######## sha3_pad_packer ########
### I/O nets highlighted, sha3_pad_packer

The bar under the picture is 20 µm long.
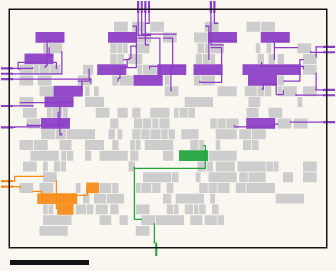

[config.mk]
export PLATFORM = sky130hd
export DESIGN_NAME = sha3_pad_packer
export DESIGN_NICKNAME = d
export VERILOG_FILES = /design/src/rtl/sha3_pad_packer.sv
export SDC_FILE = /design/constraint.sdc
export NUM_CORES = 1
export LEC_CHECK = 0
export CAP_MARGIN = 20
export CELL_PAD_IN_SITES_DETAIL_PLACEMENT = 0
export CELL_PAD_IN_SITES_GLOBAL_PLACEMENT = 1
export CORE_AREA = 2 2 78 58
export CTS_BUF_LIST = sky130_fd_sc_hd__clkbuf_8
export CTS_CLUSTER_DIAMETER = 50
export DETAILED_ROUTE_END_ITERATION = 6
export DIE_AREA = 0 0 80 60
export GPL_TIMING_DRIVEN = 1
export PLACE_DENSITY_LB_ADDON = 0.1
export SLEW_MARGIN = 20
export SYNTH_ARGS = -nofsm -noshare
export SYNTH_HDL_FRONTEND = slang
export SYNTH_SLANG_ARGS = --single-unit
[constraint.sdc]
create_clock -name ACLK -period 4.3 [get_ports ACLK]
set_input_delay 0.43 -clock ACLK [delete_from_list [all_inputs] [get_ports ACLK]]
set_output_delay 0.43 -clock ACLK [all_outputs]
set_load 0.005 [all_outputs]
[src/rtl/sha3_pad_packer.sv]
// -----------------------------------------------------------------------------
// sha3_pad_packer
//
// Front end of the SHA3 hash engine. It takes a raw byte message on a 16-bit
// AXI-stream, appends SHA3 padding (domain suffix 0x06, pad10*1 final 0x80),
// and emits only whole rate-sized blocks of 16-bit words. The sponge core
// therefore never sees a partial block.
//
// Ports
//   ACLK      clock
//   ARESET    synchronous, active-high reset
//   USER      rate select latched at message start:
//             0 = SHA3-224, 1 = SHA3-256, 2 = SHA3-384, 3 = SHA3-512
//   s_tdata   message bytes; first byte in [7:0], second byte in [15:8]
//   s_tkeep   byte valid; only the tlast word may be partial
//   s_tvalid  input valid
//   s_tlast   last word of the message
//   s_tready  input ready
//   m_tdata   padded block word (registered)
//   m_tvalid  output valid
//   m_tready  downstream ready
//   m_tlast   last word of every block
//   m_tuser   last word of the final block of a message
//   busy      high from the first accepted word until the final word leaves
// -----------------------------------------------------------------------------
module sha3_pad_packer #(
   parameter int unsigned WIDTH = 16
) (
   input  logic               ACLK,
   input  logic               ARESET,
   input  logic [1:0]         USER,
   input  logic [WIDTH-1:0]   s_tdata,
   input  logic [WIDTH/8-1:0] s_tkeep,
   input  logic               s_tvalid,
   input  logic               s_tlast,
   output logic               s_tready,
   output logic [WIDTH-1:0]   m_tdata,
   output logic               m_tvalid,
   input  logic               m_tready,
   output logic               m_tlast,
   output logic               m_tuser,
   output logic               busy
);

   typedef enum logic [0:0] {
      ST_DATA = 1'b0,
      ST_PAD  = 1'b1
   } state_t;

   state_t       state;
   state_t       state_nx;
   logic         pad_first;
   logic         pad_first_nx;
   logic [6:0]   wcnt;
   logic [1:0]   mode;
   logic         in_msg;      // at least one non-last word of a message accepted

   logic [1:0]   cur_mode;
   logic [6:0]   rate;
   logic         at_last;
   logic         out_free;
   logic         s_fire;

   logic             ld;
   logic [WIDTH-1:0] ld_data;
   logic             ld_last;
   logic             ld_user;

   // Before the first word of a message is accepted the latched mode is stale,
   // so the rate of that first word must come straight from USER.
   assign cur_mode = (state == ST_DATA && !in_msg) ? USER : mode;

   always_comb begin
      case (cur_mode)
         2'd0:    rate = 7'd72;
         2'd1:    rate = 7'd68;
         2'd2:    rate = 7'd52;
         default: rate = 7'd36;
      endcase
   end

   assign at_last  = (wcnt == rate - 7'd1);
   assign out_free = !m_tvalid || m_tready;
   assign s_tready = (state == ST_DATA) && out_free;
   assign s_fire   = s_tvalid && s_tready;

   // ---------------------------------------------------------------------------
   // State register
   // ---------------------------------------------------------------------------
   always_ff @(posedge ACLK) begin
      if (ARESET) begin
         state     <= ST_DATA;
         pad_first <= 1'b0;
      end else begin
         state     <= state_nx;
         pad_first <= pad_first_nx;
      end
   end

   // ---------------------------------------------------------------------------
   // Next-state logic
   // ---------------------------------------------------------------------------
   always_comb begin
      state_nx     = state;
      pad_first_nx = pad_first;
      case (state)
         ST_DATA: begin
            if (s_fire && s_tlast) begin
               if (s_tkeep[1] || s_tkeep == 2'b00) begin
                  // Whole-word or empty tail: the 0x06 suffix starts a pad word.
                  state_nx     = ST_PAD;
                  pad_first_nx = 1'b1;
               end else if (!at_last) begin
                  // Single-byte tail already carried the 0x06 suffix.
                  state_nx     = ST_PAD;
                  pad_first_nx = 1'b0;
               end
            end
         end
         ST_PAD: begin
            if (out_free) begin
               pad_first_nx = 1'b0;
               if (at_last) begin
                  state_nx = ST_DATA;
               end
            end
         end
         default: begin
            state_nx     = ST_DATA;
            pad_first_nx = 1'b0;
         end
      endcase
   end

   // ---------------------------------------------------------------------------
   // Output word generation (value loaded into the output register)
   // ---------------------------------------------------------------------------
   always_comb begin
      ld      = 1'b0;
      ld_data = '0;
      ld_last = 1'b0;
      ld_user = 1'b0;
      case (state)
         ST_DATA: begin
            if (s_fire) begin
               if (s_tkeep[1]) begin
                  // keep = 10 is handled as a full word.
                  ld      = 1'b1;
                  ld_data = s_tdata;
                  ld_last = at_last;
               end else if (s_tkeep[0]) begin
                  ld      = 1'b1;
                  ld_data = {(at_last ? 8'h86 : 8'h06), s_tdata[7:0]};
                  ld_last = at_last;
                  ld_user = at_last;
               end
            end
         end
         ST_PAD: begin
            if (out_free) begin
               ld      = 1'b1;
               ld_data = {(at_last ? 8'h80 : 8'h00), (pad_first ? 8'h06 : 8'h00)};
               ld_last = at_last;
               ld_user = at_last;
            end
         end
         default: begin
            ld = 1'b0;
         end
      endcase
   end

   // ---------------------------------------------------------------------------
   // Datapath registers
   // ---------------------------------------------------------------------------
   always_ff @(posedge ACLK) begin
      if (ARESET) begin
         m_tdata  <= '0;
         m_tvalid <= 1'b0;
         m_tlast  <= 1'b0;
         m_tuser  <= 1'b0;
         busy     <= 1'b0;
         wcnt     <= '0;
         mode     <= '0;
         in_msg   <= 1'b0;
      end else begin
         if (out_free) begin
            m_tvalid <= ld;
         end
         if (ld) begin
            m_tdata <= ld_data;
            m_tlast <= ld_last;
            m_tuser <= ld_user;
            wcnt    <= at_last ? 7'd0 : wcnt + 7'd1;
         end

         if (s_fire) begin
            in_msg <= !s_tlast;
            if (!in_msg) begin
               mode <= USER;
            end
         end

         // A new message may start in the same cycle the previous one's final
         // word leaves, so the set has priority over the clear.
         if (s_fire && !in_msg) begin
            busy <= 1'b1;
         end else if (m_tvalid && m_tready && m_tuser) begin
            busy <= 1'b0;
         end
      end
   end

endmodule

######## bcd_display_scanner ########
$ cat config.mk
export PLATFORM = sky130hd
export DESIGN_NAME = bcd_display_scanner
export DESIGN_NICKNAME = d
export VERILOG_FILES = /design/src/rtl/bcd_display_scanner.sv
export SDC_FILE = /design/constraint.sdc
export NUM_CORES = 1
export LEC_CHECK = 0
export ABC_AREA = 1
export CORE_ASPECT_RATIO = 2
export CORE_MARGIN = 8
export CORE_UTILIZATION = 47
export CTS_BUF_LIST = sky130_fd_sc_hd__clkbuf_4
export DETAILED_ROUTE_END_ITERATION = 6
export PLACE_DENSITY = 0.68
export SYNTH_ARGS = -nofsm -noshare
export SYNTH_HDL_FRONTEND = slang
export SYNTH_SLANG_ARGS = --single-unit
$ cat constraint.sdc
create_clock -name clk -period 4.2 [get_ports clk]
set_clock_uncertainty 0.2 [all_clocks]
set_input_delay 0.63 -clock clk [delete_from_list [all_inputs] [get_ports clk]]
set_output_delay 0.63 -clock clk [all_outputs]
set_load 0.01 [all_outputs]
$ cat src/rtl/bcd_display_scanner.sv
`default_nettype none
// ============================================================================
// Module      : bcd_display_scanner
// Description : Sequential double-dabble binary-to-BCD converter feeding a
//               multiplexed common-anode 7-segment scanner with lead blanking.
// Revision    : 1.0 - initial release
// ============================================================================
module bcd_display_scanner #(
    parameter int NUM_DIGITS  = 4,
    parameter int BIN_WIDTH   = 14,
    parameter int REFRESH_DIV = 50000,
    parameter int BLANK_LEAD  = 1
) (
    input  logic                  clk,
    input  logic                  rst_n,
    input  logic [BIN_WIDTH-1:0]  value,
    input  logic                  load,
    output logic                  busy,
    output logic                  overflow,
    output logic [3:0]            digit,
    output logic [NUM_DIGITS-1:0] anode
);

    // Decimal digits of 2^BIN_WIDTH-1 is floor(BIN_WIDTH*log10(2))+1.
    localparam int c_dig_bin = (BIN_WIDTH * 30103) / 100000 + 1;
    localparam int c_bcd_dig = (c_dig_bin > NUM_DIGITS) ? c_dig_bin : NUM_DIGITS;
    localparam int c_bcd_w   = 4 * c_bcd_dig;
    localparam int c_disp_w  = 4 * NUM_DIGITS;
    localparam int c_cnt_w   = $clog2(BIN_WIDTH + 1);
    localparam int c_ref_w   = $clog2(REFRESH_DIV);
    localparam int c_idx_w   = (NUM_DIGITS > 1) ? $clog2(NUM_DIGITS) : 1;

    localparam logic [c_cnt_w-1:0]    c_cnt_last = c_cnt_w'(BIN_WIDTH - 1);
    localparam logic [c_ref_w-1:0]    c_ref_last = c_ref_w'(REFRESH_DIV - 1);
    localparam logic [c_idx_w-1:0]    c_idx_last = c_idx_w'(NUM_DIGITS - 1);
    localparam logic [NUM_DIGITS-1:0] c_one      = NUM_DIGITS'(1);

    typedef enum logic [0:0] {
        S_IDLE    = 1'b0,
        S_CONVERT = 1'b1
    } state_t;

    state_t                  r_state;
    state_t                  w_state_nxt;
    logic [BIN_WIDTH-1:0]    r_bin;
    logic [c_bcd_w-1:0]      r_bcd;
    logic [c_cnt_w-1:0]      r_cnt;
    logic [c_disp_w-1:0]     r_disp;
    logic                    r_ovf;
    logic [c_ref_w-1:0]      r_ref;
    logic [c_idx_w-1:0]      r_idx;
    logic [3:0]              r_digit;
    logic [NUM_DIGITS-1:0]   r_anode;

    logic [c_bcd_w-1:0]      w_adj;
    logic [c_bcd_w-1:0]      w_bcd_shift;
    logic                    w_ovf;
    logic                    w_start;
    logic                    w_last;
    logic [c_idx_w-1:0]      w_msnz;
    logic [3:0]              w_nib;

    always_comb begin
        w_adj = r_bcd;
        for (int i = 0; i < c_bcd_dig; i++) begin
            if (r_bcd[4*i +: 4] >= 4'd5) begin
                w_adj[4*i +: 4] = r_bcd[4*i +: 4] + 4'd3;
            end
        end
    end

    assign w_bcd_shift = {w_adj[c_bcd_w-2:0], r_bin[BIN_WIDTH-1]};

    // Any nonzero digit beyond the display width, or a bit lost off the top,
    // means the value cannot be shown.
    generate
        if (c_bcd_dig > NUM_DIGITS) begin : g_ovf_guard
            assign w_ovf = w_adj[c_bcd_w-1] | (|w_bcd_shift[c_bcd_w-1:c_disp_w]);
        end else begin : g_ovf_noguard
            assign w_ovf = w_adj[c_bcd_w-1];
        end
    endgenerate

    always_comb begin
        w_state_nxt = r_state;
        w_start     = 1'b0;
        w_last      = 1'b0;
        case (r_state)
            S_IDLE: begin
                if (load) begin
                    w_start     = 1'b1;
                    w_state_nxt = S_CONVERT;
                end
            end
            S_CONVERT: begin
                if (r_cnt == c_cnt_last) begin
                    w_last      = 1'b1;
                    w_state_nxt = S_IDLE;
                end
            end
            default: w_state_nxt = S_IDLE;
        endcase
    end

    always_ff @(posedge clk or negedge rst_n) begin
        if (!rst_n) begin
            r_state <= S_IDLE;
        end else begin
            r_state <= w_state_nxt;
        end
    end

    always_ff @(posedge clk or negedge rst_n) begin
        if (!rst_n) begin
            r_bin  <= '0;
            r_bcd  <= '0;
            r_cnt  <= '0;
            r_disp <= '0;
            r_ovf  <= 1'b0;
        end else if (w_start) begin
            r_bin <= value;
            r_bcd <= '0;
            r_cnt <= '0;
        end else if (r_state == S_CONVERT) begin
            r_bin <= r_bin << 1;
            r_bcd <= w_bcd_shift;
            r_cnt <= r_cnt + 1'b1;
            if (w_last) begin
                r_disp <= w_ovf ? {NUM_DIGITS{4'h9}} : w_bcd_shift[c_disp_w-1:0];
                r_ovf  <= w_ovf;
            end
        end
    end

    always_ff @(posedge clk or negedge rst_n) begin
        if (!rst_n) begin
            r_ref <= '0;
            r_idx <= '0;
        end else if (r_ref == c_ref_last) begin
            r_ref <= '0;
            r_idx <= (r_idx == c_idx_last) ? '0 : r_idx + 1'b1;
        end else begin
            r_ref <= r_ref + 1'b1;
        end
    end

    // Digit 0 is excluded from the search so an all-zero value still shows "0".
    always_comb begin
        w_msnz = '0;
        w_nib  = r_disp[3:0];
        for (int i = 1; i < NUM_DIGITS; i++) begin
            if (r_disp[4*i +: 4] != 4'd0) begin
                w_msnz = c_idx_w'(i);
            end
            if (r_idx == c_idx_w'(i)) begin
                w_nib = r_disp[4*i +: 4];
            end
        end
    end

    always_ff @(posedge clk or negedge rst_n) begin
        if (!rst_n) begin
            r_digit <= 4'hF;
            r_anode <= '1;
        end else begin
            r_anode <= ~(c_one << r_idx);
            r_digit <= ((BLANK_LEAD != 0) && (r_idx > w_msnz)) ? 4'hF : w_nib;
        end
    end

    assign busy     = (r_state == S_CONVERT);
    assign overflow = r_ovf;
    assign digit    = r_digit;
    assign anode    = r_anode;

endmodule
`default_nettype wire

######## hex_reg_viewer ########
### src/rtl/hex_reg_viewer_pkg.sv
// hex_reg_viewer_pkg: shared glyph table, view states and page-count helper
package hex_reg_viewer_pkg;

    localparam logic [6:0] SEG_BLANK = 7'h7F;
    localparam logic [6:0] SEG_ZERO  = 7'h40;

    // Active-low gfedcba glyphs for hex digits 0..F
    localparam logic [6:0] GLYPHS [16] = '{
        SEG_ZERO, 7'h79, 7'h24, 7'h30, 7'h19, 7'h12, 7'h02, 7'h78,
        7'h00,    7'h10, 7'h08, 7'h03, 7'h46, 7'h21, 7'h06, 7'h0E
    };

    typedef enum logic [1:0] {IDLE, HOLD, LIVE} view_state_t;

    function automatic logic [6:0] glyph(input logic [3:0] nib);
        return GLYPHS[nib];
    endfunction

    function automatic int calc_pages(input int data_w, input int num_digits);
        return (data_w + 4 * num_digits - 1) / (4 * num_digits);
    endfunction

endpackage

### src/rtl/hex_reg_viewer_btn_debounce.sv
// hex_reg_viewer_btn_debounce: synchronise, debounce and edge-detect one active-low button
module hex_reg_viewer_btn_debounce #(
    parameter int DEBOUNCE_CYCLES = 16
) (
    input  logic clk,
    input  logic reset_n,
    input  logic btn_n,
    output logic press
);

    localparam int CW = $clog2(DEBOUNCE_CYCLES + 1);

    logic          sync1, sync2, level, level_q;
    logic [CW-1:0] cnt;

    // two-flop synchroniser, idles at the released level
    always_ff @(posedge clk or negedge reset_n) begin
        if (!reset_n) {sync2, sync1} <= 2'b11;
        else          {sync2, sync1} <= {sync1, btn_n};
    end

    // accept a new level only after a full run of samples that differ from it
    always_ff @(posedge clk or negedge reset_n) begin
        if (!reset_n) begin
            level <= 1'b1;
            cnt   <= '0;
        end else if (sync2 == level) begin
            cnt <= '0;
        end else if (cnt == CW'(DEBOUNCE_CYCLES - 1)) begin
            level <= sync2;
            cnt   <= '0;
        end else begin
            cnt <= cnt + 1'b1;
        end
    end

    // one-cycle pulse on the released-to-pressed transition only
    always_ff @(posedge clk or negedge reset_n) begin
        if (!reset_n) begin
            level_q <= 1'b1;
            press   <= 1'b0;
        end else begin
            level_q <= level;
            press   <= level_q & ~level;
        end
    end

endmodule

### src/rtl/hex_reg_viewer.sv
// hex_reg_viewer: register peek/track controller driving a paged seven-segment bank
module hex_reg_viewer
    import hex_reg_viewer_pkg::*;
#(
    parameter int NUM_REGS        = 5,
    parameter int DATA_W          = 32,
    parameter int NUM_DIGITS      = 8,
    parameter int DEBOUNCE_CYCLES = 16,
    parameter int SEL_W           = 3,
    localparam int PAGES          = calc_pages(DATA_W, NUM_DIGITS),
    localparam int PAGE_W         = (PAGES > 1) ? $clog2(PAGES) : 1
) (
    input  logic                       clk,
    input  logic                       reset_n,
    input  logic [NUM_REGS*DATA_W-1:0] reg_bus,
    input  logic [SEL_W-1:0]           sel,
    input  logic                       peek_btn_n,
    input  logic                       page_btn_n,
    input  logic                       live_mode,
    input  logic                       blank_lz,
    output logic [NUM_DIGITS*7-1:0]    seg_n,
    output logic [PAGE_W-1:0]          page,
    output logic                       sel_err,
    output logic                       view_valid
);

    localparam int PAGE_BITS = NUM_DIGITS * 4;
    localparam int PAD_W     = PAGES * PAGE_BITS;
    localparam logic [NUM_DIGITS*7-1:0] SEG_RST = {{(NUM_DIGITS-1){SEG_BLANK}}, SEG_ZERO};

    logic                    peek_ev, page_ev;
    logic [DATA_W-1:0]       src, snapshot;
    logic [PAD_W-1:0]        padded;
    logic [PAGE_BITS-1:0]    shown;
    logic [NUM_DIGITS*7-1:0] seg_next;
    int                      msd;
    view_state_t             state;

    hex_reg_viewer_btn_debounce #(.DEBOUNCE_CYCLES(DEBOUNCE_CYCLES)) u_peek (
        .clk(clk), .reset_n(reset_n), .btn_n(peek_btn_n), .press(peek_ev)
    );

    hex_reg_viewer_btn_debounce #(.DEBOUNCE_CYCLES(DEBOUNCE_CYCLES)) u_page (
        .clk(clk), .reset_n(reset_n), .btn_n(page_btn_n), .press(page_ev)
    );

    // register select; unpopulated selects read as zero
    always_comb begin
        src = '0;
        for (int r = 0; r < NUM_REGS; r++)
            if (int'(sel) == r) src = reg_bus[r*DATA_W +: DATA_W];
    end

    // page counter wrapping at the last page
    always_ff @(posedge clk or negedge reset_n) begin
        if (!reset_n)     page <= '0;
        else if (page_ev) page <= (int'(page) == PAGES - 1) ? '0 : page + 1'b1;
    end

    // view FSM: first peek leaves IDLE, then live_mode picks tracking or frozen snapshot
    always_ff @(posedge clk or negedge reset_n) begin
        if (!reset_n) begin
            state      <= IDLE;
            snapshot   <= '0;
            view_valid <= 1'b0;
            sel_err    <= 1'b0;
        end else begin
            sel_err <= int'(sel) >= NUM_REGS;
            if (state == IDLE) begin
                if (peek_ev) begin
                    snapshot   <= src;
                    state      <= live_mode ? LIVE : HOLD;
                    view_valid <= 1'b1;
                end
            end else begin
                if (peek_ev || live_mode) snapshot <= src;
                state <= live_mode ? LIVE : HOLD;
            end
        end
    end

    // pick the shown page, find its top nonzero digit and decode with optional blanking
    always_comb begin
        padded = PAD_W'(snapshot);
        shown  = '0;
        for (int p = 0; p < PAGES; p++)
            if (int'(page) == p) shown = padded[p*PAGE_BITS +: PAGE_BITS];
        msd = 0;
        for (int d = 0; d < NUM_DIGITS; d++)
            if (shown[d*4 +: 4] != 4'h0) msd = d;
        for (int d = 0; d < NUM_DIGITS; d++)
            seg_next[d*7 +: 7] = (blank_lz && d > msd) ? SEG_BLANK : glyph(shown[d*4 +: 4]);
    end

    // registered segment drive
    always_ff @(posedge clk or negedge reset_n) begin
        if (!reset_n) seg_n <= SEG_RST;
        else          seg_n <= seg_next;
    end

endmodule

### config.mk
export PLATFORM = sky130hd
export DESIGN_NAME = hex_reg_viewer
export DESIGN_NICKNAME = d
export VERILOG_FILES = /design/src/rtl/hex_reg_viewer_pkg.sv /design/src/rtl/hex_reg_viewer_btn_debounce.sv /design/src/rtl/hex_reg_viewer.sv
export SDC_FILE = /design/constraint.sdc
export NUM_CORES = 1
export LEC_CHECK = 0
export CAP_MARGIN = 5
export CORE_MARGIN = 1.5
export CORE_UTILIZATION = 41
export DETAILED_ROUTE_END_ITERATION = 16
export PLACE_DENSITY = 0.88
export SYNTH_ARGS = -nofsm -noshare
export SYNTH_HDL_FRONTEND = slang
export SYNTH_SLANG_ARGS = --single-unit
### constraint.sdc
create_clock -name clk -period 2.3 [get_ports clk]
set_input_delay 0.575 -clock clk [delete_from_list [all_inputs] [get_ports clk]]
set_output_delay 0.575 -clock clk [all_outputs]
set_load 0.05 [all_outputs]

==> layout pictures side by side <==
Power grid.
panel A
The bar under the picture is 20 µm long. Pins as bars on the die edge. Tap cells in gray.
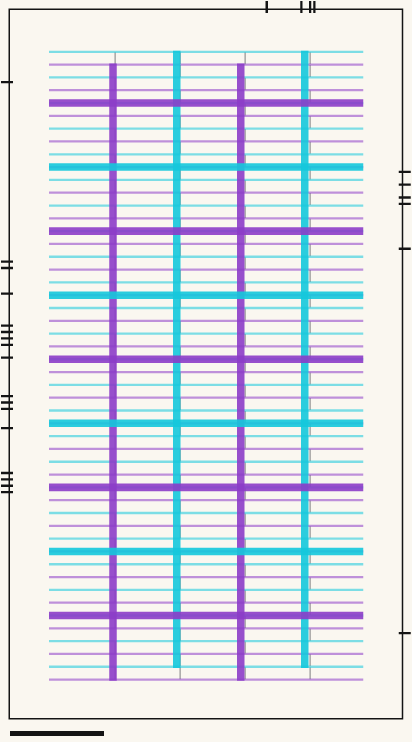
panel B
The bar under the picture is 20 µm long. Pins as bars on the die edge. Tap cells in gray.
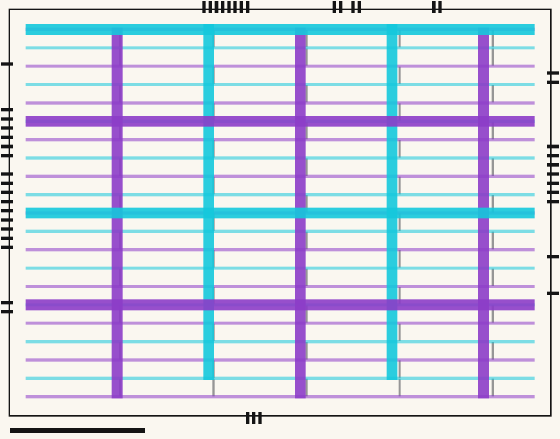
panel C
The bar under the picture is 50 µm long. Pins as bars on the die edge. Tap cells in gray.
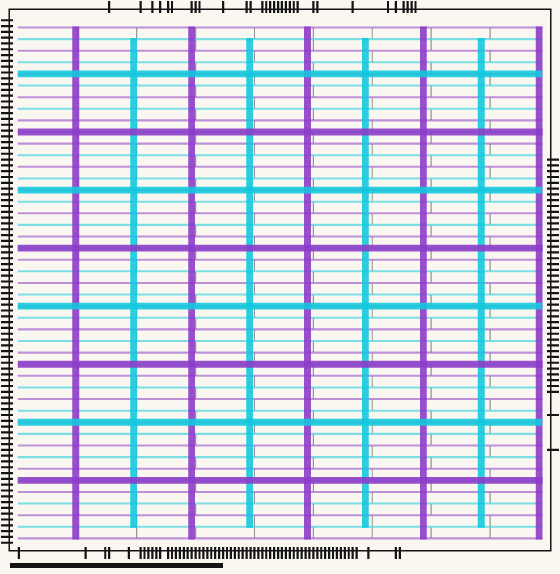
bcd_display_scanner is panel A.
sha3_pad_packer is panel B.
hex_reg_viewer is panel C.

### I/O nets highlighted, hex_reg_viewer

The bar under the picture is 50 µm long.
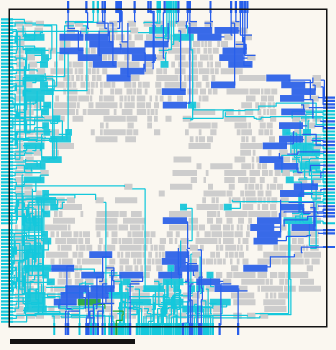
color	port	direction	edge	end cells	wire
blue	seg_n	output	21 top, 19 right, 16 bottom	56	1180 µm
green	sel_err	output	bottom	1	16.1 µm
cyan	reg_bus	input	89 left, 41 bottom, 21 right, 9 top	64	4080 µm

==> impl_metrics.yaml, hex_reg_viewer <==
# generated from flow reports
place:
  post-place-cells: 990
  place.gp.congestion: 0.8732
yosys:
  top_area_share_pct: 22.69
  ys_ff: 102
  ys_sh_adder_pct: 9.004
  synth.most_common_cell: "nand2_1"
  mux_area_share_pct: 13.93
  top_cells_by_count: "nand2_1, dfstp_2, dfrtp_1, ha_1, a21oi_1"
  syn_avg_cell_area_um2: 10.67
global_routing:
  gr-usage-all-layers_pct: 22.67
  grt_max_degree: 48
finish:
  regArea_mm2: 0.002620
  num_antenna_cells: 0
  area.growth.synth_to_final_pct: 46.68
detailed_routing:
  dr.first_iter.drc_count: 391
  wl_per_cell_um: 17.20
critical_path:
  ff2ff_setup_slack_ns: 0.13
  crit_cells: 1
  slowest_stage: "clkdlybuf4s50_1"
power:
  intPower_w: 0.005786
  powerClk_w: 0.00152
  p_seq_share_pct: 31.0
sta:
  finalCriticalPeriod_ns: 2.279
outcome:
  status: "completed"
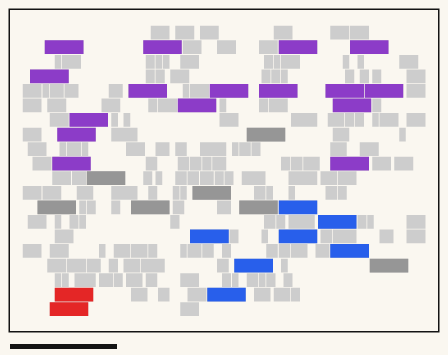
*Register map, names as in the netlist, sha3_pad_packer*
The bar under the picture is 20 µm long. Other sequential cells in the stronger gray, the rest of the logic in the fainter gray.
color	name in the netlist	placed flops
purple	m_tdata	16
red	mode	2
blue	wcnt	7
not colored	7

Notes on 'I/O nets highlighted' of sha3_pad_packer above:
color	port	direction	edge	end cells	wire
purple	m_tdata	output	6 top, 5 right, 5 left	16	377 µm
orange	USER	input	left	5	42.5 µm
green	m_tuser	output	bottom	1	46.1 µm
number of port buffers: 45
IO Count: 46

==> impl_metrics.yaml, sha3_pad_packer <==
# generated from flow reports
yosys:
  synthesis.nets: 192
  ys_types: 43
  top_cells_by_count: "dfxtp_1, a21oi_1, nand2_1, nor2_1, nand3_1"
  ys_ff: 32
  synth-main-ff-cell: "dfxtp_1"
  yosys_cells: 166
  topCellsByArea: "dfxtp_1, a21oi_1, nand2_1"
  synth.most_common_cell: "dfxtp_1"
  synthCells: 166
  ys_top_logic_family: "simple AND/OR/NAND/NOR gates"
  aoi_share_pct: 22.45
finish:
  combGateArea_um2: 734.5
  final-clk-cell-share_pct: 3.882
  signal_buffers: 47
  inv_count: 3
  num_antenna_cells: 0
  area.growth.synth_to_final_pct: 39.48
power:
  switchingPower_w: 0.0001735
  power_density_mw_per_mm2: 331.8
  power.total_w: 0.0006630
  p_sw_share_pct: 26.16
clock_network:
  ctsResizeCount: 0
  hold_buffers: 0
  h-tree-depth: 2
die:
  design.core.area_mm2: 0.004104
  chipHeight_um: 60
critical_path:
  timing.critical_path.from: "m_tready"
  cp_common_cell: "clkdlybuf4s50_1"
  critical_path.top_delay_family: "buffers and inverters"
  worstSetupEndpoint: "s_tready"
sta:
  hold_violations: 0
  finClkSkew_ns: 0.003008
  setup_slack_ns: 1.900
  relSlewSlack_pct: 68.16
global_routing:
  use_met1_pct: 22.93
  grt_overflow_total: 0
  gr-usage-all-layers_pct: 16.94
  use_met3_pct: 5.740
  grt.met2_usage_pct: 25.36
detailed_routing:
  highest_layer: "met4"
  drc: 0
  first_pass_iters: 4
place:
  post-place-cells: 258
  place.gp.congestion: 0.7650
outcome:
  status: "completed"
### Cell density map, bcd_display_scanner

The bar under the picture is 20 µm long. The die is cut into 8 by 15 equal tiles; white is low, dark blue is high, 0 to 100% covered.
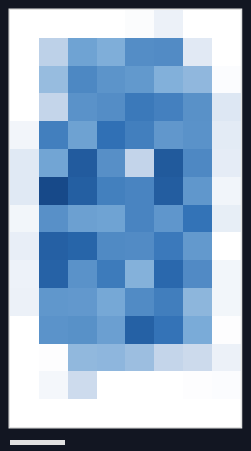
densest ninth of the die	center
nearly empty tiles	25%
tiles over 75% full	8.3%

==> impl_metrics.yaml, bcd_display_scanner <==
# generated from flow reports
outcome:
  status: "completed"
critical_path:
  arrival_ns: 1.81
  crit_type: "flop to primary output"
  critPathBufInv: 1
  cpPeakStageDelay_ns: 0.72
min_path:
  hold_path_class: "primary input to async pin"
detailed_routing:
  first_pass_iters: 4
  vias: 3431
  wl_met1_um: 3410
  finalWirelength_um: 8963
flow_run:
  warnings: 35
clock_network:
  cts_buffer_depth: 2
  cts.sink_count: 82
  cts-root-buf: "clkbuf_4"
  cts.clk_slew.worst_paths_ns: 0.13
place:
  place_worst_setup_slack_ns: 1.605
  post-place-cells: 623
  dpl.hpwl_um: 6616
sta:
  hold_violations: 0
global_routing:
  grt.met2_usage_pct: 28.98
power:
  pg_comb_w: 0.00126
  pg_seq_w: 0.00123
  intPower_w: 0.001676
  power_density_mw_per_mm2: 629.8
yosys:
  top_area_share_pct: 43.68
  ys_sh_adder_pct: 5.608
  topCellsByArea: "dfrtp_1, nand2_1, ha_1"
  synth-main-ff-cell: "dfrtp_1"
  async_flop_share_pct: 100.0
  yosys_area_mm2: 0.004239
finish:
  inv_count: 65
  drive_gt1_share_pct: 8.194

######## commit_trace_buffer ########
### Register map, names as in the netlist, commit_trace_buffer

The bar under the picture is 50 µm long. Other sequential cells in the stronger gray, the rest of the logic in the fainter gray.
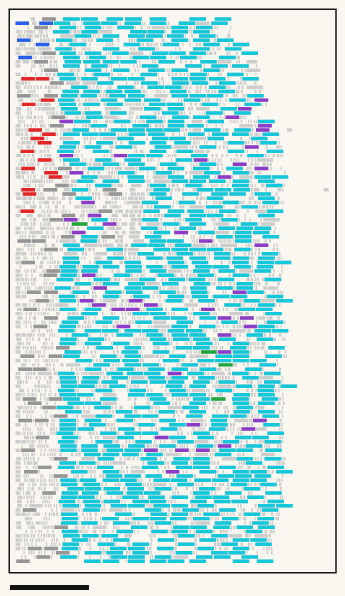

--- config.mk ---
export PLATFORM = sky130hd
export DESIGN_NAME = commit_trace_buffer
export DESIGN_NICKNAME = d
export VERILOG_FILES = /design/src/rtl/commit_trace_buffer.sv
export SDC_FILE = /design/constraint.sdc
export NUM_CORES = 1
export LEC_CHECK = 0
export ABC_AREA = 1
export CORE_ASPECT_RATIO = 1.75
export CORE_MARGIN = 3
export CORE_UTILIZATION = 55
export DETAILED_ROUTE_END_ITERATION = 7
export GPL_ROUTABILITY_DRIVEN = 0
export PLACE_DENSITY = 0.72
export SLEW_MARGIN = 20
export SYNTH_ARGS = -nofsm -noshare
export SYNTH_HDL_FRONTEND = slang
export SYNTH_SLANG_ARGS = --single-unit
--- constraint.sdc ---
create_clock -name clock -period 5.15 [get_ports clock]
set_clock_uncertainty 0.15 [all_clocks]
set_input_delay 1.03 -clock clock [delete_from_list [all_inputs] [get_ports clock]]
set_output_delay 1.03 -clock clock [all_outputs]
set_load 0.01 [all_outputs]
--- src/rtl/commit_trace_buffer.sv ---
// Commit trace buffer: packs regfile/dmem writes into 48-bit records, queues them,
// and streams each record out MSB-first as six bytes over a valid/ready link.
module commit_trace_buffer #(
    parameter int DEPTH     = 16,
    parameter bit FILTER_R0 = 1'b1,
    parameter int CNT_W     = 16,
    localparam int CW       = $clog2(DEPTH + 1)
) (
    input  logic             clock,
    input  logic             reset,
    input  logic             rf_we,
    input  logic [4:0]       rf_reg,
    input  logic [31:0]      rf_data,
    input  logic             dm_we,
    input  logic [11:0]      dm_addr,
    input  logic [31:0]      dm_data,
    output logic [7:0]       tx_data,
    output logic             tx_valid,
    input  logic             tx_ready,
    output logic [CW-1:0]    fifo_count,
    output logic [CNT_W-1:0] drop_count,
    output logic             overflow
);
    localparam int AW = $clog2(DEPTH);
    localparam logic [CW-1:0] FULL_CNT = CW'(DEPTH);

    typedef enum logic {IDLE, SEND} state_t;

    state_t        state;
    logic [47:0]   mem [DEPTH];
    logic [AW-1:0] wr_ptr, rd_ptr;
    logic          pend_vld, pend_vld_nxt;
    logic [47:0]   pend_rec, pend_nxt;
    logic [47:0]   shreg;
    logic [2:0]    idx;

    logic          rf_ev, dm_ev, pop, full, push;
    logic [47:0]   rf_rec, dm_rec, push_rec;
    logic [1:0]    n_drop;
    logic [CNT_W:0] drop_sum;

    assign rf_ev  = rf_we && !(FILTER_R0 && rf_reg == 5'd0);
    assign dm_ev  = dm_we;
    assign rf_rec = {2'b01, 2'b00, 7'd0, rf_reg, rf_data};
    assign dm_rec = {2'b10, 2'b00, dm_addr, dm_data};

    // A pop in the same cycle frees a slot, so a full FIFO can still take a push.
    assign pop  = (state == IDLE) && (fifo_count != '0);
    assign full = (fifo_count == FULL_CNT) && !pop;

    always_comb begin
        push         = 1'b0;
        push_rec     = rf_rec;
        pend_vld_nxt = pend_vld;
        pend_nxt     = pend_rec;
        n_drop       = 2'd0;
        if (!full) begin
            pend_vld_nxt = 1'b0;
            if (pend_vld) begin
                push     = 1'b1;
                push_rec = pend_rec;
                if (rf_ev) begin
                    pend_vld_nxt = 1'b1;
                    pend_nxt     = rf_rec;
                    n_drop       = {1'b0, dm_ev};
                end else if (dm_ev) begin
                    pend_vld_nxt = 1'b1;
                    pend_nxt     = dm_rec;
                end
            end else if (rf_ev) begin
                push     = 1'b1;
                push_rec = rf_rec;
                if (dm_ev) begin
                    pend_vld_nxt = 1'b1;
                    pend_nxt     = dm_rec;
                end
            end else if (dm_ev) begin
                push     = 1'b1;
                push_rec = dm_rec;
            end
        end else if (pend_vld) begin
            n_drop = {1'b0, rf_ev} + {1'b0, dm_ev};
        end else if (rf_ev) begin
            pend_vld_nxt = 1'b1;
            pend_nxt     = rf_rec;
            n_drop       = {1'b0, dm_ev};
        end else if (dm_ev) begin
            pend_vld_nxt = 1'b1;
            pend_nxt     = dm_rec;
        end
    end

    assign drop_sum = {1'b0, drop_count} + {{(CNT_W-1){1'b0}}, n_drop};

    always_ff @(posedge clock) begin
        if (push) mem[wr_ptr] <= push_rec;
    end

    always_ff @(posedge clock or negedge reset) begin
        if (!reset) begin
            wr_ptr     <= '0;
            rd_ptr     <= '0;
            fifo_count <= '0;
            pend_vld   <= 1'b0;
            pend_rec   <= '0;
            drop_count <= '0;
            overflow   <= 1'b0;
        end else begin
            if (push) wr_ptr <= wr_ptr + 1'b1;
            if (pop)  rd_ptr <= rd_ptr + 1'b1;
            fifo_count <= fifo_count + CW'(push) - CW'(pop);
            pend_vld   <= pend_vld_nxt;
            pend_rec   <= pend_nxt;
            if (n_drop != 2'd0) begin
                overflow   <= 1'b1;
                drop_count <= drop_sum[CNT_W] ? '1 : drop_sum[CNT_W-1:0];
            end
        end
    end

    // Shifting on every accepted byte leaves shreg zero once a record is fully sent.
    always_ff @(posedge clock or negedge reset) begin
        if (!reset) begin
            state    <= IDLE;
            shreg    <= '0;
            idx      <= '0;
            tx_valid <= 1'b0;
        end else begin
            case (state)
                IDLE: if (pop) begin
                    shreg    <= mem[rd_ptr];
                    idx      <= '0;
                    tx_valid <= 1'b1;
                    state    <= SEND;
                end
                SEND: if (tx_ready) begin
                    shreg <= {shreg[39:0], 8'h00};
                    if (idx == 3'd5) begin
                        tx_valid <= 1'b0;
                        state    <= IDLE;
                    end else begin
                        idx <= idx + 1'b1;
                    end
                end
                default: state <= IDLE;
            endcase
        end
    end

    assign tx_data = shreg[47:40];

endmodule

######## uart_tx_serializer ########
[src/rtl/uart_tx_serializer.sv]
// Buffered 8N1 UART transmitter: a small byte FIFO in front of a start/data/stop
// serializer that runs at CLK_FREQ/BAUD clocks per bit.
module uart_tx_serializer #(
   parameter int CLK_FREQ   = 100_000_000,
   parameter int BAUD       = 115200,
   parameter int FIFO_DEPTH = 4
) (
   input  logic       clk,
   input  logic       rst,
   input  logic       dout_vld,
   input  logic [7:0] dout_data,
   output logic       dout,
   output logic       busy,
   output logic       full,
   output logic       overflow
);

   localparam int B     = CLK_FREQ / BAUD;
   localparam int PTR_W = $clog2(FIFO_DEPTH);
   localparam int CNT_W = PTR_W + 1;
   localparam int CYC_W = (B > 1) ? $clog2(B) : 1;

   localparam logic [CYC_W-1:0] CYC_LAST = CYC_W'(B - 1);
   localparam logic [CNT_W-1:0] CNT_FULL = CNT_W'(FIFO_DEPTH);

   typedef enum logic [1:0] {
      IDLE  = 2'd0,
      START = 2'd1,
      DATA  = 2'd2,
      STOP  = 2'd3
   } state_t;

   state_t             state_q, state_d;
   logic [CYC_W-1:0]   cyc_q, cyc_d;
   logic [2:0]         bit_q, bit_d;
   logic [7:0]         shift_q, shift_d;
   logic               dout_q, dout_d;
   logic [PTR_W-1:0]   wr_ptr_q, wr_ptr_d;
   logic [PTR_W-1:0]   rd_ptr_q, rd_ptr_d;
   logic [CNT_W-1:0]   cnt_q, cnt_d;
   logic               ovf_q, ovf_d;
   logic [7:0]         mem_q [FIFO_DEPTH];

   logic full_w;
   logic pop;
   logic push;
   logic bit_end;

   // A pop frees a slot in the same cycle, so a write to a full FIFO is still taken.
   always_comb begin
      full_w   = (cnt_q == CNT_FULL);
      pop      = (state_q == IDLE) && (cnt_q != '0);
      push     = dout_vld && (!full_w || pop);
      ovf_d    = dout_vld && full_w && !pop;
      wr_ptr_d = push ? wr_ptr_q + PTR_W'(1) : wr_ptr_q;
      rd_ptr_d = pop  ? rd_ptr_q + PTR_W'(1) : rd_ptr_q;
      cnt_d    = cnt_q;
      case ({push, pop})
         2'b10:   cnt_d = cnt_q + CNT_W'(1);
         2'b01:   cnt_d = cnt_q - CNT_W'(1);
         default: cnt_d = cnt_q;
      endcase
   end

   always_comb begin
      state_d = state_q;
      cyc_d   = cyc_q;
      bit_d   = bit_q;
      shift_d = shift_q;
      dout_d  = 1'b1;
      bit_end = (cyc_q == CYC_LAST);
      case (state_q)
         IDLE: begin
            cyc_d = '0;
            if (pop) begin
               shift_d = mem_q[rd_ptr_q];
               bit_d   = '0;
               state_d = START;
            end
         end
         START: begin
            if (bit_end) begin
               cyc_d   = '0;
               state_d = DATA;
            end else begin
               cyc_d = cyc_q + CYC_W'(1);
            end
         end
         DATA: begin
            if (bit_end) begin
               cyc_d   = '0;
               shift_d = {1'b0, shift_q[7:1]};
               bit_d   = bit_q + 3'd1;
               if (bit_q == 3'd7) begin
                  state_d = STOP;
               end
            end else begin
               cyc_d = cyc_q + CYC_W'(1);
            end
         end
         STOP: begin
            if (bit_end) begin
               cyc_d   = '0;
               state_d = IDLE;
            end else begin
               cyc_d = cyc_q + CYC_W'(1);
            end
         end
         default: begin
            state_d = IDLE;
            cyc_d   = '0;
         end
      endcase

      // The line level is registered, so it is derived from the state being entered.
      case (state_d)
         START:   dout_d = 1'b0;
         DATA:    dout_d = shift_d[0];
         default: dout_d = 1'b1;
      endcase
   end

   always_ff @(posedge clk) begin
      if (rst) begin
         state_q  <= IDLE;
         cyc_q    <= '0;
         bit_q    <= '0;
         dout_q   <= 1'b1;
         wr_ptr_q <= '0;
         rd_ptr_q <= '0;
         cnt_q    <= '0;
         ovf_q    <= 1'b0;
      end else begin
         state_q  <= state_d;
         cyc_q    <= cyc_d;
         bit_q    <= bit_d;
         dout_q   <= dout_d;
         wr_ptr_q <= wr_ptr_d;
         rd_ptr_q <= rd_ptr_d;
         cnt_q    <= cnt_d;
         ovf_q    <= ovf_d;
      end
   end

   // Storage needs no reset: the pointers and count decide what is valid.
   always_ff @(posedge clk) begin
      shift_q <= shift_d;
      if (push) begin
         mem_q[wr_ptr_q] <= dout_data;
      end
   end

   assign dout     = dout_q;
   assign busy     = (state_q != IDLE) || (cnt_q != '0);
   assign full     = full_w;
   assign overflow = ovf_q;

endmodule

[config.mk]
export PLATFORM = sky130hd
export DESIGN_NAME = uart_tx_serializer
export DESIGN_NICKNAME = d
export VERILOG_FILES = /design/src/rtl/uart_tx_serializer.sv
export SDC_FILE = /design/constraint.sdc
export NUM_CORES = 1
export LEC_CHECK = 0
export ABC_AREA = 1
export CAP_MARGIN = 20
export CORE_MARGIN = 2
export CORE_UTILIZATION = 45
export DETAILED_ROUTE_END_ITERATION = 6
export GPL_TIMING_DRIVEN = 0
export PLACE_DENSITY = 0.64
export SYNTH_ARGS = -nofsm -noshare
export SYNTH_HDL_FRONTEND = slang
export SYNTH_SLANG_ARGS = --single-unit
[constraint.sdc]
create_clock -name clk -period 1.8 [get_ports clk]
set_input_delay 0.36 -clock clk [delete_from_list [all_inputs] [get_ports clk]]
set_output_delay 0.36 -clock clk [all_outputs]
set_load 0.03 [all_outputs]
### Power grid, uart_tx_serializer

The bar under the picture is 20 µm long. Pins as bars on the die edge. Tap cells in gray.
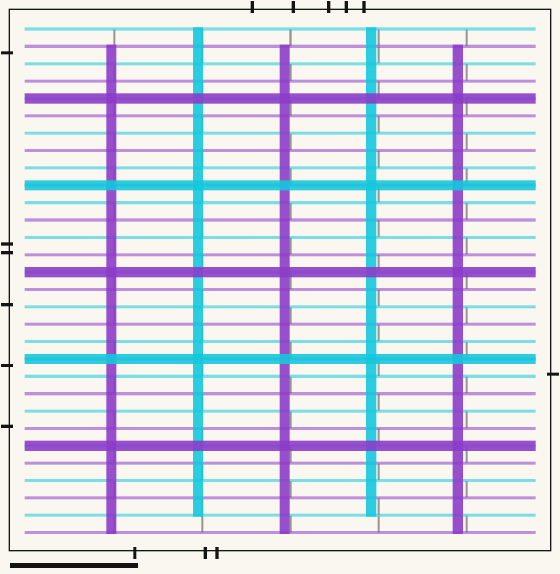
color	net
cyan	VDD
purple	VSS
met1 rails	30
tap cells	77
met5 straps	5

### Register map, names as in the netlist, uart_tx_serializer

The bar under the picture is 20 µm long. Other sequential cells in the stronger gray, the rest of the logic in the fainter gray.
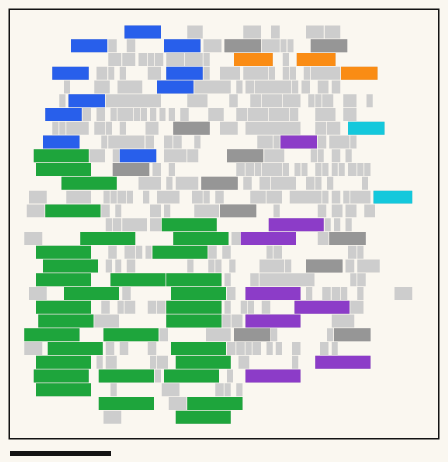
color	name in the netlist	placed flops
green	mem_q	32
orange	cnt_q	3
blue	cyc_q	10
cyan	state_q	2
purple	shift_q	8
final core occ: 54.44%
Register Area: 0.001715 mm²
flop share of the area: 49.91%

==> impl_metrics.yaml, uart_tx_serializer <==
# generated from flow reports
outcome:
  status: "completed"
yosys:
  mux_area_share_pct: 0
  edf_count: 39
  synth-seq-area-share_pct: 58.59
flow_run:
  maxCapViolCount: 0
  warnings: 29
critical_path:
  arrival_ns: 1.94
  worstReg2RegStart: "state_q[1]"
  startpoint_type: "primary input"
  worstSetupEndpoint: "cnt_q[2]"
global_routing:
  gr-usage-all-layers_pct: 16.13
clock_network:
  cts_tree: "built"
  ctsResizeCount: 8
  post_cts_buffers: 1
sta:
  relSlewSlack_pct: 67.55
  setup_tns_ns: 0
finish:
  dominant_cells: "registers"
  top_regs: "mem_q (32), cyc_q (10), shift_q (8)"
die:
  chipHeight_um: 84.58
  nWellTaps: 77
power:
  p_seq_share_pct: 40.1
  powerClk_w: 0.00150
detailed_routing:
  ant_nets: 0
### Power grid, commit_trace_buffer

The bar under the picture is 50 µm long. Pins as bars on the die edge. Tap cells in gray.
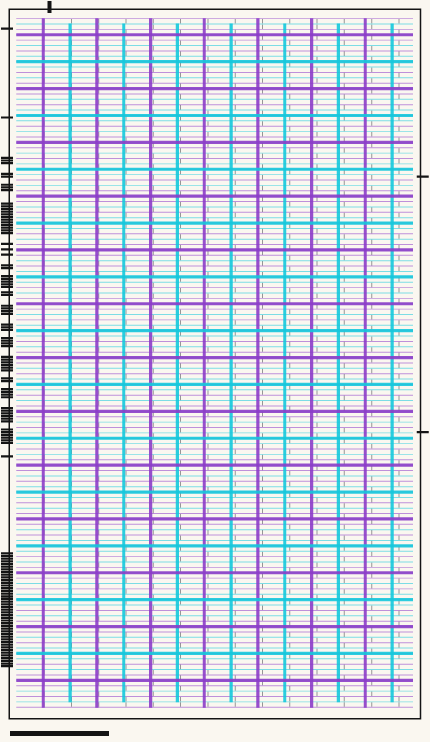
color	net
cyan	VDD
purple	VSS
met5 straps	25
signal pins	117

About 'Register map, names as in the netlist' of commit_trace_buffer:
color	name in the netlist	placed flops
cyan	mem	768
blue	fifo_count	5
red	drop_count	16
purple	shreg	48
green	rd_ptr	4
not colored	59

==> impl_metrics.yaml, commit_trace_buffer <==
# generated from flow reports
global_routing:
  top_usage_layer: "met2"
  grt_antenna_before_repair: 1
finish:
  regArea_mm2: 0.02638
  fin_nets: 3863
  final-clk-cell-share_pct: 5.787
  final_util_pct: 62.33
  area.growth.synth_to_final_pct: 11.78
  stdcell_count: 4729
detailed_routing:
  dr_wl_met2_um: 52590
  finalWirelength_um: 102100
  dr.first_iter.drc_count: 3170
die:
  die-area_mm2: 0.07414
  die_w_um: 207.1
  nWellTaps: 910
yosys:
  ys_sh_xor_pct: 0.3374
  ys_sh_simple_pct: 19.19
  largest_area_cell: "edfxtp_1"
  top_area_share_pct: 59.24
  ys_types: 36
  ys_ff: 900
critical_path:
  crit_cells: 22
  rr_worst_depth: 12
  critical_path.top_delay_family: "simple AND/OR/NAND/NOR gates"
  cp_cell_sequence: "clkdlybuf4s50_1, nor2_1, nand4_1, nand2_1, inv_1, ha_1, inv_1, nand2_1, o211ai_1, o21ai_0, ha_1, inv_1, fa_1, inv_1, nand2_1, nor2_1, nand2_1, nor2_2, inv_2, nand3_1, nand2_1, o21ai_0"
power:
  pg_comb_w: 0.00842
  p_comb_share_pct: 32.8
clock_network:
  cts_buffer_depth: 3
outcome:
  status: "completed"
sta:
  finalCriticalPeriod_ns: 4.200
  worst_slew_pin_slew_ns: 1.064
place:
  place_worst_setup_slack_ns: 0.3498
  post-place-cells: 4588

==> screenshots <==
I/O nets highlighted.
Plate I
The bar under the picture is 20 µm long.
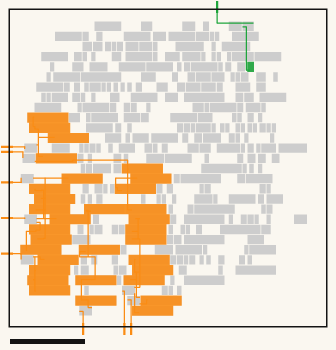
Plate II
The bar under the picture is 50 µm long.
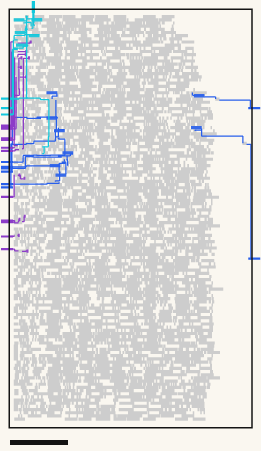
- largest die: Plate II
- most cells: Plate II
- Plate II = commit_trace_buffer
- Plate I = uart_tx_serializer

Key to Plate II:
color	port	direction	edge	end cells	wire
cyan	fifo_count	output	3 left, 2 top	5	414 µm
blue	tx_data	output	6 left, 2 right	8	727 µm
purple	dm_addr	input	left	13	615 µm


######## sram_mgmt_arbiter ########
`config.mk`:
```
export PLATFORM = sky130hd
export DESIGN_NAME = sram_mgmt_arbiter
export DESIGN_NICKNAME = d
export VERILOG_FILES = /design/src/rtl/sram_mgmt_arbiter.sv
export SDC_FILE = /design/constraint.sdc
export NUM_CORES = 1
export LEC_CHECK = 0
export CORE_AREA = 2 2 173 175
export CTS_CLUSTER_SIZE = 10
export DETAILED_ROUTE_END_ITERATION = 7
export DIE_AREA = 0 0 175 177
export RECOVER_POWER = 50
export SYNTH_ARGS = -nofsm -noshare
export SYNTH_HDL_FRONTEND = slang
export SYNTH_SLANG_ARGS = --single-unit
```
`constraint.sdc`:
```
create_clock -name clock -period 6.3 [get_ports clock]
set_input_delay 1.26 -clock clock [delete_from_list [all_inputs] [get_ports clock]]
set_output_delay 1.26 -clock clock [all_outputs]
set_load 0.005 [all_outputs]
```
`src/rtl/sram_mgmt_arbiter.sv`:
```
// Merges a management req/ack port onto eight SRAM macros behind the cache; the cache always wins.
// Latency (no contention) write 3 / read 4 cycles. Management stalls while any cache csb is low. Optional SRAM_MGMT_STARVE_EN aborts long waits.
module sram_mgmt_arbiter #(
  parameter int NBANK        = 8,
  parameter int AW           = 9,
  parameter int STARVE_LIMIT = 255
) (
  input  logic                  clock,
  input  logic                  reset_n,
  input  logic [NBANK-1:0]      c_csb,
  input  logic                  c_web,
  input  logic [AW-1:0]         c_addr,
  input  logic [3:0]            c_wmask,
  input  logic [31:0]           c_din,
  input  logic                  m_req,
  input  logic                  m_we,
  input  logic [AW+$clog2(NBANK)-1:0] m_addr,
  input  logic [3:0]            m_wmask,
  input  logic [31:0]           m_wdata,
  output logic                  m_ack,
  output logic [31:0]           m_rdata,
  output logic                  m_err,
  output logic [NBANK-1:0]      ram_csb,
  output logic                  ram_web,
  output logic [AW-1:0]         ram_addr,
  output logic [3:0]            ram_wmask,
  output logic [31:0]           ram_din,
  input  logic [NBANK*32-1:0]   ram_dout
);

  localparam int BW = $clog2(NBANK);

  if (STARVE_LIMIT < 0 || STARVE_LIMIT > 255) begin : g_bad_limit
    $error("STARVE_LIMIT must fit the 8-bit wait counter");
  end

  typedef enum logic [1:0] {S_IDLE, S_WAIT, S_CAPT, S_ACK} state_t;

  state_t          state_q;
  logic            we_q;
  logic [AW-1:0]   addr_q;
  logic [BW-1:0]   bank_q;
  logic [3:0]      wmask_q;
  logic [31:0]     wdata_q;
  logic            ack_q;
  logic            err_q;
  logic [31:0]     rdata_q;
  logic            cache_busy;
  logic            grant;

`ifdef SRAM_MGMT_STARVE_EN
  localparam logic [7:0] LIMIT = 8'(STARVE_LIMIT);
  logic [7:0]      cnt_q;
`endif

  assign cache_busy = ~&c_csb;
  assign grant      = (state_q == S_WAIT) && !cache_busy;

  // Macro pins follow the cache except in the single management grant cycle.
  always_comb begin
    ram_csb   = c_csb;
    ram_web   = c_web;
    ram_addr  = c_addr;
    ram_wmask = c_wmask;
    ram_din   = c_din;
    if (grant) begin
      ram_csb   = ~(NBANK'(1) << bank_q);
      ram_web   = ~we_q;
      ram_addr  = addr_q;
      ram_wmask = wmask_q;
      ram_din   = wdata_q;
    end
  end

  always_ff @(posedge clock or negedge reset_n) begin
    if (!reset_n) begin
      state_q <= S_IDLE;
      we_q    <= 1'b0;
      addr_q  <= '0;
      bank_q  <= '0;
      wmask_q <= '0;
      wdata_q <= '0;
      ack_q   <= 1'b0;
      err_q   <= 1'b0;
      rdata_q <= '0;
`ifdef SRAM_MGMT_STARVE_EN
      cnt_q   <= '0;
`endif
    end else begin
      ack_q <= 1'b0;
      err_q <= 1'b0;
      case (state_q)
        S_IDLE: begin
          if (m_req) begin
            we_q    <= m_we;
            addr_q  <= m_addr[AW-1:0];
            bank_q  <= m_addr[AW+BW-1:AW];
            wmask_q <= m_wmask;
            wdata_q <= m_wdata;
            state_q <= S_WAIT;
`ifdef SRAM_MGMT_STARVE_EN
            cnt_q   <= '0;
`endif
          end
        end
        S_WAIT: begin
          if (!cache_busy) begin
            state_q <= we_q ? S_ACK : S_CAPT;
            ack_q   <= we_q;
          end
`ifdef SRAM_MGMT_STARVE_EN
          // A grant in the limit cycle wins; the abort only fires while still blocked.
          else if (cnt_q == LIMIT) begin
            state_q <= S_ACK;
            ack_q   <= 1'b1;
            err_q   <= 1'b1;
          end else begin
            cnt_q <= cnt_q + 8'd1;
          end
`endif
        end
        S_CAPT: begin
          rdata_q <= ram_dout[{bank_q, 5'd0} +: 32];
          state_q <= S_ACK;
          ack_q   <= 1'b1;
        end
        default: state_q <= S_IDLE;
      endcase
    end
  end

  assign m_ack   = ack_q;
  assign m_rdata = rdata_q;
`ifdef SRAM_MGMT_STARVE_EN
  assign m_err   = err_q;
`else
  assign m_err   = 1'b0;
`endif

endmodule

```
######## pc_ras_flat ########
File: src/rtl/pc_ras_if.sv
// pc_ras_if: control/flag inputs and PC/stack status outputs of pc_ras.
// master drives decode inputs, slave is the PC unit.
interface pc_ras_if #(
    parameter int PC_W      = 8,
    parameter int OFF_W     = 15,
    parameter int RAS_DEPTH = 4
);
    localparam int CW = $clog2(RAS_DEPTH + 1);

    logic             en;
    logic [2:0]       ctl;
    logic [2:0]       cond;
    logic             z;
    logic             lt;
    logic [OFF_W-1:0] offset;
    logic [PC_W-1:0]  target;
    logic [PC_W-1:0]  PC;
    logic             taken;
    logic             halted;
    logic [CW-1:0]    ras_cnt;
    logic             ras_ovf;
    logic             ras_unf;

    modport master (
        output en, ctl, cond, z, lt, offset, target,
        input  PC, taken, halted, ras_cnt, ras_ovf, ras_unf
    );

    modport slave (
        input  en, ctl, cond, z, lt, offset, target,
        output PC, taken, halted, ras_cnt, ras_ovf, ras_unf
    );
endinterface

File: src/rtl/pc_ras.sv
// pc_ras: program counter with relative branch, absolute jump,
// circular return-address stack and HALT state.
module pc_ras #(
    parameter int          PC_W       = 8,
    parameter int          OFF_W      = 15,
    parameter int          RAS_DEPTH  = 4,
    parameter int unsigned START_ADDR = 0
) (
    input logic       clk,
    input logic       reset,
    pc_ras_if.slave   bus
);
    localparam int CW = $clog2(RAS_DEPTH + 1);
    localparam int SW = $clog2(RAS_DEPTH);

    typedef enum logic {RUN, HALT} state_t;

    state_t          state;
    state_t          state_nxt;

    logic [PC_W-1:0] pc;
    logic [PC_W-1:0] pc_nxt;
    logic [PC_W-1:0] pc_inc;
    logic [PC_W-1:0] br_tgt;
    logic [PC_W-1:0] top;
    logic [PC_W-1:0] stk [RAS_DEPTH];
    logic [SW-1:0]   sp;
    logic [SW-1:0]   sp_inc;
    logic [SW-1:0]   sp_dec;
    logic [CW-1:0]   cnt;
    logic            ovf;
    logic            unf;

    logic            is_seq;
    logic            is_brel;
    logic            is_jabs;
    logic            is_call;
    logic            is_ret;
    logic            is_halt;
    logic            cond_ok;
    logic            full;
    logic            empty;
    logic            go;

    assign is_brel = (bus.ctl == 3'b001);
    assign is_jabs = (bus.ctl == 3'b010);
    assign is_call = (bus.ctl == 3'b011);
    assign is_ret  = (bus.ctl == 3'b100);
    assign is_halt = (bus.ctl == 3'b101);
    assign is_seq  = ~(is_brel | is_jabs | is_call
                     | is_ret | is_halt);

    always_comb begin
        cond_ok = 1'b0;
        unique case (bus.cond)
            3'b000:  cond_ok = 1'b1;
            3'b001:  cond_ok = bus.z;
            3'b010:  cond_ok = ~bus.z;
            3'b011:  cond_ok = bus.lt;
            3'b100:  cond_ok = ~bus.lt;
            default: cond_ok = 1'b0;
        endcase
    end

    assign go     = (state == RUN) && bus.en;
    assign full   = (cnt == CW'(RAS_DEPTH));
    assign empty  = (cnt == '0);
    assign pc_inc = pc + 1'b1;
    // signed cast sign-extends or truncates the offset to PC width
    assign br_tgt = pc + PC_W'($signed(bus.offset));

    // sp is the next write slot; when full it also marks the oldest
    assign sp_inc = (sp == SW'(RAS_DEPTH - 1)) ? '0 : sp + 1'b1;
    assign sp_dec = (sp == '0) ? SW'(RAS_DEPTH - 1) : sp - 1'b1;
    assign top    = stk[sp_dec];

    assign bus.taken = go & ((is_brel & cond_ok) | is_jabs
                     | is_call | (is_ret & ~empty));

    always_comb begin
        pc_nxt = pc;
        if (go) begin
            unique case (1'b1)
                is_seq:  pc_nxt = pc_inc;
                is_brel: pc_nxt = cond_ok ? br_tgt : pc_inc;
                is_jabs: pc_nxt = bus.target;
                is_call: pc_nxt = bus.target;
                is_ret:  pc_nxt = empty ? pc_inc : top;
                is_halt: pc_nxt = pc;
                default: pc_nxt = pc;
            endcase
        end
    end

    always_ff @(posedge clk) begin
        if (reset) begin
            state <= RUN;
        end else begin
            state <= state_nxt;
        end
    end

    always_comb begin
        state_nxt = state;
        if (state == RUN && bus.en && is_halt) begin
            state_nxt = HALT;
        end
    end

    always_comb begin
        bus.halted = (state == HALT);
    end

    always_ff @(posedge clk) begin
        if (reset) begin
            pc  <= PC_W'(START_ADDR);
            sp  <= '0;
            cnt <= '0;
            ovf <= 1'b0;
            unf <= 1'b0;
        end else begin
            pc <= pc_nxt;
            if (go && is_call) begin
                sp <= sp_inc;
                if (full) begin
                    ovf <= 1'b1;
                end else begin
                    cnt <= cnt + 1'b1;
                end
            end
            if (go && is_ret) begin
                if (empty) begin
                    unf <= 1'b1;
                end else begin
                    sp  <= sp_dec;
                    cnt <= cnt - 1'b1;
                end
            end
        end
    end

    // stack storage needs no reset; cnt defines which entries are valid
    always_ff @(posedge clk) begin
        if (!reset && go && is_call) begin
            stk[sp] <= pc_inc;
        end
    end

    assign bus.PC      = pc;
    assign bus.ras_cnt = cnt;
    assign bus.ras_ovf = ovf;
    assign bus.ras_unf = unf;
endmodule

File: src/flat_wrapper.sv
// flat-port wrapper written by rule: the top's interface ports become plain ports
module pc_ras_flat 
#(
    parameter int          PC_W       = 8,
    parameter int          OFF_W      = 15,
    parameter int          RAS_DEPTH  = 4,
    parameter int unsigned START_ADDR = 0
)
  (clk, reset, bus_en, bus_ctl, bus_cond, bus_z, bus_lt, bus_offset, bus_target, bus_PC, bus_taken, bus_halted, bus_ras_cnt, bus_ras_ovf, bus_ras_unf);
  pc_ras_if #(.PC_W(PC_W), .OFF_W(OFF_W), .RAS_DEPTH(RAS_DEPTH)) bus_i ();
  input logic clk;
  input logic reset;
  input wire logic [$bits(bus_i.en)-1:0] bus_en;
  input wire logic [$bits(bus_i.ctl)-1:0] bus_ctl;
  input wire logic [$bits(bus_i.cond)-1:0] bus_cond;
  input wire logic [$bits(bus_i.z)-1:0] bus_z;
  input wire logic [$bits(bus_i.lt)-1:0] bus_lt;
  input wire logic [$bits(bus_i.offset)-1:0] bus_offset;
  input wire logic [$bits(bus_i.target)-1:0] bus_target;
  output wire logic [$bits(bus_i.PC)-1:0] bus_PC;
  output wire logic [$bits(bus_i.taken)-1:0] bus_taken;
  output wire logic [$bits(bus_i.halted)-1:0] bus_halted;
  output wire logic [$bits(bus_i.ras_cnt)-1:0] bus_ras_cnt;
  output wire logic [$bits(bus_i.ras_ovf)-1:0] bus_ras_ovf;
  output wire logic [$bits(bus_i.ras_unf)-1:0] bus_ras_unf;
  assign bus_i.en = bus_en;
  assign bus_i.ctl = bus_ctl;
  assign bus_i.cond = bus_cond;
  assign bus_i.z = bus_z;
  assign bus_i.lt = bus_lt;
  assign bus_i.offset = bus_offset;
  assign bus_i.target = bus_target;
  assign bus_PC = bus_i.PC;
  assign bus_taken = bus_i.taken;
  assign bus_halted = bus_i.halted;
  assign bus_ras_cnt = bus_i.ras_cnt;
  assign bus_ras_ovf = bus_i.ras_ovf;
  assign bus_ras_unf = bus_i.ras_unf;
  pc_ras #(.PC_W(PC_W), .OFF_W(OFF_W), .RAS_DEPTH(RAS_DEPTH), .START_ADDR(START_ADDR)) u_core (.clk(clk), .reset(reset), .bus(bus_i));
endmodule
File: config.mk
export PLATFORM = sky130hd
export DESIGN_NAME = pc_ras_flat
export DESIGN_NICKNAME = d
export VERILOG_FILES = /design/src/rtl/pc_ras_if.sv /design/src/rtl/pc_ras.sv /design/src/flat_wrapper.sv
export SDC_FILE = /design/constraint.sdc
export NUM_CORES = 1
export LEC_CHECK = 0
export CORE_ASPECT_RATIO = 0.7
export CORE_MARGIN = 3
export CORE_UTILIZATION = 53
export DETAILED_ROUTE_END_ITERATION = 8
export PLACE_DENSITY = 0.8
export SLEW_MARGIN = 20
export SYNTH_ARGS = -nofsm -noshare
export SYNTH_HDL_FRONTEND = slang
export SYNTH_SLANG_ARGS = --single-unit
File: constraint.sdc
create_clock -name clk -period 2.44 [get_ports clk]
set_clock_uncertainty 0.1 [all_clocks]
set_input_delay 0.488 -clock clk [delete_from_list [all_inputs] [get_ports clk]]
set_output_delay 0.488 -clock clk [all_outputs]
set_load 0.03 [all_outputs]
######## if_fetch_ctrl ########
<file path="config.mk">
export PLATFORM = sky130hd
export DESIGN_NAME = if_fetch_ctrl
export DESIGN_NICKNAME = d
export VERILOG_FILES = /design/src/rtl/cpu_pkg.sv /design/src/rtl/if_fetch_ctrl_pc_next_gen.sv /design/src/rtl/if_fetch_ctrl.sv
export SDC_FILE = /design/constraint.sdc
export NUM_CORES = 1
export LEC_CHECK = 0
export ABC_CLOCK_PERIOD_IN_PS = 5200
export CORE_MARGIN = 4
export CORE_UTILIZATION = 28
export CTS_CLUSTER_DIAMETER = 30
export CTS_CLUSTER_SIZE = 30
export DETAILED_ROUTE_END_ITERATION = 12
export PLACE_DENSITY_LB_ADDON = 0.25
export SETUP_SLACK_MARGIN = 0.1
export SKIP_LAST_GASP = 1
export SLEW_MARGIN = 0
export SYNTH_ARGS = -nofsm -noshare
export SYNTH_HDL_FRONTEND = slang
export SYNTH_SLANG_ARGS = --single-unit
export TNS_END_PERCENT = 20
</file>
<file path="constraint.sdc">
create_clock -name clk -period 5.2 [get_ports clk]
set_input_delay 1.04 -clock clk [delete_from_list [all_inputs] [get_ports clk]]
set_output_delay 1.04 -clock clk [all_outputs]
set_load 0.02 [all_outputs]
</file>
<file path="src/rtl/cpu_pkg.sv">
// Shared CPU front-end types: fetch FSM states, the NOP encoding and the IF/ID select codes.
package cpu_pkg;

  typedef enum logic [1:0] {
    S_REQ   = 2'd0,
    S_RESP  = 2'd1,
    S_VALID = 2'd2
  } fetch_state_e;

  localparam logic [31:0] INSTR_NOP = 32'h0000_0013;

  localparam logic [1:0] SEL_PASS  = 2'b00;
  localparam logic [1:0] SEL_HOLD  = 2'b01;
  localparam logic [1:0] SEL_FLUSH = 2'b10;

endpackage

</file>
<file path="src/rtl/if_fetch_ctrl_pc_next_gen.sv">
// Next fetch PC: sequential +4 or a word-aligned redirect target.
module pc_next_gen (
  input  logic [31:0] fetch_pc,
  input  logic        redirect,
  input  logic [31:0] branch_target,
  output logic [31:0] next_pc
);

  logic [31:0] target_aligned;

  assign target_aligned = branch_target & ~32'h0000_0003;
  assign next_pc        = redirect ? target_aligned : (fetch_pc + 32'd4);

endmodule

</file>
<file path="src/rtl/if_fetch_ctrl.sv">
// Instruction-fetch front end: owns the PC, runs one AR/R read at a time and
// feeds {pc, instr, instr_sel, bus_stall} to the IF/ID register.
module if_fetch_ctrl
  import cpu_pkg::*;
#(
  parameter logic [31:0] RESET_PC = 32'h0000_0000,
  parameter logic [31:0] NOP      = INSTR_NOP
) (
  input  logic        clk,
  input  logic        rst,
  input  logic        stall_ext,
  input  logic        load_use,
  input  logic        branch_taken,
  input  logic [31:0] branch_target,
  output logic [31:0] araddr,
  output logic        arvalid,
  input  logic        arready,
  input  logic [31:0] rdata,
  input  logic [1:0]  rresp,
  input  logic        rvalid,
  output logic        rready,
  output logic [31:0] pc,
  output logic [31:0] instr,
  output logic [1:0]  instr_sel,
  output logic [1:0]  bus_stall,
  output logic        fetch_err
);

  fetch_state_e state, state_nxt;
  logic [31:0]  fetch_pc;
  logic [31:0]  next_pc;
  logic         pc_load;
  logic         capture;
  logic         fetch_stall;

  pc_next_gen u_pc_next_gen (
    .fetch_pc      (fetch_pc),
    .redirect      (branch_taken),
    .branch_target (branch_target),
    .next_pc       (next_pc)
  );

  always_ff @(posedge clk) begin
    if (rst) begin
      state     <= S_REQ;
      fetch_pc  <= RESET_PC;
      pc        <= 32'h0000_0000;
      instr     <= NOP;
      fetch_err <= 1'b0;
    end else begin
      state <= state_nxt;
      if (pc_load) fetch_pc <= next_pc;
      if (capture) begin
        instr     <= (rresp != 2'b00) ? NOP : rdata;
        pc        <= fetch_pc;
        fetch_err <= fetch_err | (rresp != 2'b00);
      end
    end
  end

  // A taken branch in S_VALID redirects even under load_use; load_use alone holds.
  always_comb begin
    state_nxt = state;
    arvalid   = 1'b0;
    rready    = 1'b0;
    pc_load   = 1'b0;
    capture   = 1'b0;
    case (state)
      S_REQ: begin
        arvalid = 1'b1;
        if (arready) state_nxt = S_RESP;
      end
      S_RESP: begin
        rready = 1'b1;
        if (rvalid) begin
          capture   = 1'b1;
          state_nxt = S_VALID;
        end
      end
      S_VALID: begin
        if (!stall_ext && (branch_taken || !load_use)) begin
          pc_load   = 1'b1;
          state_nxt = S_REQ;
        end
      end
      default: state_nxt = S_REQ;
    endcase
  end

  assign araddr      = fetch_pc;
  assign fetch_stall = (state != S_VALID);
  assign bus_stall   = {stall_ext, fetch_stall};

  always_comb begin
    instr_sel = SEL_PASS;
    if (branch_taken)  instr_sel = SEL_FLUSH;
    else if (load_use) instr_sel = SEL_HOLD;
  end

endmodule

</file>
######## seg_display_scan_flat ########
## config.mk

```make
export PLATFORM = sky130hd
export DESIGN_NAME = seg_display_scan_flat
export DESIGN_NICKNAME = d
export VERILOG_FILES = /design/src/rtl/seg_display_scan_if.sv /design/src/rtl/seg_display_scan.sv /design/src/flat_wrapper.sv
export SDC_FILE = /design/constraint.sdc
export NUM_CORES = 1
export LEC_CHECK = 0
export ABC_AREA = 1
export CAP_MARGIN = 30
export CORE_MARGIN = 1
export CORE_UTILIZATION = 40
export DETAILED_ROUTE_END_ITERATION = 10
export GPL_TIMING_DRIVEN = 0
export REMOVE_ABC_BUFFERS = 1
export SLEW_MARGIN = 20
export SYNTH_ARGS = -nofsm -noshare
export SYNTH_HDL_FRONTEND = slang
export SYNTH_SLANG_ARGS = --single-unit
```

## constraint.sdc

```tcl
create_clock -name clk -period 6.1 [get_ports clk]
set_input_delay 0.61 -clock clk [delete_from_list [all_inputs] [get_ports clk]]
set_output_delay 0.61 -clock clk [all_outputs]
set_load 0.1 [all_outputs]
```

## src/rtl/seg_display_scan_if.sv

```systemverilog
// Segment-scan bus: digit patterns and controls in, multiplexed
// segment/anode drive and frame strobe out.
interface seg_display_scan_if;
  logic       enable;
  logic       blank_lz;
  logic [6:0] seg_tens;
  logic [6:0] seg_ones;
  logic [6:0] seg_out;
  logic [1:0] an_out;
  logic       frame_done;

  modport master (
    output enable, blank_lz,
    output seg_tens, seg_ones,
    input  seg_out, an_out,
    input  frame_done
  );

  modport slave (
    input  enable, blank_lz,
    input  seg_tens, seg_ones,
    output seg_out, an_out,
    output frame_done
  );
endinterface

```

## src/rtl/seg_display_scan.sv

```systemverilog
// Two-digit seven-segment scanner with optional dead-time
// between digits and leading-zero blanking of the tens digit.
module seg_display_scan #(
  parameter int TICK_DIV       = 62500,
  parameter int BLANK_CYCLES   = 0,
  parameter bit SEG_ACTIVE_LOW = 1'b1,
  parameter bit AN_ACTIVE_LOW  = 1'b1
) (
  input logic clk,
  input logic rst_n,
  seg_display_scan_if.slave bus
);

  localparam int MAXN =
    (TICK_DIV > BLANK_CYCLES) ? TICK_DIV : BLANK_CYCLES;
  localparam int CW = $clog2(MAXN + 1);
  localparam bit HAS_BLK = (BLANK_CYCLES > 0);
  localparam logic [CW-1:0] TICK_LAST = CW'(TICK_DIV - 1);
  localparam logic [CW-1:0] BLK_LAST  = CW'(BLANK_CYCLES - 1);

  typedef enum logic [2:0] {
    S_OFF, S_ONES, S_BLK_O, S_TENS, S_BLK_T
  } state_t;

  state_t        state, state_nxt;
  logic [CW-1:0] cnt, cnt_nxt;
  logic [6:0]    sh_tens, sh_tens_nxt;
  logic [6:0]    sh_ones, sh_ones_nxt;
  logic          sh_blz, sh_blz_nxt;
  logic          enter, capture, tens_blank;
  logic [6:0]    seg_h;
  logic [1:0]    an_h;
  logic          fd_nxt;
  logic [6:0]    seg_q;
  logic [1:0]    an_q;
  logic          fd_q;

  always_comb begin
    state_nxt = state;
    enter     = 1'b0;
    unique case (state)
      S_OFF: begin
        state_nxt = S_ONES;
        enter     = 1'b1;
      end
      S_ONES: if (cnt == TICK_LAST) begin
        state_nxt = HAS_BLK ? S_BLK_O : S_TENS;
        enter     = 1'b1;
      end
      S_BLK_O: if (cnt == BLK_LAST) begin
        state_nxt = S_TENS;
        enter     = 1'b1;
      end
      S_TENS: if (cnt == TICK_LAST) begin
        state_nxt = HAS_BLK ? S_BLK_T : S_ONES;
        enter     = 1'b1;
      end
      S_BLK_T: if (cnt == BLK_LAST) begin
        state_nxt = S_ONES;
        enter     = 1'b1;
      end
      default: begin
        state_nxt = S_OFF;
        enter     = 1'b1;
      end
    endcase
    // disable aborts the frame from any state
    if (!bus.enable) begin
      state_nxt = S_OFF;
      enter     = 1'b1;
    end

    cnt_nxt = enter ? '0 : cnt + CW'(1);
    capture = enter && (state_nxt == S_ONES);

    sh_tens_nxt = capture ? bus.seg_tens : sh_tens;
    sh_ones_nxt = capture ? bus.seg_ones : sh_ones;
    sh_blz_nxt  = capture ? bus.blank_lz : sh_blz;
    tens_blank  = sh_blz_nxt && (sh_tens_nxt == 7'h3F);

    seg_h = '0;
    an_h  = '0;
    unique case (1'b1)
      state_nxt == S_ONES: begin
        seg_h = sh_ones_nxt;
        an_h  = 2'b01;
      end
      state_nxt == S_TENS && !tens_blank: begin
        seg_h = sh_tens_nxt;
        an_h  = 2'b10;
      end
      default: ;
    endcase

    if (HAS_BLK)
      fd_nxt = (state_nxt == S_BLK_T) && (cnt_nxt == BLK_LAST);
    else
      fd_nxt = (state_nxt == S_TENS) && (cnt_nxt == TICK_LAST);
  end

  always_ff @(posedge clk) begin
    if (!rst_n) begin
      state   <= S_OFF;
      cnt     <= '0;
      sh_tens <= '0;
      sh_ones <= '0;
      sh_blz  <= 1'b0;
      seg_q   <= {7{SEG_ACTIVE_LOW}};
      an_q    <= {2{AN_ACTIVE_LOW}};
      fd_q    <= 1'b0;
    end else begin
      state   <= state_nxt;
      cnt     <= cnt_nxt;
      sh_tens <= sh_tens_nxt;
      sh_ones <= sh_ones_nxt;
      sh_blz  <= sh_blz_nxt;
      seg_q   <= seg_h ^ {7{SEG_ACTIVE_LOW}};
      an_q    <= an_h ^ {2{AN_ACTIVE_LOW}};
      fd_q    <= fd_nxt;
    end
  end

  assign bus.seg_out    = seg_q;
  assign bus.an_out     = an_q;
  assign bus.frame_done = fd_q;

endmodule

```

## src/flat_wrapper.sv

```systemverilog
// flat-port wrapper written by rule: the top's interface ports become plain ports
module seg_display_scan_flat 
#(
  parameter int TICK_DIV       = 62500,
  parameter int BLANK_CYCLES   = 0,
  parameter bit SEG_ACTIVE_LOW = 1'b1,
  parameter bit AN_ACTIVE_LOW  = 1'b1
)
  (clk, rst_n, bus_enable, bus_blank_lz, bus_seg_tens, bus_seg_ones, bus_seg_out, bus_an_out, bus_frame_done);
  seg_display_scan_if bus_i ();
  input logic clk;
  input logic rst_n;
  input wire logic [$bits(bus_i.enable)-1:0] bus_enable;
  input wire logic [$bits(bus_i.blank_lz)-1:0] bus_blank_lz;
  input wire logic [$bits(bus_i.seg_tens)-1:0] bus_seg_tens;
  input wire logic [$bits(bus_i.seg_ones)-1:0] bus_seg_ones;
  output wire logic [$bits(bus_i.seg_out)-1:0] bus_seg_out;
  output wire logic [$bits(bus_i.an_out)-1:0] bus_an_out;
  output wire logic [$bits(bus_i.frame_done)-1:0] bus_frame_done;
  assign bus_i.enable = bus_enable;
  assign bus_i.blank_lz = bus_blank_lz;
  assign bus_i.seg_tens = bus_seg_tens;
  assign bus_i.seg_ones = bus_seg_ones;
  assign bus_seg_out = bus_i.seg_out;
  assign bus_an_out = bus_i.an_out;
  assign bus_frame_done = bus_i.frame_done;
  seg_display_scan #(.TICK_DIV(TICK_DIV), .BLANK_CYCLES(BLANK_CYCLES), .SEG_ACTIVE_LOW(SEG_ACTIVE_LOW), .AN_ACTIVE_LOW(AN_ACTIVE_LOW)) u_core (.clk(clk), .rst_n(rst_n), .bus(bus_i));
endmodule
```

### Register map, names as in the netlist, seg_display_scan_flat

The bar under the picture is 20 µm long. Other sequential cells in the stronger gray, the rest of the logic in the fainter gray.
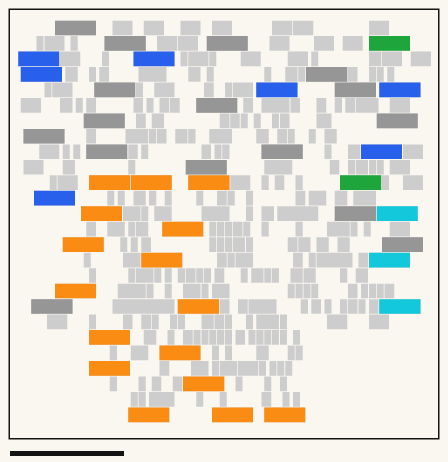
color	name in the netlist	placed flops
orange	u_core.cnt	16
blue	u_core.sh_ones	7
green	u_core.bus.an_out	2
cyan	u_core.state	3
not colored	16
Register Area: 880.8 µm²
seq pwr: 0.000299 W
final core occ: 50.22%
flop share of the area: 34.13%

==> impl_metrics.yaml, seg_display_scan_flat <==
# generated from flow reports
finish:
  signal_buffers: 27
  regMostFlops: "u_core.cnt"
  drive_gt1_share_pct: 10.73
  final_area_mm2: 0.002581
  comb_area_share_pct: 41.59
  dominant_cells: "combinational gates"
critical_path:
  startpoint_type: "flop"
  cp_cell_sequence: "ha_1, nand2_1, nor2_1, nand2_1, nor2_2, nand2_1, nand3_2, nand3_4, nand2_1, nand2_1, nand2_1, nor2_2, nand2_4, nand3_1, nand2_1, inv_1"
  timing.critical_path.from: "u_core.cnt[0]"
  worstPathMaxFanout: 15
  rr_worst_depth: 16
  slowest_stage: "dfxtp_1"
  arrival_ns: 2.74
yosys:
  synth-main-ff-cell: "dfxtp_1"
  edf_count: 0
  topCellsByArea: "dfxtp_1, nand2_1, nor2_1"
  mux_area_share_pct: 3.265
  ys_sh_adder_pct: 0.5831
  syn_avg_cell_area_um2: 7.477
detailed_routing:
  first_pass_iters: 4
  dr_wl_met2_um: 2022
  dr.first_iter.drc_count: 90
  highest_layer: "met4"
clock_network:
  h-tree-depth: 2
  insertion_delay_ns: 0.31
power:
  power.total_w: 0.0006048
  p_comb_share_pct: 10.6
sta:
  worst_hold_slack_ns: 0.4739
global_routing:
  grt_pass1_vias: 1629
  grt_max_degree: 22
outcome:
  status: "completed"
place:
  dpl.hpwl_um: 3268
### Cell density map, pc_ras_flat

The bar under the picture is 20 µm long. The die is cut into 9 by 7 equal tiles; white is low, dark blue is high, 0 to 100% covered.
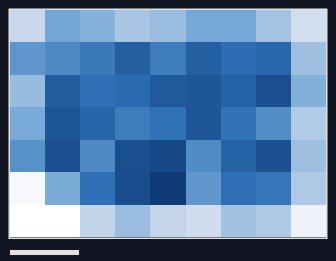
nearly empty tiles	3.2%
emptiest ninth of the die	lower left
tiles over 75% full	33%
fullest tile	96%
mean over tiles	58%

==> impl_metrics.yaml, pc_ras_flat <==
# generated from flow reports
power:
  p_seq_share_pct: 48.0
  pg_comb_w: 0.000429
  ir_drop_uv: 278.2
critical_path:
  timing.critical_path.from: "bus_lt"
  worst_r2r_endpoint: "u_core.bus.PC[3]"
  worstReg2RegStart: "u_core.sp[0]"
place:
  port_buffers: 41
  place.gp.congestion: 0.8259
  placed_cell_area_mm2: 0.003446
  dpl.hpwl_um: 4949
outcome:
  status: "completed"
detailed_routing:
  dr_wl_met2_um: 2999
  vias_per_cell: 5.829
  ant_nets: 0
  dr.first_iter.drc_count: 204
clock_network:
  h-tree-depth: 2
  ctsResizeCount: 5
  cts.clk_slew.worst_paths_ns: 0.09
  insertion_delay_ns: 0.30
min_path:
  min_to: "u_core.bus.ras_ovf"
finish:
  regMostFlops: "u_core.stk"
sta:
  slew_viol_final: 0
  setup_slack_ns: 0.06224
  relSlewSlack_pct: 66.84
yosys:
  edf_count: 32
  synthesis.nets: 287
die:
  die_w_um: 91.79
global_routing:
  grt_pass1_vias: 2046
### I/O nets highlighted, if_fetch_ctrl

The bar under the picture is 50 µm long.
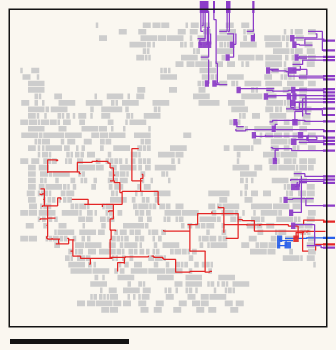
color	port	direction	edge	end cells	wire
red	instr_sel	output	right	1	535 µm
purple	rdata	input	24 right, 8 top	32	778 µm
blue	rvalid	input	right	3	29.7 µm

==> impl_metrics.yaml, if_fetch_ctrl <==
# generated from flow reports
outcome:
  status: "completed"
flow_run:
  warnings: 28
  maxCapViolCount: 0
finish:
  area.growth.synth_to_final_pct: 47.24
  final_util_pct: 42.15
  fin_nets: 788
  num_antenna_cells: 0
yosys:
  synth_warnings: 0
  synthCells: 579
  largest_area_cell: "dfxtp_1"
  synth-main-ff-cell: "dfxtp_1"
  mux_area_share_pct: 1.862
  synth_area_mm2: 0.004368
  ys_sh_simple_pct: 29.25
  edf_count: 0
detailed_routing:
  dr_wl_met2_um: 6925
  highest_layer: "met4"
  vias: 4712
  wl_per_cell_um: 16.57
sta:
  hold_violations: 0
  period_used_pct: 71.33
  finalCriticalPeriod_ns: 3.709
  setup_slack_ns: 1.491
  worst_slew_pin_slew_ns: 1.160
global_routing:
  grt_max_degree: 98
  use_met3_pct: 6.578
  grt_pass1_wl_um: 24430
power:
  power_density_mw_per_mm2: 244.5
  powerClk_w: 0.000665
  pg_seq_w: 0.000744
min_path:
  hold_path_class: "flop to flop"
critical_path:
  rr_worst_depth: 6
  timing.critical_path.from: "load_use"
  cp_cell_sequence: "clkdlybuf4s50_1, nor2b_1, clkdlybuf4s50_1"
  worstPathMaxFanout: 4
  crit_cells: 3
place:
  port_buffers: 169
  place_worst_setup_slack_ns: 1.507
  dpl.hpwl_um: 10710
die:
  die_w_um: 132.9
clock_network:
  cts_buffers: 9
### Placed standard cells, sram_mgmt_arbiter

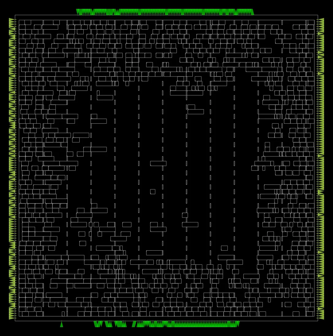
final std cells w/o fill: 1370
flop share of the area: 19.17%
FILL cells: 2875
FFs & Latches: 84

==> impl_metrics.yaml, sram_mgmt_arbiter <==
# generated from flow reports
outcome:
  status: "finished, violations left"
  violations: "capacitance limit, slew limit"
power:
  intPower_w: 0.002146
  p_comb_share_pct: 54.3
sta:
  finClkSkew_ns: 0.008644
  slew_viol_final: 111
  relSlewSlack_pct: -118.6
yosys:
  async_flop_share_pct: 100.0
  edf_count: 0
clock_network:
  hold_buffers: 0
  post_cts_buffers: 0
finish:
  signal_buffers: 454
min_path:
  hold_depth: 1
place:
  post-place-cells: 1353
global_routing:
  gr-usage-all-layers_pct: 15.81
  grt.met2_usage_pct: 27.52
  use_met3_pct: 5.799
  grt_antenna_before_repair: 1
flow_run:
  maxCapViolCount: 4
critical_path:
  worstPathMaxFanout: 46
  critPathBufInv: 3
die:
  die_w_um: 175

######## bus_xfer_ctrl ########
### Power grid, bus_xfer_ctrl

The bar under the picture is 20 µm long. Pins as bars on the die edge. Tap cells in gray.
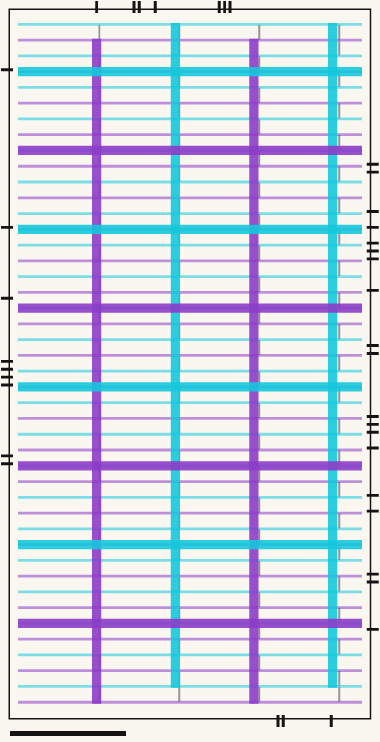

[src/rtl/bus_pkg.sv]
// Shared bus codes, command format and sequencer state encoding for the
// 8-bit datapath bus (Bus_mux, register file and bus_xfer_ctrl).
package bus_pkg;

  localparam logic [3:0] CODE_NONE = 4'd0;
  localparam logic [3:0] CODE_AC   = 4'd1;
  localparam logic [3:0] CODE_C3   = 4'd2;
  localparam logic [3:0] CODE_C2   = 4'd3;
  localparam logic [3:0] CODE_C1   = 4'd4;
  localparam logic [3:0] CODE_RN2  = 4'd5;
  localparam logic [3:0] CODE_RK2  = 4'd6;
  localparam logic [3:0] CODE_RM2  = 4'd7;
  localparam logic [3:0] CODE_RN1  = 4'd8;
  localparam logic [3:0] CODE_RK1  = 4'd9;
  localparam logic [3:0] CODE_RM1  = 4'd10;
  localparam logic [3:0] CODE_RT   = 4'd11;
  localparam logic [3:0] CODE_RP   = 4'd12;
  localparam logic [3:0] CODE_DR   = 4'd13;
  localparam logic [3:0] CODE_AR   = 4'd14;
  localparam logic [3:0] CODE_MEM  = 4'd15;

  typedef enum logic [1:0] {S_IDLE, S_DRIVE, S_WAIT, S_LOAD} xfer_state_t;

  typedef struct packed {
    logic [3:0] src;
    logic [3:0] dst;
  } bus_cmd_t;

  function automatic logic [15:0] code_onehot(input logic [3:0] code);
    return 16'h0001 << code;
  endfunction

  function automatic logic cmd_illegal(input bus_cmd_t c);
    return (c.src == CODE_NONE) || (c.dst == CODE_NONE) || (c.src == c.dst);
  endfunction

endpackage

[src/rtl/bus_cmd_fifo.sv]
// Small synchronous command FIFO; pointers carry an extra wrap bit so that
// full and empty are told apart without a separate occupancy counter.
module bus_cmd_fifo #(
  parameter int DEPTH = 4,
  parameter int WIDTH = 8
) (
  input  logic             clk,
  input  logic             rst_n,
  input  logic             push_i,
  input  logic [WIDTH-1:0] wdata_i,
  input  logic             pop_i,
  output logic [WIDTH-1:0] rdata_o,
  output logic             full_o,
  output logic             empty_o
);

  localparam int AW = $clog2(DEPTH);
  localparam logic [AW:0] PTR_ONE = (AW+1)'(1);

  logic [WIDTH-1:0] mem_q [DEPTH];
  logic [AW:0]      wptr_q, rptr_q;

  always_ff @(posedge clk or negedge rst_n) begin
    if (!rst_n) begin
      wptr_q <= '0;
      rptr_q <= '0;
    end else begin
      if (push_i && !full_o) wptr_q <= wptr_q + PTR_ONE;
      if (pop_i && !empty_o) rptr_q <= rptr_q + PTR_ONE;
    end
  end

  // Storage needs no reset: an entry is only read after it has been written.
  always_ff @(posedge clk) begin
    if (push_i && !full_o) mem_q[wptr_q[AW-1:0]] <= wdata_i;
  end

  assign rdata_o = mem_q[rptr_q[AW-1:0]];
  assign empty_o = (wptr_q == rptr_q);
  assign full_o  = (wptr_q[AW] != rptr_q[AW]) && (wptr_q[AW-1:0] == rptr_q[AW-1:0]);

endmodule

[src/rtl/bus_xfer_ctrl.sv]
// Bus transfer sequencer: queues src/dst commands, drives the Bus_mux select
// and pulses the destination load enable, with extra wait cycles for MEM.
module bus_xfer_ctrl
  import bus_pkg::*;
#(
  parameter int DEPTH    = 4,
  parameter int MEM_WAIT = 1
) (
  input  logic        clk,
  input  logic        rst_n,
  input  logic        cmd_valid,
  output logic        cmd_ready,
  input  logic [3:0]  cmd_src,
  input  logic [3:0]  cmd_dst,
  output logic [3:0]  mux_sel,
  output logic [15:0] ld_en,
  output logic        mem_rd,
  output logic        mem_wr,
  output logic        busy,
  output logic        done,
  output logic        err,
  input  logic        err_clr
);

  localparam int CNT_W = (MEM_WAIT > 1) ? $clog2(MEM_WAIT + 1) : 1;

  bus_cmd_t    in_cmd, head, cur_q;
  logic        full, empty, accept, illegal, push, pop, cur_mem;
  xfer_state_t state_q;
  logic [CNT_W-1:0] cnt_q;
  logic [3:0]  mux_sel_q;
  logic [15:0] ld_en_q;
  logic        mem_rd_q, mem_wr_q, done_q, err_q;

  assign in_cmd    = '{src: cmd_src, dst: cmd_dst};
  assign cmd_ready = !full;
  assign accept    = cmd_valid && cmd_ready;
  assign illegal   = cmd_illegal(in_cmd);
  assign push      = accept && !illegal;
  assign pop       = !empty && ((state_q == S_IDLE) || (state_q == S_LOAD));
  assign cur_mem   = (cur_q.src == CODE_MEM) || (cur_q.dst == CODE_MEM);

  bus_cmd_fifo #(.DEPTH(DEPTH), .WIDTH(8)) u_fifo (
    .clk     (clk),
    .rst_n   (rst_n),
    .push_i  (push),
    .wdata_i (in_cmd),
    .pop_i   (pop),
    .rdata_o (head),
    .full_o  (full),
    .empty_o (empty)
  );

  // Outputs are assigned on the transition into the state they belong to,
  // so every output is a flop and nothing combinational reaches the pins.
  always_ff @(posedge clk or negedge rst_n) begin
    if (!rst_n) begin
      state_q   <= S_IDLE;
      cur_q     <= '0;
      cnt_q     <= '0;
      mux_sel_q <= '0;
      ld_en_q   <= '0;
      mem_rd_q  <= 1'b0;
      mem_wr_q  <= 1'b0;
      done_q    <= 1'b0;
    end else begin
      ld_en_q  <= '0;
      mem_wr_q <= 1'b0;
      done_q   <= 1'b0;
      case (state_q)
        S_IDLE, S_LOAD: begin
          if (pop) begin
            cur_q     <= head;
            mux_sel_q <= head.src;
            mem_rd_q  <= (head.src == CODE_MEM);
            state_q   <= S_DRIVE;
          end else begin
            mux_sel_q <= '0;
            mem_rd_q  <= 1'b0;
            state_q   <= S_IDLE;
          end
        end
        S_DRIVE: begin
          if (cur_mem && (MEM_WAIT > 0)) begin
            cnt_q   <= CNT_W'(MEM_WAIT);
            state_q <= S_WAIT;
          end else begin
            ld_en_q  <= code_onehot(cur_q.dst);
            mem_wr_q <= (cur_q.dst == CODE_MEM);
            done_q   <= 1'b1;
            state_q  <= S_LOAD;
          end
        end
        S_WAIT: begin
          if (cnt_q == CNT_W'(1)) begin
            ld_en_q  <= code_onehot(cur_q.dst);
            mem_wr_q <= (cur_q.dst == CODE_MEM);
            done_q   <= 1'b1;
            state_q  <= S_LOAD;
          end else begin
            cnt_q <= cnt_q - CNT_W'(1);
          end
        end
        default: state_q <= S_IDLE;
      endcase
    end
  end

  // A new illegal command wins over a simultaneous clear.
  always_ff @(posedge clk or negedge rst_n) begin
    if (!rst_n) err_q <= 1'b0;
    else        err_q <= (err_q && !err_clr) || (accept && illegal);
  end

  assign mux_sel = mux_sel_q;
  assign ld_en   = ld_en_q;
  assign mem_rd  = mem_rd_q;
  assign mem_wr  = mem_wr_q;
  assign done    = done_q;
  assign err     = err_q;
  assign busy    = (state_q != S_IDLE) || !empty;

endmodule

[config.mk]
export PLATFORM = sky130hd
export DESIGN_NAME = bus_xfer_ctrl
export DESIGN_NICKNAME = d
export VERILOG_FILES = /design/src/rtl/bus_pkg.sv /design/src/rtl/bus_cmd_fifo.sv /design/src/rtl/bus_xfer_ctrl.sv
export SDC_FILE = /design/constraint.sdc
export NUM_CORES = 1
export LEC_CHECK = 0
export ABC_AREA = 1
export CORE_ASPECT_RATIO = 2
export CORE_UTILIZATION = 47
export CTS_CLUSTER_SIZE = 40
export DETAILED_ROUTE_END_ITERATION = 10
export GPL_TIMING_DRIVEN = 1
export HOLD_SLACK_MARGIN = 0.1
export PLACE_DENSITY = 0.69
export SLEW_MARGIN = 15
export SYNTH_ARGS = -nofsm -noshare
export SYNTH_HDL_FRONTEND = slang
export SYNTH_SLANG_ARGS = --single-unit
[constraint.sdc]
create_clock -name clk -period 2.5 [get_ports clk]
set_input_delay 0.75 -clock clk [delete_from_list [all_inputs] [get_ports clk]]
set_output_delay 0.75 -clock clk [all_outputs]
set_load 0.01 [all_outputs]
######## cpu_intr_ctrl ########
### src/rtl/cpu_intr_pkg.sv
// cpu_intr_pkg
// Shared definitions for the interrupt/timer controller: register word
// offsets, the "no interrupt" id, and a helper that widens an id to a bus word.
package cpu_intr_pkg;

  localparam logic [2:0] PRESCALE_OFF = 3'd0;
  localparam logic [2:0] TCTRL_OFF    = 3'd1;
  localparam logic [2:0] ENABLE_OFF   = 3'd2;
  localparam logic [2:0] TRIGGER_OFF  = 3'd3;
  localparam logic [2:0] PENDING_OFF  = 3'd4;
  localparam logic [2:0] CLAIM_OFF    = 3'd5;
  localparam logic [2:0] COMPLETE_OFF = 3'd6;

  localparam int         ID_W   = 5;
  localparam logic [4:0] NO_IRQ = 5'd0;

  function automatic logic [31:0] id_to_word(input logic [ID_W-1:0] id);
    return {{(32-ID_W){1'b0}}, id};
  endfunction

endpackage

### src/rtl/cpu_intr_sync.sv
// cpu_intr_sync
// Per-line 2-flop synchroniser followed by a rising-edge detector.
// Ports:
//   clk_i    core clock
//   rst_n_i  asynchronous active-low reset
//   irq_i    raw asynchronous interrupt lines
//   level_o  synchronised level
//   rise_o   one-cycle pulse on a synchronised 0->1 transition
module cpu_intr_sync #(
  parameter int WIDTH = 8
) (
  input  logic             clk_i,
  input  logic             rst_n_i,
  input  logic [WIDTH-1:0] irq_i,
  output logic [WIDTH-1:0] level_o,
  output logic [WIDTH-1:0] rise_o
);

  logic [WIDTH-1:0] meta_q;
  logic [WIDTH-1:0] sync_q;
  logic [WIDTH-1:0] prev_q;

  always_ff @(posedge clk_i or negedge rst_n_i) begin
    if (!rst_n_i) begin
      meta_q <= '0;
      sync_q <= '0;
      prev_q <= '0;
    end else begin
      meta_q <= irq_i;
      sync_q <= meta_q;
      prev_q <= sync_q;
    end
  end

  assign level_o = sync_q;
  assign rise_o  = sync_q & ~prev_q;

endmodule

### src/rtl/cpu_intr_ctrl.sv
// cpu_intr_ctrl
// Programmable timer tick plus external interrupt latch with a
// claim/complete register interface, feeding the CSR file.
// Ports:
//   clk, rst_n      core clock, asynchronous active-low reset
//   irq_in          raw interrupt lines, bit i is id i+1
//   addr, rd, wr    register word offset and one-cycle access strobes
//   data_in         write data
//   data_out        registered read data, valid the cycle after rd
//   timer_tick      one-cycle pulse every PRESCALE+1 cycles while enabled
//   ext_intr_tick   one-cycle pulse when the claimable set leaves zero
module cpu_intr_ctrl
  import cpu_intr_pkg::*;
#(
  parameter int          IRQ_COUNT      = 8,
  parameter logic [31:0] PRESCALE_RESET = 32'd999
) (
  input  logic                 clk,
  input  logic                 rst_n,
  input  logic [IRQ_COUNT-1:0] irq_in,
  input  logic [2:0]           addr,
  input  logic                 rd,
  input  logic                 wr,
  input  logic [31:0]          data_in,
  output logic [31:0]          data_out,
  output logic                 timer_tick,
  output logic                 ext_intr_tick
);

  logic [31:0]          prescale_q;
  logic [31:0]          cnt_q;
  logic                 ten_q;
  logic [IRQ_COUNT-1:0] en_q;
  logic [IRQ_COUNT-1:0] trig_q;
  logic [IRQ_COUNT-1:0] pend_q, pend_d;
  logic [IRQ_COUNT-1:0] isr_q, isr_d;
  logic                 any_q;
  logic [31:0]          data_out_q;
  logic                 timer_tick_q;
  logic                 ext_tick_q;

  logic [IRQ_COUNT-1:0] sync_level;
  logic [IRQ_COUNT-1:0] sync_rise;
  logic [IRQ_COUNT-1:0] claimable;
  logic [IRQ_COUNT-1:0] claim_mask;
  logic [IRQ_COUNT-1:0] cmp_mask;
  logic [ID_W-1:0]      claim_id;
  logic [31:0]          rdata;
  logic                 rd_en;
  logic                 claim_rd;
  logic                 cmp_wr;

  cpu_intr_sync #(.WIDTH(IRQ_COUNT)) u_sync (
    .clk_i   (clk),
    .rst_n_i (rst_n),
    .irq_i   (irq_in),
    .level_o (sync_level),
    .rise_o  (sync_rise)
  );

  // A write in the same cycle suppresses the read entirely, including claim.
  assign rd_en    = rd & ~wr;
  assign claim_rd = rd_en && (addr == CLAIM_OFF);
  assign cmp_wr   = wr && (addr == COMPLETE_OFF);

  assign claimable = pend_q & en_q & ~isr_q;

  // Highest index wins: later iterations overwrite lower ones.
  always_comb begin
    claim_id = NO_IRQ;
    for (int i = 0; i < IRQ_COUNT; i++) begin
      if (claimable[i]) claim_id = ID_W'(i + 1);
    end
  end

  // Out-of-range or idle ids match no line, so they fall out naturally.
  always_comb begin
    claim_mask = '0;
    cmp_mask   = '0;
    for (int i = 0; i < IRQ_COUNT; i++) begin
      claim_mask[i] = claim_rd && (claim_id == ID_W'(i + 1));
      cmp_mask[i]   = cmp_wr && (data_in[ID_W-1:0] == ID_W'(i + 1)) && isr_q[i];
    end
  end

  assign isr_d = (isr_q | claim_mask) & ~cmp_mask;

  // Edge lines: a rise in the claim cycle keeps pending set so it is not lost.
  // Level lines use next-state in_service so a complete with the level still
  // high reasserts pending on the very next cycle.
  always_comb begin
    pend_d = '0;
    for (int i = 0; i < IRQ_COUNT; i++) begin
      if (trig_q[i]) pend_d[i] = (pend_q[i] & ~claim_mask[i]) | sync_rise[i];
      else           pend_d[i] = sync_level[i] & ~isr_d[i];
    end
  end

  always_comb begin
    rdata = '0;
    case (addr)
      PRESCALE_OFF: rdata = prescale_q;
      TCTRL_OFF:    rdata = {31'd0, ten_q};
      ENABLE_OFF:   rdata = {{(32-IRQ_COUNT){1'b0}}, en_q};
      TRIGGER_OFF:  rdata = {{(32-IRQ_COUNT){1'b0}}, trig_q};
      PENDING_OFF:  rdata = {{(32-IRQ_COUNT){1'b0}}, pend_q};
      CLAIM_OFF:    rdata = id_to_word(claim_id);
      default:      rdata = '0;
    endcase
  end

  always_ff @(posedge clk or negedge rst_n) begin
    if (!rst_n) begin
      ten_q      <= 1'b0;
      en_q       <= '0;
      trig_q     <= '0;
      pend_q     <= '0;
      isr_q      <= '0;
      any_q      <= 1'b0;
      ext_tick_q <= 1'b0;
      data_out_q <= '0;
    end else begin
      if (wr && addr == TCTRL_OFF)   ten_q  <= data_in[0];
      if (wr && addr == ENABLE_OFF)  en_q   <= data_in[IRQ_COUNT-1:0];
      if (wr && addr == TRIGGER_OFF) trig_q <= data_in[IRQ_COUNT-1:0];
      if (rd_en) data_out_q <= rdata;
      pend_q     <= pend_d;
      isr_q      <= isr_d;
      any_q      <= |claimable;
      ext_tick_q <= (|claimable) & ~any_q;
    end
  end

  // A PRESCALE write takes priority over a terminal count in the same cycle.
  always_ff @(posedge clk or negedge rst_n) begin
    if (!rst_n) begin
      prescale_q   <= PRESCALE_RESET;
      cnt_q        <= PRESCALE_RESET;
      timer_tick_q <= 1'b0;
    end else if (wr && addr == PRESCALE_OFF) begin
      prescale_q   <= data_in;
      cnt_q        <= data_in;
      timer_tick_q <= 1'b0;
    end else if (ten_q) begin
      if (cnt_q == 32'd0) begin
        cnt_q        <= prescale_q;
        timer_tick_q <= 1'b1;
      end else begin
        cnt_q        <= cnt_q - 32'd1;
        timer_tick_q <= 1'b0;
      end
    end else begin
      timer_tick_q <= 1'b0;
    end
  end

  assign data_out      = data_out_q;
  assign timer_tick    = timer_tick_q;
  assign ext_intr_tick = ext_tick_q;

endmodule

### config.mk
export PLATFORM = sky130hd
export DESIGN_NAME = cpu_intr_ctrl
export DESIGN_NICKNAME = d
export VERILOG_FILES = /design/src/rtl/cpu_intr_pkg.sv /design/src/rtl/cpu_intr_sync.sv /design/src/rtl/cpu_intr_ctrl.sv
export SDC_FILE = /design/constraint.sdc
export NUM_CORES = 1
export LEC_CHECK = 0
export ABC_AREA = 1
export CORE_AREA = 2 2 135 137
export CTS_CLUSTER_DIAMETER = 30
export DETAILED_ROUTE_END_ITERATION = 16
export DIE_AREA = 0 0 137 139
export PLACE_DENSITY = 0.66
export SLEW_MARGIN = 20
export SYNTH_ARGS = -nofsm -noshare
export SYNTH_HDL_FRONTEND = slang
export SYNTH_SLANG_ARGS = --single-unit
### constraint.sdc
create_clock -name clk -period 2.1 [get_ports clk]
set_input_delay 0.315 -clock clk [delete_from_list [all_inputs] [get_ports clk]]
set_output_delay 0.315 -clock clk [all_outputs]
set_load 0.02 [all_outputs]
######## store_check_monitor_flat ########
$ cat config.mk
export PLATFORM = sky130hd
export DESIGN_NAME = store_check_monitor_flat
export DESIGN_NICKNAME = d
export VERILOG_FILES = /design/src/rtl/rv_tb_pkg.sv /design/src/rtl/store_check_monitor_if.sv /design/src/rtl/store_slot_decode.sv /design/src/rtl/store_check_monitor.sv /design/src/flat_wrapper.sv
export SDC_FILE = /design/constraint.sdc
export NUM_CORES = 1
export LEC_CHECK = 0
export ABC_AREA = 1
export CORE_UTILIZATION = 52
export DETAILED_ROUTE_END_ITERATION = 16
export PLACE_DENSITY = 0.87
export RECOVER_POWER = 25
export SLEW_MARGIN = 20
export SYNTH_ARGS = -nofsm -noshare
export SYNTH_HDL_FRONTEND = slang
export SYNTH_SLANG_ARGS = --single-unit
$ cat constraint.sdc
create_clock -name clk -period 2 [get_ports clk]
set_clock_uncertainty 0.05 [all_clocks]
set_input_delay 0.3 -clock clk [delete_from_list [all_inputs] [get_ports clk]]
set_output_delay 0.3 -clock clk [all_outputs]
set_load 0.02 [all_outputs]
$ cat src/rtl/rv_tb_pkg.sv
// rtl/rv_tb_pkg.sv - shared state encoding and error codes for the store check monitor
package rv_tb_pkg;

  typedef enum logic [1:0] {
    ST_IDLE = 2'd0,
    ST_RUN  = 2'd1,
    ST_DONE = 2'd2
  } state_t;

  localparam logic [1:0] ERR_NONE     = 2'd0;
  localparam logic [1:0] ERR_MISMATCH = 2'd1;
  localparam logic [1:0] ERR_BAD_ADDR = 2'd2;
  localparam logic [1:0] ERR_ORDER    = 2'd3;

  // Slot index width; a single slot still needs one index bit.
  function automatic int idx_width(input int n);
    return (n > 1) ? $clog2(n) : 1;
  endfunction

endpackage

$ cat src/rtl/store_check_monitor_if.sv
// rtl/store_check_monitor_if.sv - control, table-load, store-watch and result bundle
interface store_check_monitor_if #(
  parameter int XLEN  = 32,
  parameter int IDX_W = 4
);
  logic             start;
  logic             exp_we;
  logic [IDX_W-1:0] exp_idx;
  logic [XLEN-1:0]  exp_data;
  logic             memwrite;
  logic [XLEN-1:0]  dataadr;
  logic [XLEN-1:0]  writedata;
  logic [IDX_W:0]   pass_cnt;
  logic [7:0]       fail_cnt;
  logic             done;
  logic             pass;
  logic             err_valid;
  logic [1:0]       err_code;
  logic [XLEN-1:0]  err_addr;
  logic [XLEN-1:0]  err_data;

  modport master (
    output start, exp_we, exp_idx, exp_data, memwrite, dataadr, writedata,
    input  pass_cnt, fail_cnt, done, pass, err_valid, err_code, err_addr, err_data
  );

  modport slave (
    input  start, exp_we, exp_idx, exp_data, memwrite, dataadr, writedata,
    output pass_cnt, fail_cnt, done, pass, err_valid, err_code, err_addr, err_data
  );
endinterface

$ cat src/rtl/store_slot_decode.sv
// rtl/store_slot_decode.sv - maps a store byte address onto an expected-table slot
module store_slot_decode #(
  parameter int XLEN       = 32,
  parameter int NUM_CHECKS = 9,
  parameter int BASE_ADDR  = 200,
  parameter int STRIDE     = 4,
  parameter int IDX_W      = 4
) (
  input  logic [XLEN-1:0]  dataadr,
  output logic             hit,
  output logic [IDX_W-1:0] idx
);

  localparam int              SHIFT = $clog2(STRIDE);
  localparam logic [XLEN-1:0] BASE  = XLEN'(BASE_ADDR);
  localparam logic [XLEN-1:0] MASK  = XLEN'(STRIDE - 1);
  localparam logic [XLEN-1:0] LIMIT = XLEN'(NUM_CHECKS);

  logic [XLEN-1:0] off;
  logic [XLEN-1:0] slot;

  // STRIDE is a power of two, so the slot number is a shift and the remainder a mask.
  assign off  = dataadr - BASE;
  assign slot = off >> SHIFT;
  assign hit  = (dataadr >= BASE) && ((off & MASK) == '0) && (slot < LIMIT);
  assign idx  = slot[IDX_W-1:0];

endmodule

$ cat src/rtl/store_check_monitor.sv
// rtl/store_check_monitor.sv - scores core stores against a loadable table of expected words
module store_check_monitor
  import rv_tb_pkg::*;
#(
  parameter int XLEN       = 32,
  parameter int NUM_CHECKS = 9,
  parameter int BASE_ADDR  = 200,
  parameter int STRIDE     = 4,
  parameter int ORDERED    = 0,
  parameter int TIMEOUT    = 30
) (
  input logic                 clk,
  input logic                 rst_n,
  store_check_monitor_if.slave bus
);

  localparam int             IDX_W    = idx_width(NUM_CHECKS);
  localparam int             TMR_W    = $clog2(TIMEOUT + 1);
  localparam logic [TMR_W-1:0] TMR_LAST = TMR_W'(TIMEOUT - 1);
  localparam logic [IDX_W:0] NUM_CNT  = (IDX_W + 1)'(NUM_CHECKS);

  state_t                state_q, state_d;
  logic [XLEN-1:0]       exp_tbl [NUM_CHECKS];
  logic [NUM_CHECKS-1:0] mask_q, mask_d;
  logic [IDX_W-1:0]      ptr_q;
  logic [TMR_W-1:0]      timer_q;
  logic [IDX_W:0]        pass_cnt_q;
  logic [7:0]            fail_cnt_q;
  logic                  err_valid_q;
  logic [1:0]            err_code_q;
  logic [XLEN-1:0]       err_addr_q;
  logic [XLEN-1:0]       err_data_q;

  logic                  slot_hit;
  logic [IDX_W-1:0]      slot_idx;
  logic                  not_run;
  logic                  do_start;
  logic                  ev_err;
  logic [1:0]            ev_code;
  logic                  ev_good;
  logic                  ev_match;

  store_slot_decode #(
    .XLEN       (XLEN),
    .NUM_CHECKS (NUM_CHECKS),
    .BASE_ADDR  (BASE_ADDR),
    .STRIDE     (STRIDE),
    .IDX_W      (IDX_W)
  ) u_decode (
    .dataadr (bus.dataadr),
    .hit     (slot_hit),
    .idx     (slot_idx)
  );

  assign not_run  = (state_q != ST_RUN);
  assign do_start = bus.start && not_run;

  always_ff @(posedge clk or negedge rst_n) begin
    if (!rst_n) begin
      state_q <= ST_IDLE;
    end else begin
      state_q <= state_d;
    end
  end

  // Scoring uses the post-store mask, so a last-slot store on the timeout edge still counts.
  always_comb begin
    state_d  = state_q;
    mask_d   = mask_q;
    ev_err   = 1'b0;
    ev_code  = ERR_NONE;
    ev_good  = 1'b0;
    ev_match = 1'b0;
    if (state_q == ST_RUN && bus.memwrite) begin
      if (!slot_hit) begin
        ev_err  = 1'b1;
        ev_code = ERR_BAD_ADDR;
      end else if (mask_q[slot_idx] || (ORDERED != 0 && slot_idx != ptr_q)) begin
        ev_err  = 1'b1;
        ev_code = ERR_ORDER;
      end else begin
        ev_good          = 1'b1;
        mask_d[slot_idx] = 1'b1;
        if (bus.writedata === exp_tbl[slot_idx]) begin
          ev_match = 1'b1;
        end else begin
          ev_err  = 1'b1;
          ev_code = ERR_MISMATCH;
        end
      end
    end
    case (state_q)
      ST_IDLE, ST_DONE: if (bus.start) state_d = ST_RUN;
      ST_RUN:           if ((&mask_d) || timer_q == TMR_LAST) state_d = ST_DONE;
      default:          state_d = ST_IDLE;
    endcase
  end

  always_ff @(posedge clk or negedge rst_n) begin
    if (!rst_n) begin
      for (int i = 0; i < NUM_CHECKS; i++) exp_tbl[i] <= '0;
      mask_q      <= '0;
      ptr_q       <= '0;
      timer_q     <= '0;
      pass_cnt_q  <= '0;
      fail_cnt_q  <= '0;
      err_valid_q <= 1'b0;
      err_code_q  <= ERR_NONE;
      err_addr_q  <= '0;
      err_data_q  <= '0;
    end else begin
      if (not_run && bus.exp_we && (32'(bus.exp_idx) < NUM_CHECKS)) begin
        exp_tbl[bus.exp_idx] <= bus.exp_data;
      end
      if (do_start) begin
        mask_q      <= '0;
        ptr_q       <= '0;
        timer_q     <= '0;
        pass_cnt_q  <= '0;
        fail_cnt_q  <= '0;
        err_valid_q <= 1'b0;
        err_code_q  <= ERR_NONE;
        err_addr_q  <= '0;
        err_data_q  <= '0;
      end else if (state_q == ST_RUN) begin
        mask_q <= mask_d;
        if (timer_q != TMR_LAST) timer_q <= timer_q + 1'b1;
        if (ev_good) ptr_q <= ptr_q + 1'b1;
        if (ev_match) pass_cnt_q <= pass_cnt_q + 1'b1;
        if (ev_err) begin
          if (fail_cnt_q != 8'hFF) fail_cnt_q <= fail_cnt_q + 8'd1;
          if (!err_valid_q) begin
            err_valid_q <= 1'b1;
            err_code_q  <= ev_code;
            err_addr_q  <= bus.dataadr;
            err_data_q  <= bus.writedata;
          end
        end
      end
    end
  end

  assign bus.pass_cnt  = pass_cnt_q;
  assign bus.fail_cnt  = fail_cnt_q;
  assign bus.done      = (state_q == ST_DONE);
  assign bus.pass      = (state_q == ST_DONE) && (fail_cnt_q == 8'd0) && (pass_cnt_q == NUM_CNT);
  assign bus.err_valid = err_valid_q;
  assign bus.err_code  = err_code_q;
  assign bus.err_addr  = err_addr_q;
  assign bus.err_data  = err_data_q;

endmodule

$ cat src/flat_wrapper.sv
// flat-port wrapper written by rule: the top's interface ports become plain ports
module store_check_monitor_flat import rv_tb_pkg::*;
#(
  parameter int XLEN       = 32,
  parameter int NUM_CHECKS = 9,
  parameter int BASE_ADDR  = 200,
  parameter int STRIDE     = 4,
  parameter int ORDERED    = 0,
  parameter int TIMEOUT    = 30
)
  (clk, rst_n, bus_start, bus_exp_we, bus_exp_idx, bus_exp_data, bus_memwrite, bus_dataadr, bus_writedata, bus_pass_cnt, bus_fail_cnt, bus_done, bus_pass, bus_err_valid, bus_err_code, bus_err_addr, bus_err_data);
  store_check_monitor_if #(.XLEN(XLEN), .IDX_W(4)) bus_i ();
  input logic clk;
  input logic rst_n;
  input wire logic [$bits(bus_i.start)-1:0] bus_start;
  input wire logic [$bits(bus_i.exp_we)-1:0] bus_exp_we;
  input wire logic [$bits(bus_i.exp_idx)-1:0] bus_exp_idx;
  input wire logic [$bits(bus_i.exp_data)-1:0] bus_exp_data;
  input wire logic [$bits(bus_i.memwrite)-1:0] bus_memwrite;
  input wire logic [$bits(bus_i.dataadr)-1:0] bus_dataadr;
  input wire logic [$bits(bus_i.writedata)-1:0] bus_writedata;
  output wire logic [$bits(bus_i.pass_cnt)-1:0] bus_pass_cnt;
  output wire logic [$bits(bus_i.fail_cnt)-1:0] bus_fail_cnt;
  output wire logic [$bits(bus_i.done)-1:0] bus_done;
  output wire logic [$bits(bus_i.pass)-1:0] bus_pass;
  output wire logic [$bits(bus_i.err_valid)-1:0] bus_err_valid;
  output wire logic [$bits(bus_i.err_code)-1:0] bus_err_code;
  output wire logic [$bits(bus_i.err_addr)-1:0] bus_err_addr;
  output wire logic [$bits(bus_i.err_data)-1:0] bus_err_data;
  assign bus_i.start = bus_start;
  assign bus_i.exp_we = bus_exp_we;
  assign bus_i.exp_idx = bus_exp_idx;
  assign bus_i.exp_data = bus_exp_data;
  assign bus_i.memwrite = bus_memwrite;
  assign bus_i.dataadr = bus_dataadr;
  assign bus_i.writedata = bus_writedata;
  assign bus_pass_cnt = bus_i.pass_cnt;
  assign bus_fail_cnt = bus_i.fail_cnt;
  assign bus_done = bus_i.done;
  assign bus_pass = bus_i.pass;
  assign bus_err_valid = bus_i.err_valid;
  assign bus_err_code = bus_i.err_code;
  assign bus_err_addr = bus_i.err_addr;
  assign bus_err_data = bus_i.err_data;
  store_check_monitor #(.XLEN(XLEN), .NUM_CHECKS(NUM_CHECKS), .BASE_ADDR(BASE_ADDR), .STRIDE(STRIDE), .ORDERED(ORDERED), .TIMEOUT(TIMEOUT)) u_core (.clk(clk), .rst_n(rst_n), .bus(bus_i));
endmodule
######## rf_access_sequencer ########
File: config.mk
export PLATFORM = sky130hd
export DESIGN_NAME = rf_access_sequencer
export DESIGN_NICKNAME = d
export VERILOG_FILES = /design/src/rtl/rf_access_sequencer_pkg.sv /design/src/rtl/rf_access_sequencer.sv
export SDC_FILE = /design/constraint.sdc
export NUM_CORES = 1
export LEC_CHECK = 0
export ABC_CLOCK_PERIOD_IN_PS = 4580
export CAP_MARGIN = 20
export CORE_MARGIN = 2
export CORE_UTILIZATION = 43
export CTS_CLUSTER_SIZE = 30
export DETAILED_ROUTE_END_ITERATION = 6
export PLACE_DENSITY = 0.88
export SETUP_SLACK_MARGIN = 0.15
export SLEW_MARGIN = 20
export SYNTH_ARGS = -nofsm -noshare
export SYNTH_HDL_FRONTEND = slang
export SYNTH_SLANG_ARGS = --single-unit
export TNS_END_PERCENT = 10
File: constraint.sdc
create_clock -name CLK -period 4.58 [get_ports CLK]
set_input_delay 0.916 -clock CLK [delete_from_list [all_inputs] [get_ports CLK]]
set_output_delay 0.916 -clock CLK [all_outputs]
set_load 0.02 [all_outputs]
File: src/rtl/rf_access_sequencer_pkg.sv
// Shared definitions for the register-file access sequencer:
// widths, opcode and state encodings, command record and write-gating helper.
package rf_access_sequencer_pkg;

    localparam int unsigned DATA_MSB = 31;
    localparam int unsigned ADDR_MSB = 4;

    typedef logic [DATA_MSB:0] data_t;
    typedef logic [ADDR_MSB:0] addr_t;

    typedef enum logic [1:0] {
        OP_NOP        = 2'b00,
        OP_READ       = 2'b01,
        OP_WRITE      = 2'b10,
        OP_WRITE_READ = 2'b11
    } op_e;

    typedef enum logic [2:0] {
        S_IDLE       = 3'd0,
        S_WR         = 3'd1,
        S_RD_ISSUE   = 3'd2,
        S_RD_CAPTURE = 3'd3,
        S_RESP       = 3'd4
    } state_e;

    typedef struct packed {
        op_e   op;
        addr_t rs;
        addr_t rt;
        addr_t rd;
        data_t wdata;
    } cmd_t;

    // Register 0 is read-only when zero protection is enabled.
    function automatic logic write_allowed(input int unsigned zero_protect, input addr_t rd);
        return (zero_protect == 0) || (rd != '0);
    endfunction

endpackage

File: src/rtl/rf_access_sequencer.sv
// Sequences a single latched command into register-file write/read strobes
// and returns a one-cycle completion pulse with captured read data.
module rf_access_sequencer
    import rf_access_sequencer_pkg::*;
#(
    parameter int unsigned ZERO_PROTECT = 1
) (
    input  logic                CLK,
    input  logic                RST,
    input  logic                CMD_VALID,
    output logic                CMD_READY,
    input  logic [1:0]          CMD_OP,
    input  logic [ADDR_MSB:0]   CMD_RS,
    input  logic [ADDR_MSB:0]   CMD_RT,
    input  logic [ADDR_MSB:0]   CMD_RD,
    input  logic [DATA_MSB:0]   CMD_WDATA,
    output logic                RESP_VALID,
    output logic [DATA_MSB:0]   RESP_RS_DATA,
    output logic [DATA_MSB:0]   RESP_RT_DATA,
    output logic                RF_READ,
    output logic                RF_WRITE,
    output logic [ADDR_MSB:0]   RF_ADDR_R1,
    output logic [ADDR_MSB:0]   RF_ADDR_R2,
    output logic [ADDR_MSB:0]   RF_ADDR_W,
    output logic [DATA_MSB:0]   RF_DATA_W,
    input  logic [DATA_MSB:0]   RF_DATA_R1,
    input  logic [DATA_MSB:0]   RF_DATA_R2
);

    state_e state_q, state_d;
    cmd_t   cmd_q, cmd_d;

    logic   cmd_ready_q, cmd_ready_d;
    logic   resp_valid_q, resp_valid_d;
    data_t  resp_rs_q, resp_rs_d;
    data_t  resp_rt_q, resp_rt_d;
    logic   rf_read_q, rf_read_d;
    logic   rf_write_q, rf_write_d;
    addr_t  addr_r1_q, addr_r1_d;
    addr_t  addr_r2_q, addr_r2_d;
    addr_t  addr_w_q, addr_w_d;
    data_t  data_w_q, data_w_d;

    logic   accept;

    assign accept = CMD_VALID && cmd_ready_q && (state_q == S_IDLE);

    // Outputs are registered from the next state and next command, so each
    // strobe lines up with the state it belongs to without a decode stage.
    always_comb begin
        state_d      = state_q;
        cmd_d        = cmd_q;
        resp_rs_d    = resp_rs_q;
        resp_rt_d    = resp_rt_q;

        case (state_q)
            S_IDLE: begin
                if (accept) begin
                    cmd_d.op    = op_e'(CMD_OP);
                    cmd_d.rs    = CMD_RS;
                    cmd_d.rt    = CMD_RT;
                    cmd_d.rd    = CMD_RD;
                    cmd_d.wdata = CMD_WDATA;
                    case (op_e'(CMD_OP))
                        OP_NOP:  state_d = S_RESP;
                        OP_READ: state_d = S_RD_ISSUE;
                        default: state_d = S_WR;
                    endcase
                end
            end
            S_WR:         state_d = (cmd_q.op == OP_WRITE_READ) ? S_RD_ISSUE : S_RESP;
            S_RD_ISSUE:   state_d = S_RD_CAPTURE;
            S_RD_CAPTURE: begin
                state_d   = S_RESP;
                resp_rs_d = RF_DATA_R1;
                resp_rt_d = RF_DATA_R2;
            end
            S_RESP:       state_d = S_IDLE;
            default:      state_d = S_IDLE;
        endcase

        cmd_ready_d  = (state_d == S_IDLE);
        resp_valid_d = (state_d == S_RESP);
        rf_read_d    = (state_d == S_RD_ISSUE) || (state_d == S_RD_CAPTURE);
        rf_write_d   = (state_d == S_WR) && write_allowed(ZERO_PROTECT, cmd_d.rd);
        addr_r1_d    = rf_read_d ? cmd_d.rs : '0;
        addr_r2_d    = rf_read_d ? cmd_d.rt : '0;
        addr_w_d     = rf_write_d ? cmd_d.rd : '0;
        data_w_d     = rf_write_d ? cmd_d.wdata : '0;
    end

    always_ff @(posedge CLK or negedge RST) begin
        if (!RST) begin
            state_q      <= S_IDLE;
            cmd_q        <= '0;
            cmd_ready_q  <= 1'b1;
            resp_valid_q <= 1'b0;
            resp_rs_q    <= '0;
            resp_rt_q    <= '0;
            rf_read_q    <= 1'b0;
            rf_write_q   <= 1'b0;
            addr_r1_q    <= '0;
            addr_r2_q    <= '0;
            addr_w_q     <= '0;
            data_w_q     <= '0;
        end else begin
            state_q      <= state_d;
            cmd_q        <= cmd_d;
            cmd_ready_q  <= cmd_ready_d;
            resp_valid_q <= resp_valid_d;
            resp_rs_q    <= resp_rs_d;
            resp_rt_q    <= resp_rt_d;
            rf_read_q    <= rf_read_d;
            rf_write_q   <= rf_write_d;
            addr_r1_q    <= addr_r1_d;
            addr_r2_q    <= addr_r2_d;
            addr_w_q     <= addr_w_d;
            data_w_q     <= data_w_d;
        end
    end

    assign CMD_READY    = cmd_ready_q;
    assign RESP_VALID   = resp_valid_q;
    assign RESP_RS_DATA = resp_rs_q;
    assign RESP_RT_DATA = resp_rt_q;
    assign RF_READ      = rf_read_q;
    assign RF_WRITE     = rf_write_q;
    assign RF_ADDR_R1   = addr_r1_q;
    assign RF_ADDR_R2   = addr_r2_q;
    assign RF_ADDR_W    = addr_w_q;
    assign RF_DATA_W    = data_w_q;

endmodule

### Register map, names as in the netlist, rf_access_sequencer

The bar under the picture is 20 µm long. Other sequential cells in the stronger gray, the rest of the logic in the fainter gray.
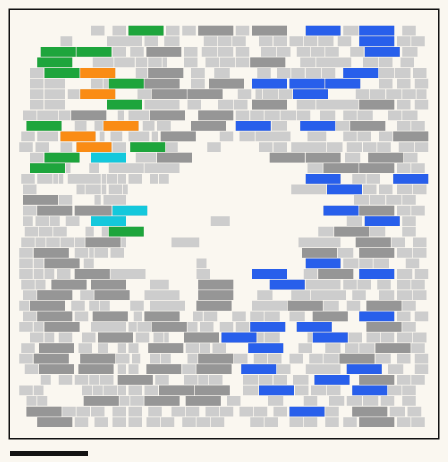
color	name in the netlist	placed flops
cyan	state_q	3
green	cmd_q	12
blue	RESP_RS_DATA	32
orange	RF_ADDR_R2	5
not colored	78

==> impl_metrics.yaml, rf_access_sequencer <==
# generated from flow reports
outcome:
  status: "completed"
clock_network:
  cts.clk_slew.worst_paths_ns: 0.06
  cts_tree: "built"
  ctsResizeCount: 0
finish:
  signal_buffers: 233
  final_util_pct: 71.31
  fin_nets: 647
  regArea_mm2: 0.003254
  ff_count: 130
  inv_count: 3
  drive_gt1_share_pct: 20.99
  num_antenna_cells: 0
critical_path:
  rr_worst_depth: 4
  worstPathMaxFanout: 4
  worstReg2RegStart: "state_q[2]"
  worst_r2r_endpoint: "RESP_RT_DATA[10]"
sta:
  setup_violations: 0
  setup_slack_ns: 1.988
  hold_violations: 0
yosys:
  synth_area_mm2: 0.004835
  yosys_cells: 299
  top_cells_by_count: "dfrtp_1, mux2_2, nor3b_1"
  top_area_share_pct: 66.77
  ys_top_logic_family: "multiplexers"
  aoi_share_pct: 2.588
  mux_area_share_pct: 18.25
global_routing:
  use_met1_pct: 21.18
  grt_max_degree: 68
  gr-usage-all-layers_pct: 19.54
power:
  ir_drop_uv: 373.8
  leakage_nw: 3.330
detailed_routing:
  wl_per_cell_um: 17.25
  vias: 3342
  dr.first_iter.drc_count: 141
  vias_per_cell: 4.893
flow_run:
  maxCapViolCount: 0
place:
  port_buffers: 230
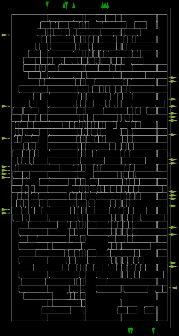
*Placed standard cells, bus_xfer_ctrl*
final core occ: 60.84%
final std cells w/o fill: 497
FFs & Latches: 73
Core ar.: 0.006940 mm²

### I/O nets highlighted, bus_xfer_ctrl

The bar under the picture is 20 µm long.
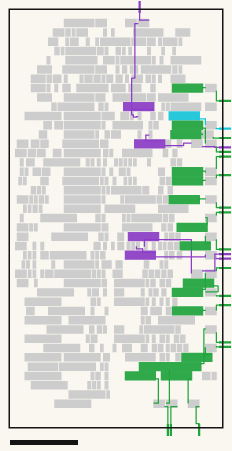
color	port	direction	edge	end cells	wire
green	ld_en	output	13 right, 3 bottom	16	133 µm
purple	mux_sel	output	3 right, 1 top	4	125 µm
cyan	done	output	right	1	4.90 µm
number of port buffers: 37
IO Count: 38

About 'Power grid' of bus_xfer_ctrl:
color	net
cyan	VDD
purple	VSS
met1 rails	44
rows	43
tap cells	90

==> impl_metrics.yaml, bus_xfer_ctrl <==
# generated from flow reports
outcome:
  status: "completed"
yosys:
  top_cells_by_count: "nand2_1, nand3_1, dfrtp_1, nor2_1"
  ys_top_logic_family: "simple AND/OR/NAND/NOR gates"
  ys_sh_adder_pct: 2.950
die:
  core_util_floorplan_pct: 48.89
detailed_routing:
  ant_nets: 0
place:
  post-place-cells: 481
critical_path:
  timing.critical_path.from: "u_fifo.rptr_q[1]"
  critical_path.top_delay_family: "buffers and inverters"
  worstPathMaxFanout: 4
  cpPeakStageDelay_ns: 0.55
  ff2ff_setup_slack_ns: 0.75
  critPathBufInv: 1
power:
  p_comb_share_pct: 40.3
  pg_comb_w: 0.00210
  pg_seq_w: 0.00180
finish:
  dominant_cells: "registers"
  seq_share_pct: 47.14
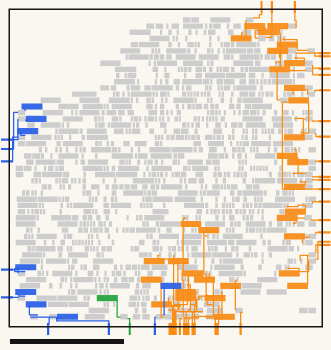
*I/O nets highlighted, cpu_intr_ctrl*
The bar under the picture is 50 µm long.
color	port	direction	edge	end cells	wire
blue	irq_in	input	5 left, 3 bottom	8	140 µm
green	ext_intr_tick	output	bottom	1	12.7 µm
orange	data_out	output	16 right, 13 bottom, 3 top	32	841 µm

==> impl_metrics.yaml, cpu_intr_ctrl <==
# generated from flow reports
clock_network:
  ctsResizeCount: 0
critical_path:
  cpPeakStageDelay_ns: 0.37
  crit_path_end_kind: "flop"
  worstSetupEndpoint: "cnt_q[24]"
  timing.critical_path.from: "cnt_q[0]"
finish:
  comb_area_share_pct: 34.52
  final_util_pct: 55.20
detailed_routing:
  wl_per_cell_um: 15.86
  finalWirelength_um: 20730
  dr_wl_met2_um: 10140
power:
  pg_seq_w: 0.00428
  ir_drop_uv: 664.5
outcome:
  status: "completed"
yosys:
  async_flop_share_pct: 100.0
  aoi_share_pct: 14.22
die:
  pin_count: 81
  rows: 49
sta:
  setup_slack_ns: 0.1933
  relSlewSlack_pct: 60.42
global_routing:
  use_met1_pct: 30.23
  grt_pass1_vias: 6747
### Placed standard cells, store_check_monitor_flat

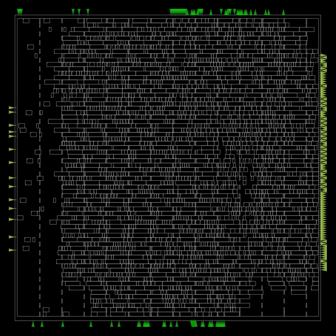
# rows: 68
FILL cells: 2165
tap cell count: 455
final std cells w/o fill: 3142

### Power grid, store_check_monitor_flat

The bar under the picture is 50 µm long. Pins as bars on the die edge. Tap cells in gray.
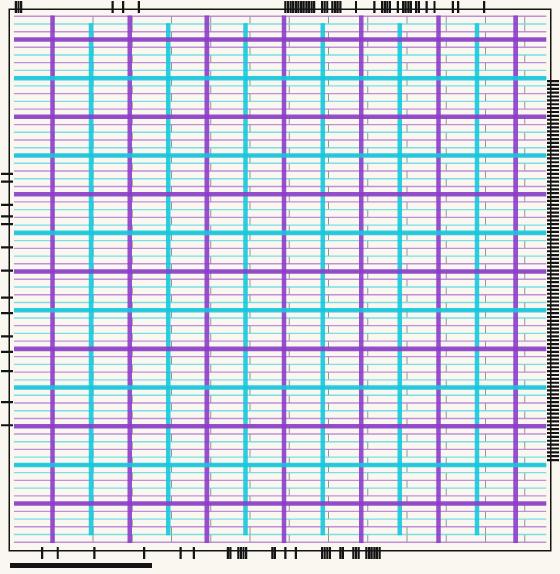
color	net
purple	VSS
cyan	VDD
met4 straps	13
rows	68
met1 rails	69
signal pins	187
DIE WIDTH: 189.9 µm
Die Ht: 189.9 µm
worst vdd ir: 1022 µV
Core ar.: 0.03463 mm²

==> impl_metrics.yaml, store_check_monitor_flat <==
# generated from flow reports
outcome:
  status: "finished, violations left"
  violations: "setup timing"
finish:
  layout_top_cell: "nand2_1"
  largest_reg_flops: 288
  final_area_mm2: 0.02518
  ff_count: 384
  num_antenna_cells: 0
critical_path:
  rr_worst_depth: 20
  critPathBufInv: 8
  crit_path_end_kind: "flop"
clock_network:
  ctsResizeCount: 129
  cts_buffer_depth: 3
  hold_buffers: 1
sta:
  finalCriticalPeriod_ns: 3.130
  setup_slack_ns: -1.130
  setup_violations: 92
  setup_tns_ns: -84.51
global_routing:
  grt_overflow_total: 0
  grt_antenna_before_repair: 1
  use_met1_pct: 44.57
die:
  pin_count: 187
  die-area_mm2: 0.03606
place:
  place.gp.congestion: 0.9355
yosys:
  synth.most_common_cell: "nand2_1"
  ys_ff: 384
  top_area_share_pct: 52.35
  yosys_area_mm2: 0.01836
power:
  p_seq_share_pct: 41.4
  powerClk_w: 0.00747

==> layout pictures side by side <==
Cell density map.
image #1
The bar under the picture is 50 µm long. The die is cut into 14 by 14 equal tiles; white is low, dark blue is high, 0 to 100% covered.
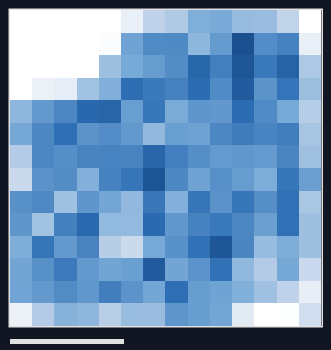
image #2
The bar under the picture is 20 µm long. The die is cut into 11 by 11 equal tiles; white is low, dark blue is high, 0 to 100% covered.
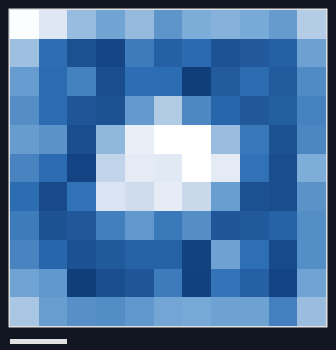
image #3
The bar under the picture is 20 µm long. The die is cut into 6 by 12 equal tiles; white is low, dark blue is high, 0 to 100% covered.
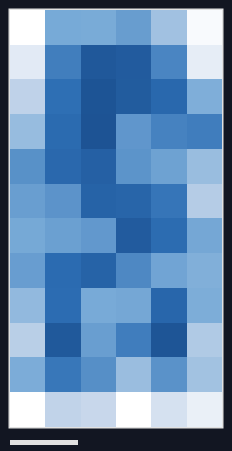
image #4
The bar under the picture is 50 µm long. The die is cut into 19 by 19 equal tiles; white is low, dark blue is high, 0 to 100% covered.
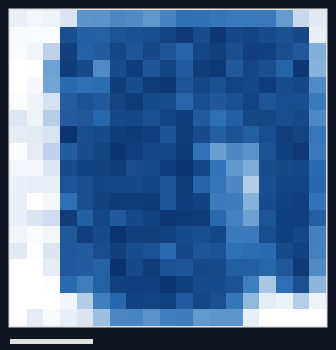
Image #2 is rf_access_sequencer.
Image #4 is store_check_monitor_flat.
Image #3 is bus_xfer_ctrl.
Image #1 is cpu_intr_ctrl.

Key to image #3:
nearly empty tiles	4.2%
tiles over 75% full	26%
mean over tiles	54%
fullest tile	86%


######## pio_vga_write_responder ########
### Cell density map, pio_vga_write_responder

The bar under the picture is 20 µm long. The die is cut into 11 by 11 equal tiles; white is low, dark blue is high, 0 to 100% covered.
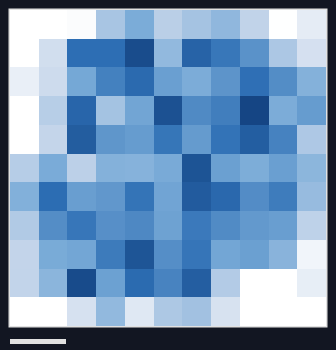

===== src/rtl/pio_vga_pkg.sv =====
// ---------------------------------------------------------------------------
// pio_vga_pkg
// Shared definitions for the HPS pixel-write PIO responder.
//   ADDR_W   : pixel address width (640x480 framebuffer needs 19 bits)
//   DATA_W   : pixel data width
//   FB_WORDS : framebuffer size in pixels, used by the optional bounds check
//   state_t  : handshake FSM state encoding
//   pix_wr_t : one buffered pixel write {addr, data}
// ---------------------------------------------------------------------------
package pio_vga_pkg;

   localparam int ADDR_W   = 19;
   localparam int DATA_W   = 8;
   localparam int FB_WORDS = 307200;

   typedef enum logic [1:0] {
      S_READY = 2'd0,
      S_ACK   = 2'd1,
      S_STALL = 2'd2
   } state_t;

   typedef struct packed {
      logic [ADDR_W-1:0] addr;
      logic [DATA_W-1:0] data;
   } pix_wr_t;

endpackage


===== src/rtl/pio_vga_fifo.sv =====
// ---------------------------------------------------------------------------
// pio_vga_fifo
// Synchronous show-ahead FIFO of pix_wr_t. The head entry is visible on dout
// whenever the FIFO is not empty; pop consumes it at the clock edge.
// Ports:
//   clk, rst   : clock, synchronous active-high reset (flushes contents)
//   push, din  : write one entry (ignored when full)
//   pop        : consume the head entry (ignored when empty)
//   dout       : head entry
//   empty/full : occupancy flags
//   level      : number of stored entries, 0..DEPTH
// DEPTH must be a power of two so the pointers wrap naturally.
// ---------------------------------------------------------------------------
module pio_vga_fifo
   import pio_vga_pkg::*;
#(
   parameter int DEPTH = 4
) (
   input  logic                   clk,
   input  logic                   rst,
   input  logic                   push,
   input  pix_wr_t                din,
   input  logic                   pop,
   output pix_wr_t                dout,
   output logic                   empty,
   output logic                   full,
   output logic [$clog2(DEPTH):0] level
);

   localparam int PTR_W = $clog2(DEPTH);
   localparam int LVL_W = PTR_W + 1;

   pix_wr_t            mem_q [DEPTH];
   pix_wr_t            mem_d [DEPTH];
   logic [PTR_W-1:0]   wr_ptr_q, wr_ptr_d;
   logic [PTR_W-1:0]   rd_ptr_q, rd_ptr_d;
   logic [LVL_W-1:0]   level_q, level_d;
   logic               push_ok, pop_ok;

   assign empty   = (level_q == '0);
   assign full    = (level_q == LVL_W'(DEPTH));
   assign push_ok = push & ~full;
   assign pop_ok  = pop & ~empty;
   assign dout    = mem_q[rd_ptr_q];
   assign level   = level_q;

   always_comb begin
      mem_d    = mem_q;
      wr_ptr_d = wr_ptr_q;
      rd_ptr_d = rd_ptr_q;
      level_d  = level_q;
      if (push_ok) begin
         mem_d[wr_ptr_q] = din;
         wr_ptr_d        = wr_ptr_q + PTR_W'(1);
      end
      if (pop_ok) begin
         rd_ptr_d = rd_ptr_q + PTR_W'(1);
      end
      // Simultaneous push and pop leaves the level unchanged.
      case ({push_ok, pop_ok})
         2'b10:   level_d = level_q + LVL_W'(1);
         2'b01:   level_d = level_q - LVL_W'(1);
         default: level_d = level_q;
      endcase
   end

   always_ff @(posedge clk) begin
      if (rst) begin
         wr_ptr_q <= '0;
         rd_ptr_q <= '0;
         level_q  <= '0;
      end else begin
         wr_ptr_q <= wr_ptr_d;
         rd_ptr_q <= rd_ptr_d;
         level_q  <= level_d;
      end
      // Storage needs no reset: stale entries are never visible once the
      // level is cleared.
      mem_q <= mem_d;
   end

endmodule


===== src/rtl/pio_vga_write_responder.sv =====
// ---------------------------------------------------------------------------
// pio_vga_write_responder
// Accepts pixel writes from the HPS PIO through a four-phase handshake on
// pio_vga_we / pio_mem_rdy, buffers them in a show-ahead FIFO and drains
// them in order to the framebuffer write port (fb_we held until fb_ready).
// Ports:
//   clk_clk, reset_reset       : system clock, synchronous active-high reset
//   pio_vga_addr/data/we       : pixel write request from software
//   pio_mem_rdy                : ready flag back to software
//   fb_addr/fb_data/fb_we      : framebuffer write request
//   fb_ready                   : framebuffer accepts the request this cycle
//   fifo_level                 : current FIFO occupancy
//   drop_cnt                   : saturating count of out-of-range writes
// Optional feature: PIO_VGA_BOUNDS_CHECK_EN drops writes with
// addr >= FB_WORDS and counts them; otherwise drop_cnt is tied to 0.
// Handshake: a write is captured on the rising edge of pio_vga_we while
// pio_mem_rdy is high; pio_mem_rdy drops the next cycle and returns only
// after pio_vga_we is seen low and the FIFO has room.
// ---------------------------------------------------------------------------
module pio_vga_write_responder
   import pio_vga_pkg::*;
#(
   parameter int ADDR_W     = pio_vga_pkg::ADDR_W,
   parameter int DATA_W     = pio_vga_pkg::DATA_W,
   parameter int FIFO_DEPTH = 4,
   parameter int FB_WORDS   = pio_vga_pkg::FB_WORDS
) (
   input  logic                        clk_clk,
   input  logic                        reset_reset,
   input  logic [ADDR_W-1:0]           pio_vga_addr,
   input  logic [DATA_W-1:0]           pio_vga_data,
   input  logic                        pio_vga_we,
   output logic                        pio_mem_rdy,
   output logic [ADDR_W-1:0]           fb_addr,
   output logic [DATA_W-1:0]           fb_data,
   output logic                        fb_we,
   input  logic                        fb_ready,
   output logic [$clog2(FIFO_DEPTH):0] fifo_level,
   output logic [15:0]                 drop_cnt
);

   // The FIFO payload type is fixed by the package widths.
   if (ADDR_W != pio_vga_pkg::ADDR_W || DATA_W != pio_vga_pkg::DATA_W ||
       FIFO_DEPTH < 2 || (FIFO_DEPTH & (FIFO_DEPTH - 1)) != 0 ||
       FB_WORDS < 1) begin : g_bad_cfg
      $error("pio_vga_write_responder: unsupported parameter set");
   end

   state_t   state_q, state_d;
   logic     we_q, we_d;
   logic     rdy_q, rdy_d;
   logic     we_rise;
   logic     capture;
   logic     push;
   logic     pop;
   pix_wr_t  wr_in;
   pix_wr_t  head;
   logic     fifo_empty;
   logic     fifo_full;

   // we_q resets to 1 so a strobe already high at reset release is ignored.
   assign we_d    = pio_vga_we;
   assign we_rise = pio_vga_we & ~we_q;
   assign capture = (state_q == S_READY) & we_rise;

   assign wr_in.addr = pio_vga_addr;
   assign wr_in.data = pio_vga_data;

`ifdef PIO_VGA_BOUNDS_CHECK_EN
   localparam logic [31:0] FB_LIMIT = 32'(FB_WORDS);

   logic        in_range;
   logic [15:0] drop_q, drop_d;

   assign in_range = (32'(pio_vga_addr) < FB_LIMIT);
   assign push     = capture & in_range;

   always_comb begin
      drop_d = drop_q;
      if (capture && !in_range && drop_q != 16'hFFFF) begin
         drop_d = drop_q + 16'd1;
      end
   end

   always_ff @(posedge clk_clk) begin
      if (reset_reset) drop_q <= '0;
      else             drop_q <= drop_d;
   end

   assign drop_cnt = drop_q;
`else
   assign push     = capture;
   assign drop_cnt = '0;
`endif

   // Handshake FSM. S_READY is only entered with free FIFO space, so a
   // capture in S_READY can always be pushed.
   always_comb begin
      state_d = state_q;
      case (state_q)
         S_READY: if (we_rise)     state_d = S_ACK;
         S_ACK:   if (!pio_vga_we) state_d = fifo_full ? S_STALL : S_READY;
         S_STALL: if (!fifo_full)  state_d = S_READY;
         default:                  state_d = S_READY;
      endcase
      rdy_d = (state_d == S_READY);
   end

   always_ff @(posedge clk_clk) begin
      if (reset_reset) begin
         state_q <= S_READY;
         we_q    <= 1'b1;
         rdy_q   <= 1'b0;
      end else begin
         state_q <= state_d;
         we_q    <= we_d;
         rdy_q   <= rdy_d;
      end
   end

   assign pio_mem_rdy = rdy_q;

   pio_vga_fifo #(
      .DEPTH (FIFO_DEPTH)
   ) u_fifo (
      .clk   (clk_clk),
      .rst   (reset_reset),
      .push  (push),
      .din   (wr_in),
      .pop   (pop),
      .dout  (head),
      .empty (fifo_empty),
      .full  (fifo_full),
      .level (fifo_level)
   );

   // Show-ahead drain; outputs are forced to zero while nothing is pending.
   assign fb_we   = ~fifo_empty;
   assign pop     = fb_we & fb_ready;
   assign fb_addr = fifo_empty ? '0 : head.addr;
   assign fb_data = fifo_empty ? '0 : head.data;

endmodule

===== config.mk =====
export PLATFORM = sky130hd
export DESIGN_NAME = pio_vga_write_responder
export DESIGN_NICKNAME = d
export VERILOG_FILES = /design/src/rtl/pio_vga_pkg.sv /design/src/rtl/pio_vga_fifo.sv /design/src/rtl/pio_vga_write_responder.sv
export SDC_FILE = /design/constraint.sdc
export NUM_CORES = 1
export LEC_CHECK = 0
export CAP_MARGIN = 20
export CORE_MARGIN = 1.5
export CORE_UTILIZATION = 40
export DETAILED_ROUTE_END_ITERATION = 10
export HOLD_SLACK_MARGIN = 0.12
export PLACE_DENSITY = 0.6
export SLEW_MARGIN = 20
export SYNTH_ARGS = -nofsm -noshare
export SYNTH_HDL_FRONTEND = slang
export SYNTH_SLANG_ARGS = --single-unit

===== constraint.sdc =====
create_clock -name clk_clk -period 3.75 [get_ports clk_clk]
set_clock_uncertainty 0.2 [all_clocks]
set_input_delay 0.75 -clock clk_clk [delete_from_list [all_inputs] [get_ports clk_clk]]
set_output_delay 0.75 -clock clk_clk [all_outputs]
set_load 0.02 [all_outputs]

######## check ########
===== config.mk =====
export PLATFORM = sky130hd
export DESIGN_NAME = check
export DESIGN_NICKNAME = d
export VERILOG_FILES = /design/src/rtl/check_pkg.sv /design/src/rtl/check_wr.sv /design/src/rtl/check.sv
export SDC_FILE = /design/constraint.sdc
export NUM_CORES = 1
export LEC_CHECK = 0
export CAP_MARGIN = 0
export CORE_MARGIN = 1.5
export CORE_UTILIZATION = 49
export CTS_BUF_LIST = sky130_fd_sc_hd__clkbuf_2 sky130_fd_sc_hd__clkbuf_4 sky130_fd_sc_hd__clkbuf_8
export DETAILED_ROUTE_END_ITERATION = 6
export DONT_BUFFER_PORTS = 1
export SETUP_SLACK_MARGIN = 0.3
export SYNTH_ARGS = -nofsm -noshare
export SYNTH_HDL_FRONTEND = slang
export SYNTH_SLANG_ARGS = --single-unit

===== constraint.sdc =====
create_clock -name clock -period 9.05 [get_ports clock]
set_clock_uncertainty 0.1 [all_clocks]
set_input_delay 1.81 -clock clock [delete_from_list [all_inputs] [get_ports clock]]
set_output_delay 1.81 -clock clock [all_outputs]
set_load 0.02 [all_outputs]

===== src/rtl/check_pkg.sv =====
// rtl/check_pkg.sv - shared constants and types for the result checker
// Command codes must stay in step with the stimulus stage.
package check_pkg;

  localparam logic [4:0] SC_CMD_IDLE    = 5'b00000;
  localparam logic [4:0] SC_CMD_BITMASK = 5'b00001;

  typedef enum logic [1:0] {
    ST_IDLE    = 2'd0,
    ST_COMPARE = 2'd1,
    ST_WRITE   = 2'd2
  } state_t;

  localparam int REC_WORDS = 4;

  // w0 carries pass in its MSB; tv_addr and actual are split at bit 16
  localparam int REC_PASS_BIT = 15;
  localparam int REC_HI_LSB   = 16;

endpackage


===== src/rtl/check_wr.sv =====
// rtl/check_wr.sv - record serializer and write master for the result log
// Holds address/data steady under waitrequest; the log pointer advances per accepted word.
module check_wr
  import check_pkg::*;
#(
  parameter int                    ADDR_WIDTH = 20,
  parameter int                    DATA_WIDTH = 16,
  parameter logic [ADDR_WIDTH-1:0] RES_BASE   = 20'h80000
) (
  input  logic                                  clock,
  input  logic                                  reset,
  input  logic                                  i_rewind,
  input  logic                                  i_load,
  input  logic [REC_WORDS-1:0][DATA_WIDTH-1:0]  i_words,
  input  logic                                  i_waitrequest,
  output logic                                  o_busy,
  output logic                                  o_last,
  output logic [ADDR_WIDTH-1:0]                 o_ptr,
  output logic [DATA_WIDTH-1:0]                 o_writedata
);

  localparam int                IDX_W    = $clog2(REC_WORDS);
  localparam logic [IDX_W-1:0]  LAST_IDX = IDX_W'(REC_WORDS - 1);

  logic                                 r_busy;
  logic [IDX_W-1:0]                     r_idx;
  logic [ADDR_WIDTH-1:0]                r_ptr;
  logic [REC_WORDS-1:0][DATA_WIDTH-1:0] r_words;
  logic                                 w_accept;

  assign w_accept    = r_busy && !i_waitrequest;
  assign o_last      = w_accept && (r_idx == LAST_IDX);
  assign o_busy      = r_busy;
  assign o_ptr       = r_ptr;
  assign o_writedata = r_busy ? r_words[r_idx] : '0;

  always_ff @(posedge clock) begin
    if (reset) begin
      r_busy  <= 1'b0;
      r_idx   <= '0;
      r_ptr   <= RES_BASE;
      r_words <= '0;
    end else begin
      if (i_rewind) begin
        r_ptr <= RES_BASE;
      end
      if (i_load) begin
        r_busy  <= 1'b1;
        r_idx   <= '0;
        r_words <= i_words;
      end else if (w_accept) begin
        r_ptr <= r_ptr + 1'b1;
        r_idx <= r_idx + 1'b1;
        if (o_last) begin
          r_busy <= 1'b0;
        end
      end
    end
  end

endmodule


===== src/rtl/check.sv =====
// rtl/check.sv - result checker: pops vector/result pairs, compares under mask, logs records
// One pop of both FIFOs per vector; records are dropped (overflow) rather than wrapping.
module check
  import check_pkg::*;
#(
  parameter int                    ADDR_WIDTH = 20,
  parameter int                    DATA_WIDTH = 16,
  parameter int                    BE_WIDTH   = DATA_WIDTH / 8,
  parameter int                    STF_WIDTH  = 24,
  parameter int                    CHF_WIDTH  = STF_WIDTH + ADDR_WIDTH,
  parameter int                    SCC_WIDTH  = 5,
  parameter int                    SCD_WIDTH  = 24,
  parameter logic [ADDR_WIDTH-1:0] RES_BASE   = 20'h80000,
  parameter logic [ADDR_WIDTH-1:0] RES_LIMIT  = 20'hFFFFF,
  parameter int                    FCNT_WIDTH = 16
) (
  input  logic                  clock,
  input  logic                  reset,
  input  logic                  start,
  output logic                  done,
  input  logic [CHF_WIDTH-1:0]  cfifo_data,
  input  logic                  cfifo_rdempty,
  output logic                  cfifo_rdreq,
  input  logic [STF_WIDTH-1:0]  rfifo_data,
  input  logic                  rfifo_rdempty,
  output logic                  rfifo_rdreq,
  input  logic [SCC_WIDTH-1:0]  sc_cmd,
  input  logic [SCD_WIDTH-1:0]  sc_data,
  output logic                  sc_ready,
  output logic [ADDR_WIDTH-1:0] mem_address,
  output logic [BE_WIDTH-1:0]   mem_byteenable,
  output logic                  mem_write,
  output logic [DATA_WIDTH-1:0] mem_writedata,
  input  logic                  mem_waitrequest,
  output logic [FCNT_WIDTH-1:0] fail_count,
  output logic                  overflow
);

  state_t                               r_state, w_next;
  logic [STF_WIDTH-1:0]                 r_expected, r_actual, r_bitmask, w_diff;
  logic [ADDR_WIDTH-1:0]                r_tv_addr, w_ptr;
  logic [FCNT_WIDTH-1:0]                r_fail_count;
  logic                                 r_overflow;
  logic                                 w_pop, w_pass, w_full, w_load, w_rewind;
  logic                                 w_last, w_busy, w_mask_we;
  logic [ADDR_WIDTH:0]                  w_ptr_end;
  logic [REC_WORDS-1:0][DATA_WIDTH-1:0] w_words;

  always_ff @(posedge clock) begin
    if (reset) r_state <= ST_IDLE;
    else       r_state <= w_next;
  end

  always_comb begin
    w_next = r_state;
    case (r_state)
      ST_IDLE:    if (w_pop) w_next = ST_COMPARE;
      ST_COMPARE: w_next = w_full ? ST_IDLE : ST_WRITE;
      ST_WRITE:   if (w_last) w_next = ST_IDLE;
      default:    w_next = ST_IDLE;
    endcase
  end

  always_comb begin
    w_pop       = (r_state == ST_IDLE) && !cfifo_rdempty && !rfifo_rdempty;
    w_load      = (r_state == ST_COMPARE) && !w_full;
    w_rewind    = (r_state == ST_IDLE) && start;
    cfifo_rdreq = w_pop;
    rfifo_rdreq = w_pop;
    sc_ready    = (r_state == ST_IDLE);
    done        = (r_state == ST_IDLE) && cfifo_rdempty && rfifo_rdempty;
  end

  always_comb begin
    w_mask_we = 1'b0;
    if (r_state == ST_IDLE) begin
      case (sc_cmd)
        SC_CMD_BITMASK: w_mask_we = 1'b1;
        SC_CMD_IDLE:    w_mask_we = 1'b0;
        default:        w_mask_we = 1'b0;
      endcase
    end
  end

  // Full check is done at one extra bit so a pointer near the top of memory cannot wrap
  assign w_diff    = (r_expected ^ r_actual) & r_bitmask;
  assign w_pass    = (w_diff == '0);
  assign w_ptr_end = {1'b0, w_ptr} + (ADDR_WIDTH + 1)'(REC_WORDS - 1);
  assign w_full    = (w_ptr_end > {1'b0, RES_LIMIT});

  always_comb begin
    w_words = '0;
    w_words[0][REC_PASS_BIT] = w_pass;
    w_words[0][ADDR_WIDTH-REC_HI_LSB-1:0] = r_tv_addr[ADDR_WIDTH-1:REC_HI_LSB];
    w_words[1] = r_tv_addr[REC_HI_LSB-1:0];
    w_words[2][STF_WIDTH-REC_HI_LSB-1:0] = r_actual[STF_WIDTH-1:REC_HI_LSB];
    w_words[3] = r_actual[REC_HI_LSB-1:0];
  end

  always_ff @(posedge clock) begin
    if (reset) begin
      r_expected   <= '0;
      r_actual     <= '0;
      r_tv_addr    <= '0;
      r_bitmask    <= '1;
      r_fail_count <= '0;
      r_overflow   <= 1'b0;
    end else begin
      if (w_pop) begin
        r_expected <= cfifo_data[CHF_WIDTH-1:ADDR_WIDTH];
        r_tv_addr  <= cfifo_data[ADDR_WIDTH-1:0];
        r_actual   <= rfifo_data;
      end
      if (w_mask_we) r_bitmask <= sc_data[STF_WIDTH-1:0];
      if (w_rewind) begin
        r_fail_count <= '0;
        r_overflow   <= 1'b0;
      end else if (r_state == ST_COMPARE) begin
        if (!w_pass && (r_fail_count != '1)) r_fail_count <= r_fail_count + 1'b1;
        if (w_full) r_overflow <= 1'b1;
      end
    end
  end

  check_wr #(
    .ADDR_WIDTH (ADDR_WIDTH),
    .DATA_WIDTH (DATA_WIDTH),
    .RES_BASE   (RES_BASE)
  ) u_wr (
    .clock         (clock),
    .reset         (reset),
    .i_rewind      (w_rewind),
    .i_load        (w_load),
    .i_words       (w_words),
    .i_waitrequest (mem_waitrequest),
    .o_busy        (w_busy),
    .o_last        (w_last),
    .o_ptr         (w_ptr),
    .o_writedata   (mem_writedata)
  );

  assign mem_write      = w_busy;
  assign mem_address    = w_ptr;
  assign mem_byteenable = '1;
  assign fail_count     = r_fail_count;
  assign overflow       = r_overflow;

endmodule


######## threshold_monitor ########
**config.mk**
```make
export PLATFORM = sky130hd
export DESIGN_NAME = threshold_monitor
export DESIGN_NICKNAME = d
export VERILOG_FILES = /design/src/rtl/threshold_monitor.sv
export SDC_FILE = /design/constraint.sdc
export NUM_CORES = 1
export LEC_CHECK = 0
export ABC_AREA = 1
export CAP_MARGIN = 15
export CORE_MARGIN = 1.5
export CORE_UTILIZATION = 47
export CTS_BUF_LIST = sky130_fd_sc_hd__clkbuf_8
export DETAILED_ROUTE_END_ITERATION = 8
export HOLD_SLACK_MARGIN = 0.05
export PLACE_DENSITY_LB_ADDON = 0.2
export SYNTH_ARGS = -nofsm -noshare
export SYNTH_HDL_FRONTEND = slang
export SYNTH_SLANG_ARGS = --single-unit
```
**constraint.sdc**
```tcl
create_clock -name clk -period 1.2 [get_ports clk]
set_input_delay 0.24 -clock clk [delete_from_list [all_inputs] [get_ports clk]]
set_output_delay 0.24 -clock clk [all_outputs]
set_load 0.02 [all_outputs]
```
**src/rtl/threshold_monitor.sv**
```systemverilog
// Two-channel sensor threshold monitor: hysteresis band plus persistence filter per channel.
// Optional latched over-temperature flag is enabled by defining THRESH_MON_OVERTEMP_EN.

module threshold_chan #(
  parameter int PERSIST = 4
) (
  input  logic       clk,
  input  logic       reset,
  input  logic       valid,
  input  logic       on_cond,
  input  logic       off_cond,
  output logic [1:0] state,
  output logic       active_nxt
);
  localparam logic [1:0] ST_OFF    = 2'd0;
  localparam logic [1:0] ST_ARM    = 2'd1;
  localparam logic [1:0] ST_ON     = 2'd2;
  localparam logic [1:0] ST_DISARM = 2'd3;
  localparam logic [3:0] PERSIST_C = 4'(PERSIST);
  localparam bit         SINGLE    = (PERSIST == 1);

  logic [1:0] state_r, state_nxt_s;
  logic [3:0] cnt_r, cnt_nxt_s;

  // State and persistence counter registers
  always_ff @(posedge clk or posedge reset) begin
    if (reset) begin
      state_r <= ST_OFF;
      cnt_r   <= 4'd0;
    end else begin
      state_r <= state_nxt_s;
      cnt_r   <= cnt_nxt_s;
    end
  end

  // Next-state and counter update, only on valid samples
  always_comb begin
    state_nxt_s = state_r;
    cnt_nxt_s   = cnt_r;
    if (valid) begin
      case (state_r)
        ST_OFF: begin
          if (on_cond) begin
            cnt_nxt_s   = SINGLE ? 4'd0 : 4'd1;
            state_nxt_s = SINGLE ? ST_ON : ST_ARM;
          end else begin
            cnt_nxt_s   = 4'd0;
          end
        end
        ST_ARM: begin
          if (on_cond && (cnt_r + 4'd1 == PERSIST_C)) begin
            cnt_nxt_s   = 4'd0;
            state_nxt_s = ST_ON;
          end else if (on_cond) begin
            cnt_nxt_s   = cnt_r + 4'd1;
          end else begin
            cnt_nxt_s   = 4'd0;
            state_nxt_s = ST_OFF;
          end
        end
        ST_ON: begin
          if (off_cond) begin
            cnt_nxt_s   = SINGLE ? 4'd0 : 4'd1;
            state_nxt_s = SINGLE ? ST_OFF : ST_DISARM;
          end else begin
            cnt_nxt_s   = 4'd0;
          end
        end
        ST_DISARM: begin
          if (off_cond && (cnt_r + 4'd1 == PERSIST_C)) begin
            cnt_nxt_s   = 4'd0;
            state_nxt_s = ST_OFF;
          end else if (off_cond) begin
            cnt_nxt_s   = cnt_r + 4'd1;
          end else begin
            cnt_nxt_s   = 4'd0;
            state_nxt_s = ST_ON;
          end
        end
        default: begin
          cnt_nxt_s   = 4'd0;
          state_nxt_s = ST_OFF;
        end
      endcase
    end else begin
      state_nxt_s = state_r;
      cnt_nxt_s   = cnt_r;
    end
  end

  // Drive is asserted in ON and DISARM; computed from next state so the parent can register it
  always_comb begin
    active_nxt = (state_nxt_s == ST_ON) || (state_nxt_s == ST_DISARM);
  end

  assign state = state_r;
endmodule

module threshold_monitor #(
  parameter int PERSIST   = 4,
  parameter int HYST      = 2,
  parameter int OT_MARGIN = 10
) (
  input  logic       clk,
  input  logic       reset,
  input  logic [7:0] temp_sample,
  input  logic       temp_valid,
  input  logic [7:0] light_sample,
  input  logic       light_valid,
  input  logic [7:0] temp_threshold,
  input  logic [7:0] light_threshold,
  input  logic       overtemp_ack,
  output logic       fan_on,
  output logic       lamp_on,
  output logic [1:0] temp_state,
  output logic [1:0] light_state,
  output logic       overtemp
);
  logic [7:0] temp_lo_s, light_hi_s;
  logic [8:0] light_sum_s;
  logic       temp_on_s, temp_off_s, light_on_s, light_off_s;
  logic       temp_act_s, light_act_s, ot_nxt_s;
  logic       fan_on_r, lamp_on_r, overtemp_r;

  // Saturating hysteresis band edges
  always_comb begin
    light_sum_s = {1'b0, light_threshold} + 9'(HYST);
    if (temp_threshold >= 8'(HYST)) begin
      temp_lo_s = temp_threshold - 8'(HYST);
    end else begin
      temp_lo_s = 8'd0;
    end
    if (light_sum_s[8]) begin
      light_hi_s = 8'd255;
    end else begin
      light_hi_s = light_sum_s[7:0];
    end
  end

  assign temp_on_s   = temp_sample > temp_threshold;
  assign temp_off_s  = temp_sample < temp_lo_s;
  assign light_on_s  = light_sample < light_threshold;
  assign light_off_s = light_sample > light_hi_s;

  threshold_chan #(.PERSIST(PERSIST)) u_temp (
    .clk(clk), .reset(reset), .valid(temp_valid), .on_cond(temp_on_s),
    .off_cond(temp_off_s), .state(temp_state), .active_nxt(temp_act_s)
  );

  threshold_chan #(.PERSIST(PERSIST)) u_light (
    .clk(clk), .reset(reset), .valid(light_valid), .on_cond(light_on_s),
    .off_cond(light_off_s), .state(light_state), .active_nxt(light_act_s)
  );

`ifdef THRESH_MON_OVERTEMP_EN
  logic [8:0] ot_lim_s;
  logic       ot_set_s;
  assign ot_lim_s = {1'b0, temp_threshold} + 9'(OT_MARGIN);
  assign ot_set_s = temp_valid && ({1'b0, temp_sample} >= ot_lim_s);

  // Sticky flag: a set in the same cycle as an ack takes priority
  always_comb begin
    if (ot_set_s) begin
      ot_nxt_s = 1'b1;
    end else if (overtemp_ack) begin
      ot_nxt_s = 1'b0;
    end else begin
      ot_nxt_s = overtemp_r;
    end
  end
`else
  logic       unused_ack_s;
  logic [8:0] unused_margin_s;
  assign unused_ack_s    = overtemp_ack;
  assign unused_margin_s = 9'(OT_MARGIN);
  assign ot_nxt_s        = 1'b0;
`endif

  // Registered drives; overtemp forces the fan on
  always_ff @(posedge clk or posedge reset) begin
    if (reset) begin
      fan_on_r   <= 1'b0;
      lamp_on_r  <= 1'b0;
      overtemp_r <= 1'b0;
    end else begin
      fan_on_r   <= temp_act_s | ot_nxt_s;
      lamp_on_r  <= light_act_s;
      overtemp_r <= ot_nxt_s;
    end
  end

  assign fan_on   = fan_on_r;
  assign lamp_on  = lamp_on_r;
  assign overtemp = overtemp_r;
endmodule

```
######## param_instruction_fetch ########
## config.mk

```make
export PLATFORM = sky130hd
export DESIGN_NAME = param_instruction_fetch
export DESIGN_NICKNAME = d
export VERILOG_FILES = /design/src/rtl/param_instruction_fetch.sv
export SDC_FILE = /design/constraint.sdc
export NUM_CORES = 1
export LEC_CHECK = 0
export ABC_AREA = 1
export CORE_ASPECT_RATIO = 2
export CORE_MARGIN = 2
export CORE_UTILIZATION = 40
export DETAILED_ROUTE_END_ITERATION = 10
export SLEW_MARGIN = 20
export SYNTH_ARGS = -nofsm -noshare
export SYNTH_HDL_FRONTEND = slang
export SYNTH_SLANG_ARGS = --single-unit
```

## constraint.sdc

```tcl
create_clock -name clk -period 6.8 [get_ports clk]
set_clock_uncertainty 0.2 [all_clocks]
set_input_delay 2.04 -clock clk [delete_from_list [all_inputs] [get_ports clk]]
set_output_delay 2.04 -clock clk [all_outputs]
set_load 0.05 [all_outputs]
```

## src/rtl/param_instruction_fetch.sv

```systemverilog
// Fetch unit: program store + PC, presents {opcode, operand} pairs to decode.
// Latency: start -> FETCH after one edge, first pair valid one edge later.
// Backpressure: payload holds while valid & !ready; stall freezes everything.
module param_instruction_fetch #(
    parameter int WORD_W = 3,
    parameter int DEPTH  = 16,
    parameter int PTR_W  = 4
) (
    input  logic                clk,
    input  logic                rst,
    input  logic                stall,
    input  logic                load_en,
    input  logic [PTR_W-1:0]    load_addr,
    input  logic [WORD_W-1:0]   load_data,
    input  logic                len_en,
    input  logic [PTR_W:0]      load_len,
    input  logic                start,
    input  logic                jump_en,
    input  logic [PTR_W-1:0]    jump_target,
    input  logic                ready,
    output logic                valid,
    output logic [WORD_W-1:0]   opcode,
    output logic [WORD_W-1:0]   operand,
    output logic [PTR_W-1:0]    instr_pc,
    output logic                busy,
    output logic                done
);

    localparam int LEN_W = PTR_W + 1;
    localparam logic [LEN_W-1:0] DEPTH_L = LEN_W'(DEPTH);

    localparam logic [1:0] ST_IDLE   = 2'b00;
    localparam logic [1:0] ST_FETCH  = 2'b01;
    localparam logic [1:0] ST_HALTED = 2'b10;

    logic [1:0]        state;
    // PC carries one extra bit so stepping past the last pair never wraps to 0.
    logic [LEN_W-1:0]  pc;
    logic [LEN_W-1:0]  len;
    logic [WORD_W-1:0] mem [DEPTH];

    logic [LEN_W-1:0]  pc_plus1;
    logic              pair_exists;
    logic [PTR_W-1:0]  rd_addr0;
    logic [PTR_W-1:0]  rd_addr1;
    logic [LEN_W-1:0]  len_clamped;

    // Pair lookup: a pair exists only when both words at PC and PC+1 lie within len.
    always_comb begin
        pc_plus1    = pc + LEN_W'(1);
        pair_exists = (pc_plus1 < len);
        rd_addr0    = pc[PTR_W-1:0];
        rd_addr1    = pc_plus1[PTR_W-1:0];
        len_clamped = (load_len > DEPTH_L) ? DEPTH_L : load_len;
    end

    // Main sequencer: loads in IDLE, pair fetch and redirect in FETCH, restart from HALTED.
    always_ff @(posedge clk or posedge rst) begin
        if (rst) begin
            state    <= ST_IDLE;
            pc       <= '0;
            len      <= '0;
            valid    <= 1'b0;
            opcode   <= '0;
            operand  <= '0;
            instr_pc <= '0;
            for (int i = 0; i < DEPTH; i++) begin
                mem[i] <= '0;
            end
        end else if (!stall) begin
            case (state)
                ST_IDLE: begin
                    if (load_en) begin
                        mem[load_addr] <= load_data;
                    end
                    if (len_en) begin
                        len <= len_clamped;
                    end
                    if (start) begin
                        state <= ST_FETCH;
                        pc    <= '0;
                    end
                end
                ST_FETCH: begin
                    if (jump_en) begin
                        // Redirect discards the presented pair; one bubble follows.
                        pc    <= {1'b0, jump_target};
                        valid <= 1'b0;
                    end else if (!valid || ready) begin
                        if (pair_exists) begin
                            opcode   <= mem[rd_addr0];
                            operand  <= mem[rd_addr1];
                            instr_pc <= rd_addr0;
                            valid    <= 1'b1;
                            pc       <= pc + LEN_W'(2);
                        end else begin
                            valid <= 1'b0;
                            state <= ST_HALTED;
                        end
                    end
                end
                ST_HALTED: begin
                    if (start) begin
                        state <= ST_FETCH;
                        pc    <= '0;
                    end
                end
                default: begin
                    state <= ST_IDLE;
                end
            endcase
        end
    end

    // Status flags decoded straight from the state register.
    always_comb begin
        busy = (state == ST_FETCH);
        done = (state == ST_HALTED);
    end

endmodule

```

### Placed standard cells, threshold_monitor

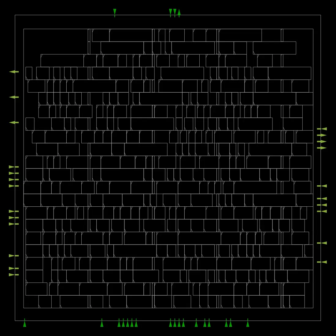
FILL cells: 236
flop share of the area: 11.38%
final core occ: 82.83%
FFs & Latches: 14

### Register map, names as in the netlist, threshold_monitor

The bar under the picture is 20 µm long. Other sequential cells in the stronger gray, the rest of the logic in the fainter gray.
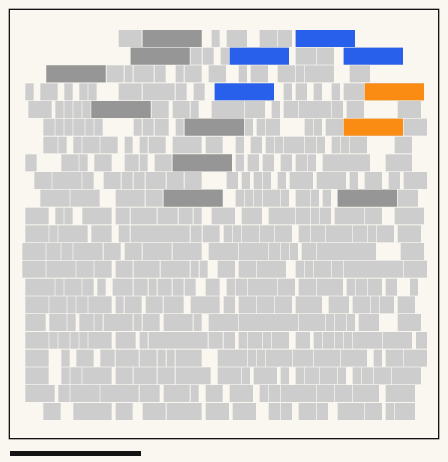
color	name in the netlist	placed flops
blue	u_temp.cnt_r	4
orange	u_temp.state	2

==> impl_metrics.yaml, threshold_monitor <==
# generated from flow reports
detailed_routing:
  first_pass_iters: 6
  finalWirelength_um: 5437
  dr_wl_met2_um: 2922
clock_network:
  cts_buffer_depth: 2
  hold_buffers: 0
finish:
  layout_top_cells: "buf_4, nand2_1, inv_1"
  dominant_cells: "combinational gates"
die:
  chipHeight_um: 65.56
sta:
  setup_violations: 14
  period_used_pct: 172.8
  setup_slack_ns: -0.8742
  hold_violations: 0
outcome:
  violations: "setup timing"
  status: "finished, violations left"
critical_path:
  worstPathMaxFanout: 6
  worstReg2RegStart: "u_temp.cnt_r[0]"
power:
  switchingPower_w: 0.001286
  power_density_mw_per_mm2: 986.2
global_routing:
  grt_pass1_wl_um: 8714
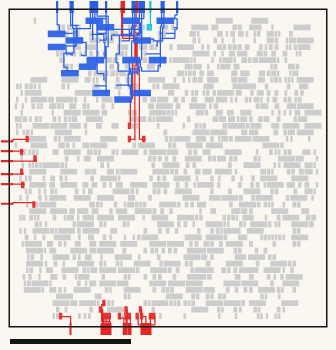
*I/O nets highlighted, check*
The bar under the picture is 50 µm long.
color	port	direction	edge	end cells	wire
cyan	done	output	top	1	6.50 µm
red	rfifo_data	input	15 bottom, 6 left, 3 top	24	312 µm
blue	fail_count	output	top	16	532 µm
IO Count: 163
number of port buffers: 0

==> impl_metrics.yaml, check <==
# generated from flow reports
sta:
  worst_hold_slack_ns: 0.3584
  fmax_mhz: 188.0
  rsz0062_at_grt: "false"
power:
  powerClk_w: 0.000510
  p_comb_share_pct: 6.2
die:
  chipHeight_um: 130.9
min_path:
  min_from: "r_tv_addr[16]"
finish:
  num_antenna_cells: 0
  comb_area_share_pct: 48.31
  layout_top_cell: "nand2_1"
  n_clock_buffer: 22
  layout.nonclk_buf_share_pct: 0.6253
  fin_nets: 1085
yosys:
  ys_types: 60
  ys_sh_simple_pct: 23.43
  topCellsByArea: "dfxtp_1, nand2_1, a21oi_1"
  synthCells: 1026
  edf_count: 0
clock_network:
  insertion_delay_ns: 0.47
  cts.clk_slew.worst_paths_ns: 0.09
global_routing:
  use_met3_pct: 5.619
  use_met1_pct: 36.87
place:
  place.gp.congestion: 0.8404
  post-place-cells: 1174
flow_run:
  maxCapViolCount: 0
critical_path:
  timing.critical_path.from: "cfifo_rdempty"
  worstSetupEndpoint: "rfifo_rdreq"
  ff2ff_setup_slack_ns: 4.86
outcome:
  status: "completed"
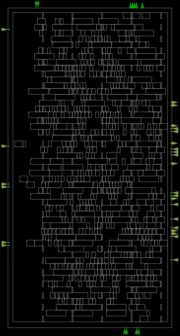
*Placed standard cells, param_instruction_fetch*
flop share of the area: 35.82%
FILL cells: 1099
FFs & Latches: 71
final core occ: 47.64%

### Power grid, param_instruction_fetch

The bar under the picture is 20 µm long. Pins as bars on the die edge. Tap cells in gray.
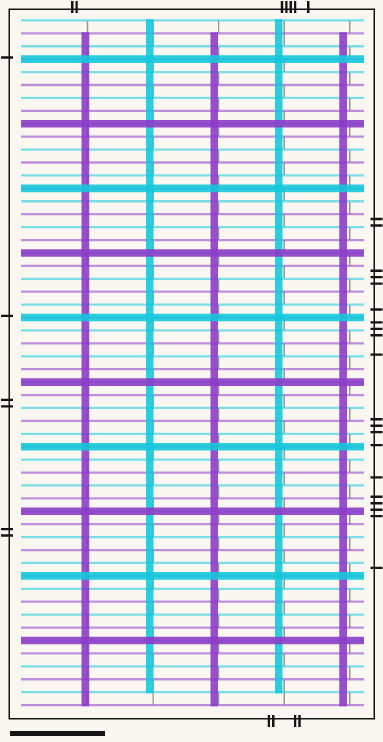
color	net
cyan	VDD
purple	VSS
signal pins	37
met5 straps	10
tap cells	137
rows	53
met1 rails	54
Die Ht: 149.1 µm
Core ar.: 0.01041 mm²

==> impl_metrics.yaml, param_instruction_fetch <==
# generated from flow reports
finish:
  top_regs: "mem (48), len (5), pc (5)"
  stdcell_count: 769
  comb_area_share_pct: 40.69
  drive_gt1_share_pct: 6.171
power:
  ir_drop_uv: 179.5
  power_density_mw_per_mm2: 433.7
  powerClk_w: 0.000469
yosys:
  synth-seq-area-share_pct: 42.21
  edf_count: 0
  yosys_cells: 598
  synthCells: 598
  ys_sh_xor_pct: 1.040
  ys_ff: 71
  syn_avg_cell_area_um2: 7.039
  mux_area_share_pct: 0
  synth.most_common_cell: "nand2_1"
  yosys_area_mm2: 0.004209
critical_path:
  slowest_stage: "clkdlybuf4s50_1"
  arrival_ns: 2.01
  crit_path_end_kind: "primary output"
  worstReg2RegStart: "pc[0]"
  timing.critical_path.from: "state[0]"
global_routing:
  top_usage_layer: "met2"
  grt_pass1_wl_um: 18330
detailed_routing:
  wl_met1_um: 4375
  wl_per_cell_um: 14.29
clock_network:
  cts_tree: "built"
  ctsResizeCount: 0
  cts_buffer_depth: 2
  h-tree-depth: 3
min_path:
  min_to: "operand[0]"
  hold_path_class: "flop to flop"
die:
  core_util_floorplan_pct: 40.43
  die-area_mm2: 0.01141
outcome:
  status: "completed"
sta:
  period_used_pct: 62.48
  slew_viol_final: 0
flow_run:
  maxCapViolCount: 0
place:
  dpl.hpwl_um: 8198
### Placed standard cells, pio_vga_write_responder

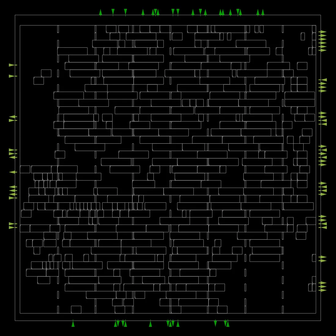
FFs & Latches: 119
tap cell count: 143
final std cells w/o fill: 489
FILL cells: 957
final core occ: 52.76%

## Picture notes: 'Cell density map' of pio_vga_write_responder
densest ninth of the die	center
nearly empty tiles	11%
tiles over 75% full	14%
mean over tiles	47%
fullest tile	91%
Core ar.: 0.01156 mm²
Core Util at FP: 41.57%

==> impl_metrics.yaml, pio_vga_write_responder <==
# generated from flow reports
critical_path:
  crit_cells: 4
  rr_worst_depth: 9
  slowest_stage: "dfxtp_2"
  cpPeakStageDelay_ns: 0.57
detailed_routing:
  dr.first_iter.drc_count: 118
clock_network:
  ctsResizeCount: 0
sta:
  relSlewSlack_pct: 48.21
finish:
  final-clk-cell-share_pct: 8.550
  drive_gt1_share_pct: 20.52
  inv_count: 9
  regMostFlops: "u_fifo.mem_q"
  comb_cells: 117
  layout_top_cells: "edfxtp_1, clkdlybuf4s50_1, nor2b_1"
  combGateArea_mm2: 0.001191
yosys:
  synth_area_mm2: 0.004807
  async_flop_share_pct: 0
  synthCells: 256
flow_run:
  maxCapViolCount: 0
outcome:
  status: "completed"
global_routing:
  grt_pass1_vias: 2444


==> layout pictures side by side <==
Cell density map.
(a)
The bar under the picture is 20 µm long. The die is cut into 7 by 7 equal tiles; white is low, dark blue is high, 0 to 100% covered.
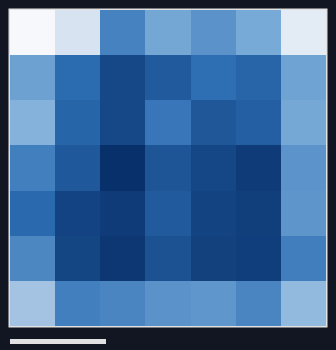
(b)
The bar under the picture is 50 µm long. The die is cut into 18 by 18 equal tiles; white is low, dark blue is high, 0 to 100% covered.
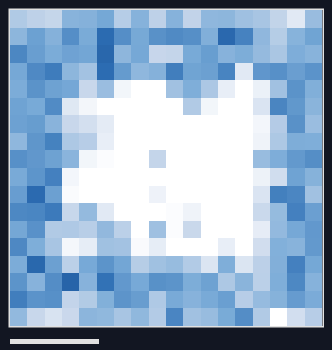
(c)
The bar under the picture is 50 µm long. The die is cut into 13 by 13 equal tiles; white is low, dark blue is high, 0 to 100% covered.
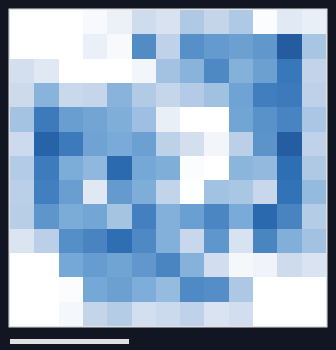
(d)
The bar under the picture is 20 µm long. The die is cut into 8 by 15 equal tiles; white is low, dark blue is high, 0 to 100% covered.
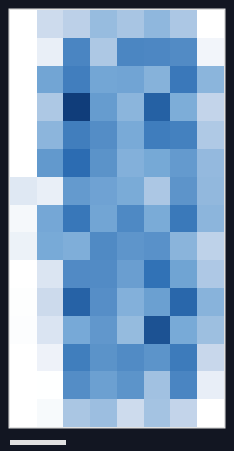
(e)
The bar under the picture is 50 µm long. The die is cut into 21 by 36 equal tiles; white is low, dark blue is high, 0 to 100% covered.
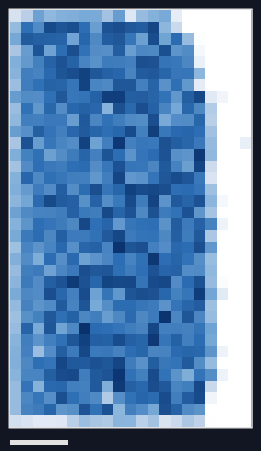
(f)
The bar under the picture is 50 µm long. The die is cut into 13 by 13 equal tiles; white is low, dark blue is high, 0 to 100% covered.
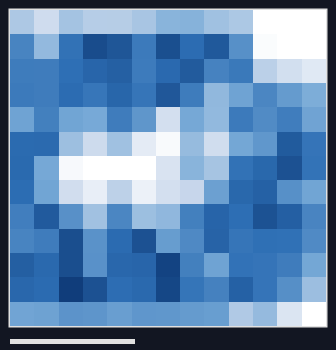
(a) is threshold_monitor.
(e) is commit_trace_buffer.
(b) is sram_mgmt_arbiter.
(f) is hex_reg_viewer.
(d) is param_instruction_fetch.
(c) is if_fetch_ctrl.
- highest utilization: (a)
- largest die: (e)

Key to (c):
nearly empty tiles	17%
mean over tiles	35%
fullest tile	82%


==> gallery <==
Register map, names as in the netlist.
shot_01.png
The bar under the picture is 50 µm long. Other sequential cells in the stronger gray, the rest of the logic in the fainter gray.
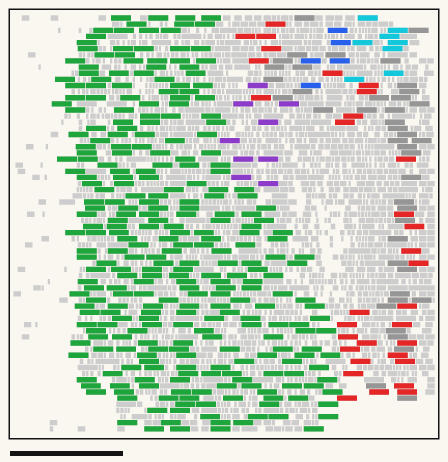
shot_02.png
The bar under the picture is 20 µm long. Other sequential cells in the stronger gray, the rest of the logic in the fainter gray.
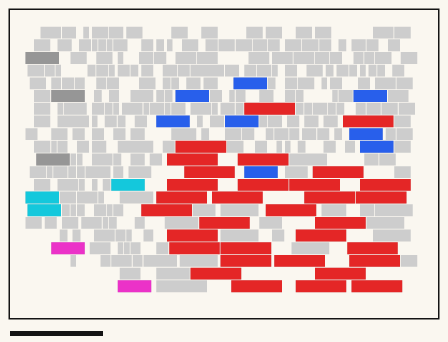
shot_03.png
The bar under the picture is 50 µm long. Other sequential cells in the stronger gray, the rest of the logic in the fainter gray.
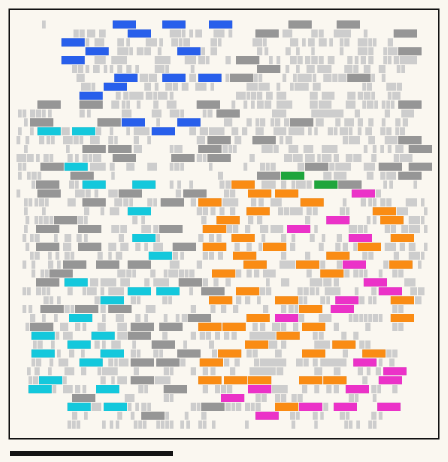
shot_04.png
The bar under the picture is 50 µm long. Other sequential cells in the stronger gray, the rest of the logic in the fainter gray.
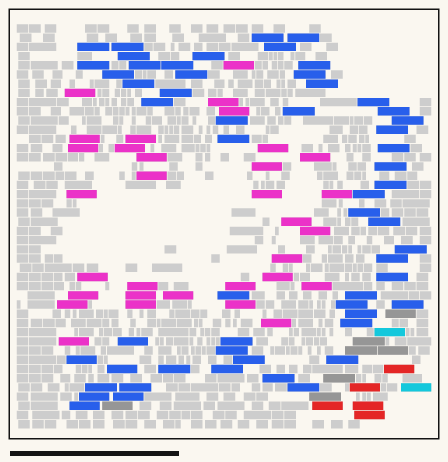
shot_05.png
The bar under the picture is 50 µm long. Other sequential cells in the stronger gray, the rest of the logic in the fainter gray.
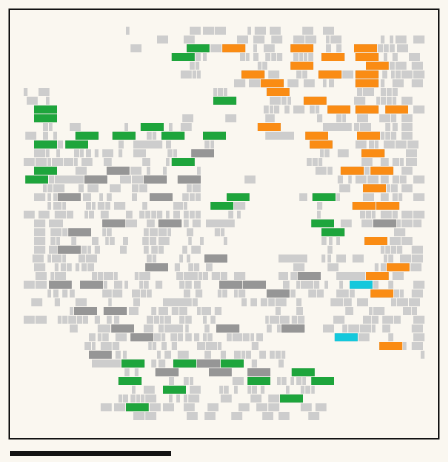
shot_06.png
The bar under the picture is 20 µm long. Other sequential cells in the stronger gray, the rest of the logic in the fainter gray.
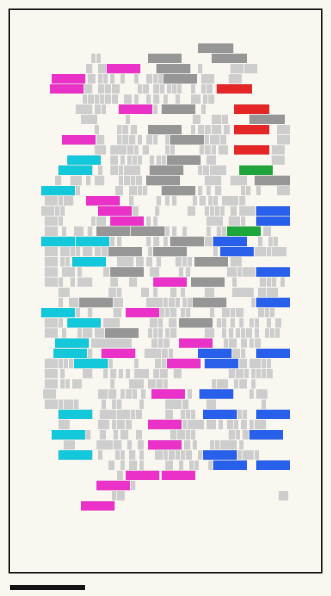
- largest die: shot_01.png
bcd_display_scanner -> shot_06.png
pc_ras_flat -> shot_02.png
store_check_monitor_flat -> shot_01.png
hex_reg_viewer -> shot_04.png
check -> shot_03.png
if_fetch_ctrl -> shot_05.png

Key to shot_04.png:
color	name in the netlist	placed flops
red	u_peek.cnt	5
blue	seg_n	56
magenta	padded	32
cyan	state	2

No activity file was given, so power comes from the tool's default toggle rates.
